# ---- block 1 ----
Figure 1. Gate families picked out (block 1).
The bar under the picture is 20 um long.
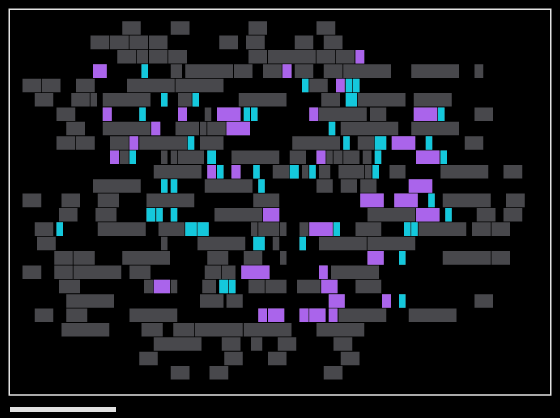

--- config.mk ---
export PLATFORM = sky130hd
export DESIGN_NAME = fp16_mul_norm_flat
export DESIGN_NICKNAME = d
export VERILOG_FILES = /design/src/rtl/fp16_mul_norm_if.sv /design/src/rtl/fp16_mul_norm.sv /design/src/flat_wrapper.sv
export SDC_FILE = /design/constraint.sdc
export NUM_CORES = 1
export LEC_CHECK = 0
export CAP_MARGIN = 0
export CORE_ASPECT_RATIO = 0.7
export CORE_MARGIN = 2
export CORE_UTILIZATION = 30
export CTS_CLUSTER_SIZE = 10
export DETAILED_ROUTE_END_ITERATION = 8
export GPL_TIMING_DRIVEN = 0
export PLACE_DENSITY = 0.56
export SYNTH_ARGS = -nofsm -noshare
export SYNTH_HDL_FRONTEND = slang
export SYNTH_SLANG_ARGS = --single-unit
--- constraint.sdc ---
create_clock -name clk -period 7.9 [get_ports clk]
set_input_delay 1.185 -clock clk [delete_from_list [all_inputs] [get_ports clk]]
set_output_delay 1.185 -clock clk [all_outputs]
set_load 0.1 [all_outputs]
--- src/rtl/fp16_mul_norm_if.sv ---
// Handshake and operand/result bundle between the FP16 multiplier front end,
// the normalize/round back end, and whatever consumes the product.
interface fp16_mul_norm_if;
  logic        in_valid;
  logic        in_ready;
  logic        sign_in;
  logic [4:0]  exp_sum;
  logic        ovf_in;
  logic        unf_in;
  logic        zero_in;
  logic [21:0] mant_prod;
  logic        out_valid;
  logic        out_ready;
  logic [15:0] result;
  logic        ovf_out;
  logic        unf_out;

  modport master (
    output in_valid, sign_in, exp_sum, ovf_in, unf_in, zero_in, mant_prod, out_ready,
    input  in_ready, out_valid, result, ovf_out, unf_out
  );

  modport slave (
    input  in_valid, sign_in, exp_sum, ovf_in, unf_in, zero_in, mant_prod, out_ready,
    output in_ready, out_valid, result, ovf_out, unf_out
  );
endinterface

--- src/rtl/fp16_mul_norm.sv ---
// Back end of an FP16 multiplier: normalizes the 22-bit significand product,
// rounds to nearest-even, applies zero/overflow/underflow exceptions.
module fp16_mul_norm (
  input  logic           clk,
  input  logic           nRST,
  fp16_mul_norm_if.slave bus
);

  logic        adv;

  logic [9:0]  nrm_frac;
  logic        nrm_guard;
  logic        nrm_sticky;

  logic        s1_valid;
  logic        s1_sign;
  logic [4:0]  s1_exp;
  logic        s1_ovf;
  logic        s1_unf;
  logic        s1_zero;
  logic [9:0]  s1_frac;
  logic        s1_guard;
  logic        s1_sticky;

  logic        round_up;
  logic [10:0] frac_rnd;
  logic [5:0]  exp_rnd;
  logic [15:0] res_nxt;
  logic        ovf_nxt;
  logic        unf_nxt;

  logic        out_valid_q;
  logic [15:0] result_q;
  logic        ovf_q;
  logic        unf_q;

  // Both stages move as one; a stalled output freezes S1 too, so at most two
  // bundles are ever in flight and an empty S1 is never collapsed.
  assign adv          = ~out_valid_q | bus.out_ready;
  assign bus.in_ready = adv;
  assign bus.out_valid = out_valid_q;
  assign bus.result    = result_q;
  assign bus.ovf_out   = ovf_q;
  assign bus.unf_out   = unf_q;

  always_comb begin
    nrm_frac   = bus.mant_prod[19:10];
    nrm_guard  = bus.mant_prod[9];
    nrm_sticky = |bus.mant_prod[8:0];
    if (bus.mant_prod[21]) begin
      nrm_frac   = bus.mant_prod[20:11];
      nrm_guard  = bus.mant_prod[10];
      nrm_sticky = |bus.mant_prod[9:0];
    end
  end

  always_ff @(posedge clk or negedge nRST) begin
    if (!nRST) begin
      s1_valid  <= 1'b0;
      s1_sign   <= 1'b0;
      s1_exp    <= 5'd0;
      s1_ovf    <= 1'b0;
      s1_unf    <= 1'b0;
      s1_zero   <= 1'b0;
      s1_frac   <= 10'd0;
      s1_guard  <= 1'b0;
      s1_sticky <= 1'b0;
    end else if (adv) begin
      s1_valid <= bus.in_valid;
      if (bus.in_valid) begin
        s1_sign   <= bus.sign_in;
        s1_exp    <= bus.exp_sum;
        s1_ovf    <= bus.ovf_in;
        s1_unf    <= bus.unf_in;
        s1_zero   <= bus.zero_in;
        s1_frac   <= nrm_frac;
        s1_guard  <= nrm_guard;
        s1_sticky <= nrm_sticky;
      end
    end
  end

  // A carry out of the rounded fraction leaves the fraction at zero and bumps
  // the exponent; the 6-bit exponent lets that bump reach the overflow check.
  always_comb begin
    round_up = s1_guard & (s1_sticky | s1_frac[0]);
    frac_rnd = {1'b0, s1_frac} + {10'd0, round_up};
    exp_rnd  = {1'b0, s1_exp} + {5'd0, frac_rnd[10]};
    res_nxt  = {s1_sign, exp_rnd[4:0], frac_rnd[9:0]};
    ovf_nxt  = 1'b0;
    unf_nxt  = 1'b0;
    if (s1_zero) begin
      res_nxt = {s1_sign, 15'h0000};
    end else if (s1_ovf || (exp_rnd >= 6'd31)) begin
      res_nxt = {s1_sign, 5'h1F, 10'h000};
      ovf_nxt = 1'b1;
    end else if (s1_unf || (s1_exp == 5'd0)) begin
      res_nxt = {s1_sign, 15'h0000};
      unf_nxt = 1'b1;
    end
  end

  // Output register; an empty slot carries all-zero result and flags.
  always_ff @(posedge clk or negedge nRST) begin
    if (!nRST) begin
      out_valid_q <= 1'b0;
      result_q    <= 16'h0000;
      ovf_q       <= 1'b0;
      unf_q       <= 1'b0;
    end else if (adv) begin
      out_valid_q <= s1_valid;
      if (s1_valid) begin
        result_q <= res_nxt;
        ovf_q    <= ovf_nxt;
        unf_q    <= unf_nxt;
      end else begin
        result_q <= 16'h0000;
        ovf_q    <= 1'b0;
        unf_q    <= 1'b0;
      end
    end
  end

endmodule

--- src/flat_wrapper.sv ---
// flat-port wrapper written by rule: the top's interface ports become plain ports
module fp16_mul_norm_flat 
  (clk, nRST, bus_in_valid, bus_sign_in, bus_exp_sum, bus_ovf_in, bus_unf_in, bus_zero_in, bus_mant_prod, bus_out_ready, bus_in_ready, bus_out_valid, bus_result, bus_ovf_out, bus_unf_out);
  fp16_mul_norm_if bus_i ();
  input  logic clk;
  input  logic nRST;
  input wire logic [$bits(bus_i.in_valid)-1:0] bus_in_valid;
  input wire logic [$bits(bus_i.sign_in)-1:0] bus_sign_in;
  input wire logic [$bits(bus_i.exp_sum)-1:0] bus_exp_sum;
  input wire logic [$bits(bus_i.ovf_in)-1:0] bus_ovf_in;
  input wire logic [$bits(bus_i.unf_in)-1:0] bus_unf_in;
  input wire logic [$bits(bus_i.zero_in)-1:0] bus_zero_in;
  input wire logic [$bits(bus_i.mant_prod)-1:0] bus_mant_prod;
  input wire logic [$bits(bus_i.out_ready)-1:0] bus_out_ready;
  output wire logic [$bits(bus_i.in_ready)-1:0] bus_in_ready;
  output wire logic [$bits(bus_i.out_valid)-1:0] bus_out_valid;
  output wire logic [$bits(bus_i.result)-1:0] bus_result;
  output wire logic [$bits(bus_i.ovf_out)-1:0] bus_ovf_out;
  output wire logic [$bits(bus_i.unf_out)-1:0] bus_unf_out;
  assign bus_i.in_valid = bus_in_valid;
  assign bus_i.sign_in = bus_sign_in;
  assign bus_i.exp_sum = bus_exp_sum;
  assign bus_i.ovf_in = bus_ovf_in;
  assign bus_i.unf_in = bus_unf_in;
  assign bus_i.zero_in = bus_zero_in;
  assign bus_i.mant_prod = bus_mant_prod;
  assign bus_i.out_ready = bus_out_ready;
  assign bus_in_ready = bus_i.in_ready;
  assign bus_out_valid = bus_i.out_valid;
  assign bus_result = bus_i.result;
  assign bus_ovf_out = bus_i.ovf_out;
  assign bus_unf_out = bus_i.unf_out;
  fp16_mul_norm u_core (.clk(clk), .nRST(nRST), .bus(bus_i));
endmodule
# ---- block 2 ----
### src/rtl/doctor_pkg.sv
// Shared display-mode encoding and default sizing for the doctor display path.
package doctor_pkg;

  localparam int NPARAM_DEF = 4;
  localparam int HDEPTH_DEF = 8;

  typedef enum logic [1:0] {
    MODE_OFF    = 2'd0,
    MODE_LIVE   = 2'd1,
    MODE_HIST   = 2'd2,
    MODE_STATUS = 2'd3
  } mode_e;

endpackage

### src/rtl/doctor_view_ctrl_rise_det.sv
// Button rising-edge detector; CONFIRM=2 needs two consecutive high samples.
// Latency: pulse is combinational on the sample that completes the rise; no backpressure.
module rise_det #(
  parameter int CONFIRM = 1
) (
  input  logic clk,
  input  logic rst,
  input  logic din,
  output logic pulse
);

  logic level;
  logic prev;

  generate
    if (CONFIRM == 2) begin : g_confirm2
      logic s1;
      // Resets high so a button held through reset never produces a pulse.
      always_ff @(posedge clk) begin
        if (rst) s1 <= 1'b1;
        else     s1 <= din;
      end
      assign level = din & s1;
    end else begin : g_confirm1
      assign level = din;
    end
  endgenerate

  always_ff @(posedge clk) begin
    if (rst) prev <= 1'b1;
    else     prev <= level;
  end

  assign pulse = level & ~prev;

endmodule

### src/rtl/doctor_view_ctrl.sv
// Display-mode FSM, parameter select and history addressing; STATUS auto-return under STATUS_TIMEOUT_EN.
// Latency: one clock from sampled button edge to registered outputs; no backpressure, every event acts at once.
module doctor_view_ctrl
  import doctor_pkg::*;
#(
  parameter int NPARAM  = NPARAM_DEF,
  parameter int PW      = 2,
  parameter int HDEPTH  = HDEPTH_DEF,
  parameter int HAW     = 3,
  parameter int TIMEOUT = 20,
  parameter int TW      = 8
) (
  input  logic           clk,
  input  logic           rst,
  input  logic           postop,
  input  logic           tasto_change,
  input  logic           tasto_hist,
  input  logic           tasto_status,
  input  logic           sample_valid,
  output logic [1:0]     disp_mode,
  output logic [PW-1:0]  sel_param,
  output logic [HAW-1:0] hist_idx,
  output logic [HAW-1:0] hist_addr,
  output logic [HAW-1:0] wr_ptr
);

  logic ev_change, ev_hist, ev_status;

  rise_det #(.CONFIRM(1)) u_det_change (.clk(clk), .rst(rst), .din(tasto_change), .pulse(ev_change));
  rise_det #(.CONFIRM(1)) u_det_hist   (.clk(clk), .rst(rst), .din(tasto_hist),   .pulse(ev_hist));
  rise_det #(.CONFIRM(2)) u_det_status (.clk(clk), .rst(rst), .din(tasto_status), .pulse(ev_status));

  mode_e          mode_q, mode_n;
  logic [PW-1:0]  sel_q, sel_n;
  logic [HAW-1:0] idx_q, idx_n;
  logic [HAW-1:0] wr_q, wr_n;
  logic [HAW-1:0] addr_q, addr_n;
`ifdef STATUS_TIMEOUT_EN
  logic [TW-1:0]  cnt_q, cnt_n;
`endif

  always_ff @(posedge clk) begin
    if (rst) begin
      mode_q <= MODE_OFF;
      sel_q  <= '0;
      idx_q  <= '0;
      wr_q   <= '0;
      addr_q <= '1;
`ifdef STATUS_TIMEOUT_EN
      cnt_q  <= '0;
`endif
    end else begin
      mode_q <= mode_n;
      sel_q  <= sel_n;
      idx_q  <= idx_n;
      wr_q   <= wr_n;
      addr_q <= addr_n;
`ifdef STATUS_TIMEOUT_EN
      cnt_q  <= cnt_n;
`endif
    end
  end

  always_comb begin
    mode_n = mode_q;
    sel_n  = sel_q;
    idx_n  = idx_q;
`ifdef STATUS_TIMEOUT_EN
    cnt_n  = '0;
`endif
    wr_n   = wr_q + {{(HAW-1){1'b0}}, sample_valid};

    // Priority: postop low, then status, hist, change; only one acts per cycle.
    if (!postop) begin
      mode_n = MODE_OFF;
      idx_n  = '0;
    end else begin
      case (mode_q)
        MODE_OFF: mode_n = MODE_LIVE;
        MODE_LIVE: begin
          if (ev_status) begin
            mode_n = MODE_STATUS;
          end else if (ev_hist) begin
            mode_n = MODE_HIST;
            idx_n  = '0;
          end else if (ev_change) begin
            sel_n = (sel_q == PW'(NPARAM - 1)) ? '0 : sel_q + PW'(1);
          end
        end
        MODE_HIST: begin
          if (ev_status) begin
            mode_n = MODE_STATUS;
            idx_n  = '0;
          end else if (ev_hist) begin
            idx_n = (idx_q == HAW'(HDEPTH - 1)) ? '0 : idx_q + HAW'(1);
          end else if (ev_change) begin
            mode_n = MODE_LIVE;
            idx_n  = '0;
          end
        end
        MODE_STATUS: begin
`ifdef STATUS_TIMEOUT_EN
          cnt_n = cnt_q + TW'(1);
          if (ev_status || cnt_q == TW'(TIMEOUT - 1)) begin
            mode_n = MODE_LIVE;
            cnt_n  = '0;
          end
`else
          if (ev_status) mode_n = MODE_LIVE;
`endif
        end
        default: mode_n = MODE_OFF;
      endcase
    end

    // Uses next-state pointer and index so same-cycle updates are both reflected.
    addr_n = wr_n - HAW'(1) - idx_n;
  end

  assign disp_mode = mode_q;
  assign sel_param = sel_q;
  assign hist_idx  = idx_q;
  assign hist_addr = addr_q;
  assign wr_ptr    = wr_q;

endmodule

### config.mk
export PLATFORM = sky130hd
export DESIGN_NAME = doctor_view_ctrl
export DESIGN_NICKNAME = d
export VERILOG_FILES = /design/src/rtl/doctor_pkg.sv /design/src/rtl/doctor_view_ctrl_rise_det.sv /design/src/rtl/doctor_view_ctrl.sv
export SDC_FILE = /design/constraint.sdc
export NUM_CORES = 1
export LEC_CHECK = 0
export CAP_MARGIN = 0
export CORE_UTILIZATION = 45
export DETAILED_ROUTE_END_ITERATION = 12
export PLACE_DENSITY_LB_ADDON = 0.25
export REMOVE_ABC_BUFFERS = 1
export SLEW_MARGIN = 20
export SYNTH_ARGS = -nofsm -noshare
export SYNTH_HDL_FRONTEND = slang
export SYNTH_SLANG_ARGS = --single-unit
### constraint.sdc
create_clock -name clk -period 3.2 [get_ports clk]
set_input_delay 0.64 -clock clk [delete_from_list [all_inputs] [get_ports clk]]
set_output_delay 0.64 -clock clk [all_outputs]
set_load 0.02 [all_outputs]
# ---- block 3 ----
<file path="config.mk">
export PLATFORM = sky130hd
export DESIGN_NAME = dmem_store_buffer
export DESIGN_NICKNAME = d
export VERILOG_FILES = /design/src/rtl/dmem_store_buffer.sv
export SDC_FILE = /design/constraint.sdc
export NUM_CORES = 1
export LEC_CHECK = 0
export CORE_MARGIN = 2
export CORE_UTILIZATION = 60
export CTS_CLUSTER_SIZE = 25
export DETAILED_ROUTE_END_ITERATION = 10
export PLACE_DENSITY = 0.82
export SLEW_MARGIN = 40
export SYNTH_ARGS = -nofsm -noshare
export SYNTH_HDL_FRONTEND = slang
export SYNTH_SLANG_ARGS = --single-unit
</file>
<file path="constraint.sdc">
create_clock -name mem_clk -period 13.47 [get_ports mem_clk]
set_clock_uncertainty 0.15 [all_clocks]
set_input_delay 3.3675 -clock mem_clk [delete_from_list [all_inputs] [get_ports mem_clk]]
set_output_delay 3.3675 -clock mem_clk [all_outputs]
set_load 0.01 [all_outputs]
</file>
<file path="src/rtl/dmem_store_buffer.sv">
// Store buffer between the MEM stage and the data memory port: queues stores,
// drains them in load-free cycles, and forwards the youngest matching store to loads.
module dmem_store_buffer #(
    parameter int DEPTH = 4,
    parameter int AW    = 8,
    parameter int DW    = 16
) (
    input  logic          mem_clk,
    input  logic          reset,
    input  logic          ld_req,
    input  logic          st_req,
    input  logic [AW-1:0] req_addr,
    input  logic [DW-1:0] st_data,
    output logic          stall,
    output logic          ld_valid,
    output logic [DW-1:0] ld_data,
    output logic          empty,
    output logic          dwe,
    output logic [AW-1:0] addr,
    output logic [DW-1:0] wdata,
    input  logic [DW-1:0] rdata
);

    localparam int PW = $clog2(DEPTH);
    localparam int CW = PW + 1;

    logic [AW-1:0] entryAddr_q [DEPTH];
    logic [DW-1:0] entryData_q [DEPTH];
    logic [PW-1:0] head_q, head_d;
    logic [PW-1:0] tail_q, tail_d;
    logic [CW-1:0] count_q, count_d;
    logic          ldValid_q;
    logic          hit_q;
    logic [DW-1:0] fwd_q;

    logic          full;
    logic          drain;
    logic          push;
    logic          hit;
    logic [DW-1:0] fwdData;
    logic [PW-1:0] idx;

    // Walk entries oldest to youngest so the last match (youngest) wins.
    always_comb begin
        hit     = 1'b0;
        fwdData = '0;
        idx     = '0;
        for (int k = 0; k < DEPTH; k++) begin
            idx = head_q + PW'(k);
            if ((CW'(k) < count_q) && (entryAddr_q[idx] == req_addr)) begin
                hit     = 1'b1;
                fwdData = entryData_q[idx];
            end
        end
    end

    always_comb begin
        full    = (count_q == CW'(DEPTH));
        empty   = (count_q == '0);
        drain   = !ld_req && !empty;
        push    = st_req && !ld_req && (!full || drain);
        stall   = st_req && (ld_req || (full && !drain));
        dwe     = drain;
        addr    = '0;
        wdata   = '0;
        if (ld_req) begin
            addr = req_addr;
        end else if (drain) begin
            addr  = entryAddr_q[head_q];
            wdata = entryData_q[head_q];
        end
        head_d  = drain ? head_q + PW'(1) : head_q;
        tail_d  = push ? tail_q + PW'(1) : tail_q;
        count_d = count_q + {{PW{1'b0}}, push} - {{PW{1'b0}}, drain};
    end

    always_ff @(posedge mem_clk or posedge reset) begin
        if (reset) begin
            head_q  <= '0;
            tail_q  <= '0;
            count_q <= '0;
            for (int i = 0; i < DEPTH; i++) begin
                entryAddr_q[i] <= '0;
                entryData_q[i] <= '0;
            end
        end else begin
            head_q  <= head_d;
            tail_q  <= tail_d;
            count_q <= count_d;
            if (push) begin
                entryAddr_q[tail_q] <= req_addr;
                entryData_q[tail_q] <= st_data;
            end
        end
    end

    // Forwarded data is captured at the request edge; misses take rdata next cycle.
    always_ff @(posedge mem_clk or posedge reset) begin
        if (reset) begin
            ldValid_q <= 1'b0;
            hit_q     <= 1'b0;
            fwd_q     <= '0;
        end else begin
            ldValid_q <= ld_req;
            hit_q     <= ld_req && hit;
            if (ld_req && hit) begin
                fwd_q <= fwdData;
            end
        end
    end

    assign ld_valid = ldValid_q;
    assign ld_data  = ldValid_q ? (hit_q ? fwd_q : rdata) : '0;

endmodule
</file>
# ---- block 4 ----
File: src/rtl/div_seq_if.sv
// Handshake bundle for div_seq: operation request, flush, stall and result signals.
interface div_seq_if;
    logic        start;
    logic [1:0]  op;
    logic [31:0] a;
    logic [31:0] b;
    logic        flush;
    logic        busy;
    logic        done;
    logic [31:0] result;

    modport master (
        output start, op, a, b, flush,
        input  busy, done, result
    );

    modport slave (
        input  start, op, a, b, flush,
        output busy, done, result
    );
endinterface

File: src/rtl/div_seq.sv
// Sequential 32-bit restoring divider (div/mod/divu/modu), 35-cycle latency from accept to done.
// Optional macro DIV_ZERO_FAST_EN: a zero divisor goes straight to DONE with a zero result.
module div_seq (
    input  logic     clk,
    input  logic     rst,
    div_seq_if.slave io_div
);

    typedef enum logic [2:0] {StIdle, StPrep, StIter, StFix, StDone} state_e;

    state_e      r_state;
    state_e      w_state_next;
    logic [1:0]  r_op;
    logic [31:0] r_dvd;     // raw dividend, then |a|, then quotient shifted in LSB-first
    logic [31:0] r_dvs;
    logic [32:0] r_rem;
    logic [5:0]  r_cnt;
    logic        r_q_neg;
    logic        r_r_neg;
    logic [31:0] r_result;

    logic        w_accept;
    logic        w_zero_fast;
    logic        w_signed;
    logic        w_a_neg;
    logic        w_b_neg;
    logic [33:0] w_shift;
    logic [33:0] w_diff;
    logic        w_fits;
    logic [31:0] w_quo_fix;
    logic [31:0] w_rem_fix;

    assign w_accept = io_div.start && ((r_state == StIdle) || (r_state == StDone));

`ifdef DIV_ZERO_FAST_EN
    assign w_zero_fast = w_accept && (io_div.b == 32'd0);
`else
    assign w_zero_fast = 1'b0;
`endif

    assign w_signed = ~r_op[1];
    assign w_a_neg  = w_signed & r_dvd[31];
    assign w_b_neg  = w_signed & r_dvs[31];

    // Shift in the next dividend bit and try to subtract; no borrow means the bit is 1.
    assign w_shift = {r_rem, r_dvd[31]};
    assign w_diff  = w_shift - {2'b00, r_dvs};
    assign w_fits  = ~w_diff[33];

    assign w_quo_fix = r_q_neg ? (32'd0 - r_dvd) : r_dvd;
    assign w_rem_fix = r_r_neg ? (32'd0 - r_rem[31:0]) : r_rem[31:0];

    always_comb begin
        w_state_next = r_state;
        if (io_div.flush) begin
            w_state_next = StIdle;
        end else begin
            unique case (r_state)
                StIdle: begin
                    if (w_accept) w_state_next = w_zero_fast ? StDone : StPrep;
                end
                StPrep: w_state_next = StIter;
                StIter: begin
                    if (r_cnt == 6'd31) w_state_next = StFix;
                end
                StFix:  w_state_next = StDone;
                StDone: begin
                    if (w_accept) w_state_next = w_zero_fast ? StDone : StPrep;
                    else          w_state_next = StIdle;
                end
                default: w_state_next = StIdle;
            endcase
        end
    end

    always_ff @(posedge clk) begin
        if (rst) r_state <= StIdle;
        else     r_state <= w_state_next;
    end

    always_ff @(posedge clk) begin
        if (rst) begin
            r_op     <= 2'b00;
            r_dvd    <= 32'd0;
            r_dvs    <= 32'd0;
            r_rem    <= 33'd0;
            r_cnt    <= 6'd0;
            r_q_neg  <= 1'b0;
            r_r_neg  <= 1'b0;
            r_result <= 32'd0;
        end else if (!io_div.flush) begin
            if (w_accept) begin
                r_op  <= io_div.op;
                r_dvd <= io_div.a;
                r_dvs <= io_div.b;
            end
            case (r_state)
                StPrep: begin
                    r_dvd   <= w_a_neg ? (32'd0 - r_dvd) : r_dvd;
                    r_dvs   <= w_b_neg ? (32'd0 - r_dvs) : r_dvs;
                    r_q_neg <= w_a_neg ^ w_b_neg;
                    r_r_neg <= w_a_neg;
                    r_rem   <= 33'd0;
                    r_cnt   <= 6'd0;
                end
                StIter: begin
                    r_rem <= w_fits ? w_diff[32:0] : w_shift[32:0];
                    r_dvd <= {r_dvd[30:0], w_fits};
                    r_cnt <= r_cnt + 6'd1;
                end
                StFix: begin
                    r_result <= r_op[0] ? w_rem_fix : w_quo_fix;
                end
                default: ;
            endcase
            if (w_zero_fast) r_result <= 32'd0;
        end
    end

    assign io_div.busy   = (r_state == StPrep) || (r_state == StIter) || (r_state == StFix);
    assign io_div.done   = (r_state == StDone);
    assign io_div.result = r_result;

endmodule

File: src/flat_wrapper.sv
// flat-port wrapper written by rule: the top's interface ports become plain ports
module div_seq_flat 
  (clk, rst, io_div_start, io_div_op, io_div_a, io_div_b, io_div_flush, io_div_busy, io_div_done, io_div_result);
  div_seq_if io_div_i ();
  input  logic clk;
  input  logic rst;
  input wire logic [$bits(io_div_i.start)-1:0] io_div_start;
  input wire logic [$bits(io_div_i.op)-1:0] io_div_op;
  input wire logic [$bits(io_div_i.a)-1:0] io_div_a;
  input wire logic [$bits(io_div_i.b)-1:0] io_div_b;
  input wire logic [$bits(io_div_i.flush)-1:0] io_div_flush;
  output wire logic [$bits(io_div_i.busy)-1:0] io_div_busy;
  output wire logic [$bits(io_div_i.done)-1:0] io_div_done;
  output wire logic [$bits(io_div_i.result)-1:0] io_div_result;
  assign io_div_i.start = io_div_start;
  assign io_div_i.op = io_div_op;
  assign io_div_i.a = io_div_a;
  assign io_div_i.b = io_div_b;
  assign io_div_i.flush = io_div_flush;
  assign io_div_busy = io_div_i.busy;
  assign io_div_done = io_div_i.done;
  assign io_div_result = io_div_i.result;
  div_seq u_core (.clk(clk), .rst(rst), .io_div(io_div_i));
endmodule
File: config.mk
export PLATFORM = sky130hd
export DESIGN_NAME = div_seq_flat
export DESIGN_NICKNAME = d
export VERILOG_FILES = /design/src/rtl/div_seq_if.sv /design/src/rtl/div_seq.sv /design/src/flat_wrapper.sv
export SDC_FILE = /design/constraint.sdc
export NUM_CORES = 1
export LEC_CHECK = 0
export CAP_MARGIN = 20
export CORE_ASPECT_RATIO = 2
export CORE_MARGIN = 3
export CORE_UTILIZATION = 45
export CTS_CLUSTER_DIAMETER = 40
export DETAILED_ROUTE_END_ITERATION = 16
export GPL_TIMING_DRIVEN = 1
export MAX_ROUTING_LAYER = met4
export PLACE_DENSITY = 0.76
export SKIP_CTS_REPAIR_TIMING = 1
export SYNTH_ARGS = -nofsm -noshare
export SYNTH_HDL_FRONTEND = slang
export SYNTH_SLANG_ARGS = --single-unit
File: constraint.sdc
create_clock -name clk -period 3.42 [get_ports clk]
set_clock_uncertainty 0.1 [all_clocks]
set_input_delay 0.513 -clock clk [delete_from_list [all_inputs] [get_ports clk]]
set_output_delay 0.513 -clock clk [all_outputs]
set_load 0.05 [all_outputs]
# ---- block 5 ----
--- src/rtl/ro_block_n.sv ---
// ro_block_n: N-channel event readout scheduler, edge capture into pending latches
// drained by a free-running time-division scan with a gray-coded slot output.
module ro_block_n #(
  parameter int N_CH   = 8,
  parameter int SLOT_W = $clog2(N_CH)
) (
  input  logic              clk_master,
  input  logic              rstb,
  input  logic              en,
  input  logic              ovf_clr,
  input  logic [N_CH-1:0]   in_eve,
  input  logic [N_CH-1:0]   in_pol_eve,
  output logic              out_valid,
  output logic              out_eve,
  output logic              out_pol_eve,
  output logic [SLOT_W-1:0] out_ch,
  output logic [SLOT_W-1:0] gray_slot,
  output logic [N_CH-1:0]   overflow
);
  logic [SLOT_W-1:0] slot_q, slot_d, ch_q, ch_d, gray_q, gray_d, slot_nx;
  logic [N_CH-1:0]   prev_q, pend_q, pend_d, pol_q, pol_d, ovf_q, ovf_d;
  logic [N_CH-1:0]   rise, rd, accept;
  logic              valid_q, valid_d, opol_q, opol_d;
  always_comb begin
    slot_nx = slot_q + SLOT_W'(1);
    rd      = en ? N_CH'(1) << slot_q : '0;
    rise    = in_eve & ~prev_q;
    // a rise on the channel being read this cycle refills the latch instead of overflowing
    accept  = rise & (~pend_q | rd);
    pend_d  = (pend_q & ~rd) | rise;
    pol_d   = (pol_q & ~accept) | (in_pol_eve & accept);
    ovf_d   = (ovf_clr ? '0 : ovf_q) | (rise & ~accept);
    slot_d  = en ? slot_nx : slot_q;
    gray_d  = en ? slot_nx ^ (slot_nx >> 1) : gray_q;
    ch_d    = en ? slot_q : ch_q;
    valid_d = en & pend_q[slot_q];
    opol_d  = en & pend_q[slot_q] & pol_q[slot_q];
  end
  always_ff @(posedge clk_master or negedge rstb) begin
    if (!rstb) begin
      slot_q  <= '0;
      ch_q    <= '0;
      gray_q  <= '0;
      prev_q  <= '0;
      pend_q  <= '0;
      pol_q   <= '0;
      ovf_q   <= '0;
      valid_q <= 1'b0;
      opol_q  <= 1'b0;
    end else begin
      slot_q  <= slot_d;
      ch_q    <= ch_d;
      gray_q  <= gray_d;
      prev_q  <= in_eve;
      pend_q  <= pend_d;
      pol_q   <= pol_d;
      ovf_q   <= ovf_d;
      valid_q <= valid_d;
      opol_q  <= opol_d;
    end
  end
  assign out_valid   = valid_q;
  assign out_eve     = valid_q;
  assign out_pol_eve = opol_q;
  assign out_ch      = ch_q;
  assign gray_slot   = gray_q;
  assign overflow    = ovf_q;
endmodule

--- config.mk ---
export PLATFORM = sky130hd
export DESIGN_NAME = ro_block_n
export DESIGN_NICKNAME = d
export VERILOG_FILES = /design/src/rtl/ro_block_n.sv
export SDC_FILE = /design/constraint.sdc
export NUM_CORES = 1
export LEC_CHECK = 0
export CAP_MARGIN = 5
export CELL_PAD_IN_SITES_DETAIL_PLACEMENT = 0
export CELL_PAD_IN_SITES_GLOBAL_PLACEMENT = 1
export CORE_MARGIN = 2
export CORE_UTILIZATION = 25
export CTS_BUF_LIST = sky130_fd_sc_hd__clkbuf_8
export CTS_CLUSTER_DIAMETER = 60
export CTS_CLUSTER_SIZE = 12
export DETAILED_ROUTE_END_ITERATION = 7
export GPL_TIMING_DRIVEN = 0
export PLACE_DENSITY = 0.55
export SETUP_SLACK_MARGIN = 0.2
export SLEW_MARGIN = 20
export SYNTH_ARGS = -nofsm -noshare
export SYNTH_HDL_FRONTEND = slang
export SYNTH_SLANG_ARGS = --single-unit
--- constraint.sdc ---
create_clock -name clk_master -period 1.72 [get_ports clk_master]
set_input_delay 0.344 -clock clk_master [delete_from_list [all_inputs] [get_ports clk_master]]
set_output_delay 0.344 -clock clk_master [all_outputs]
set_load 0.02 [all_outputs]
Figure 2. Sequential cells colored by netlist name (block 2).
The bar under the picture is 10 um long.
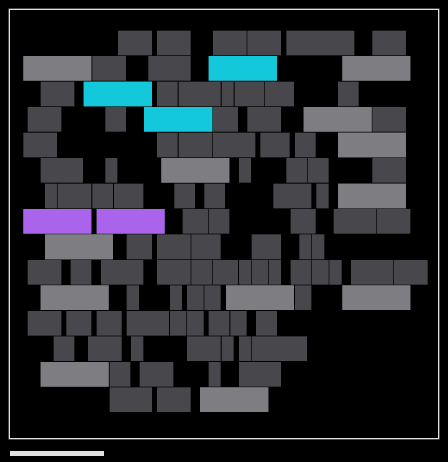
| color | netlist name | flops |
|---|---|---|
| cyan | wr_ptr | 3 |
| purple | sel_param | 2 |
power attributed to sequential cells: 229 uW
fraction of standard cell area that is sequential: 30.9%

Figure 3. Gate families picked out (block 2).
The bar under the picture is 10 um long.
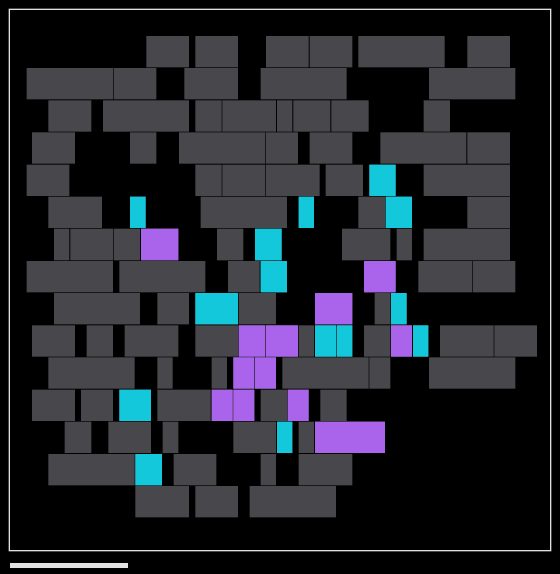
| color | family | cells |
|---|---|---|
| purple | aoi and oai cells | 12 |
| cyan | nand cells | 14 |
commonest non-fill, non-tap cell in the layout: clkdlybuf4s50_1
number of cells in the finished layout apart from fillers: 134

==> PnR_summary.wiki, block 2 <==
== Flow metrics ==
{| class="wikitable"
! Metric !! Value
|-
| Worst setup path class || primary input to flip-flop
|-
| CTS Root Cell || clkbuf_4
|-
| Total cell area reported by yosys after synthesis || about 860 um2
|-
| Site Rows || 15
|-
| Synth Register Bits || 17
|-
| Portion of the post-synthesis area used by sequential elements || approximately two fifths
|-
| Switching power total || about 110 uW
|-
| # Post-CTS Setup Buffers || 0
|-
| Largest fanout of any net on the critical path || 4
|-
| Iter 0 DRT Violations || 7
|-
| Hold_buf cts || 0
|-
| Share of synthesized registers carrying an async set or reset || 0%
|-
| DRC viols || 0
|-
| Area used by sequential logic in the layout || about 340 um2
|-
| Result of the run || completed
|-
| Vias || a little under 700
|-
| Vias per cell || between 5 and 6
|-
| Wire length of the first global-routing pass || roughly 2.5 mm
|-
| Cell-internal power || between 300 and 400 uW
|-
| Vertical die dimension || between 40 and 50 um
|-
| Proportion of power drawn by flip-flops and latches || about 53%
|-
| Final antenna diode count || 0
|-
| Design Area, Final || roughly 1100 um2
|-
| Total instance count after detailed placement || between 100 and 150
|-
| Num sequential || 17
|-
| Clock network power consumption || approximately 110 uW
|-
| Crit path DRT || ~3.4 ns
|-
| Number of global-route vias before repair || between 600 and 700
|-
| Met3 wirelength from detailed routing || about 60 um
|-
| Leakage power || 0.000433 uW
|-
| Largest cell class by area || combinational gates
|-
| Most frequent cell after synthesis || dfxtp_1
|-
| Syn Inst Count || just under 90
|-
| Die outline width || roughly 46 um
|-
| Post-route ant nets || 0
|-
| Multi-input gate area || 503 um2
|-
| Synthesis-to-finish area growth || 28.4%
|-
| Minimum setup slack among reg-to-reg paths || about 0.7 ns
|-
| Worst setup startpoint || tasto_status
|-
| Area leader share || approximately 40%
|-
| Total of endpoints with negative setup slack in the final report || 0
|-
| Multiplexer fraction of the synthesized cell area || under 10%
|-
| Netlist area before placement || ~860 um2
|}
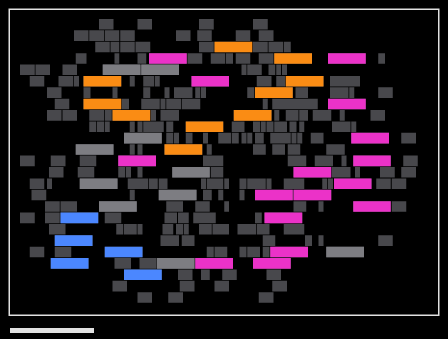
Figure 4: block 1, sequential cells colored by netlist name.
The bar under the picture is 20 um long.
| color | netlist name | flops |
|---|---|---|
| orange | u_core.s1_frac | 10 |
| magenta | u_core.bus.result | 16 |
| blue | u_core.s1_exp | 5 |
not colored: 10
area used by sequential logic in the layout: 1030 um2
fraction of the core area covered by cells at the end of the flow: 42.5%
fraction of standard cell area that is sequential: 36.4%
power attributed to sequential cells: 266 uW

## Picture notes: Figure 1
| color | family | cells |
|---|---|---|
| purple | aoi and oai cells | 36 |
| cyan | nand cells | 45 |
multi-input gate share of the layout cell area: 33.5%
number of cells in the finished layout apart from fillers: 343

==> PnR_summary.wiki, block 1 <==
== Flow metrics ==
{| class="wikitable"
! Metric !! Value
|-
| Most frequent cell after synthesis || dfrtp_1
|-
| Cell taking the most area after synthesis || dfrtp_1
|-
| Critical Path Max Stage Delay || ~1.2 ns
|-
| Worst setup path class || primary input to primary output
|-
| Pin count of the biggest net entering global routing || 26
|-
| CTS H-tree lvls || 2
|-
| Average instance area after synthesis || approximately 11 um2
|-
| Dominant register cell in the synthesized netlist || dfrtp_1
|-
| HP Start || u_core.s1_sticky
|-
| Vias || between 1500 and 2000
|-
| Area leader share || between 50% and 60%
|-
| Result of the run || completed
|-
| Dominant logic cell types in the final layout || clkdlybuf4s50_1, dfrtp_1, nand2_1
|-
| Element type at the critical path end || primary output
|-
| Commonest non-fill, non-tap cell in the layout || clkdlybuf4s50_1
|-
| Compound-cell area share of the yosys netlist || approximately 15%
|-
| Clock sinks || approximately 41
|-
| Comb. pwr || 213 uW
|}
Figure 5. Sequential cells colored by netlist name (block 5).
The bar under the picture is 20 um long.
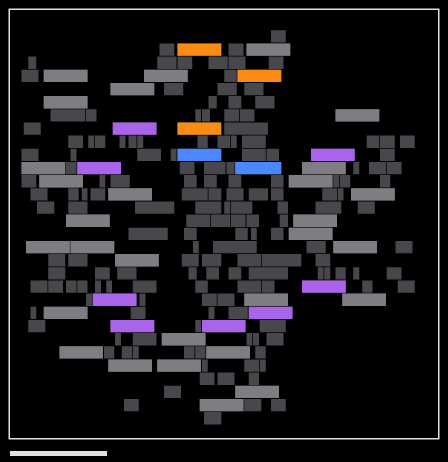
| color | netlist name | flops |
|---|---|---|
| blue | slot_q | 2 |
| orange | gray_slot | 3 |
| purple | pend_q | 8 |
not colored: 29
fraction of the core area covered by cells at the end of the flow: 37.5%
power attributed to sequential cells: 1580 uW
fraction of standard cell area that is sequential: 41.1%
area used by sequential logic in the layout: 1050 um2

Figure 6. Clock nets (block 5).
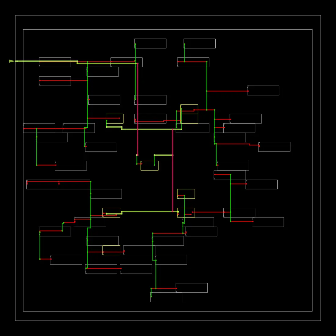
latest clock arrival within the worst-skew pair: 0.29 ns
num sequential: 42

==> PnR_summary.wiki, block 5 <==
== Flow metrics ==
{| class="wikitable"
! Metric !! Value
|-
| Worst r2r path cells || 6
|-
| Maximum count of clock buffers along a single path || 2
|-
| Data-path buffer share of cell area in the final layout || between 20 and 25%
|-
| Initial antenna violation count || 0
|-
| Slowest cell on crit path || dfrtp_1
|-
| Largest delay share family, worst path || flip-flops
|-
| Compound-cell area share of the yosys netlist || between 6 and 7%
|-
| Pin count of the biggest net entering global routing || 28
|-
| Result of the run || completed
|-
| Post-Route Setup TNS || 0 ns
|-
| Busiest grt layer || met2
|-
| Global Route met1 Usage || 13.6%
|-
| Post-synthesis net count || 170
|-
| Met2 track utilization from global routing || between 10% and 20%
|-
| Portion of the post-synthesis area used by sequential elements || slightly below 60%
|-
| Clock Skew || roughly 0.0044 ns
|-
| Power consumption || 4230 uW
|}
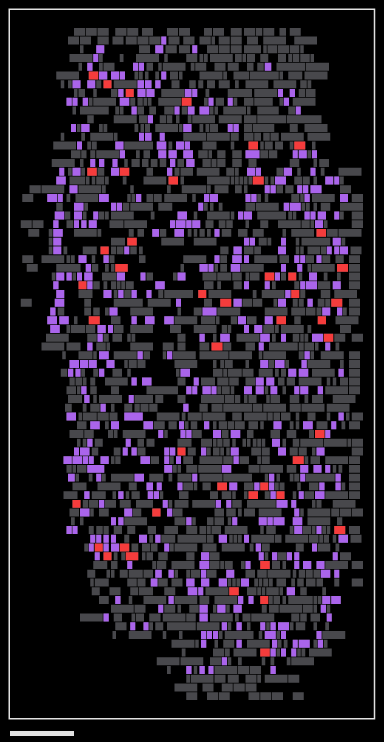
Figure 7: block 4, gate families picked out.
The bar under the picture is 20 um long.
| color | family | cells |
|---|---|---|
| purple | aoi and oai cells | 411 |
| red | non-inverting ao/oa cells | 45 |
multi-input gate share of the layout cell area: 55.6%
number of cells in the finished layout apart from fillers: 1780

Figure 8. Sequential cells colored by netlist name (block 4).
The bar under the picture is 20 um long.
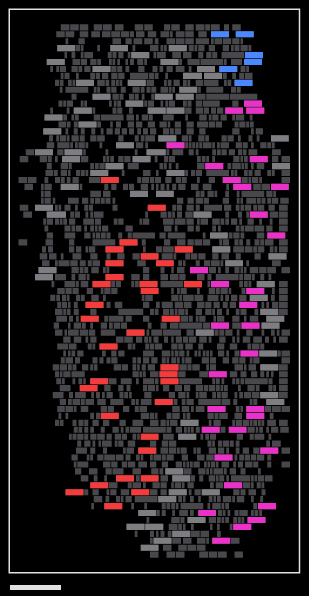
| color | netlist name | flops |
|---|---|---|
| red | u_core.r_rem | 33 |
| magenta | u_core.r_dvd | 32 |
| blue | u_core.r_cnt | 6 |
fraction of standard cell area that is sequential: 22.7%
area used by sequential logic in the layout: 2850 um2
fraction of the core area covered by cells at the end of the flow: 56.1%
power attributed to sequential cells: 1810 uW

==> PnR_summary.wiki, block 4 <==
== Flow metrics ==
{| class="wikitable"
! Metric !! Value
|-
| Largest cell class by area || combinational gates
|-
| Post-Route Setup TNS || 0 ns
|-
| Total cells reported by yosys after synthesis || between 1000 and 1500
|-
| Number of detailed-routing iterations run before antenna repair || 6
|-
| Largest register FFs || 33
|-
| Slowest cell on crit path || ha_2
|-
| Dominant logic cell types in the final layout || nor2_1, nand2_1, dfxtp_1
|-
| Top area cell types || dfxtp_1, a21oi_1, nor2_1
|-
| Worst r2r path cells || 12
|-
| TritonCTS Buffers || 17
|-
| Post-route ant nets || 0
|-
| Area leader share || between 20% and 30%
|-
| Non-clock buffer count in the final layout || between 150 and 200
|-
| Result of the run || completed
|-
| Data arrival time of the worst path || between 3 and 4 ns
|-
| Final antenna diode count || 0
|-
| Layout cell share with drive strength beyond 1 || 10.4%
|-
| Top routing layer in use || met4
|-
| OpenROAD warning count || 26
|-
| Vertical die dimension || about 220 um
|-
| Site Rows || 77
|-
| Number of logic inverters in the finished layout || roughly 46
|-
| HPWL after detailed placement || between 20 and 30 mm
|-
| Number of max-cap violations || 0
|-
| Latest clock arrival within the worst-skew pair || 0.45 ns
|-
| Clock sinks || between 100 and 150
|-
| Element type at the critical path end || flip-flop
|-
| Area fraction in and, or, nand and nor cells after synthesis || 23.3%
|-
| RSZ-0062 raised after global routing || false
|-
| DRC viols || 0
|-
| Final Hold Fails || 0
|-
| Final RePlAce weighted congestion || about 0.96
|-
| Total of endpoints with negative setup slack in the final report || 0
|-
| Most frequent cell after synthesis || nor2_1
|-
| Reg-to-Reg Start || u_core.r_dvs[11]
|-
| Floorplan utilization || 46.2%
|-
| Worst Hold End || u_core.io_div.result[5]
|}
Figure 9. Sequential cells colored by netlist name (block 3).
The bar under the picture is 20 um long.
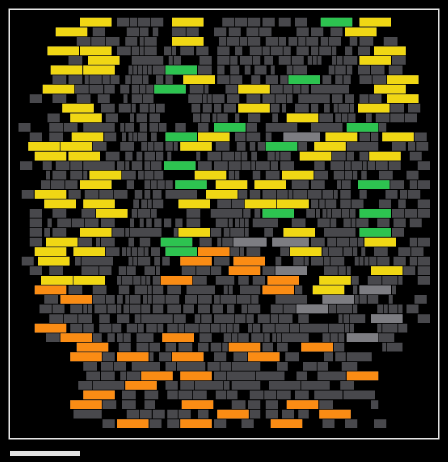
| color | netlist name | flops |
|---|---|---|
| yellow | entryData_q | 64 |
| orange | entryAddr_q | 32 |
| green | fwd_q | 16 |
not colored: 9
fraction of standard cell area that is sequential: 31.1%
power attributed to sequential cells: 752 uW

==> PnR_summary.wiki, block 3 <==
== Flow metrics ==
{| class="wikitable"
! Metric !! Value
|-
| Total cells reported by yosys after synthesis || around 800
|-
| Hold_buf cts || 0
|-
| Routed length on met2 || between 10 and 15 mm
|-
| TritonCTS clock tree || yes
|-
| Largest register FFs || between 60 and 70
|-
| Part of the power in the clock network || between 10% and 20%
|-
| Worst setup path endpoint || addr[7]
|-
| Element type at the critical path end || primary output
|-
| Worst r2r path cells || 10
|-
| Hold/Removal Path Class || flip-flop to flip-flop
|-
| Synthesis-to-finish area growth || 17.3%
|-
| Layout fillers || approximately 1000
|-
| Reg-to-Reg Start || head_q[1]
|-
| Post-cts repair resize count || 0
|-
| Largest cell class by area || combinational gates
|-
| Vertical die dimension || ~120 um
|-
| Number of logic inverters in the finished layout || 12
|-
| Worst setup startpoint || ld_req
|-
| Fraction of power spent switching nets || 42.1%
|-
| Max Clock Freq || ~0.10 GHz
|-
| Total instance count after detailed placement || 1009
|-
| Design Area, Final || approximately 9800 um2
|-
| Dominant register cell in the synthesized netlist || dfrtp_1
|-
| Kind of start point of the critical path || primary input
|-
| Non-clock buffer count in the final layout || just under 100
|-
| Met3 usage || approximately 8%
|-
| Result of the run || completed
|-
| Worst Hold End || entryData_q[18]
|-
| Commonest non-fill, non-tap cell in the layout || mux2_2
|}

==> gallery <==
Metal layers overlaid.
Two of the layers only.
panel A
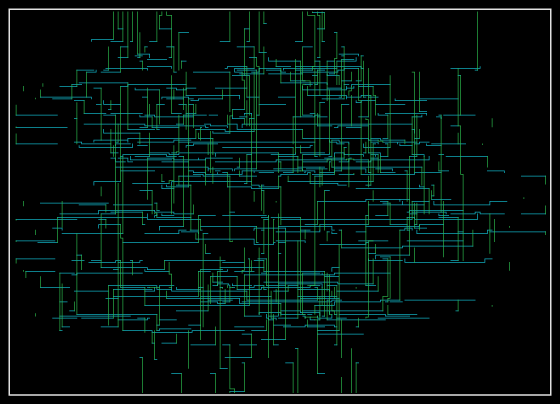
panel B
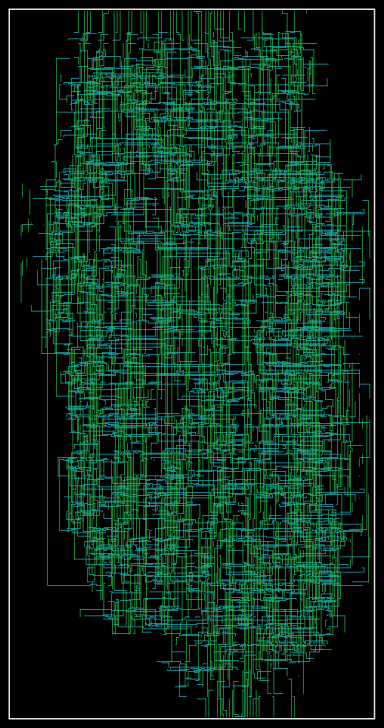
panel C
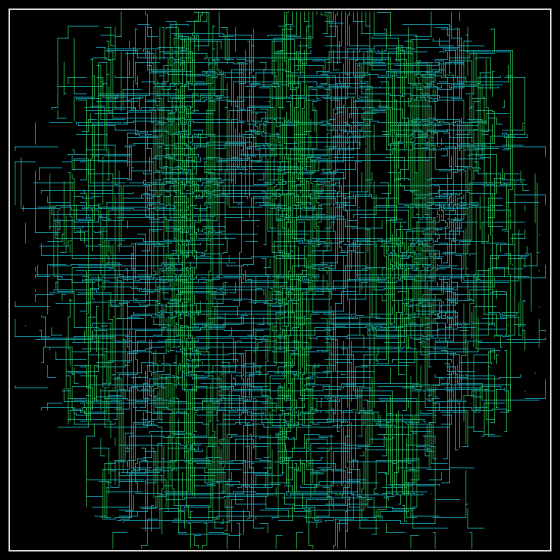
panel D
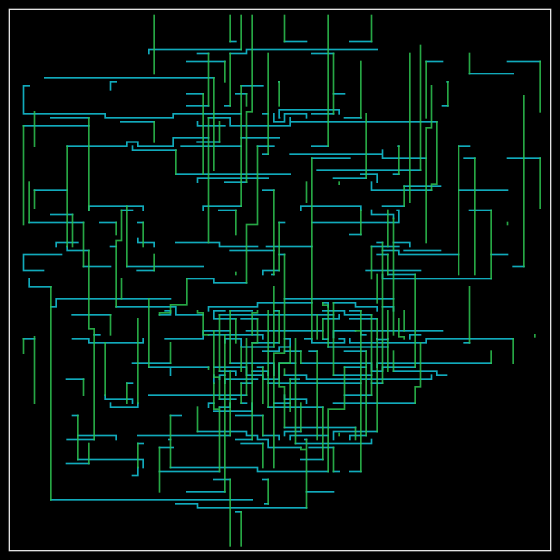
panel E
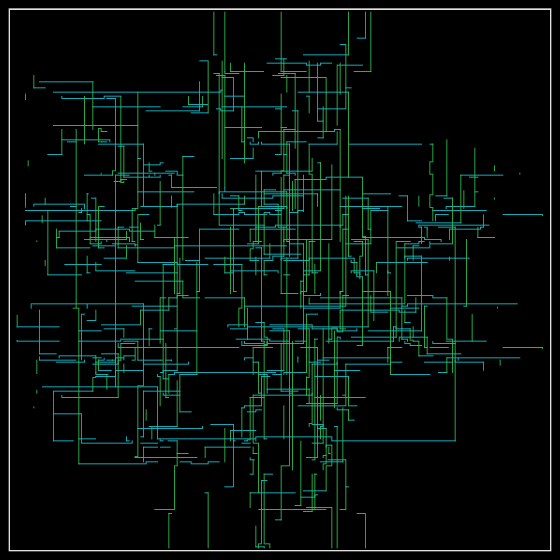
Of these, least wire: panel D
Of these, most wire: panel B
Block 3 is panel C.
Block 5 is panel E.
Block 1 is panel A.
Block 4 is panel B.
Block 2 is panel D.


# ---- block 6 ----
Figure 10. Ports around the boundary (block 6).
Pins as bars across the die edge, other pins in gray.
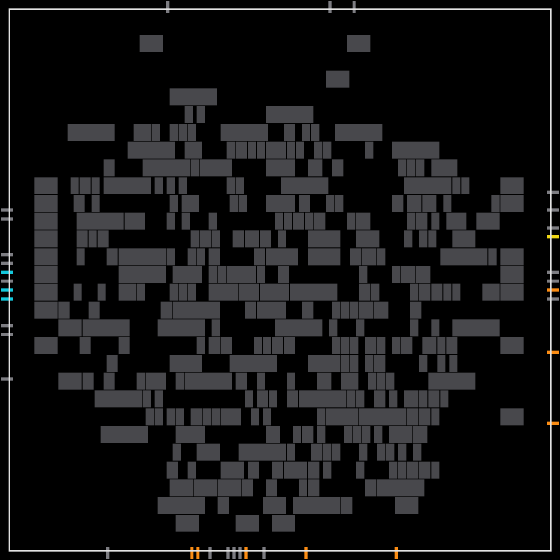

**src/rtl/seq_det_pkg.sv**
```systemverilog
// Shared encodings and defaults for the serial sequence detector controller.
package seq_det_pkg;

    localparam logic [1:0] ST_IDLE = 2'd0;
    localparam logic [1:0] ST_RUN  = 2'd1;
    localparam logic [1:0] ST_DONE = 2'd2;

    localparam logic [3:0] DEF_PATTERN = 4'b1101;
    localparam int         DEF_LEN     = 4;

    // Legal pattern lengths are 2..max_len; anything else is pulled to the nearest bound.
    function automatic int clamp_len(input int len, input int max_len);
        if (len < 2)
            return 2;
        if (len > max_len)
            return max_len;
        return len;
    endfunction

endpackage

```
**src/rtl/seq_det_if.sv**
```systemverilog
// Configuration handshake between host (master) and detector controller (slave).
interface seq_det_if #(
    parameter int PAT_W = 4,
    parameter int CNT_W = 8
);
    localparam int LEN_W = $clog2(PAT_W) + 1;

    logic             cfg_valid;
    logic             cfg_ready;
    logic [PAT_W-1:0] cfg_pattern;
    logic [LEN_W-1:0] cfg_len;
    logic             cfg_overlap;
    logic [CNT_W-1:0] cfg_target;

    modport master (
        output cfg_valid, cfg_pattern, cfg_len, cfg_overlap, cfg_target,
        input  cfg_ready
    );

    modport slave (
        input  cfg_valid, cfg_pattern, cfg_len, cfg_overlap, cfg_target,
        output cfg_ready
    );

endinterface

```
**src/rtl/seq_match.sv**
```systemverilog
// History shift register, bits_seen counter and length-masked comparator (Mealy match).
module seq_match #(
    parameter int PAT_W = 4,
    parameter int LEN_W = $clog2(PAT_W) + 1
) (
    input  logic             clk,
    input  logic             reset,
    input  logic             clr,
    input  logic             shift,
    input  logic             in,
    input  logic [PAT_W-1:0] pattern,
    input  logic [LEN_W-1:0] len,
    input  logic             overlap,
    output logic             match
);

    logic [PAT_W-2:0] hist;
    logic [LEN_W-1:0] bits_seen;
    logic [PAT_W-1:0] window;
    logic [PAT_W-1:0] mask;

    assign window = {hist, in};

    always_comb begin
        mask = '0;
        for (int i = 0; i < PAT_W; i++)
            mask[i] = (LEN_W'(i) < len);
    end

    // The incoming bit completes the window, so only len-1 prior bits are required.
    assign match = (((window ^ pattern) & mask) == '0) && (bits_seen >= len - LEN_W'(1));

    always_ff @(posedge clk) begin
        if (reset || clr) begin
            hist      <= '0;
            bits_seen <= '0;
        end else if (shift) begin
            if (match && !overlap) begin
                hist      <= '0;
                bits_seen <= '0;
            end else begin
                hist <= window[PAT_W-2:0];
                if (bits_seen != LEN_W'(PAT_W))
                    bits_seen <= bits_seen + LEN_W'(1);
            end
        end
    end

endmodule

```
**src/rtl/seq_det_ctrl.sv**
```systemverilog
// Run controller around a programmable Mealy sequence detector.
// Optional build macro SEQDET_IRQ_EN adds a sticky completion interrupt (irq / irq_clr).
module seq_det_ctrl
    import seq_det_pkg::*;
#(
    parameter int PAT_W = 4,
    parameter int CNT_W = 8
) (
    input  logic             clk,
    input  logic             reset,
    seq_det_if.slave         cfg,
    input  logic             start,
    input  logic             abort,
    input  logic             in_valid,
    input  logic             in,
    output logic             out,
    output logic             busy,
    output logic             done,
    output logic [CNT_W-1:0] hit_count
`ifdef SEQDET_IRQ_EN
   ,output logic             irq,
    input  logic             irq_clr
`endif
);

    localparam int LEN_W = $clog2(PAT_W) + 1;

    logic [1:0]       state;
    logic [PAT_W-1:0] pat_r;
    logic [LEN_W-1:0] len_r;
    logic             ovl_r;
    logic [CNT_W-1:0] tgt_r;

    logic cfg_acc;
    logic run_go;
    logic shift;
    logic match;
    logic hit;
    logic final_hit;

    function automatic logic [CNT_W-1:0] sat_inc(input logic [CNT_W-1:0] v);
        return (&v) ? v : v + CNT_W'(1);
    endfunction

    assign cfg.cfg_ready = (state != ST_RUN);
    assign cfg_acc       = cfg.cfg_valid & cfg.cfg_ready;
    assign run_go        = (state != ST_RUN) & start & ~abort;
    assign shift         = (state == ST_RUN) & in_valid;
    assign hit           = shift & match & ~abort;
    assign final_hit     = hit & (tgt_r != '0) & (hit_count + CNT_W'(1) == tgt_r);

    assign out  = hit;
    assign busy = (state == ST_RUN);
    assign done = (state == ST_DONE);

    seq_match #(
        .PAT_W (PAT_W),
        .LEN_W (LEN_W)
    ) u_match (
        .clk     (clk),
        .reset   (reset),
        .clr     (run_go),
        .shift   (shift),
        .in      (in),
        .pattern (pat_r),
        .len     (len_r),
        .overlap (ovl_r),
        .match   (match)
    );

    // Config captured alongside a start is already in effect for that run's first bit.
    always_ff @(posedge clk) begin
        if (reset) begin
            state     <= ST_IDLE;
            pat_r     <= PAT_W'(DEF_PATTERN);
            len_r     <= LEN_W'(clamp_len(DEF_LEN, PAT_W));
            ovl_r     <= 1'b0;
            tgt_r     <= '0;
            hit_count <= '0;
        end else begin
            if (cfg_acc) begin
                pat_r <= cfg.cfg_pattern;
                len_r <= LEN_W'(clamp_len(int'(cfg.cfg_len), PAT_W));
                ovl_r <= cfg.cfg_overlap;
                tgt_r <= cfg.cfg_target;
            end
            case (state)
                ST_IDLE, ST_DONE: begin
                    if (abort) begin
                        state <= ST_IDLE;
                    end else if (start) begin
                        state     <= ST_RUN;
                        hit_count <= '0;
                    end
                end
                ST_RUN: begin
                    if (abort) begin
                        state <= ST_IDLE;
                    end else if (hit) begin
                        hit_count <= sat_inc(hit_count);
                        if (final_hit)
                            state <= ST_DONE;
                    end
                end
                default: state <= ST_IDLE;
            endcase
        end
    end

`ifdef SEQDET_IRQ_EN
    // A set on DONE entry outranks a clear in the same cycle.
    always_ff @(posedge clk) begin
        if (reset)
            irq <= 1'b0;
        else if (final_hit)
            irq <= 1'b1;
        else if (irq_clr)
            irq <= 1'b0;
    end
`endif

endmodule

```
**src/flat_wrapper.sv**
```systemverilog
// flat-port wrapper written by rule: the top's interface ports become plain ports
module seq_det_ctrl_flat import seq_det_pkg::*;
#(
    parameter int PAT_W = 4,
    parameter int CNT_W = 8
)
  (clk, reset, start, abort, in_valid, in, out, busy, done, hit_count, cfg_cfg_valid, cfg_cfg_pattern, cfg_cfg_len, cfg_cfg_overlap, cfg_cfg_target, cfg_cfg_ready);
  seq_det_if #(.PAT_W(PAT_W), .CNT_W(CNT_W)) cfg_i ();
  input  logic clk;
  input  logic reset;
  input  logic start;
  input  logic abort;
  input  logic in_valid;
  input  logic in;
  output logic out;
  output logic busy;
  output logic done;
  output logic [CNT_W-1:0] hit_count;
  input wire logic [$bits(cfg_i.cfg_valid)-1:0] cfg_cfg_valid;
  input wire logic [$bits(cfg_i.cfg_pattern)-1:0] cfg_cfg_pattern;
  input wire logic [$bits(cfg_i.cfg_len)-1:0] cfg_cfg_len;
  input wire logic [$bits(cfg_i.cfg_overlap)-1:0] cfg_cfg_overlap;
  input wire logic [$bits(cfg_i.cfg_target)-1:0] cfg_cfg_target;
  output wire logic [$bits(cfg_i.cfg_ready)-1:0] cfg_cfg_ready;
  assign cfg_i.cfg_valid = cfg_cfg_valid;
  assign cfg_i.cfg_pattern = cfg_cfg_pattern;
  assign cfg_i.cfg_len = cfg_cfg_len;
  assign cfg_i.cfg_overlap = cfg_cfg_overlap;
  assign cfg_i.cfg_target = cfg_cfg_target;
  assign cfg_cfg_ready = cfg_i.cfg_ready;
  seq_det_ctrl #(.PAT_W(PAT_W), .CNT_W(CNT_W)) u_core (.clk(clk), .reset(reset), .cfg(cfg_i), .start(start), .abort(abort), .in_valid(in_valid), .in(in), .out(out), .busy(busy), .done(done), .hit_count(hit_count));
endmodule
```
**config.mk**
```make
export PLATFORM = sky130hd
export DESIGN_NAME = seq_det_ctrl_flat
export DESIGN_NICKNAME = d
export VERILOG_FILES = /design/src/rtl/seq_det_pkg.sv /design/src/rtl/seq_det_if.sv /design/src/rtl/seq_match.sv /design/src/rtl/seq_det_ctrl.sv /design/src/flat_wrapper.sv
export SDC_FILE = /design/constraint.sdc
export NUM_CORES = 1
export LEC_CHECK = 0
export ABC_AREA = 1
export CORE_MARGIN = 2
export CORE_UTILIZATION = 30
export CTS_CLUSTER_SIZE = 30
export DETAILED_ROUTE_END_ITERATION = 6
export GPL_ROUTABILITY_DRIVEN = 0
export PLACE_DENSITY = 0.6
export SYNTH_ARGS = -nofsm -noshare
export SYNTH_HDL_FRONTEND = slang
export SYNTH_SLANG_ARGS = --single-unit
export TNS_END_PERCENT = 20
```
**constraint.sdc**
```tcl
create_clock -name clk -period 3.5 [get_ports clk]
set_input_delay 0.7 -clock clk [delete_from_list [all_inputs] [get_ports clk]]
set_output_delay 0.7 -clock clk [all_outputs]
set_load 0.05 [all_outputs]
```
# ---- block 7 ----
**src/rtl/noc_router_pkg.sv**
```systemverilog
// rtl/noc_router_pkg.sv - shared types and port indices for the 5-port NoC router
//
// Purpose: allocator state encoding and router port index constants.
// Ports:   none (package).

package noc_router_pkg;

  typedef enum logic {
    ALLOC_IDLE,
    ALLOC_LOCKED
  } alloc_state_t;

  localparam int LOCAL = 0;
  localparam int NORTH = 1;
  localparam int SOUTH = 2;
  localparam int EAST  = 3;
  localparam int WEST  = 4;

endpackage

```
**src/rtl/rr_priority_select.sv**
```systemverilog
// rtl/rr_priority_select.sv - combinational cyclic first-one search from a rotating pointer
//
// Purpose: pick the first set bit of i_eligible at or after i_rr_ptr, wrapping at NUM_INPUTS.
// Ports:
//   i_eligible  in  NUM_INPUTS  candidate inputs
//   i_rr_ptr    in  SEL_WIDTH   search start index, always < NUM_INPUTS
//   o_onehot    out NUM_INPUTS  one-hot winner, zero when nothing is eligible
//   o_idx       out SEL_WIDTH   winner index, zero when nothing is eligible
//   o_any       out 1           at least one input is eligible

module rr_priority_select #(
  parameter int NUM_INPUTS = 5,
  parameter int SEL_WIDTH  = $clog2(NUM_INPUTS)
) (
  input  logic [NUM_INPUTS-1:0] i_eligible,
  input  logic [SEL_WIDTH-1:0]  i_rr_ptr,
  output logic [NUM_INPUTS-1:0] o_onehot,
  output logic [SEL_WIDTH-1:0]  o_idx,
  output logic                  o_any
);

  always_comb begin : p_search
    int v_pos;
    v_pos    = 0;
    o_any    = 1'b0;
    o_idx    = '0;
    for (int k = 0; k < NUM_INPUTS; k++) begin
      // i_rr_ptr < NUM_INPUTS, so a single subtraction is enough to wrap
      v_pos = int'(i_rr_ptr) + k;
      if (v_pos >= NUM_INPUTS) begin
        v_pos = v_pos - NUM_INPUTS;
      end
      if (!o_any && i_eligible[v_pos]) begin
        o_any = 1'b1;
        o_idx = SEL_WIDTH'(v_pos);
      end
    end
    o_onehot = o_any ? (NUM_INPUTS'(1) << o_idx) : '0;
  end

endmodule

```
**src/rtl/noc_output_port_allocator.sv**
```systemverilog
// rtl/noc_output_port_allocator.sv - per-output wormhole allocator with downstream credit tracking
//
// Purpose: grants one input per cycle to this output, holding the output for the owning input from
//          head to tail flit, and never sends without a downstream credit.
// Ports:
//   clk_noc       in  1             NoC clock
//   rst_noc_sync  in  1             synchronous active-high reset
//   req           in  NUM_INPUTS    input i has a flit for this output
//   req_is_tail   in  NUM_INPUTS    that flit is a tail (single-flit packet = head and tail)
//   turn_disable  in  NUM_INPUTS    static forbidden turns
//   credit_in     in  1             downstream freed one slot
//   grant         out NUM_INPUTS    one-hot or zero, combinational
//   send_out      out 1             a flit leaves this cycle
//   out_sel       out SEL_WIDTH     crossbar select, valid with send_out
//   locked        out 1             output held by an unfinished packet
//   credits       out CREDIT_WIDTH  current credit count
//   credit_err    out 1             sticky credit overflow flag

module noc_output_port_allocator
  import noc_router_pkg::*;
#(
  parameter int NUM_INPUTS        = 5,
  parameter int FLIT_BUFFER_DEPTH = 8,
  parameter int CREDIT_WIDTH      = $clog2(FLIT_BUFFER_DEPTH + 1),
  parameter int SEL_WIDTH         = $clog2(NUM_INPUTS)
) (
  input  logic                    clk_noc,
  input  logic                    rst_noc_sync,
  input  logic [NUM_INPUTS-1:0]   req,
  input  logic [NUM_INPUTS-1:0]   req_is_tail,
  input  logic [NUM_INPUTS-1:0]   turn_disable,
  input  logic                    credit_in,
  output logic [NUM_INPUTS-1:0]   grant,
  output logic                    send_out,
  output logic [SEL_WIDTH-1:0]    out_sel,
  output logic                    locked,
  output logic [CREDIT_WIDTH-1:0] credits,
  output logic                    credit_err
);

  localparam logic [CREDIT_WIDTH-1:0] MAX_CREDITS = CREDIT_WIDTH'(FLIT_BUFFER_DEPTH);

  alloc_state_t            r_state;
  logic [SEL_WIDTH-1:0]    r_owner;
  logic [SEL_WIDTH-1:0]    r_rr_ptr;
  logic [CREDIT_WIDTH-1:0] r_credits;
  logic                    r_credit_err;

  logic [NUM_INPUTS-1:0]   w_eligible;
  logic [NUM_INPUTS-1:0]   w_win_onehot;
  logic [SEL_WIDTH-1:0]    w_win_idx;
  logic                    w_win_any;
  logic                    w_can_send;
  logic [NUM_INPUTS-1:0]   w_grant;
  logic [SEL_WIDTH-1:0]    w_sel;
  logic                    w_send;
  logic                    w_tail_sent;

  function automatic logic [SEL_WIDTH-1:0] next_idx(input logic [SEL_WIDTH-1:0] idx);
    return (int'(idx) == NUM_INPUTS - 1) ? '0 : idx + SEL_WIDTH'(1);
  endfunction

  assign w_eligible = req & ~turn_disable;
  assign w_can_send = (r_credits != '0);

  rr_priority_select #(
    .NUM_INPUTS (NUM_INPUTS),
    .SEL_WIDTH  (SEL_WIDTH)
  ) u_rr_select (
    .i_eligible (w_eligible),
    .i_rr_ptr   (r_rr_ptr),
    .o_onehot   (w_win_onehot),
    .o_idx      (w_win_idx),
    .o_any      (w_win_any)
  );

  // Grant is combinational so a flit can leave in the same cycle its request appears.
  // While locked, only the owner is considered and its turn_disable bit is not consulted.
  always_comb begin
    w_grant = '0;
    w_sel   = '0;
    case (r_state)
      ALLOC_IDLE: begin
        w_sel = w_win_idx;
        if (w_win_any && w_can_send) begin
          w_grant = w_win_onehot;
        end
      end
      ALLOC_LOCKED: begin
        w_sel = r_owner;
        if (req[r_owner] && w_can_send) begin
          w_grant[r_owner] = 1'b1;
        end
      end
      default: begin
        w_grant = '0;
        w_sel   = '0;
      end
    endcase
  end

  assign w_send      = |w_grant;
  assign w_tail_sent = |(w_grant & req_is_tail);

  always_ff @(posedge clk_noc) begin
    if (rst_noc_sync) begin
      r_state      <= ALLOC_IDLE;
      r_owner      <= '0;
      r_rr_ptr     <= '0;
      r_credits    <= MAX_CREDITS;
      r_credit_err <= 1'b0;
    end else begin
      if (w_send) begin
        case (r_state)
          ALLOC_IDLE: begin
            if (w_tail_sent) begin
              r_rr_ptr <= next_idx(w_sel);
            end else begin
              r_state <= ALLOC_LOCKED;
              r_owner <= w_sel;
            end
          end
          ALLOC_LOCKED: begin
            if (w_tail_sent) begin
              r_state  <= ALLOC_IDLE;
              r_rr_ptr <= next_idx(r_owner);
            end
          end
          default: r_state <= ALLOC_IDLE;
        endcase
      end

      // A send and a returned credit in the same cycle cancel out.
      case ({w_send, credit_in})
        2'b10: r_credits <= r_credits - CREDIT_WIDTH'(1);
        2'b01: begin
          if (r_credits == MAX_CREDITS) begin
            r_credit_err <= 1'b1;
          end else begin
            r_credits <= r_credits + CREDIT_WIDTH'(1);
          end
        end
        default: r_credits <= r_credits;
      endcase
    end
  end

  assign grant      = w_grant;
  assign send_out   = w_send;
  assign out_sel    = w_sel;
  assign locked     = (r_state == ALLOC_LOCKED);
  assign credits    = r_credits;
  assign credit_err = r_credit_err;

endmodule

```
**config.mk**
```make
export PLATFORM = sky130hd
export DESIGN_NAME = noc_output_port_allocator
export DESIGN_NICKNAME = d
export VERILOG_FILES = /design/src/rtl/noc_router_pkg.sv /design/src/rtl/rr_priority_select.sv /design/src/rtl/noc_output_port_allocator.sv
export SDC_FILE = /design/constraint.sdc
export NUM_CORES = 1
export LEC_CHECK = 0
export CORE_MARGIN = 4
export CORE_UTILIZATION = 30
export CTS_BUF_LIST = sky130_fd_sc_hd__clkbuf_8 sky130_fd_sc_hd__clkbuf_16
export DETAILED_ROUTE_END_ITERATION = 8
export GPL_ROUTABILITY_DRIVEN = 0
export GPL_TIMING_DRIVEN = 1
export SLEW_MARGIN = 10
export SYNTH_ARGS = -nofsm -noshare
export SYNTH_HDL_FRONTEND = slang
export SYNTH_SLANG_ARGS = --single-unit
```
**constraint.sdc**
```tcl
create_clock -name clk_noc -period 5 [get_ports clk_noc]
set_clock_uncertainty 0.2 [all_clocks]
set_input_delay 1 -clock clk_noc [delete_from_list [all_inputs] [get_ports clk_noc]]
set_output_delay 1 -clock clk_noc [all_outputs]
set_load 0.02 [all_outputs]
```
# ---- block 8 ----
===== src/rtl/demux64_1to2_buf.sv =====
// demux64_1to2_buf
//   1-to-2 steering demultiplexer with a single registered output slot per
//   destination. One producer offers a word per cycle; in_sel picks slot A
//   (0) or slot B (1). Each slot is an independent one-entry buffer that can
//   be drained and reloaded in the same cycle, giving 1 word/cycle per
//   destination. Placed between the 64-bit HI/LO result path and its two
//   consumers.
//
// Parameters
//   WIDTH : data width of input and both outputs (default 64)
//   CNT_W : width of the per-output delivered-word counters
//
// Optional feature
//   DEMUX_CNT_EN : when defined, adds cntA/cntB, which count words delivered
//                  on each output and wrap at 2^CNT_W.
//
// Ports
//   Clk, Rst_n              : clock (rising edge), async active-low reset
//   in_valid/in_ready       : producer handshake
//   in_data, in_sel         : word and destination (0 = A, 1 = B)
//   outA_valid/outA_ready   : consumer A handshake, outA_data slot A word
//   outB_valid/outB_ready   : consumer B handshake, outB_data slot B word
//   cntA, cntB              : delivered-word counters (DEMUX_CNT_EN only)

module demux64_1to2_buf #(
  parameter int WIDTH = 64,
  parameter int CNT_W = 16
) (
  input  logic             Clk,
  input  logic             Rst_n,
  input  logic             in_valid,
  output logic             in_ready,
  input  logic [WIDTH-1:0] in_data,
  input  logic             in_sel,
  output logic             outA_valid,
  input  logic             outA_ready,
  output logic [WIDTH-1:0] outA_data,
  output logic             outB_valid,
  input  logic             outB_ready,
  output logic [WIDTH-1:0] outB_data
`ifdef DEMUX_CNT_EN
  ,
  output logic [CNT_W-1:0] cntA,
  output logic [CNT_W-1:0] cntB
`endif
);

  logic drain_a;
  logic drain_b;
  logic load_a;
  logic load_b;

  assign drain_a = outA_valid & outA_ready;
  assign drain_b = outB_valid & outB_ready;

  // A slot can take a new word when it is empty or is being drained this
  // cycle. in_valid is deliberately kept out of in_ready so the producer may
  // wait on ready without creating a combinational loop.
  assign in_ready = in_sel ? (~outB_valid | outB_ready)
                           : (~outA_valid | outA_ready);

  assign load_a = in_valid & in_ready & ~in_sel;
  assign load_b = in_valid & in_ready &  in_sel;

  // Slot A. Load has priority over drain so a simultaneous drain+load keeps
  // valid high with the new word.
  // NOTE: sequential state is written with non-blocking assignments so every
  // register samples pre-edge values regardless of statement order.
  // NOTE: the data registers are reset as well, because outputs must read 0
  // immediately after reset, not merely be flagged invalid.
  always_ff @(posedge Clk or negedge Rst_n) begin
    if (!Rst_n) begin
      outA_valid <= 1'b0;
      outA_data  <= '0;
    end else if (load_a) begin
      outA_valid <= 1'b1;
      outA_data  <= in_data;
    end else if (drain_a) begin
      outA_valid <= 1'b0;
    end
  end

  // Slot B, identical and fully independent of slot A.
  always_ff @(posedge Clk or negedge Rst_n) begin
    if (!Rst_n) begin
      outB_valid <= 1'b0;
      outB_data  <= '0;
    end else if (load_b) begin
      outB_valid <= 1'b1;
      outB_data  <= in_data;
    end else if (drain_b) begin
      outB_valid <= 1'b0;
    end
  end

`ifdef DEMUX_CNT_EN
  // Delivered-word counters; natural binary wrap at 2^CNT_W.
  always_ff @(posedge Clk or negedge Rst_n) begin
    if (!Rst_n) begin
      cntA <= '0;
      cntB <= '0;
    end else begin
      if (drain_a) cntA <= cntA + 1'b1;
      if (drain_b) cntB <= cntB + 1'b1;
    end
  end
`endif

endmodule


===== config.mk =====
export PLATFORM = sky130hd
export DESIGN_NAME = demux64_1to2_buf
export DESIGN_NICKNAME = d
export VERILOG_FILES = /design/src/rtl/demux64_1to2_buf.sv
export SDC_FILE = /design/constraint.sdc
export NUM_CORES = 1
export LEC_CHECK = 0
export ABC_CLOCK_PERIOD_IN_PS = 1900
export CORE_UTILIZATION = 30
export DETAILED_ROUTE_END_ITERATION = 7
export HOLD_SLACK_MARGIN = 0.1
export PLACE_DENSITY_LB_ADDON = 0.08
export SLEW_MARGIN = 20
export SYNTH_ARGS = -nofsm -noshare
export SYNTH_HDL_FRONTEND = slang
export SYNTH_SLANG_ARGS = --single-unit

===== constraint.sdc =====
create_clock -name Clk -period 1.9 [get_ports Clk]
set_input_delay 0.38 -clock Clk [delete_from_list [all_inputs] [get_ports Clk]]
set_output_delay 0.38 -clock Clk [all_outputs]
set_load 0.01 [all_outputs]

# ---- block 9 ----
### config.mk
export PLATFORM = sky130hd
export DESIGN_NAME = mux3_rr_arbiter
export DESIGN_NICKNAME = d
export VERILOG_FILES = /design/src/rtl/mux3_rr_arbiter.sv
export SDC_FILE = /design/constraint.sdc
export NUM_CORES = 1
export LEC_CHECK = 0
export CAP_MARGIN = 20
export CORE_ASPECT_RATIO = 0.8
export CORE_MARGIN = 5
export CORE_UTILIZATION = 57
export DETAILED_ROUTE_END_ITERATION = 8
export GPL_ROUTABILITY_DRIVEN = 0
export PLACE_DENSITY = 0.82
export SLEW_MARGIN = 30
export SYNTH_ARGS = -nofsm -noshare
export SYNTH_HDL_FRONTEND = slang
export SYNTH_SLANG_ARGS = --single-unit
### constraint.sdc
create_clock -name clk -period 4.9 [get_ports clk]
set_clock_uncertainty 0.1 [all_clocks]
set_input_delay 1.225 -clock clk [delete_from_list [all_inputs] [get_ports clk]]
set_output_delay 1.225 -clock clk [all_outputs]
set_load 0.01 [all_outputs]
### src/rtl/mux3_rr_arbiter.sv
// mux3_rr_arbiter
// Round-robin arbiter sharing one downstream resource among three requesters.
// It drives the select code for the 3:1 input mux and a one-hot grant.
// A grant lasts for the whole transaction, counted in res_ack beats. When
// another requester is waiting, the grant is cut off after BURST_MAX beats.
// After every release there is one idle cycle before the next grant.
module mux3_rr_arbiter #(
    parameter int BURST_MAX = 8
) (
    input  logic       clk,
    input  logic       rst_n,
    input  logic [2:0] req,
    input  logic       res_ack,
    output logic [2:0] gnt,
    output logic [1:0] sel,
    output logic       res_valid,
    output logic       busy
);

    localparam int CW = $clog2(BURST_MAX + 1);

    typedef enum logic {
        IDLE,
        GRANT
    } state_t;

    state_t        state;
    logic [1:0]    ptr;
    logic [CW-1:0] cnt;

    logic          win_found;
    logic [1:0]    win_idx;
    logic          others_pending;
    logic          cap_hit;
    logic          release_now;
    logic [1:0]    next_ptr;

    // Reduces 0..4 modulo 3 so that the scan wraps past requester 2
    function automatic logic [1:0] wrap3(input logic [2:0] v);
        logic [2:0] t;
        t = (v >= 3'd3) ? (v - 3'd3) : v;
        return t[1:0];
    endfunction

    // The request goes to the resource only while the granted requester is still asking
    assign res_valid = |(gnt & req);

    // Scans the requests starting at the rotate pointer and takes the first set bit
    always_comb begin
        win_found = 1'b0;
        win_idx   = 2'd0;
        for (int k = 0; k < 3; k++) begin
            if (!win_found && req[wrap3({1'b0, ptr} + 3'(k))]) begin
                win_found = 1'b1;
                win_idx   = wrap3({1'b0, ptr} + 3'(k));
            end
        end
    end

    // Release happens when the owner drops its request, or when the burst cap is reached while another requester waits
    always_comb begin
        others_pending = |(req & ~gnt);
        cap_hit        = (int'(cnt) + 1) == BURST_MAX;
        release_now    = !res_valid || (res_ack && cap_hit && others_pending);
        next_ptr       = (sel == 2'd2) ? 2'd0 : (sel + 2'd1);
    end

    // Two-state grant FSM with registered grant, select and busy outputs
    always_ff @(posedge clk or negedge rst_n) begin
        if (!rst_n) begin
            state <= IDLE;
            gnt   <= 3'b000;
            sel   <= 2'd3;
            busy  <= 1'b0;
            ptr   <= 2'd0;
            cnt   <= '0;
        end else begin
            case (state)
                IDLE: begin
                    if (win_found) begin
                        state <= GRANT;
                        gnt   <= 3'b001 << win_idx;
                        sel   <= win_idx;
                        busy  <= 1'b1;
                        cnt   <= '0;
                    end
                end
                GRANT: begin
                    if (release_now) begin
                        state <= IDLE;
                        gnt   <= 3'b000;
                        sel   <= 2'd3;
                        busy  <= 1'b0;
                        cnt   <= '0;
                        ptr   <= next_ptr;
                    end else if (res_ack) begin
                        cnt <= cap_hit ? '0 : (cnt + 1'b1);
                    end
                end
                default: begin
                    state <= IDLE;
                end
            endcase
        end
    end

endmodule


==> notes/layouts.md <==
Pictures saved along the way, in no particular order.

Ports around the boundary.
Pins as bars across the die edge, other pins in gray.
shot_01.png
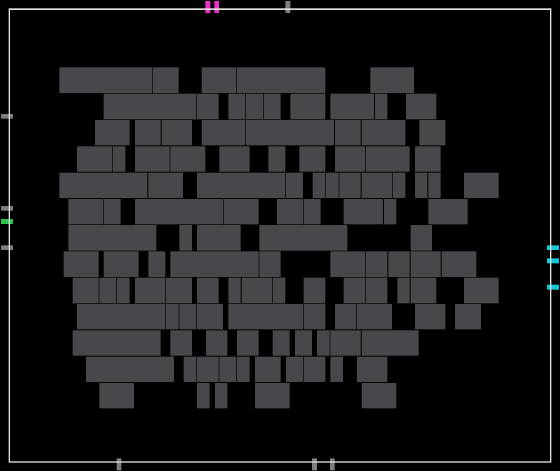
shot_02.png
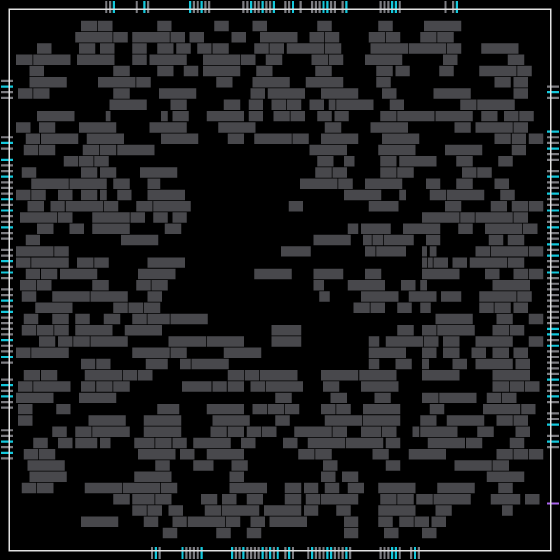
shot_03.png
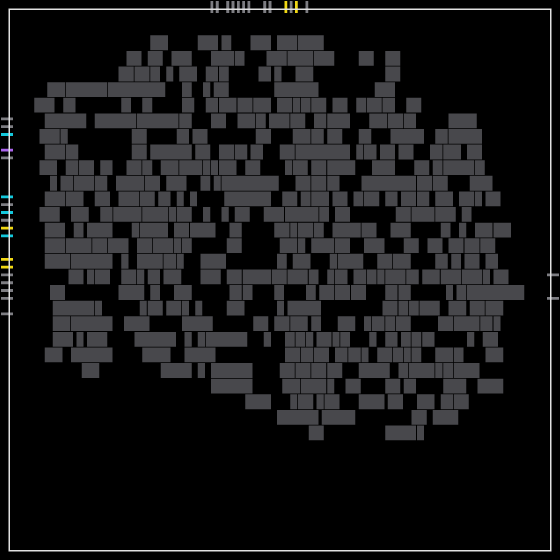
block 9: shot_01.png
block 7: shot_03.png
block 8: shot_02.png

Figure 11. Sequential cells colored by netlist name (block 7).
The bar under the picture is 20 um long.
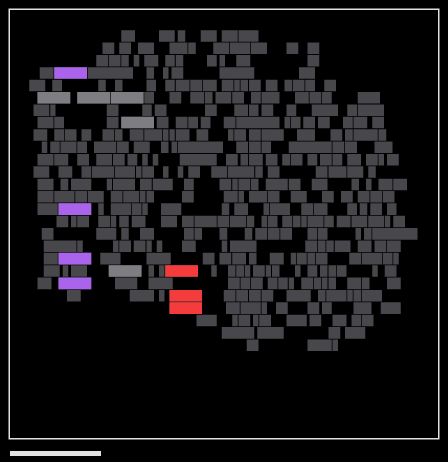
| color | netlist name | flops |
|---|---|---|
| purple | credits | 4 |
| red | r_rr_ptr | 3 |
not colored: 5
fraction of standard cell area that is sequential: 7.21%
power attributed to sequential cells: 182 uW
fraction of the core area covered by cells at the end of the flow: 46.2%
area used by sequential logic in the layout: 240 um2

Figure 12. Metal layers overlaid (block 7).
Two of the layers only.
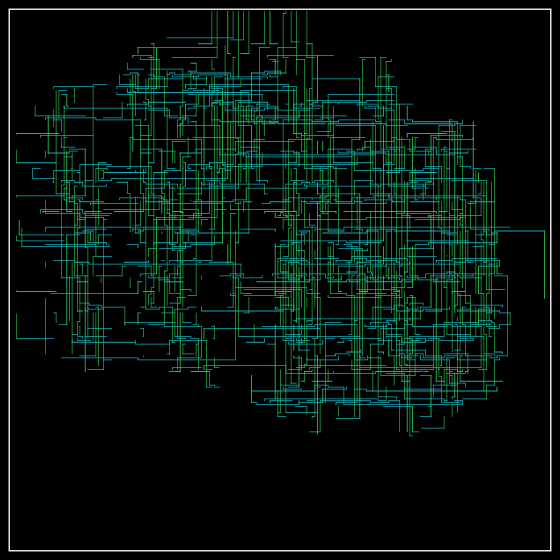
| color | layer | wire length |
|---|---|---|
| green | M2 | 3550 um |
| cyan | M1 | 3260 um |
DR WL/cell: 15.0 um
Overall Global Routing Usage: 17.1%

==> PnR_summary.wiki, block 7 <==
== Flow metrics ==
{| class="wikitable"
! Metric !! Value
|-
| Data-path buffer share of cell area in the final layout || about a quarter
|-
| Number of global-route vias before repair || about 2600
|-
| Fraction of power spent switching nets || 48.2%
|-
| Latest clock arrival within the worst-skew pair || ~0.24 ns
|-
| Dominant logic cell types in the final layout || buf_4, nor2_1, clkdlybuf4s50_1
|-
| CP dominant cell by count || or2_2
|-
| Shortest period the worst path allows || ~5 ns
|-
| Maximum count of clock buffers along a single path || 2
|-
| Final max-slew violation count || 0
|-
| Total grt overflow || 0
|-
| Met2 track utilization from global routing || between 20 and 30%
|-
| Commonest non-fill, non-tap cell in the layout || buf_4
|-
| Leakage power || roughly 0.0015 uW
|-
| Synthesis-to-finish area growth || 49.8%
|-
| Multi-input gate share of the layout cell area || 59.0%
|-
| OpenROAD warning count || 33
|-
| Result of the run || completed
|-
| Dominant register cell in the synthesized netlist || dfxtp_1
|-
| Setup ws final || 0.0935 ns
|-
| Largest register FFs || 4
|-
| #MultiIn Comb || ~240
|-
| Die outline width || 94.1 um
|-
| Final Hold Fails || 0
|-
| Critical Path Max Stage Delay || 0.47 ns
|-
| Crit. path cell count || 12
|-
| Synth Register Bits || 12
|-
| Clock sinks || 12
|-
| Share of synthesized registers carrying an async set or reset || 0%
|-
| Met3 wirelength from detailed routing || between 200 and 300 um
|-
| Layout Nets || between 400 and 500
|-
| Worst Hold End || credit_err
|-
| Synthesized-area fraction occupied by adder cells || under 10%
|-
| DRC viols || 0
|-
| Hold_buf cts || 0
|-
| Layout cell share with drive strength beyond 1 || around a third
|-
| Worst setup startpoint || turn_disable[3]
|-
| Minimum setup slack among reg-to-reg paths || about 0.58 ns
|-
| Part of the power in the clock network || between 4 and 5%
|-
| Commonest cells in the synthesized netlist || nor2_1, a21oi_1, ha_1, nor3_1
|-
| Vias per cell || roughly 5.3
|}
Figure 13. Sequential cells colored by netlist name (block 6).
The bar under the picture is 20 um long.
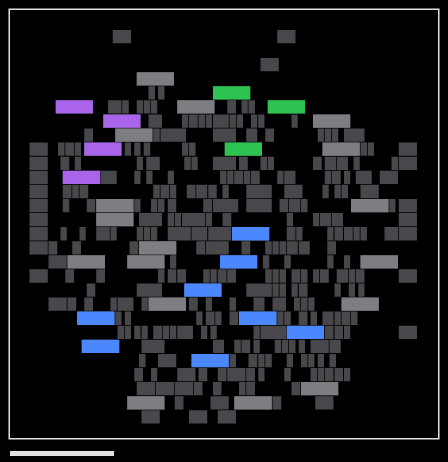
| color | netlist name | flops |
|---|---|---|
| green | u_core.u_match.bits_seen | 3 |
| purple | u_core.pat_r | 4 |
| blue | u_core.tgt_r | 8 |
not colored: 17
fraction of the core area covered by cells at the end of the flow: 39.7%
power attributed to sequential cells: 392 uW
area used by sequential logic in the layout: 641 um2
fraction of standard cell area that is sequential: 27.1%

Figure 14. Gate families picked out (block 6).
The bar under the picture is 20 um long.
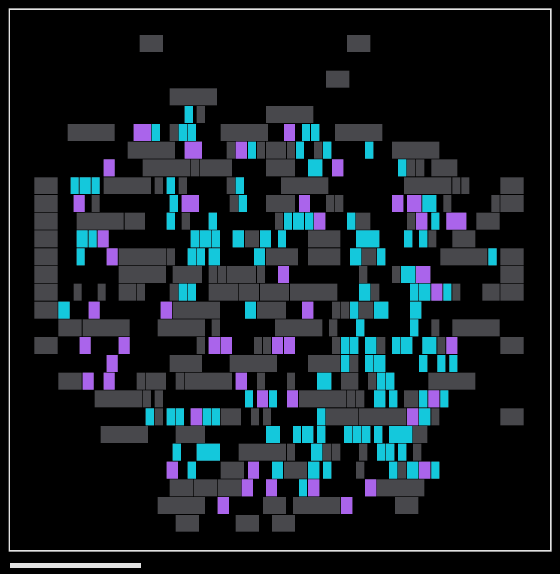
| color | family | cells |
|---|---|---|
| purple | aoi and oai cells | 47 |
| cyan | nand cells | 111 |
multi-input gate share of the layout cell area: 43.3%
number of cells in the finished layout apart from fillers: 396
commonest non-fill, non-tap cell in the layout: nand2_1

Notes on Figure 10 above:
| color | port | pins | direction | edge |
|---|---|---|---|---|
| yellow | abort | 1 | input | right |
| cyan | cfg_cfg_len | 3 | input | left |
| orange | hit_count | 8 | output | 5 bottom, 3 right |
all pins by edge: 11 left, 11 bottom, 10 right, 3 top
vertical die dimension: 82.6 um
die outline width: 82.6 um
Port Buffers: 34

==> PnR_summary.wiki, block 6 <==
== Flow metrics ==
{| class="wikitable"
! Metric !! Value
|-
| Result of the run || completed
|-
| Iter 0 DRT Violations || roughly 75
|-
| Crit path DRT || 2.80 ns
|-
| Vias per cell || 4.64
|-
| Clock network power consumption || approximately 310 uW
|-
| # Post-CTS Setup Buffers || 0
|-
| Post-route clock period utilization || slightly above 80%
|-
| Portion of the post-synthesis area used by sequential elements || about a third
|-
| Share of synthesized registers carrying an async set or reset || 0%
|-
| Synthesized-area fraction occupied by adder cells || under 10%
|-
| Layout fillers || roughly 670
|-
| Syn Inst Count || about 280
|-
| Total wire length || between 4 and 5 mm
|-
| Synthesis-to-finish area growth || 27.4%
|-
| Slew at the pin closest to its max-slew limit || 0.783 ns
|-
| Max Clock Freq || ~0.35 GHz
|-
| HPWL after detailed placement || between 3 and 4 mm
|-
| Worst r2r path cells || 11
|-
| Design Area, Final || about 2400 um2
|-
| Dominant register cell in the synthesized netlist || dfxtp_1
|-
| Placeable core area || approximately 6000 um2
|-
| Multiplexer fraction of the synthesized cell area || 0%
|-
| Multi-input gate area || about 1000 um2
|-
| RR Endpoint || u_core.u_match.hist[1]
|-
| Worst setup path class || flip-flop to primary output
|-
| Num sequential || 32
|-
| Floorplan utilization || 31.2%
|-
| Power consumption || 829 uW
|-
| Worst ir drop on vdd || roughly 140 uV
|-
| Top area cell types || dfxtp_1, nand2_1, inv_1
|-
| XOR/XNOR Fraction of Synth Area || between 2 and 2.5%
|-
| Kind of start point of the critical path || flip-flop
|-
| Pin count of the biggest net entering global routing || 26
|-
| M1 wire length || approximately 2.2 mm
|-
| #MultiIn Comb || just over 200
|-
| Hold/Removal Path Class || flip-flop to flip-flop
|-
| Wire length of the first global-routing pass || 7.42 mm
|-
| Switching power total || 219 uW
|-
| Layout Nets || around 350
|-
| Reg-to-Reg Start || u_core.len_r[0]
|-
| Part of the power in the clock network || a little under two fifths
|-
| Final Hold Fails || 0
|}
Figure 15. Sequential cells colored by netlist name (block 9).
The bar under the picture is 20 um long.
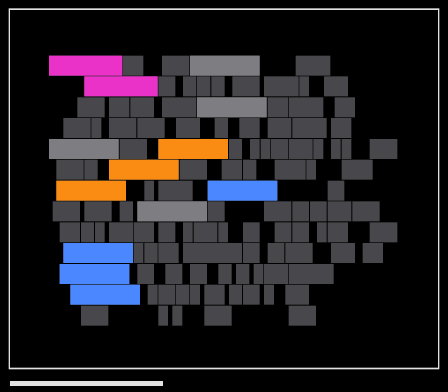
| color | netlist name | flops |
|---|---|---|
| orange | gnt | 3 |
| magenta | sel | 2 |
| blue | cnt | 4 |
not colored: 4
fraction of the core area covered by cells at the end of the flow: 69.9%
fraction of standard cell area that is sequential: 29.1%
area used by sequential logic in the layout: 328 um2
power attributed to sequential cells: 197 uW

==> PnR_summary.wiki, block 9 <==
== Flow metrics ==
{| class="wikitable"
! Metric !! Value
|-
| Result of the run || completed
|-
| Count of yosys warnings during synthesis || 0
|-
| HPWL after detailed placement || around 1.7 mm
|-
| Largest power group || combinational logic
|-
| CTS Root Cell || clkbuf_4
|-
| Largest registers ranked by flip-flop count || cnt x4, gnt x3
|-
| Total cell area reported by yosys after synthesis || approximately 960 um2
|-
| Power consumption || ~660 uW
|-
| Normalized max-slew margin || a little over half
|-
| Cell-internal power || approximately 370 uW
|-
| Commonest cells in the synthesized netlist || dfrtp_1, inv_1, nand2_1, nand3_1
|-
| Critical Path, Cell by Cell || clkdlybuf4s50_1 > a222oi_1 > inv_1 > clkdlybuf4s50_1
|-
| Minimum setup slack among reg-to-reg paths || 2.84 ns
|-
| Area fraction in and, or, nand and nor cells after synthesis || about 25%
|-
| Worst hold margin || approximately 0.42 ns
|-
| Final antenna diode count || 0
|-
| Crit path DRT || 3.58 ns
|-
| Synth unique cells || 40
|-
| Design Area, Final || 1130 um2
|-
| Leakage power || between 0.0004 and 0.0005 uW
|-
| #MultiIn Comb || 80
|-
| Die Size || around 2600 um2
|-
| Final Hold Fails || 0
|-
| Layout Nets || approximately 130
|-
| Number of detailed-routing iterations run before antenna repair || 4
|-
| Post-route clock period utilization || around 87%
|-
| Dominant logic cell types in the final layout || clkdlybuf4s50_1, dfrtp_1, inv_1, nand2_1, nand3_1
|-
| Worst ir drop on vdd || slightly above 400 uV
|-
| Post-cts repair resize count || 0
|-
| Clock-cell share of area || 2.33%
|-
| HP Start || busy
|-
| Met3 wirelength from detailed routing || about 110 um
|-
| Worst r2r path cells || 6
|-
| Cell count of the worst hold path || 2
|-
| Slowest cell on crit path || a222oi_1
|-
| Vias || between 800 and 900
|}
Figure 16. Metal layers overlaid (block 8).
Two of the layers only.
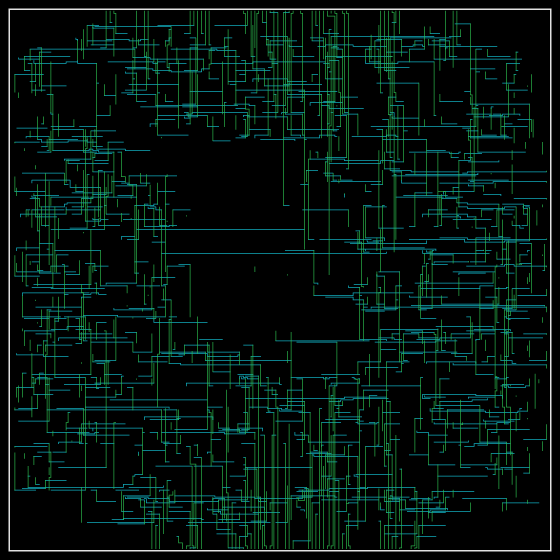
| color | layer | wire length |
|---|---|---|
| cyan | M1 | 4950 um |
| green | M2 | 5360 um |
DR WL/cell: 16.2 um
total wire length: 11.8 mm

Figure 17. Clock nets (block 8).
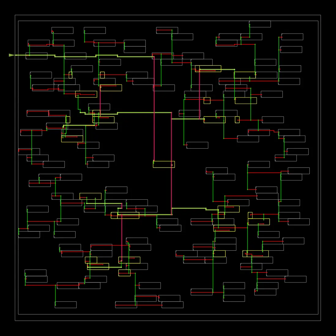
Clock Skew: 0.00589 ns
latest clock arrival within the worst-skew pair: 0.41 ns

==> PnR_summary.wiki, block 8 <==
== Flow metrics ==
{| class="wikitable"
! Metric !! Value
|-
| Result of the run || completed
|-
| Crit. path cell count || 4
|-
| Reg-to-Reg Start || outB_valid
|-
| Site Rows || 46
|-
| Hold_buf cts || 1
|-
| Part of the power in the clock network || around a third
|-
| Vias || 3194
|-
| Tap cells || roughly 220
|-
| Compound-cell area share of the yosys netlist || 0.203%
|-
| Share of synthesized registers carrying an async set or reset || 100%
|-
| Largest power group || sequential cells
|-
| Total of endpoints with negative setup slack in the final report || 0
|-
| Clock sinks || around 130
|-
| Kind of start point of the critical path || primary input
|-
| Synthesis-to-finish area growth || 58.8%
|-
| Switching power total || between 2000 and 2500 uW
|-
| Power per standard cell area || between 1000 and 1500 nW/um2
|-
| Critical Path, Cell by Cell || clkdlybuf4s50_1 > and2b_1 > a21oi_1 > clkdlybuf4s15_1
|-
| Met3 usage || 7.87%
|-
| Area of placed instances || about 7300 um2
|-
| Worst setup startpoint || outB_ready
|-
| Worst ir drop on vdd || around 570 uV
|-
| Most frequent cell after synthesis || dfrtp_1
|-
| Element type at the critical path end || primary output
|-
| Max Clock Freq || 0.542 GHz
|-
| Slowest cell on crit path || clkdlybuf4s50_1
|-
| Post-synthesis net count || approximately 350
|-
| Die Size || about 17000 um2
|-
| Post-route ant nets || 0
|-
| # Post-CTS Setup Buffers || 0
|-
| Synthesized-area fraction occupied by adder cells || 0%
|-
| Data arrival time of the worst path || 1.47 ns
|-
| Number of global-route vias before repair || between 3000 and 4000
|-
| Worst setup path class || primary input to primary output
|-
| Minimum setup slack among reg-to-reg paths || ~0.3 ns
|-
| Total cells reported by yosys after synthesis || ~280
|}

# ---- block 10 ----
Figure 18. Gate families picked out (block 10).
The bar under the picture is 20 um long.
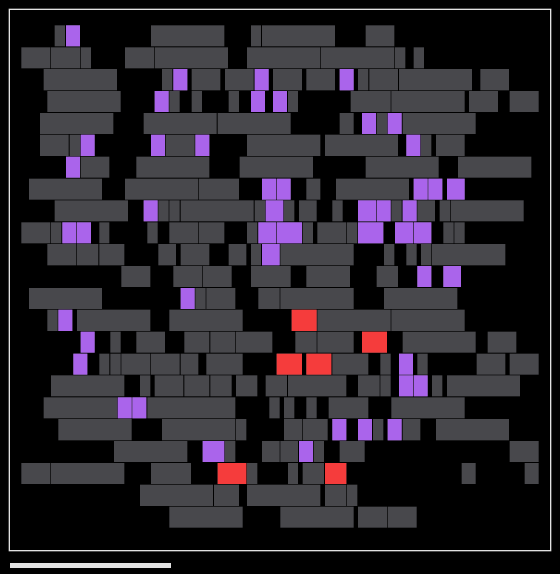

--- src/rtl/tt3_sweep_capture_if.sv ---
// Handshake and result bundle between the sweep sequencer and its controller/gate.
interface tt3_sweep_capture_if;
   logic       start;
   logic       abort;
   logic       gate_out;
   logic       in1;
   logic       in2;
   logic       in3;
   logic       busy;
   logic       done;
   logic [7:0] tt;
   logic [7:0] unstable;
   logic       match;

   // Controller / gate side: issues requests, supplies the gate output.
   modport master (
      output start, abort, gate_out,
      input  in1, in2, in3, busy, done, tt, unstable, match
   );

   // Sequencer side.
   modport slave (
      input  start, abort, gate_out,
      output in1, in2, in3, busy, done, tt, unstable, match
   );
endinterface

--- src/rtl/tt3_sweep_capture.sv ---
// Truth-table sweep sequencer: drives rows 000..111 into a 3-input gate,
// samples its synchronised output per row and reports the 8-bit word.
module tt3_sweep_capture #(
   parameter int unsigned SETTLE_CYCLES = 4,
   parameter int unsigned STABLE_CYCLES = 2,
   parameter int unsigned SYNC_STAGES   = 2,
   parameter logic [7:0]  EXPECTED_TT   = 8'h64
) (
   input logic                clk,
   input logic                rst_n,
   tt3_sweep_capture_if.slave bus
);

   localparam int unsigned CNT_W = (SETTLE_CYCLES > 1) ? $clog2(SETTLE_CYCLES) : 1;

   // Row window must cover the synchroniser latency plus the stable window.
   if (SETTLE_CYCLES < SYNC_STAGES + STABLE_CYCLES) begin : g_bad_settle
      $error("SETTLE_CYCLES must be >= SYNC_STAGES + STABLE_CYCLES");
   end
   if (SYNC_STAGES < 2) begin : g_bad_sync
      $error("SYNC_STAGES must be >= 2");
   end

   typedef enum logic [1:0] {
      IDLE   = 2'd0,
      SETTLE = 2'd1,
      FINISH = 2'd2
   } state_e;

   state_e                 state_q;
   logic [2:0]             row_q;
   logic [CNT_W-1:0]       cnt_q;
   logic [2:0]             drive_q;
   logic                   busy_q;
   logic                   done_q;
   logic [7:0]             tt_q;
   logic [7:0]             unstable_q;
   logic                   match_q;
   logic [7:0]             sh_tt_q;
   logic [7:0]             sh_unst_q;
   logic [SYNC_STAGES-1:0] sync_q;
   logic                   sync_prev_q;

   logic [7:0]             sh_tt_d;
   logic [7:0]             sh_unst_d;
   logic                   synced_c;
   logic                   cnt_last_c;
   logic                   in_window_c;
   logic                   changed_c;
   logic [2:0]             bit_idx_c;

   assign synced_c    = sync_q[SYNC_STAGES-1];
   assign cnt_last_c  = (cnt_q == CNT_W'(SETTLE_CYCLES - 1));
   // Only transitions between two cycles that both lie in the stable window
   // count; the row's own settling edge lands on the first window cycle.
   assign in_window_c = (cnt_q > CNT_W'(SETTLE_CYCLES - STABLE_CYCLES));
   assign changed_c   = (synced_c != sync_prev_q);
   assign bit_idx_c   = ~row_q;

   // Synchronise the asynchronous gate output; keep last cycle's synced value.
   always_ff @(posedge clk or negedge rst_n) begin
      if (!rst_n) begin
         sync_q      <= '0;
         sync_prev_q <= 1'b0;
      end else begin
         sync_q      <= {sync_q[SYNC_STAGES-2:0], bus.gate_out};
         sync_prev_q <= synced_c;
      end
   end

   // Shadow word including this cycle's capture / instability update.
   always_comb begin
      sh_tt_d   = sh_tt_q;
      sh_unst_d = sh_unst_q;
      if (cnt_last_c) begin
         sh_tt_d[bit_idx_c] = synced_c;
      end
      if (in_window_c && changed_c) begin
         sh_unst_d[bit_idx_c] = 1'b1;
      end
   end

   // Sweep FSM; results are committed on entry to FINISH so they are visible with done.
   always_ff @(posedge clk or negedge rst_n) begin
      if (!rst_n) begin
         state_q    <= IDLE;
         row_q      <= '0;
         cnt_q      <= '0;
         drive_q    <= '0;
         busy_q     <= 1'b0;
         done_q     <= 1'b0;
         tt_q       <= '0;
         unstable_q <= '0;
         match_q    <= 1'b0;
         sh_tt_q    <= '0;
         sh_unst_q  <= '0;
      end else begin
         done_q <= 1'b0;
         case (state_q)
            IDLE: begin
               if (bus.start && !bus.abort) begin
                  state_q   <= SETTLE;
                  row_q     <= '0;
                  cnt_q     <= '0;
                  drive_q   <= '0;
                  busy_q    <= 1'b1;
                  sh_tt_q   <= '0;
                  sh_unst_q <= '0;
               end
            end
            SETTLE: begin
               if (bus.abort) begin
                  state_q <= IDLE;
                  drive_q <= '0;
                  busy_q  <= 1'b0;
               end else begin
                  sh_tt_q   <= sh_tt_d;
                  sh_unst_q <= sh_unst_d;
                  if (!cnt_last_c) begin
                     cnt_q <= cnt_q + CNT_W'(1);
                  end else if (row_q != 3'd7) begin
                     row_q   <= row_q + 3'd1;
                     cnt_q   <= '0;
                     drive_q <= row_q + 3'd1;
                  end else begin
                     state_q    <= FINISH;
                     drive_q    <= '0;
                     busy_q     <= 1'b0;
                     done_q     <= 1'b1;
                     tt_q       <= sh_tt_d;
                     unstable_q <= sh_unst_d;
                     match_q    <= (sh_tt_d == EXPECTED_TT) && (sh_unst_d == 8'h00);
                  end
               end
            end
            FINISH: begin
               state_q <= IDLE;
            end
            default: begin
               state_q <= IDLE;
               drive_q <= '0;
               busy_q  <= 1'b0;
            end
         endcase
      end
   end

   assign bus.in1      = drive_q[2];
   assign bus.in2      = drive_q[1];
   assign bus.in3      = drive_q[0];
   assign bus.busy     = busy_q;
   assign bus.done     = done_q;
   assign bus.tt       = tt_q;
   assign bus.unstable = unstable_q;
   assign bus.match    = match_q;

endmodule

--- src/flat_wrapper.sv ---
// flat-port wrapper written by rule: the top's interface ports become plain ports
module tt3_sweep_capture_flat 
#(
   parameter int unsigned SETTLE_CYCLES = 4,
   parameter int unsigned STABLE_CYCLES = 2,
   parameter int unsigned SYNC_STAGES   = 2,
   parameter logic [7:0]  EXPECTED_TT   = 8'h64
)
  (clk, rst_n, bus_start, bus_abort, bus_gate_out, bus_in1, bus_in2, bus_in3, bus_busy, bus_done, bus_tt, bus_unstable, bus_match);
  tt3_sweep_capture_if bus_i ();
  input logic clk;
  input logic rst_n;
  input wire logic [$bits(bus_i.start)-1:0] bus_start;
  input wire logic [$bits(bus_i.abort)-1:0] bus_abort;
  input wire logic [$bits(bus_i.gate_out)-1:0] bus_gate_out;
  output wire logic [$bits(bus_i.in1)-1:0] bus_in1;
  output wire logic [$bits(bus_i.in2)-1:0] bus_in2;
  output wire logic [$bits(bus_i.in3)-1:0] bus_in3;
  output wire logic [$bits(bus_i.busy)-1:0] bus_busy;
  output wire logic [$bits(bus_i.done)-1:0] bus_done;
  output wire logic [$bits(bus_i.tt)-1:0] bus_tt;
  output wire logic [$bits(bus_i.unstable)-1:0] bus_unstable;
  output wire logic [$bits(bus_i.match)-1:0] bus_match;
  assign bus_i.start = bus_start;
  assign bus_i.abort = bus_abort;
  assign bus_i.gate_out = bus_gate_out;
  assign bus_in1 = bus_i.in1;
  assign bus_in2 = bus_i.in2;
  assign bus_in3 = bus_i.in3;
  assign bus_busy = bus_i.busy;
  assign bus_done = bus_i.done;
  assign bus_tt = bus_i.tt;
  assign bus_unstable = bus_i.unstable;
  assign bus_match = bus_i.match;
  tt3_sweep_capture #(.SETTLE_CYCLES(SETTLE_CYCLES), .STABLE_CYCLES(STABLE_CYCLES), .SYNC_STAGES(SYNC_STAGES), .EXPECTED_TT(EXPECTED_TT)) u_core (.clk(clk), .rst_n(rst_n), .bus(bus_i));
endmodule
--- config.mk ---
export PLATFORM = sky130hd
export DESIGN_NAME = tt3_sweep_capture_flat
export DESIGN_NICKNAME = d
export VERILOG_FILES = /design/src/rtl/tt3_sweep_capture_if.sv /design/src/rtl/tt3_sweep_capture.sv /design/src/flat_wrapper.sv
export SDC_FILE = /design/constraint.sdc
export NUM_CORES = 1
export LEC_CHECK = 0
export ABC_CLOCK_PERIOD_IN_PS = 2400
export CAP_MARGIN = 5
export CORE_UTILIZATION = 50
export DETAILED_ROUTE_END_ITERATION = 8
export PLACE_DENSITY = 0.73
export RECOVER_POWER = 100
export SKIP_CTS_REPAIR_TIMING = 1
export SLEW_MARGIN = 20
export SYNTH_ARGS = -nofsm -noshare
export SYNTH_HDL_FRONTEND = slang
export SYNTH_SLANG_ARGS = --single-unit
--- constraint.sdc ---
create_clock -name clk -period 2.4 [get_ports clk]
set_input_delay 0.72 -clock clk [delete_from_list [all_inputs] [get_ports clk]]
set_output_delay 0.72 -clock clk [all_outputs]
set_load 0.02 [all_outputs]
# ---- block 11 ----
## src/rtl/second_largest_frame_ctrl.sv

```systemverilog
// Frame controller tracking the largest and second-largest distinct samples.
// Ports: start/frame_len arm a frame; in_* stream samples; out_* present the result.
module second_largest_frame_ctrl #(
  parameter int DATA_WIDTH = 32,
  parameter int CNT_WIDTH  = 16
) (
  input  logic                  clk,
  input  logic                  resetn,
  input  logic                  start,
  input  logic [CNT_WIDTH-1:0]  frame_len,
  input  logic                  abort,
  input  logic                  in_valid,
  output logic                  in_ready,
  input  logic [DATA_WIDTH-1:0] in_data,
  output logic                  out_valid,
  input  logic                  out_ready,
  output logic [DATA_WIDTH-1:0] out_max,
  output logic [DATA_WIDTH-1:0] out_max2,
  output logic                  out_has2,
  output logic                  busy,
  output logic                  err_len
);

  typedef enum logic [1:0] {
    IDLE  = 2'd0,
    ACCUM = 2'd1,
    DONE  = 2'd2
  } state_t;

  localparam logic [CNT_WIDTH-1:0] CNT_ONE = {{(CNT_WIDTH-1){1'b0}}, 1'b1};

  state_t                state_q;
  logic [CNT_WIDTH-1:0]  len_q;
  logic [CNT_WIDTH-1:0]  count_q;
  logic [DATA_WIDTH-1:0] max_q;
  logic [DATA_WIDTH-1:0] max2_q;
  logic                  has2_q;
  logic                  in_ready_q;
  logic                  out_valid_q;
  logic                  busy_q;
  logic                  err_len_q;

  logic [DATA_WIDTH-1:0] max_d;
  logic [DATA_WIDTH-1:0] max2_d;
  logic                  has2_d;
  logic                  last_beat;

  assign last_beat = (count_q == len_q - CNT_ONE);

  // New maximum demotes the old one; a value strictly below max becomes
  // second if it beats the current second or no second exists yet.
  always_comb begin
    max_d  = max_q;
    max2_d = max2_q;
    has2_d = has2_q;
    if (in_data > max_q) begin
      max_d  = in_data;
      max2_d = max_q;
      if (count_q != '0) has2_d = 1'b1;
    end else if ((in_data < max_q) &&
                 ((in_data > max2_q) || !has2_q)) begin
      max2_d = in_data;
      has2_d = 1'b1;
    end
  end

  always_ff @(posedge clk or negedge resetn) begin
    if (!resetn) begin
      state_q     <= IDLE;
      len_q       <= '0;
      count_q     <= '0;
      max_q       <= '0;
      max2_q      <= '0;
      has2_q      <= 1'b0;
      in_ready_q  <= 1'b0;
      out_valid_q <= 1'b0;
      busy_q      <= 1'b0;
      err_len_q   <= 1'b0;
    end else begin
      err_len_q <= 1'b0;
      case (state_q)
        IDLE: begin
          if (start) begin
            if (frame_len != '0) begin
              len_q      <= frame_len;
              count_q    <= '0;
              max_q      <= '0;
              max2_q     <= '0;
              has2_q     <= 1'b0;
              state_q    <= ACCUM;
              in_ready_q <= 1'b1;
              busy_q     <= 1'b1;
            end else begin
              err_len_q <= 1'b1;
            end
          end
        end
        ACCUM: begin
          if (abort) begin
            state_q    <= IDLE;
            in_ready_q <= 1'b0;
            busy_q     <= 1'b0;
          end else if (in_valid) begin
            max_q   <= max_d;
            max2_q  <= max2_d;
            has2_q  <= has2_d;
            count_q <= count_q + CNT_ONE;
            if (last_beat) begin
              state_q     <= DONE;
              in_ready_q  <= 1'b0;
              out_valid_q <= 1'b1;
            end
          end
        end
        DONE: begin
          if (abort || out_ready) begin
            state_q     <= IDLE;
            out_valid_q <= 1'b0;
            busy_q      <= 1'b0;
          end
        end
        default: begin
          state_q     <= IDLE;
          in_ready_q  <= 1'b0;
          out_valid_q <= 1'b0;
          busy_q      <= 1'b0;
        end
      endcase
    end
  end

  assign in_ready  = in_ready_q;
  assign out_valid = out_valid_q;
  assign out_max   = max_q;
  assign out_max2  = max2_q;
  assign out_has2  = has2_q;
  assign busy      = busy_q;
  assign err_len   = err_len_q;

endmodule

```

## config.mk

```make
export PLATFORM = sky130hd
export DESIGN_NAME = second_largest_frame_ctrl
export DESIGN_NICKNAME = d
export VERILOG_FILES = /design/src/rtl/second_largest_frame_ctrl.sv
export SDC_FILE = /design/constraint.sdc
export NUM_CORES = 1
export LEC_CHECK = 0
export CAP_MARGIN = 10
export CORE_AREA = 2 2 117 119
export CTS_BUF_LIST = sky130_fd_sc_hd__clkbuf_16
export CTS_CLUSTER_SIZE = 28
export DETAILED_ROUTE_END_ITERATION = 12
export DIE_AREA = 0 0 119 121
export PLACE_DENSITY = 0.8
export SETUP_SLACK_MARGIN = 0.1
export SYNTH_ARGS = -nofsm -noshare
export SYNTH_HDL_FRONTEND = slang
export SYNTH_SLANG_ARGS = --single-unit
```

## constraint.sdc

```tcl
create_clock -name clk -period 3.8 [get_ports clk]
set_input_delay 0.76 -clock clk [delete_from_list [all_inputs] [get_ports clk]]
set_output_delay 0.76 -clock clk [all_outputs]
set_load 0.03 [all_outputs]
```

# ---- block 12 ----
==> config.mk <==
export PLATFORM = sky130hd
export DESIGN_NAME = bram_frame_sequencer
export DESIGN_NICKNAME = d
export VERILOG_FILES = /design/src/rtl/bram_frame_sequencer.sv
export SDC_FILE = /design/constraint.sdc
export NUM_CORES = 1
export LEC_CHECK = 0
export CORE_ASPECT_RATIO = 1.5
export CORE_MARGIN = 10
export CORE_UTILIZATION = 45
export DETAILED_ROUTE_END_ITERATION = 10
export GPL_ROUTABILITY_DRIVEN = 0
export GPL_TIMING_DRIVEN = 0
export PLACE_DENSITY = 0.72
export SLEW_MARGIN = 5
export SYNTH_ARGS = -nofsm -noshare
export SYNTH_HDL_FRONTEND = slang
export SYNTH_SLANG_ARGS = --single-unit
==> constraint.sdc <==
create_clock -name clk_i -period 5.1 [get_ports clk_i]
set_input_delay 1.02 -clock clk_i [delete_from_list [all_inputs] [get_ports clk_i]]
set_output_delay 1.02 -clock clk_i [all_outputs]
set_load 0.02 [all_outputs]
==> src/rtl/bram_frame_sequencer.sv <==
// bram_frame_sequencer
//   Streams the sample BRAM into the FFT input as framed samples. An accepted
//   start issues max(num_frames,1) x 2^ADDR_W sequential reads (addresses
//   0..2^ADDR_W-1, wrapping once per frame). The BRAM's 1-cycle read latency
//   is absorbed by a 2-entry skid FIFO, so FFT backpressure never drops data.
//
// Ports
//   clk_i         rising-edge clock
//   rst_ni        asynchronous reset, active low
//   start_i       1-cycle start pulse, honoured only in IDLE or DONE
//   num_frames_i  frames to stream, sampled on accepted start (0 -> 1)
//   abort_i       stop issuing, flush buffered data, return to IDLE
//   bram_en_o     BRAM ena (read request this cycle)
//   bram_addr_o   BRAM addra
//   bram_dout_i   BRAM douta, valid one cycle after bram_en_o
//   m_data_o      sample to FFT ({re,im})
//   m_valid_o     m_data_o valid; transfer on m_valid_o & m_ready_i
//   m_ready_i     FFT accepts sample
//   m_sop_o       head sample is address 0 of a frame
//   m_eop_o       head sample is the last address of a frame
//   busy_o        RUN or DRAIN
//   done_o        pulse on the transfer of the last sample of the last frame
//   frame_cnt_o   frames fully transferred since the accepted start
//
// state | meaning
// ------+-----------------------------------------------------------
// IDLE  | waiting for start
// RUN   | issuing BRAM reads
// DRAIN | all reads issued, emptying in-flight read and FIFO
// DONE  | stream complete, waiting for a new start

module bram_frame_sequencer #(
  parameter int FLOAT_LEN = 32,
  parameter int ADDR_W    = 13,
  parameter int FRAME_CW  = 16
) (
  input  logic                   clk_i,
  input  logic                   rst_ni,
  input  logic                   start_i,
  input  logic [FRAME_CW-1:0]    num_frames_i,
  input  logic                   abort_i,
  output logic                   bram_en_o,
  output logic [ADDR_W-1:0]      bram_addr_o,
  input  logic [2*FLOAT_LEN-1:0] bram_dout_i,
  output logic [2*FLOAT_LEN-1:0] m_data_o,
  output logic                   m_valid_o,
  input  logic                   m_ready_i,
  output logic                   m_sop_o,
  output logic                   m_eop_o,
  output logic                   busy_o,
  output logic                   done_o,
  output logic [FRAME_CW-1:0]    frame_cnt_o
);

  localparam logic [1:0] S_IDLE  = 2'd0;
  localparam logic [1:0] S_RUN   = 2'd1;
  localparam logic [1:0] S_DRAIN = 2'd2;
  localparam logic [1:0] S_DONE  = 2'd3;

  logic [1:0]          state_q, state_d;
  logic [ADDR_W-1:0]   addr_q, addr_d;
  logic [FRAME_CW-1:0] frames_left_q, frames_left_d;
  logic [FRAME_CW-1:0] frame_cnt_q, frame_cnt_d;

  logic                inflight_q;
  logic                infl_sop_q;
  logic                infl_eop_q;

  logic [2*FLOAT_LEN-1:0] fifo_data_q [2];
  logic                   fifo_sop_q  [2];
  logic                   fifo_eop_q  [2];
  logic [1:0]             fifo_cnt_q;
  logic                   rd_ptr_q;
  logic                   wr_ptr_q;

  logic       pop;
  logic       issue;
  logic       start_ok;
  logic       last_pop;
  logic [2:0] occ;

  assign pop      = (fifo_cnt_q != 2'd0) & m_ready_i;
  assign occ      = {1'b0, fifo_cnt_q} + {2'b00, inflight_q};
  // A pop this cycle frees a slot, so the limit rises by one when popping.
  assign issue    = (state_q == S_RUN) & ~abort_i & (occ < (pop ? 3'd3 : 3'd2));
  assign start_ok = start_i & ~abort_i & ((state_q == S_IDLE) | (state_q == S_DONE));
  // In DRAIN nothing new is issued, so the only buffered sample leaving is the last one.
  assign last_pop = (state_q == S_DRAIN) & pop & (fifo_cnt_q == 2'd1) & ~inflight_q;

  always_comb begin
    state_d       = state_q;
    addr_d        = addr_q;
    frames_left_d = frames_left_q;
    frame_cnt_d   = frame_cnt_q;

    if (pop && fifo_eop_q[rd_ptr_q] && !(&frame_cnt_q)) begin
      frame_cnt_d = frame_cnt_q + FRAME_CW'(1);
    end

    case (state_q)
      S_IDLE, S_DONE: begin
        if (start_ok) begin
          state_d       = S_RUN;
          addr_d        = '0;
          frames_left_d = (num_frames_i == '0) ? FRAME_CW'(1) : num_frames_i;
          frame_cnt_d   = '0;
        end
      end
      S_RUN: begin
        if (issue) begin
          addr_d = addr_q + ADDR_W'(1);
          if (&addr_q) begin
            frames_left_d = frames_left_q - FRAME_CW'(1);
            if (frames_left_q == FRAME_CW'(1)) begin
              state_d = S_DRAIN;
            end
          end
        end
      end
      S_DRAIN: begin
        if (last_pop) begin
          state_d = S_DONE;
        end
      end
      default: state_d = S_IDLE;
    endcase

    if (abort_i) begin
      state_d = S_IDLE;
      addr_d  = '0;
    end
  end

  always_ff @(posedge clk_i or negedge rst_ni) begin
    if (!rst_ni) begin
      state_q       <= S_IDLE;
      addr_q        <= '0;
      frames_left_q <= '0;
      frame_cnt_q   <= '0;
    end else begin
      state_q       <= state_d;
      addr_q        <= addr_d;
      frames_left_q <= frames_left_d;
      frame_cnt_q   <= frame_cnt_d;
    end
  end

  // Read pipeline and skid FIFO. The tags travel with the read so the FIFO
  // head always knows its own frame position.
  always_ff @(posedge clk_i or negedge rst_ni) begin
    if (!rst_ni) begin
      inflight_q <= 1'b0;
      infl_sop_q <= 1'b0;
      infl_eop_q <= 1'b0;
      fifo_cnt_q <= 2'd0;
      rd_ptr_q   <= 1'b0;
      wr_ptr_q   <= 1'b0;
      for (int i = 0; i < 2; i++) begin
        fifo_data_q[i] <= '0;
        fifo_sop_q[i]  <= 1'b0;
        fifo_eop_q[i]  <= 1'b0;
      end
    end else if (abort_i) begin
      inflight_q <= 1'b0;
      fifo_cnt_q <= 2'd0;
      rd_ptr_q   <= 1'b0;
      wr_ptr_q   <= 1'b0;
    end else begin
      inflight_q <= issue;
      infl_sop_q <= (addr_q == '0);
      infl_eop_q <= &addr_q;
      if (inflight_q) begin
        fifo_data_q[wr_ptr_q] <= bram_dout_i;
        fifo_sop_q[wr_ptr_q]  <= infl_sop_q;
        fifo_eop_q[wr_ptr_q]  <= infl_eop_q;
        wr_ptr_q              <= ~wr_ptr_q;
      end
      if (pop) begin
        rd_ptr_q <= ~rd_ptr_q;
      end
      fifo_cnt_q <= fifo_cnt_q + {1'b0, inflight_q} - {1'b0, pop};
    end
  end

  assign bram_en_o   = issue;
  assign bram_addr_o = addr_q;
  assign m_valid_o   = (fifo_cnt_q != 2'd0);
  assign m_data_o    = fifo_data_q[rd_ptr_q];
  assign m_sop_o     = m_valid_o & fifo_sop_q[rd_ptr_q];
  assign m_eop_o     = m_valid_o & fifo_eop_q[rd_ptr_q];
  assign busy_o      = (state_q == S_RUN) | (state_q == S_DRAIN);
  assign done_o      = last_pop & ~abort_i;
  assign frame_cnt_o = frame_cnt_q;

endmodule
# ---- block 13 ----
## src/rtl/tictactoe_display_if.sv

```systemverilog
// Move/status bus published by the tictactoe game engine and watched by its display.
interface tictactoe_display_if;
    logic [1:0] xoroout;
    logic [1:0] rowout;
    logic [1:0] colout;
    logic       err;
    logic [1:0] win;

    modport master (output xoroout, rowout, colout, err, win);
    modport slave  (input  xoroout, rowout, colout, err, win);
endinterface

```

## src/rtl/tictactoe_display.sv

```systemverilog
// Shadow 3x3 board built from tictactoe moves, row-scanned onto an LED matrix
// with blinking game-over and held error indicators.
//
//   state | meaning
//   ROW0  | row 0 selected, led_row = 001
//   ROW1  | row 1 selected, led_row = 010
//   ROW2  | row 2 selected, led_row = 100
module tictactoe_display #(
    parameter int SCAN_DIV  = 4,
    parameter int BLINK_DIV = 8,
    parameter int ERR_HOLD  = 16
) (
    input  logic                clk,
    input  logic                reset,
    tictactoe_display_if.slave  mv_i,
    output logic [2:0]          led_row,
    output logic [2:0]          led_x,
    output logic [2:0]          led_o,
    output logic                win_led,
    output logic                err_led,
    output logic [3:0]          move_count
);

    localparam int SW = (SCAN_DIV  > 1) ? $clog2(SCAN_DIV)  : 1;
    localparam int BW = (BLINK_DIV > 1) ? $clog2(BLINK_DIV) : 1;
    localparam int EW = $clog2(ERR_HOLD + 1);

    typedef enum logic [1:0] {ROW0, ROW1, ROW2} scan_e;

    scan_e          state_q, state_d;
    logic [SW-1:0]  scan_cnt_q, scan_cnt_d;
    logic [1:0]     board_q [9];
    logic [3:0]     move_cnt_q;
    logic [EW-1:0]  err_cnt_q;
    logic [BW-1:0]  blink_cnt_q;
    logic           blink_q;

    logic           mover_ok;
    logic           in_range;
    logic [3:0]     cell_idx;
    logic           capture;
    logic           game_over;

    assign game_over = (mv_i.win != 2'b00);
    assign mover_ok  = (mv_i.xoroout == 2'b01) || (mv_i.xoroout == 2'b10);
    assign in_range  = (mv_i.rowout != 2'd3) && (mv_i.colout != 2'd3);
    assign cell_idx  = ({2'b00, mv_i.rowout} * 4'd3) + {2'b00, mv_i.colout};
    // cell_idx only indexes the board once the range check has passed
    assign capture   = mover_ok && in_range && !mv_i.err && !game_over &&
                       (board_q[cell_idx] == 2'b00);

    always_comb begin
        state_d    = state_q;
        scan_cnt_d = scan_cnt_q + 1'b1;
        led_row    = 3'b001;
        if (scan_cnt_q == SW'(SCAN_DIV - 1)) begin
            scan_cnt_d = '0;
            case (state_q)
                ROW0:    state_d = ROW1;
                ROW1:    state_d = ROW2;
                default: state_d = ROW0;
            endcase
        end
        case (state_q)
            ROW1:    led_row = 3'b010;
            ROW2:    led_row = 3'b100;
            default: led_row = 3'b001;
        endcase
    end

    always_ff @(posedge clk) begin
        if (reset) begin
            state_q    <= ROW0;
            scan_cnt_q <= '0;
        end else begin
            state_q    <= state_d;
            scan_cnt_q <= scan_cnt_d;
        end
    end

    always_ff @(posedge clk) begin
        if (reset) begin
            for (int i = 0; i < 9; i++) board_q[i] <= 2'b00;
            move_cnt_q <= '0;
        end else if (capture) begin
            board_q[cell_idx] <= mv_i.xoroout;
            if (move_cnt_q != 4'd9) move_cnt_q <= move_cnt_q + 4'd1;
        end
    end

    always_ff @(posedge clk) begin
        if (reset)              err_cnt_q <= '0;
        else if (mv_i.err)      err_cnt_q <= EW'(ERR_HOLD);
        else if (err_cnt_q != 0) err_cnt_q <= err_cnt_q - 1'b1;
    end

    // Phase parks at 1 during play so the board is steady when a game ends.
    always_ff @(posedge clk) begin
        if (reset || !game_over) begin
            blink_q     <= 1'b1;
            blink_cnt_q <= '0;
        end else if (blink_cnt_q == BW'(BLINK_DIV - 1)) begin
            blink_q     <= ~blink_q;
            blink_cnt_q <= '0;
        end else begin
            blink_cnt_q <= blink_cnt_q + 1'b1;
        end
    end

    logic vis_x, vis_o;
    logic [1:0] row_cells [3];

    always_comb begin
        vis_x = 1'b1;
        vis_o = 1'b1;
        case (mv_i.win)
            2'b01:   vis_x = blink_q;
            2'b10:   vis_o = blink_q;
            2'b11: begin
                vis_x = blink_q;
                vis_o = blink_q;
            end
            default: ;
        endcase
        for (int c = 0; c < 3; c++) row_cells[c] = board_q[c];
        case (state_q)
            ROW1:    for (int c = 0; c < 3; c++) row_cells[c] = board_q[3 + c];
            ROW2:    for (int c = 0; c < 3; c++) row_cells[c] = board_q[6 + c];
            default: ;
        endcase
        led_x = 3'b000;
        led_o = 3'b000;
        for (int c = 0; c < 3; c++) begin
            led_x[c] = (row_cells[c] == 2'b01) && vis_x;
            led_o[c] = (row_cells[c] == 2'b10) && vis_o;
        end
    end

    assign win_led    = game_over && blink_q;
    assign err_led    = (err_cnt_q != '0);
    assign move_count = move_cnt_q;

endmodule

```

## src/flat_wrapper.sv

```systemverilog
// flat-port wrapper written by rule: the top's interface ports become plain ports
module tictactoe_display_flat 
#(
    parameter int SCAN_DIV  = 4,
    parameter int BLINK_DIV = 8,
    parameter int ERR_HOLD  = 16
)
  (clk, reset, led_row, led_x, led_o, win_led, err_led, move_count, mv_i_xoroout, mv_i_rowout, mv_i_colout, mv_i_err, mv_i_win);
  tictactoe_display_if mv_i_i ();
  input  logic clk;
  input  logic reset;
  output logic [2:0] led_row;
  output logic [2:0] led_x;
  output logic [2:0] led_o;
  output logic win_led;
  output logic err_led;
  output logic [3:0] move_count;
  input wire logic [$bits(mv_i_i.xoroout)-1:0] mv_i_xoroout;
  input wire logic [$bits(mv_i_i.rowout)-1:0] mv_i_rowout;
  input wire logic [$bits(mv_i_i.colout)-1:0] mv_i_colout;
  input wire logic [$bits(mv_i_i.err)-1:0] mv_i_err;
  input wire logic [$bits(mv_i_i.win)-1:0] mv_i_win;
  assign mv_i_i.xoroout = mv_i_xoroout;
  assign mv_i_i.rowout = mv_i_rowout;
  assign mv_i_i.colout = mv_i_colout;
  assign mv_i_i.err = mv_i_err;
  assign mv_i_i.win = mv_i_win;
  tictactoe_display #(.SCAN_DIV(SCAN_DIV), .BLINK_DIV(BLINK_DIV), .ERR_HOLD(ERR_HOLD)) u_core (.clk(clk), .reset(reset), .mv_i(mv_i_i), .led_row(led_row), .led_x(led_x), .led_o(led_o), .win_led(win_led), .err_led(err_led), .move_count(move_count));
endmodule
```

## config.mk

```make
export PLATFORM = sky130hd
export DESIGN_NAME = tictactoe_display_flat
export DESIGN_NICKNAME = d
export VERILOG_FILES = /design/src/rtl/tictactoe_display_if.sv /design/src/rtl/tictactoe_display.sv /design/src/flat_wrapper.sv
export SDC_FILE = /design/constraint.sdc
export NUM_CORES = 1
export LEC_CHECK = 0
export ABC_AREA = 1
export CORE_ASPECT_RATIO = 0.9
export CORE_UTILIZATION = 55
export CTS_CLUSTER_DIAMETER = 100
export DETAILED_ROUTE_END_ITERATION = 6
export HOLD_SLACK_MARGIN = 0.03
export PLACE_DENSITY = 0.8
export SLEW_MARGIN = 20
export SYNTH_ARGS = -nofsm -noshare
export SYNTH_HDL_FRONTEND = slang
export SYNTH_SLANG_ARGS = --single-unit
```

## constraint.sdc

```tcl
create_clock -name clk -period 4.8 [get_ports clk]
set_input_delay 0.96 -clock clk [delete_from_list [all_inputs] [get_ports clk]]
set_output_delay 0.96 -clock clk [all_outputs]
set_load 0.005 [all_outputs]
```


==> screenshots <==
Metal layers overlaid.
Two of the layers only.
image #1
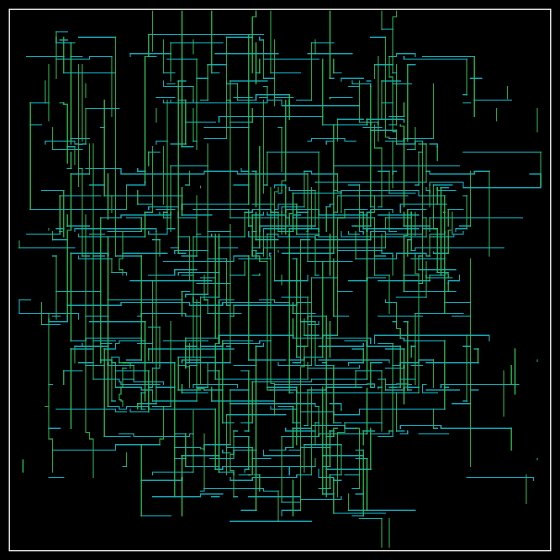
image #2
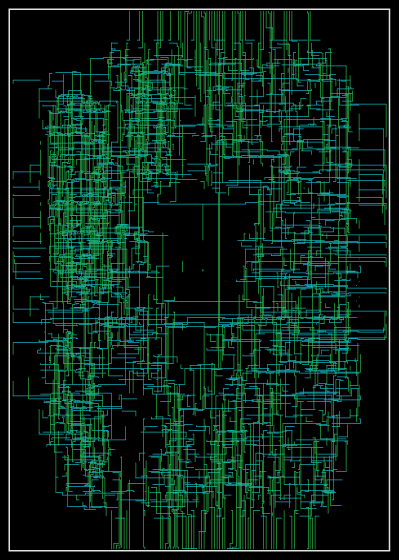
image #3
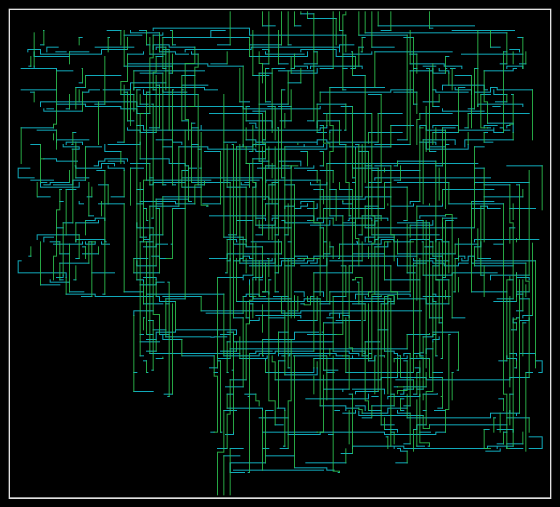
image #4
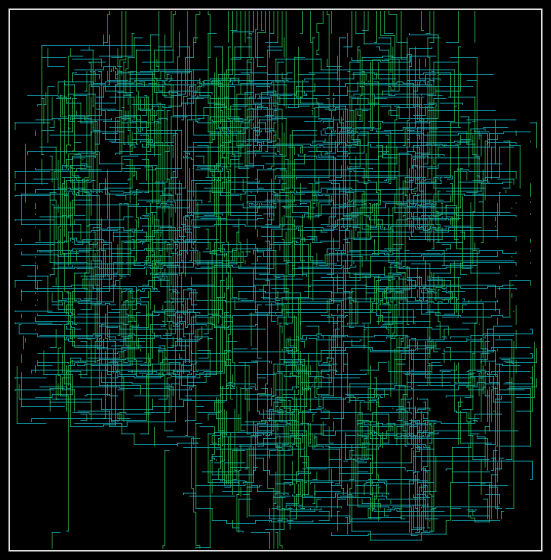
image #1 -> block 10
image #2 -> block 12
image #4 -> block 11
image #3 -> block 13
- least wire: image #1
- most wire: image #2

Key to image #1:
| color | layer | wire length |
|---|---|---|
| green | M2 | 2120 um |
| cyan | M1 | 1920 um |

Figure 19. Ports around the boundary (block 13).
Pins as bars across the die edge, other pins in gray.
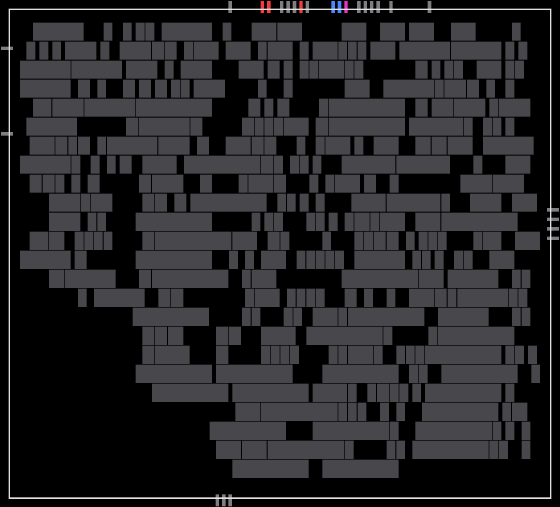
| color | port | pins | direction | edge |
|---|---|---|---|---|
| magenta | mv_i_err | 1 | input | top |
| blue | mv_i_win | 2 | input | top |
| red | led_o | 3 | output | top |
all pins by edge: 17 top, 4 right, 3 bottom, 2 left
vertical die dimension: 69.7 um
die outline width: 77.3 um
Port Buffers: 25

Figure 20. Sequential cells colored by netlist name (block 13).
The bar under the picture is 20 um long.
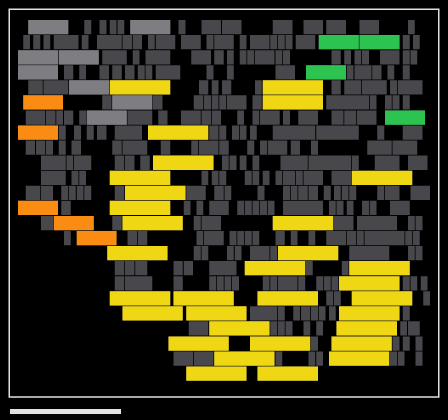
| color | netlist name | flops |
|---|---|---|
| green | u_core.move_count | 4 |
| yellow | u_core.board_q | 32 |
| orange | u_core.err_cnt_q | 5 |
fraction of the core area covered by cells at the end of the flow: 65.3%
fraction of standard cell area that is sequential: 40.9%
power attributed to sequential cells: 475 uW
area used by sequential logic in the layout: 1300 um2

==> PnR_summary.wiki, block 13 <==
== Flow metrics ==
{| class="wikitable"
! Metric !! Value
|-
| Kind of start point of the critical path || primary input
|-
| Cell count of the worst hold path || 1
|-
| Layout cell share with drive strength beyond 1 || under 10%
|-
| Syn Inst Count || between 300 and 400
|-
| Post-cts repair resize count || 0
|-
| Total instance count after detailed placement || slightly above 400
|-
| Busiest grt layer || met2
|-
| Fraction of power spent switching nets || ~31%
|-
| Tap cells || roughly 65
|-
| Number of max-cap violations || 0
|-
| Met3 usage || roughly 6%
|-
| Largest delay share family, worst path || adder cells
|-
| Layout Nets || about 380
|-
| TritonCTS clock tree || yes
|-
| Result of the run || completed
|-
| Commonest cells in the synthesized netlist || nand2_1, inv_1, edfxtp_1, nor2_1, nor3_1
|-
| Total of endpoints with negative setup slack in the final report || 0
|-
| DR WL/cell || ~15 um
|-
| Comb power frac || between 20% and 30%
|-
| Worst Hold End || u_core.blink_cnt_q[0]
|-
| Overall Global Routing Usage || 25.2%
|-
| IO Count || 26
|-
| Crit. path cell count || 12
|-
| Final Hold Fails || 0
|-
| Final RePlAce weighted congestion || 0.822
|-
| DRC viols || 0
|-
| Area of placed instances || slightly above 3000 um2
|-
| HP Start || u_core.blink_cnt_q[0]
|-
| Total grt overflow || 0
|-
| Total cell area reported by yosys after synthesis || roughly 2800 um2
|-
| #MultiIn Comb || 228
|}
Figure 21. Clock nets (block 11).
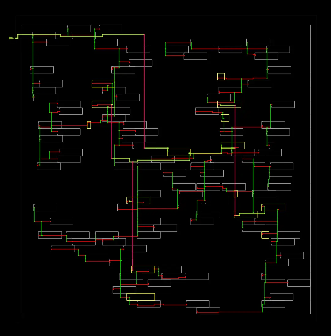
num sequential: 103
Clock Skew: 0.00574 ns

==> PnR_summary.wiki, block 11 <==
== Flow metrics ==
{| class="wikitable"
! Metric !! Value
|-
| Area used by sequential logic in the layout || 2580 um2
|-
| Dominant logic cell types in the final layout || clkdlybuf4s50_1, dfrtp_1, nand2_1
|-
| Most frequent cell after synthesis || dfrtp_1
|-
| Element type at the critical path end || flip-flop
|-
| XOR/XNOR Fraction of Synth Area || about 4.0%
|-
| Minimum setup slack among reg-to-reg paths || slightly above 0.8 ns
|-
| Fraction of power spent switching nets || around 42%
|-
| Final Hold Fails || 0
|-
| Result of the run || completed
|-
| Critical path buffer and inverter count || 3
|-
| Post-cts repair resize count || 0
|-
| Layout Nets || a little under 1000
|-
| Met3 wirelength from detailed routing || between 1 and 1.5 mm
|-
| Overall Global Routing Usage || 27.9%
|-
| Setup WS pre-CTS || roughly 0.044 ns
|-
| Netlist area before placement || just under 7000 um2
|-
| Number of logic inverters in the finished layout || roughly 74
|-
| Tap cells || about 180
|-
| Hold_buf cts || 0
|-
| Routed length on met2 || 9.17 mm
|-
| Multi-input gate share of the layout cell area || a little under half
|-
| Kind of start point of the critical path || primary input
|-
| Top routing layer in use || met4
|-
| Synthesis-to-finish area growth || 25.5%
|-
| Share of synthesized registers carrying an async set or reset || 100%
|-
| CTS Root Cell || clkbuf_16
|-
| Pin count of the biggest net entering global routing || 43
|-
| Worst hold margin || between 0.3 and 0.4 ns
|-
| Setup ws final || around 0.35 ns
|-
| Total wire length || around 20 mm
|-
| Placeable core area || roughly 13000 um2
|-
| Largest power group || combinational logic
|-
| Hold/Removal Path Class || primary input to asynchronous set/reset pin
|-
| Total of endpoints with negative setup slack in the final report || 0
|-
| Multiplexer fraction of the synthesized cell area || ~5.7%
|-
| Vias per cell || approximately 6.1
|-
| Worst ir drop on vdd || 370 uV
|}
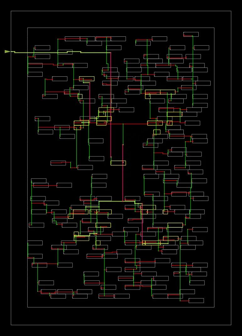
Figure 22: block 12, clock nets.
clock network power consumption: 1250 uW
Clock Skew: 0.0129 ns
TritonCTS Buffers: 17

Figure 23. Ports around the boundary (block 12).
Pins as bars across the die edge, other pins in gray.
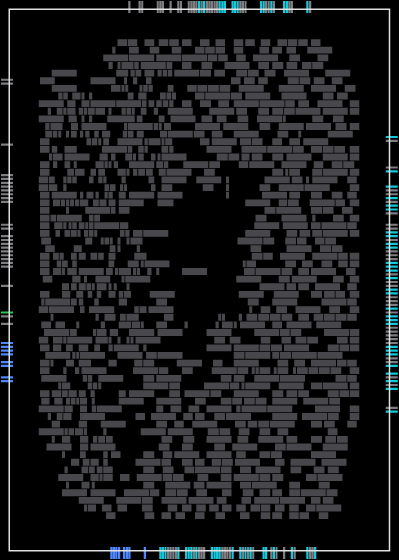
| color | port | pins | direction | edge |
|---|---|---|---|---|
| cyan | bram_dout_i | 64 | input | 28 right, 22 bottom, 14 top |
| blue | frame_cnt_o | 16 | output | 8 left, 8 bottom |
| green | m_sop_o | 1 | output | left |
all pins by edge: 57 right, 51 bottom, 42 top, 34 left
die outline width: 135 um
vertical die dimension: 192 um
Port Buffers: 182

==> PnR_summary.wiki, block 12 <==
== Flow metrics ==
{| class="wikitable"
! Metric !! Value
|-
| Result of the run || completed
|-
| Wire length of the first global-routing pass || around 37 mm
|-
| Slowest cell on crit path || clkdlybuf4s50_1
|-
| Max Clock Freq || about 0.24 GHz
|-
| #MultiIn Comb || between 400 and 500
|-
| Element type at the critical path end || primary output
|-
| Pin count of the biggest net entering global routing || 103
|-
| Met3 usage || under 10%
|-
| OpenROAD warning count || 32
|-
| Fraction of power spent switching nets || around a third
|-
| Number of synthesized flops with an enable pin || 0
|-
| Multi-input gate area || between 4000 and 5000 um2
|-
| CTS H-tree lvls || 4
|-
| Cell taking the most area after synthesis || dfrtp_1
|-
| Area fraction in and, or, nand and nor cells after synthesis || 9.85%
|-
| Fraction of the core area covered by cells at the end of the flow || ~59%
|}
Figure 24. Ports around the boundary (block 10).
Pins as bars across the die edge, other pins in gray.
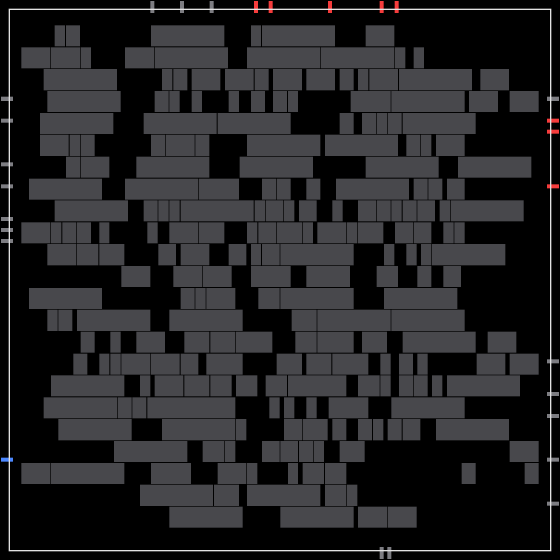
| color | port | pins | direction | edge |
|---|---|---|---|---|
| red | bus_unstable | 8 | output | 5 top, 3 right |
| blue | bus_gate_out | 1 | input | left |
all pins by edge: 9 right, 8 left, 8 top, 2 bottom
die outline width: 67.1 um
vertical die dimension: 67.1 um
Port Buffers: 26

Figure 25. Clock nets (block 10).
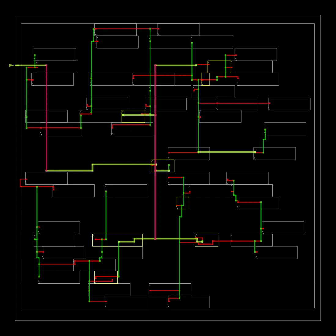
clock sinks: 48
num sequential: 48
TritonCTS Buffers: 5
clock network power consumption: 573 uW

## Picture notes: Figure 18
| color | family | cells |
|---|---|---|
| red | non-inverting ao/oa cells | 6 |
| purple | aoi and oai cells | 48 |
number of cells in the finished layout apart from fillers: 284
commonest non-fill, non-tap cell in the layout: dfrtp_1

==> PnR_summary.wiki, block 10 <==
== Flow metrics ==
{| class="wikitable"
! Metric !! Value
|-
| Post-synthesis net count || approximately 210
|-
| DRC viols || 0
|-
| Post-route clock period utilization || around nine tenths
|-
| Top routing layer in use || met4
|-
| Met2 track utilization from global routing || roughly a third
|-
| Synth unique cells || 36
|-
| Portion of the post-synthesis area used by sequential elements || around 57%
|-
| Crit. path cell count || 7
|-
| M1 wire length || approximately 1.9 mm
|-
| Critical path buffer and inverter count || 1
|-
| HP Start || u_core.sync_q[0]
|-
| Slowest cell on crit path || dfrtp_1
|-
| Worst setup path endpoint || u_core.bus.tt[6]
|-
| Slew at the pin closest to its max-slew limit || 1.13 ns
|-
| Placeable core area || approximately 4000 um2
|-
| Top area cell types || dfrtp_1, nor2_1, a21oi_1
|-
| Result of the run || completed
|-
| Max Clock Freq || ~0.46 GHz
|-
| Multi-input gate share of the layout cell area || approximately a third
|-
| Post-Route Setup TNS || 0 ns
|-
| Critical Path Max Stage Delay || ~0.65 ns
|-
| TritonCTS clock tree || yes
|-
| Clkbuf count || 5
|-
| Comb. pwr || around 120 uW
|-
| Design Area, Final || about 2500 um2
|-
| Part of the power in the clock network || approximately 37%
|-
| Multiplexer fraction of the synthesized cell area || around 3.8%
|-
| Share of synthesized registers carrying an async set or reset || 100%
|-
| Largest delay share family, worst path || flip-flops
|-
| Largest power group || sequential cells
|-
| Worst hold margin || around 0.35 ns
|-
| Data arrival time of the worst path || about 2.4 ns
|-
| Worst r2r path cells || 7
|-
| Number of detailed-routing iterations run before antenna repair || 5
|}

# ---- block 14 ----
<file path="config.mk">
export PLATFORM = sky130hd
export DESIGN_NAME = fetch_stage
export DESIGN_NICKNAME = d
export VERILOG_FILES = /design/src/rtl/fetch_stage.sv
export SDC_FILE = /design/constraint.sdc
export NUM_CORES = 1
export LEC_CHECK = 0
export ABC_AREA = 0
export CAP_MARGIN = 20
export CORE_ASPECT_RATIO = 1.75
export CORE_MARGIN = 4
export CORE_UTILIZATION = 40
export DETAILED_ROUTE_END_ITERATION = 10
export GPL_TIMING_DRIVEN = 0
export PLACE_DENSITY = 0.65
export REMOVE_ABC_BUFFERS = 1
export SLEW_MARGIN = 20
export SYNTH_ARGS = -nofsm -noshare
export SYNTH_HDL_FRONTEND = slang
export SYNTH_SLANG_ARGS = --single-unit
export TNS_END_PERCENT = 100
</file>
<file path="constraint.sdc">
create_clock -name clk -period 3.4 [get_ports clk]
set_clock_uncertainty 0.2 [all_clocks]
set_input_delay 0.68 -clock clk [delete_from_list [all_inputs] [get_ports clk]]
set_output_delay 0.68 -clock clk [all_outputs]
set_load 0.005 [all_outputs]
</file>
<file path="src/rtl/fetch_stage.sv">
// Instruction-fetch stage: owns the fetch PC, issues in-order imem requests under a
// credit limit, and presents returned words in order to the IF/ID register.
module fetch_stage #(
   parameter logic [31:0] RESET_PC  = 32'h0000_0000,
   parameter int          BUF_DEPTH = 4
) (
   input  logic        clk,
   input  logic        reset,
   input  logic        redirectIN,
   input  logic [31:0] redirectPcIN,
   output logic        imemReqValid,
   output logic [31:0] imemReqAddr,
   input  logic        imemReqReady,
   input  logic        imemRespValid,
   input  logic [31:0] imemRespData,
   input  logic        readyIN,
   output logic        validOUT,
   output logic [31:0] instructionOUT,
   output logic [31:0] pcOUT,
   output logic [31:0] pcPlus4OUT
);
   localparam int AW = $clog2(BUF_DEPTH);
   localparam int CW = AW + 1;
   localparam logic [CW:0] DEPTH_U = (CW+1)'(BUF_DEPTH);

   logic [31:0]   r_fetch_pc;
   logic [31:0]   r_pc     [BUF_DEPTH];
   logic [31:0]   r_pc4    [BUF_DEPTH];
   logic [31:0]   r_instr  [BUF_DEPTH];
   logic          r_filled [BUF_DEPTH];
   logic [AW-1:0] r_head, r_tail, r_fill;
   logic [CW-1:0] r_occ, r_unfilled, r_drop;

   logic [CW:0]   w_used;
   logic [CW-1:0] w_outstanding;
   logic [CW-1:0] w_drop_redirect;
   logic          w_req_fire, w_fill, w_drop_resp, w_deq;

   // Credits cover both live entries and stale responses still in flight, so
   // responses never need back-pressure.
   assign w_used       = {1'b0, r_occ} + {1'b0, r_drop};
   assign imemReqValid = reset && !redirectIN && (w_used < DEPTH_U);
   assign imemReqAddr  = r_fetch_pc;
   assign w_req_fire   = imemReqValid && imemReqReady;

   assign w_drop_resp  = imemRespValid && !redirectIN && (r_drop != '0);
   assign w_fill       = imemRespValid && !redirectIN && (r_drop == '0) && (r_unfilled != '0);

   assign validOUT       = r_filled[r_head] && !redirectIN;
   assign instructionOUT = r_instr[r_head];
   assign pcOUT          = r_pc[r_head];
   assign pcPlus4OUT     = r_pc4[r_head];
   assign w_deq          = validOUT && readyIN;

   // Every request still owed a response becomes stale on redirect; one arriving now is consumed.
   assign w_outstanding   = r_drop + r_unfilled;
   assign w_drop_redirect = w_outstanding - CW'(imemRespValid && (w_outstanding != '0));

   always_ff @(posedge clk or negedge reset) begin
      if (!reset) begin
         r_fetch_pc <= RESET_PC;
         r_head     <= '0;
         r_tail     <= '0;
         r_fill     <= '0;
         r_occ      <= '0;
         r_unfilled <= '0;
         r_drop     <= '0;
      end else if (redirectIN) begin
         r_fetch_pc <= {redirectPcIN[31:2], 2'b00};
         r_head     <= '0;
         r_tail     <= '0;
         r_fill     <= '0;
         r_occ      <= '0;
         r_unfilled <= '0;
         r_drop     <= w_drop_redirect;
      end else begin
         if (w_req_fire) begin
            r_fetch_pc <= r_fetch_pc + 32'd4;
            r_tail     <= r_tail + 1'b1;
         end
         if (w_fill) r_fill <= r_fill + 1'b1;
         if (w_deq)  r_head <= r_head + 1'b1;
         r_occ      <= r_occ + CW'(w_req_fire) - CW'(w_deq);
         r_unfilled <= r_unfilled + CW'(w_req_fire) - CW'(w_fill);
         r_drop     <= r_drop - CW'(w_drop_resp);
      end
   end

   // Allocate, fill and dequeue always target distinct entries, so their order here is irrelevant.
   for (genvar gi = 0; gi < BUF_DEPTH; gi++) begin : g_entry
      always_ff @(posedge clk or negedge reset) begin
         if (!reset) begin
            r_pc[gi]     <= '0;
            r_pc4[gi]    <= '0;
            r_instr[gi]  <= '0;
            r_filled[gi] <= 1'b0;
         end else if (redirectIN) begin
            r_filled[gi] <= 1'b0;
         end else begin
            if (w_req_fire && (r_tail == AW'(gi))) begin
               r_pc[gi]     <= r_fetch_pc;
               r_pc4[gi]    <= r_fetch_pc + 32'd4;
               r_filled[gi] <= 1'b0;
            end
            if (w_fill && (r_fill == AW'(gi))) begin
               r_instr[gi]  <= imemRespData;
               r_filled[gi] <= 1'b1;
            end
            if (w_deq && (r_head == AW'(gi))) r_filled[gi] <= 1'b0;
         end
      end
   end

   always_ff @(posedge clk) begin
      if (reset && imemRespValid && !redirectIN)
         assert (w_outstanding != '0);
   end
endmodule

</file>
# ---- block 15 ----
--- config.mk ---
export PLATFORM = sky130hd
export DESIGN_NAME = lcd_cfah_ctrl_flat
export DESIGN_NICKNAME = d
export VERILOG_FILES = /design/src/rtl/lcd_cfah_ctrl_pkg.sv /design/src/rtl/lcd_cfah_ctrl_if.sv /design/src/rtl/lcd_cfah_wait_cnt.sv /design/src/rtl/lcd_cfah_ctrl.sv /design/src/flat_wrapper.sv
export SDC_FILE = /design/constraint.sdc
export NUM_CORES = 1
export LEC_CHECK = 0
export CORE_MARGIN = 2
export CORE_UTILIZATION = 30
export CTS_CLUSTER_DIAMETER = 60
export CTS_CLUSTER_SIZE = 14
export DETAILED_ROUTE_END_ITERATION = 10
export GPL_TIMING_DRIVEN = 0
export SYNTH_ARGS = -nofsm -noshare
export SYNTH_HDL_FRONTEND = slang
export SYNTH_SLANG_ARGS = --single-unit
--- constraint.sdc ---
create_clock -name clk -period 2.61 [get_ports clk]
set_input_delay 0.261 -clock clk [delete_from_list [all_inputs] [get_ports clk]]
set_output_delay 0.261 -clock clk [all_outputs]
set_load 0.02 [all_outputs]
--- src/rtl/lcd_cfah_ctrl_pkg.sv ---
// Shared types and constants for the CFAH1602B sequencing controller.
// Holds the FSM state encoding, the HD44780 init ROM and the busy-flag bit position.
package lcd_cfah_ctrl_pkg;

    typedef enum logic [3:0] {
        ST_PWR_WAIT,
        ST_INIT_ISSUE,
        ST_INIT_XFER,
        ST_INIT_DELAY,
        ST_IDLE,
        ST_CMD_ISSUE,
        ST_CMD_XFER,
        ST_BF_ISSUE,
        ST_BF_XFER,
        ST_ERROR
    } state_e;

    localparam int C_INIT_NB = 8;
    localparam int C_IDX_W   = $clog2(C_INIT_NB);
    localparam int C_BF_BIT  = 7;

    localparam logic [C_IDX_W-1:0] C_INIT_BF_FIRST = C_IDX_W'(3);
    localparam logic [C_IDX_W-1:0] C_INIT_LAST     = C_IDX_W'(C_INIT_NB - 1);

    // Function set (x3), 2-line 5x8, display off, clear, entry mode, display on.
    localparam logic [0:C_INIT_NB-1][7:0] C_INIT_CMD = {
        8'h30, 8'h30, 8'h30, 8'h38, 8'h08, 8'h01, 8'h06, 8'h0C
    };

    // The first entries run before the busy flag is readable and are paced by fixed delays.
    function automatic logic is_delay_entry(input logic [C_IDX_W-1:0] idx);
        return idx < C_INIT_BF_FIRST;
    endfunction

endpackage

--- src/rtl/lcd_cfah_ctrl_if.sv ---
// Byte-stream and lcd_cfah_itf transaction signals of the sequencing controller.
// slave is the controller's view; master is the upstream/interface-side view.
interface lcd_cfah_ctrl_if;
    logic [7:0] i_char_data;
    logic       i_char_rs;
    logic       i_char_valid;
    logic       o_char_ready;
    logic       o_init_done;
    logic       o_error;
    logic [7:0] o_wdata;
    logic       o_rs;
    logic       o_rw;
    logic       o_start;
    logic [7:0] i_lcd_rdata;
    logic       i_done;

    modport slave (
        input  i_char_data, i_char_rs, i_char_valid, i_lcd_rdata, i_done,
        output o_char_ready, o_init_done, o_error, o_wdata, o_rs, o_rw, o_start
    );

    modport master (
        output i_char_data, i_char_rs, i_char_valid, i_lcd_rdata, i_done,
        input  o_char_ready, o_init_done, o_error, o_wdata, o_rs, o_rw, o_start
    );
endinterface

--- src/rtl/lcd_cfah_wait_cnt.sv ---
// Loadable down-counter; expired_o pulses for one cycle when a loaded count reaches zero.
// Comes out of reset already armed with RST_VAL so the power-on wait needs no load.
module lcd_cfah_wait_cnt #(
    parameter int             W       = 8,
    parameter logic [W-1:0]   RST_VAL = '0
) (
    input  logic         clk,
    input  logic         rst,
    input  logic         load_i,
    input  logic [W-1:0] value_i,
    output logic         expired_o
);

    logic [W-1:0] cnt_q;
    logic         armed_q;

    always_ff @(posedge clk or posedge rst) begin
        if (rst) begin
            cnt_q   <= RST_VAL;
            armed_q <= 1'b1;
        end else if (load_i) begin
            cnt_q   <= value_i;
            armed_q <= 1'b1;
        end else if (armed_q) begin
            if (cnt_q == '0) armed_q <= 1'b0;
            else             cnt_q   <= cnt_q - 1'b1;
        end
    end

    assign expired_o = armed_q && (cnt_q == '0);

endmodule

--- src/rtl/lcd_cfah_ctrl.sv ---
// CFAH1602B sequencing controller: power-on init, then one lcd_cfah_itf write per
// accepted byte followed by busy-flag polling until the display reports ready.
module lcd_cfah_ctrl
    import lcd_cfah_ctrl_pkg::*;
#(
    parameter int G_PWR_WAIT_CYCLES = 750000,
    parameter int G_WAIT1_CYCLES    = 205000,
    parameter int G_WAIT2_CYCLES    = 5000,
    parameter int G_BF_MAX_POLL     = 1024
) (
    input  logic            clk,
    input  logic            rst,
    lcd_cfah_ctrl_if.slave  bus
);

    localparam int C_MAX_A = (G_PWR_WAIT_CYCLES > G_WAIT1_CYCLES) ? G_PWR_WAIT_CYCLES : G_WAIT1_CYCLES;
    localparam int C_MAX   = (C_MAX_A > G_WAIT2_CYCLES) ? C_MAX_A : G_WAIT2_CYCLES;
    localparam int CW      = (C_MAX > 1) ? $clog2(C_MAX) : 1;
    localparam int PW      = $clog2(G_BF_MAX_POLL + 1);

    state_e               state_q, state_d;
    logic [C_IDX_W-1:0]   idx_q, idx_d, idx_nxt;
    logic [PW-1:0]        poll_q, poll_d, poll_inc;
    logic                 init_done_q, init_done_d;
    logic [7:0]           wdata_q, wdata_d;
    logic                 rs_q, rs_d;
    logic                 rw_q, rw_d;
    logic                 ld;
    logic [CW-1:0]        ld_val;
    logic                 expired;

    lcd_cfah_wait_cnt #(
        .W       (CW),
        .RST_VAL (CW'(G_PWR_WAIT_CYCLES - 1))
    ) u_wait (
        .clk       (clk),
        .rst       (rst),
        .load_i    (ld),
        .value_i   (ld_val),
        .expired_o (expired)
    );

    assign idx_nxt  = idx_q + 1'b1;
    assign poll_inc = poll_q + 1'b1;

    always_comb begin
        state_d     = state_q;
        idx_d       = idx_q;
        poll_d      = poll_q;
        init_done_d = init_done_q;
        wdata_d     = wdata_q;
        rs_d        = rs_q;
        rw_d        = rw_q;
        ld          = 1'b0;
        ld_val      = '0;
        unique case (state_q)
            ST_PWR_WAIT: if (expired) begin
                idx_d   = '0;
                wdata_d = C_INIT_CMD[0];
                rs_d    = 1'b0;
                rw_d    = 1'b0;
                state_d = ST_INIT_ISSUE;
            end
            ST_INIT_ISSUE: state_d = ST_INIT_XFER;
            ST_INIT_XFER: if (bus.i_done) begin
                if (is_delay_entry(idx_q)) begin
                    ld      = 1'b1;
                    ld_val  = (idx_q == '0) ? CW'(G_WAIT1_CYCLES - 1) : CW'(G_WAIT2_CYCLES - 1);
                    state_d = ST_INIT_DELAY;
                end else begin
                    poll_d  = '0;
                    wdata_d = 8'h00;
                    rs_d    = 1'b0;
                    rw_d    = 1'b1;
                    state_d = ST_BF_ISSUE;
                end
            end
            ST_INIT_DELAY: if (expired) begin
                idx_d   = idx_nxt;
                wdata_d = C_INIT_CMD[idx_nxt];
                rs_d    = 1'b0;
                rw_d    = 1'b0;
                state_d = ST_INIT_ISSUE;
            end
            // Byte latch lives directly in the output registers; they stay put through the write.
            ST_IDLE: if (bus.i_char_valid) begin
                wdata_d = bus.i_char_data;
                rs_d    = bus.i_char_rs;
                rw_d    = 1'b0;
                state_d = ST_CMD_ISSUE;
            end
            ST_CMD_ISSUE: state_d = ST_CMD_XFER;
            ST_CMD_XFER: if (bus.i_done) begin
                poll_d  = '0;
                wdata_d = 8'h00;
                rs_d    = 1'b0;
                rw_d    = 1'b1;
                state_d = ST_BF_ISSUE;
            end
            ST_BF_ISSUE: state_d = ST_BF_XFER;
            ST_BF_XFER: if (bus.i_done) begin
                if (bus.i_lcd_rdata[C_BF_BIT]) begin
                    poll_d  = poll_inc;
                    state_d = (poll_inc == PW'(G_BF_MAX_POLL)) ? ST_ERROR : ST_BF_ISSUE;
                end else if (!init_done_q) begin
                    if (idx_q == C_INIT_LAST) begin
                        init_done_d = 1'b1;
                        state_d     = ST_IDLE;
                    end else begin
                        idx_d   = idx_nxt;
                        wdata_d = C_INIT_CMD[idx_nxt];
                        rs_d    = 1'b0;
                        rw_d    = 1'b0;
                        state_d = ST_INIT_ISSUE;
                    end
                end else begin
                    state_d = ST_IDLE;
                end
            end
            ST_ERROR: state_d = ST_ERROR;
            default:  state_d = ST_PWR_WAIT;
        endcase
    end

    always_ff @(posedge clk or posedge rst) begin
        if (rst) begin
            state_q     <= ST_PWR_WAIT;
            idx_q       <= '0;
            poll_q      <= '0;
            init_done_q <= 1'b0;
            wdata_q     <= 8'h00;
            rs_q        <= 1'b0;
            rw_q        <= 1'b0;
        end else begin
            state_q     <= state_d;
            idx_q       <= idx_d;
            poll_q      <= poll_d;
            init_done_q <= init_done_d;
            wdata_q     <= wdata_d;
            rs_q        <= rs_d;
            rw_q        <= rw_d;
        end
    end

    assign bus.o_start      = (state_q == ST_INIT_ISSUE) || (state_q == ST_CMD_ISSUE) ||
                              (state_q == ST_BF_ISSUE);
    assign bus.o_char_ready = (state_q == ST_IDLE);
    assign bus.o_error      = (state_q == ST_ERROR);
    assign bus.o_init_done  = init_done_q;
    assign bus.o_wdata      = wdata_q;
    assign bus.o_rs         = rs_q;
    assign bus.o_rw         = rw_q;

endmodule

--- src/flat_wrapper.sv ---
// flat-port wrapper written by rule: the top's interface ports become plain ports
module lcd_cfah_ctrl_flat import lcd_cfah_ctrl_pkg::*;
#(
    parameter int G_PWR_WAIT_CYCLES = 750000,
    parameter int G_WAIT1_CYCLES    = 205000,
    parameter int G_WAIT2_CYCLES    = 5000,
    parameter int G_BF_MAX_POLL     = 1024
)
  (clk, rst, bus_i_char_data, bus_i_char_rs, bus_i_char_valid, bus_i_lcd_rdata, bus_i_done, bus_o_char_ready, bus_o_init_done, bus_o_error, bus_o_wdata, bus_o_rs, bus_o_rw, bus_o_start);
  lcd_cfah_ctrl_if bus_i ();
  input  logic clk;
  input  logic rst;
  input wire logic [$bits(bus_i.i_char_data)-1:0] bus_i_char_data;
  input wire logic [$bits(bus_i.i_char_rs)-1:0] bus_i_char_rs;
  input wire logic [$bits(bus_i.i_char_valid)-1:0] bus_i_char_valid;
  input wire logic [$bits(bus_i.i_lcd_rdata)-1:0] bus_i_lcd_rdata;
  input wire logic [$bits(bus_i.i_done)-1:0] bus_i_done;
  output wire logic [$bits(bus_i.o_char_ready)-1:0] bus_o_char_ready;
  output wire logic [$bits(bus_i.o_init_done)-1:0] bus_o_init_done;
  output wire logic [$bits(bus_i.o_error)-1:0] bus_o_error;
  output wire logic [$bits(bus_i.o_wdata)-1:0] bus_o_wdata;
  output wire logic [$bits(bus_i.o_rs)-1:0] bus_o_rs;
  output wire logic [$bits(bus_i.o_rw)-1:0] bus_o_rw;
  output wire logic [$bits(bus_i.o_start)-1:0] bus_o_start;
  assign bus_i.i_char_data = bus_i_char_data;
  assign bus_i.i_char_rs = bus_i_char_rs;
  assign bus_i.i_char_valid = bus_i_char_valid;
  assign bus_i.i_lcd_rdata = bus_i_lcd_rdata;
  assign bus_i.i_done = bus_i_done;
  assign bus_o_char_ready = bus_i.o_char_ready;
  assign bus_o_init_done = bus_i.o_init_done;
  assign bus_o_error = bus_i.o_error;
  assign bus_o_wdata = bus_i.o_wdata;
  assign bus_o_rs = bus_i.o_rs;
  assign bus_o_rw = bus_i.o_rw;
  assign bus_o_start = bus_i.o_start;
  lcd_cfah_ctrl #(.G_PWR_WAIT_CYCLES(G_PWR_WAIT_CYCLES), .G_WAIT1_CYCLES(G_WAIT1_CYCLES), .G_WAIT2_CYCLES(G_WAIT2_CYCLES), .G_BF_MAX_POLL(G_BF_MAX_POLL)) u_core (.clk(clk), .rst(rst), .bus(bus_i));
endmodule
# ---- block 16 ----
## src/rtl/rc4_pkg.sv

```systemverilog
// Shared RC4 cracking-pipeline types and constants.
// Holds the KSA shuffle state encoding and the S-box/key geometry.
package rc4_pkg;

    localparam int SBOX_DEPTH    = 256;
    localparam int KEY_LEN_BYTES = 3;

    typedef enum logic [3:0] {
        IDLE,
        RD_I,
        WT_I,
        CP_I,
        RD_J,
        WT_J,
        CP_J,
        WR_I,
        WR_J,
        DONE
    } ksa_state_t;

endpackage

```

## src/rtl/ksa_shuffle_fsm.sv

```systemverilog
// RC4 key-scheduling shuffle: walks i over the S-box, accumulates j and swaps S[i]/S[j].
// Each iteration takes eight cycles against a RAM with registered address and one cycle read latency.
module ksa_shuffle_fsm
    import rc4_pkg::*;
#(
    parameter int ADDR_W = 8,
    parameter int DATA_W = 8,
    parameter int KEY_W  = 24
) (
    input  logic              clk,
    input  logic              rst_n,
    input  logic              start,
    input  logic [KEY_W-1:0]  secret_key_in,
    output logic              done,
    output logic              busy,
    output logic [KEY_W-1:0]  key_latched,
    output logic [ADDR_W-1:0] i_counter,
    input  logic [DATA_W-1:0] key_byte,
    output logic [ADDR_W-1:0] s_address,
    output logic [DATA_W-1:0] s_data,
    output logic              s_wren,
    input  logic [DATA_W-1:0] s_q
);

    localparam logic [ADDR_W-1:0] LAST_I = ADDR_W'(SBOX_DEPTH - 1);

    ksa_state_t        state_q, state_d;
    logic [ADDR_W-1:0] i_q, j_q;
    logic [DATA_W-1:0] si_q, sj_q;
    logic [KEY_W-1:0]  keyLatched_q;

    always_ff @(posedge clk or negedge rst_n) begin
        if (!rst_n) begin
            state_q      <= IDLE;
            i_q          <= '0;
            j_q          <= '0;
            si_q         <= '0;
            sj_q         <= '0;
            keyLatched_q <= '0;
        end else begin
            state_q <= state_d;
            case (state_q)
                IDLE: begin
                    if (start) begin
                        keyLatched_q <= secret_key_in;
                        i_q          <= '0;
                        j_q          <= '0;
                    end
                end
                // j accumulates modulo 256; carries out of the byte are dropped on purpose.
                CP_I: begin
                    si_q <= s_q;
                    j_q  <= j_q + ADDR_W'(s_q) + ADDR_W'(key_byte);
                end
                CP_J: sj_q <= s_q;
                WR_J: begin
                    if (i_q != LAST_I) begin
                        i_q <= i_q + 1'b1;
                    end
                end
                default: ;
            endcase
        end
    end

    always_comb begin
        state_d = state_q;
        case (state_q)
            IDLE: if (start) state_d = RD_I;
            RD_I: state_d = WT_I;
            WT_I: state_d = CP_I;
            CP_I: state_d = RD_J;
            RD_J: state_d = WT_J;
            WT_J: state_d = CP_J;
            CP_J: state_d = WR_I;
            WR_I: state_d = WR_J;
            WR_J: state_d = (i_q == LAST_I) ? DONE : RD_I;
            DONE: if (!start) state_d = IDLE;
            default: state_d = IDLE;
        endcase
    end

    // The read address is held through the capture cycle so s_q stays stable when sampled.
    always_comb begin
        s_address = '0;
        s_data    = '0;
        s_wren    = 1'b0;
        done      = 1'b0;
        busy      = 1'b1;
        case (state_q)
            IDLE: busy = 1'b0;
            RD_I, WT_I, CP_I: s_address = i_q;
            RD_J, WT_J, CP_J: s_address = j_q;
            WR_I: begin
                s_address = i_q;
                s_data    = sj_q;
                s_wren    = 1'b1;
            end
            WR_J: begin
                s_address = j_q;
                s_data    = si_q;
                s_wren    = 1'b1;
            end
            DONE: begin
                done = 1'b1;
                busy = 1'b0;
            end
            default: busy = 1'b0;
        endcase
    end

    assign key_latched = keyLatched_q;
    assign i_counter   = i_q;

endmodule

```

## config.mk

```make
export PLATFORM = sky130hd
export DESIGN_NAME = ksa_shuffle_fsm
export DESIGN_NICKNAME = d
export VERILOG_FILES = /design/src/rtl/rc4_pkg.sv /design/src/rtl/ksa_shuffle_fsm.sv
export SDC_FILE = /design/constraint.sdc
export NUM_CORES = 1
export LEC_CHECK = 0
export ABC_AREA = 1
export ABC_CLOCK_PERIOD_IN_PS = 3600
export CORE_AREA = 4 4 95 97
export DETAILED_ROUTE_END_ITERATION = 7
export DIE_AREA = 0 0 99 101
export GPL_TIMING_DRIVEN = 1
export HOLD_SLACK_MARGIN = 0.05
export PLACE_DENSITY = 0.72
export SYNTH_ARGS = -nofsm -noshare
export SYNTH_HDL_FRONTEND = slang
export SYNTH_SLANG_ARGS = --single-unit
```

## constraint.sdc

```tcl
create_clock -name clk -period 3.6 [get_ports clk]
set_input_delay 0.72 -clock clk [delete_from_list [all_inputs] [get_ports clk]]
set_output_delay 0.72 -clock clk [all_outputs]
set_load 0.05 [all_outputs]
```

# ---- block 17 ----
==> config.mk <==
export PLATFORM = sky130hd
export DESIGN_NAME = fetch_ctrl
export DESIGN_NICKNAME = d
export VERILOG_FILES = /design/src/rtl/fetch_ctrl.sv
export SDC_FILE = /design/constraint.sdc
export NUM_CORES = 1
export LEC_CHECK = 0
export ABC_CLOCK_PERIOD_IN_PS = 4660
export CAP_MARGIN = 20
export CORE_MARGIN = 1
export CORE_UTILIZATION = 45
export CTS_CLUSTER_SIZE = 24
export DETAILED_ROUTE_END_ITERATION = 7
export PLACE_DENSITY = 0.81
export SLEW_MARGIN = 20
export SYNTH_ARGS = -nofsm -noshare
export SYNTH_HDL_FRONTEND = slang
export SYNTH_SLANG_ARGS = --single-unit
==> constraint.sdc <==
create_clock -name clk -period 4.66 [get_ports clk]
set_input_delay 0.932 -clock clk [delete_from_list [all_inputs] [get_ports clk]]
set_output_delay 0.932 -clock clk [all_outputs]
set_load 0.01 [all_outputs]
==> src/rtl/fetch_ctrl.sv <==
`default_nettype none
// +-----------------------------------------------------------------------+
// | Module     : fetch_ctrl                                               |
// | Description: Instruction fetch sequencer with fixed-latency memory,   |
// |              valid/ready hand-off to decode and redirect priority.    |
// |              Optional macro MISALIGN_TRAP_EN enables misaligned-      |
// |              redirect trapping into a HALT state.                     |
// | Revision   : 1.0 - initial release                                    |
// +-----------------------------------------------------------------------+
module fetch_ctrl #(
  parameter logic [31:0] RESET_VECTOR = 32'h0000_0000,
  parameter int          MEM_LATENCY  = 2
) (
  input  logic        clk,
  input  logic        reset,
  output logic [31:0] ProgramCounter,
  input  logic [31:0] InstructionRegister,
  input  logic        redirect_valid,
  input  logic [31:0] redirect_pc,
  output logic        inst_valid,
  input  logic        inst_ready,
  output logic [31:0] inst_out,
  output logic [31:0] inst_pc,
  output logic        misalign_fault
);

  localparam logic [1:0] c_FETCH = 2'd0;
  localparam logic [1:0] c_WAIT  = 2'd1;
  localparam logic [1:0] c_HOLD  = 2'd2;
  localparam logic [1:0] c_HALT  = 2'd3;
  localparam logic [3:0] c_LAST  = 4'(MEM_LATENCY - 1);

  logic [1:0]  r_state;
  logic [3:0]  r_count;
  logic [31:0] r_pc;
  logic [31:0] r_instOut;
  logic [31:0] r_instPc;
  logic        r_valid;
  logic        r_fault;

  logic [31:0] w_redirPc;
  logic        w_misalign;

`ifdef MISALIGN_TRAP_EN
  assign w_redirPc  = redirect_pc;
  assign w_misalign = (redirect_pc[1:0] != 2'b00);
`else
  // Low address bits are dropped, so a misaligned target fetches its word.
  logic w_unusedLowBits;
  assign w_unusedLowBits = ^redirect_pc[1:0];
  assign w_redirPc       = {redirect_pc[31:2], 2'b00};
  assign w_misalign      = 1'b0;
`endif

  always_ff @(posedge clk or posedge reset) begin
    if (reset) begin
      r_state   <= c_FETCH;
      r_count   <= 4'd0;
      r_pc      <= RESET_VECTOR;
      r_instOut <= 32'd0;
      r_instPc  <= 32'd0;
      r_valid   <= 1'b0;
      r_fault   <= 1'b0;
    end else if (redirect_valid) begin
      // Redirect wins over everything, including a same-cycle accept.
      r_count <= 4'd0;
      r_valid <= 1'b0;
      if (w_misalign) begin
        r_fault <= 1'b1;
        r_state <= c_HALT;
      end else begin
        r_fault <= 1'b0;
        r_pc    <= w_redirPc;
        r_state <= c_FETCH;
      end
    end else begin
      case (r_state)
        c_FETCH: begin
          r_count <= 4'd0;
          r_state <= c_WAIT;
        end
        c_WAIT: begin
          r_count <= r_count + 4'd1;
          if (r_count == c_LAST) begin
            r_instOut <= InstructionRegister;
            r_instPc  <= r_pc;
            r_valid   <= 1'b1;
            r_state   <= c_HOLD;
          end
        end
        c_HOLD: begin
          if (inst_ready) begin
            r_valid <= 1'b0;
            r_pc    <= r_pc + 32'd4;
            r_state <= c_FETCH;
          end
        end
        c_HALT: begin
          r_valid <= 1'b0;
        end
        default: r_state <= c_FETCH;
      endcase
    end
  end

  assign ProgramCounter = r_pc;
  assign inst_valid     = r_valid;
  assign inst_out       = r_instOut;
  assign inst_pc        = r_instPc;
  assign misalign_fault = r_fault;

endmodule
`default_nettype wire
Figure 26. Sequential cells colored by netlist name (block 17).
The bar under the picture is 20 um long.
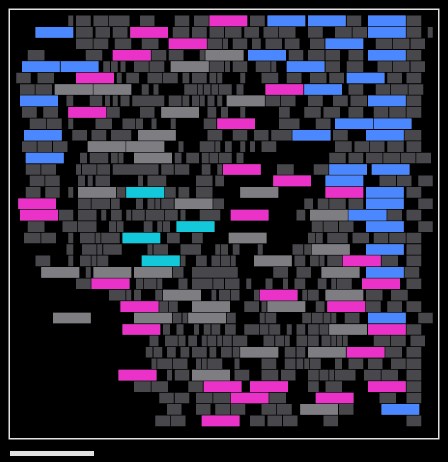
| color | netlist name | flops |
|---|---|---|
| cyan | r_count | 4 |
| blue | inst_out | 32 |
| magenta | inst_pc | 30 |
not colored: 33
area used by sequential logic in the layout: 2480 um2
fraction of standard cell area that is sequential: 38.9%
fraction of the core area covered by cells at the end of the flow: 65.5%

==> PnR_summary.wiki, block 17 <==
== Flow metrics ==
{| class="wikitable"
! Metric !! Value
|-
| XOR/XNOR Fraction of Synth Area || roughly 2.9%
|-
| Synthesis-to-finish area growth || 42.0%
|-
| Data-path buffer share of cell area in the final layout || approximately a quarter
|-
| Average instance area after synthesis || roughly 12 um2
|-
| Overall Global Routing Usage || 20.9%
|-
| Largest register FFs || 32
|-
| Netlist area before placement || approximately 4500 um2
|-
| Top routing layer in use || met4
|-
| Design Area, Final || between 6000 and 7000 um2
|-
| Comb power frac || 39.4%
|-
| Total instance count after detailed placement || 665
|-
| Post-Route Setup TNS || 0 ns
|-
| Synthesized-area fraction occupied by adder cells || 2.23%
|-
| Number of cells in the finished layout apart from fillers || between 600 and 700
|-
| Layout cell share with drive strength beyond 1 || 14.8%
|-
| Final max-slew violation count || 0
|-
| Global Route met1 Usage || 25.5%
|-
| Portion of the post-synthesis area used by sequential elements || a little under three fifths
|-
| Die outline width || 102 um
|-
| Syn Inst Count || 389
|-
| Post-route clock period utilization || between 60 and 70%
|-
| Top area cell types || dfrtp_1, mux2_2, o21ai_0
|-
| Result of the run || completed
|-
| Placeable core area || about 9700 um2
|}
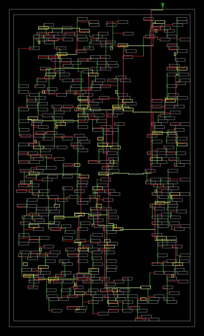
Figure 27: block 14, clock nets.
latest clock arrival within the worst-skew pair: 0.55 ns
clock network power consumption: 4510 uW

Figure 28. Ports around the boundary (block 14).
Pins as bars across the die edge, other pins in gray.
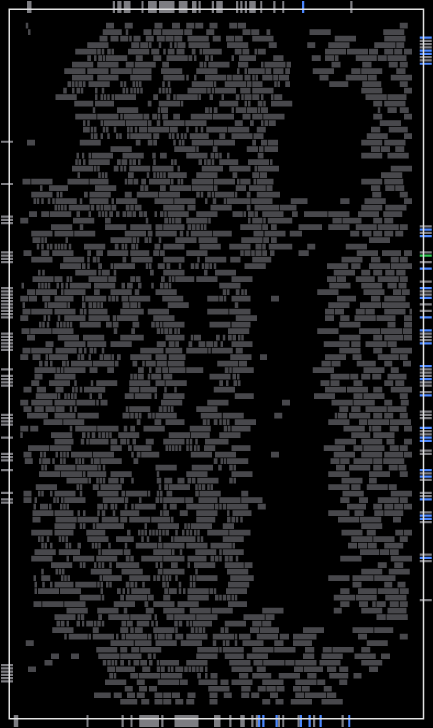
| color | port | pins | direction | edge |
|---|---|---|---|---|
| green | validOUT | 1 | output | right |
| blue | imemRespData | 32 | input | 24 right, 7 bottom, 1 top |
vertical die dimension: 296 um
Port Buffers: 191
die outline width: 173 um

==> PnR_summary.wiki, block 14 <==
== Flow metrics ==
{| class="wikitable"
! Metric !! Value
|-
| Result of the run || completed
|-
| Max Clock Freq || roughly 0.3 GHz
|-
| Slowest cell on crit path || nand2_2
|-
| Fraction of power spent switching nets || ~28%
|-
| Minimum setup slack among reg-to-reg paths || about 0.28 ns
|-
| Busiest grt layer || met2
|-
| Total wire length || around 52 mm
|-
| Share of synthesized registers carrying an async set or reset || 100%
|-
| Multiplexer fraction of the synthesized cell area || 19.0%
|-
| Largest fanout of any net on the critical path || 33
|-
| Clkbuf count || 59
|-
| Crit. path cell count || 7
|-
| Layout Nets || 1906
|-
| Area leader share || 55.0%
|-
| Synthesis-to-finish area growth || 22.8%
|-
| Final Hold Fails || 0
|-
| Met2 track utilization from global routing || 37.0%
|-
| Main kind of combinational logic by area || multiplexers
|-
| Synth Register Bits || around 420
|-
| Slew at the pin closest to its max-slew limit || 1.07 ns
|}
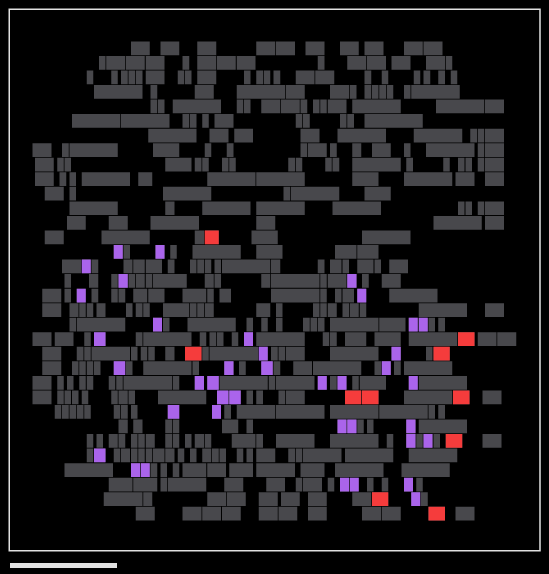
Figure 29: block 16, gate families picked out.
The bar under the picture is 20 um long.
| color | family | cells |
|---|---|---|
| purple | aoi and oai cells | 39 |
| red | non-inverting ao/oa cells | 10 |
multi-input gate share of the layout cell area: 32.5%
number of cells in the finished layout apart from fillers: 592
commonest non-fill, non-tap cell in the layout: nand2_1

==> PnR_summary.wiki, block 16 <==
== Flow metrics ==
{| class="wikitable"
! Metric !! Value
|-
| Layout Nets || roughly 540
|-
| DR WL/cell || ~14 um
|-
| RR Endpoint || j_q[7]
|-
| Count of yosys warnings during synthesis || 0
|-
| Final antenna diode count || 0
|-
| Busiest grt layer || met2
|-
| Comb. pwr || ~2300 uW
|-
| Crit. path cell count || 7
|-
| Average instance area after synthesis || around 8.1 um2
|-
| Clock Skew || 0.00963 ns
|-
| Global Route met1 Usage || approximately 22%
|-
| TritonCTS clock tree || yes
|-
| Largest cell class by area || registers
|-
| CTS H-tree lvls || 3
|-
| Area of placed instances || between 4000 and 5000 um2
|-
| Met3 wirelength from detailed routing || approximately 330 um
|-
| Result of the run || completed
|-
| Clkbuf count || 10
|-
| Final RePlAce weighted congestion || between 0.9 and 1
|-
| Top routing layer in use || met4
|-
| Iter 0 DRT Violations || between 100 and 150
|-
| Post-route clock period utilization || approximately nine tenths
|-
| Largest delay share family, worst path || buffers and inverters
|-
| Total grt overflow || 0
|-
| Area fraction in and, or, nand and nor cells after synthesis || a little over a quarter
|-
| Cell-internal power || about 2100 uW
|-
| Post-cts repair resize count || 0
|-
| Met2 track utilization from global routing || 26.2%
|-
| Total instance count after detailed placement || 577
|-
| Non-clock buffer count in the final layout || about 94
|-
| Multiplexer fraction of the synthesized cell area || 0%
|-
| Initial antenna violation count || 0
|-
| Netlist area before placement || 3150 um2
|-
| Clock network power consumption || 583 uW
|-
| Post-route ant nets || 0
|-
| Tap cells || roughly 110
|-
| Cell count of the worst hold path || 2
|-
| Clock-cell share of area || 4.37%
|-
| Shortest period the worst path allows || about 3.2 ns
|-
| Placeable core area || 8130 um2
|-
| # Post-CTS Setup Buffers || 0
|}
Figure 30. Gate families picked out (block 15).
The bar under the picture is 20 um long.
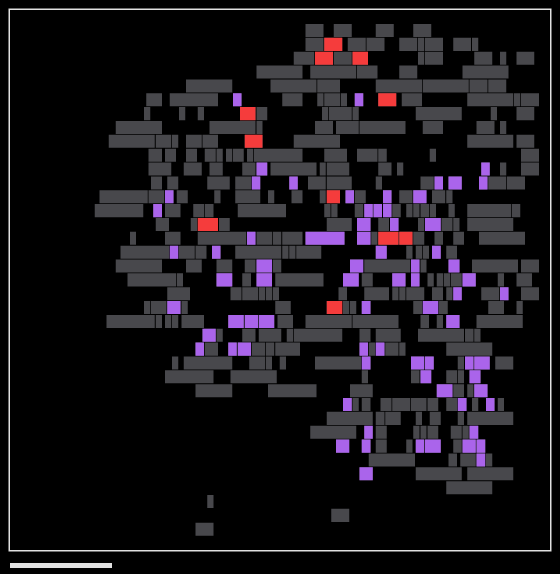
| color | family | cells |
|---|---|---|
| red | non-inverting ao/oa cells | 11 |
| purple | aoi and oai cells | 74 |
commonest non-fill, non-tap cell in the layout: dfrtp_1
number of cells in the finished layout apart from fillers: 512
multi-input gate share of the layout cell area: 46.4%

Figure 31. Clock nets (block 15).
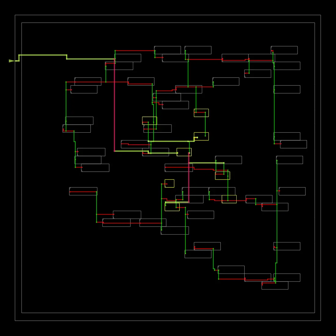
clock network power consumption: 513 uW
num sequential: 50

==> PnR_summary.wiki, block 15 <==
== Flow metrics ==
{| class="wikitable"
! Metric !! Value
|-
| Comb power frac || 49.3%
|-
| Element type at the critical path end || primary output
|-
| Result of the run || completed
|-
| Leakage power || between 0.001 and 0.0015 uW
|-
| Syn Inst Count || ~340
|-
| Largest delay share family, worst path || buffers and inverters
|-
| Number of max-cap violations || 0
|-
| Netlist area before placement || roughly 3100 um2
|-
| Non-clock buffer count in the final layout || roughly 46
|-
| Dominant register cell in the synthesized netlist || dfrtp_1
|-
| Total wire length || between 7 and 8 mm
|-
| IO Count || 35
|-
| Worst hold margin || ~0.20 ns
|-
| Vias || between 2000 and 3000
|-
| Die outline width || approximately 110 um
|-
| Port Buffers || 26
|-
| DR WL/cell || between 10 and 15 um
|-
| Total of endpoints with negative setup slack in the final report || 0
|-
| Post-cts repair resize count || 0
|-
| Register with the highest flop count || u_core.u_wait.cnt_q
|-
| Final RePlAce weighted congestion || a little under 0.9
|-
| Number of global-route vias before repair || 2517
|-
| Critical Path, Cell by Cell || clkbuf_1 > nor2b_1 > and3_1 > clkdlybuf4s50_1
|-
| Synthesis-to-finish area growth || 17.7%
|-
| OpenROAD warning count || 37
|-
| TritonCTS clock tree || yes
|-
| Kind of start point of the critical path || flip-flop
|-
| Post-route clock period utilization || between 90 and 100%
|}

==> notes/layouts.md <==
Pictures saved along the way, in no particular order.

Metal layers overlaid.
Two of the layers only.
picture 1
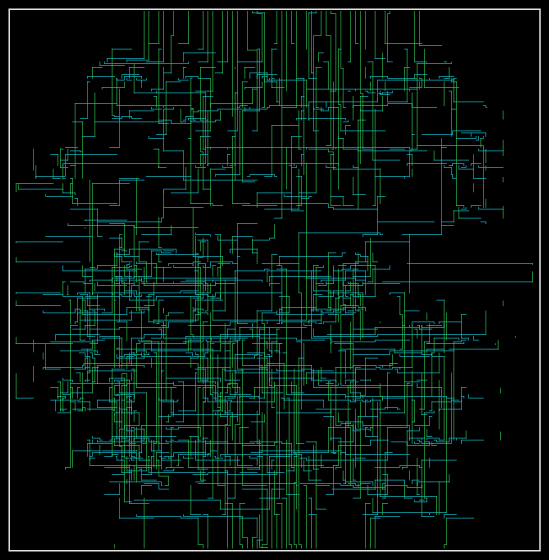
picture 2
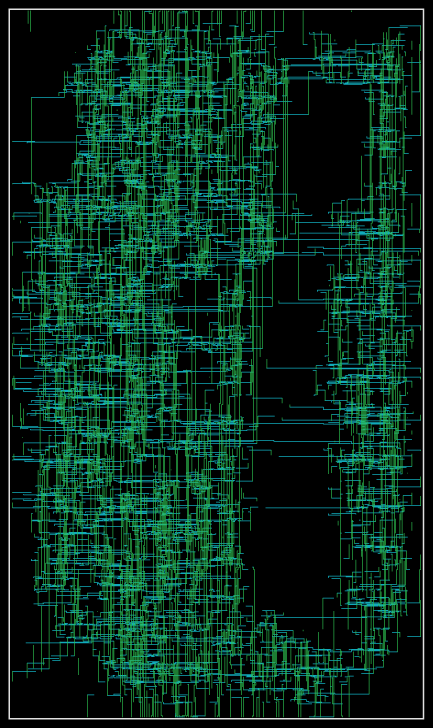
picture 3
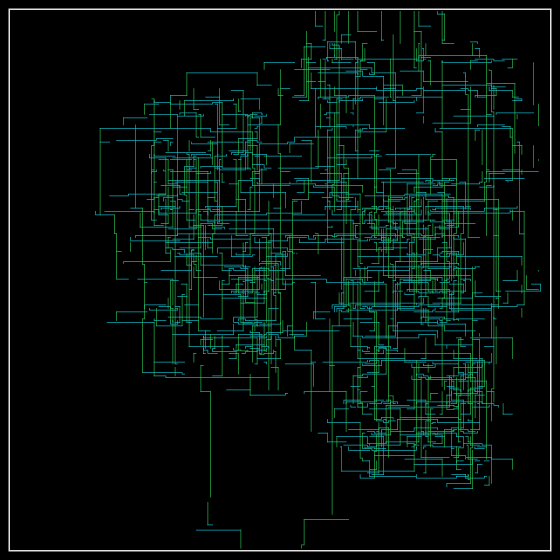
picture 4
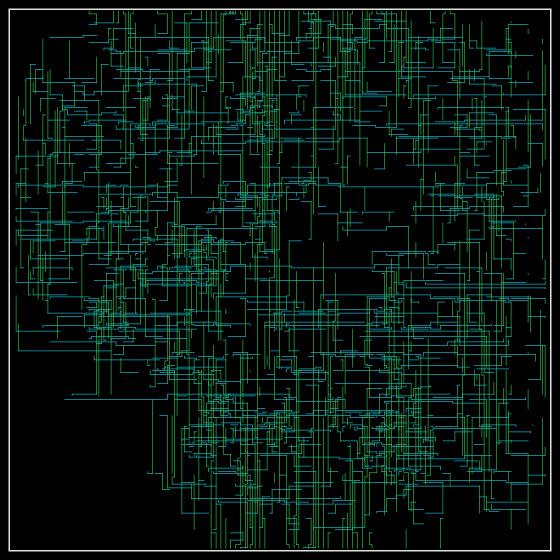
Block 16 is picture 1.
Block 15 is picture 3.
Block 17 is picture 4.
Block 14 is picture 2.
- least wire: picture 3
- most wire: picture 2



==> gallery <==
Clock nets.
(a)
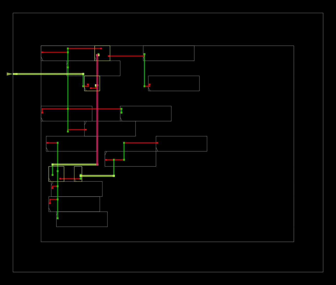
(b)
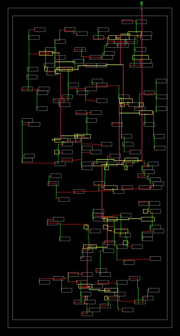
(c)
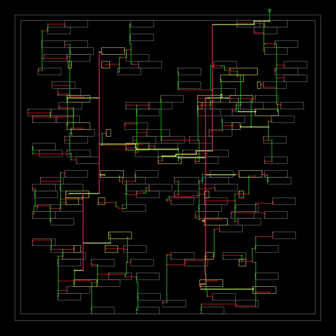
(d)
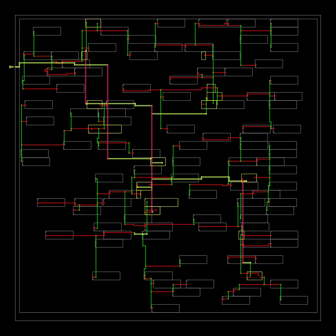
(e)
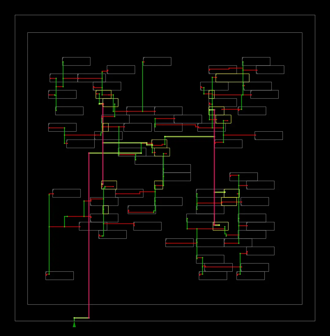
(f)
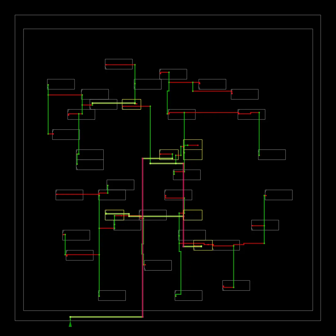
block 17: (d)
block 3: (c)
block 4: (b)
block 9: (a)
block 16: (e)
block 6: (f)


==> gallery <==
Clock nets.
Plate I
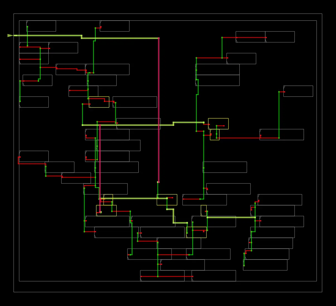
Plate II
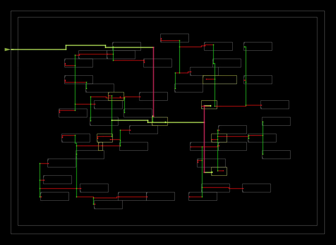
Plate III
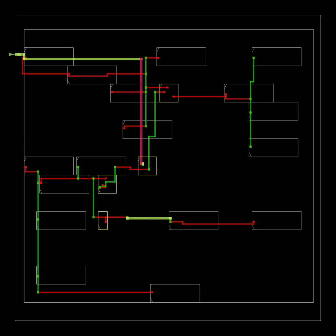
- fewest sequential cells: Plate III
Plate I comes from block 13.
Plate III comes from block 2.
Plate II comes from block 1.

Power and IR drop assume default switching activity.
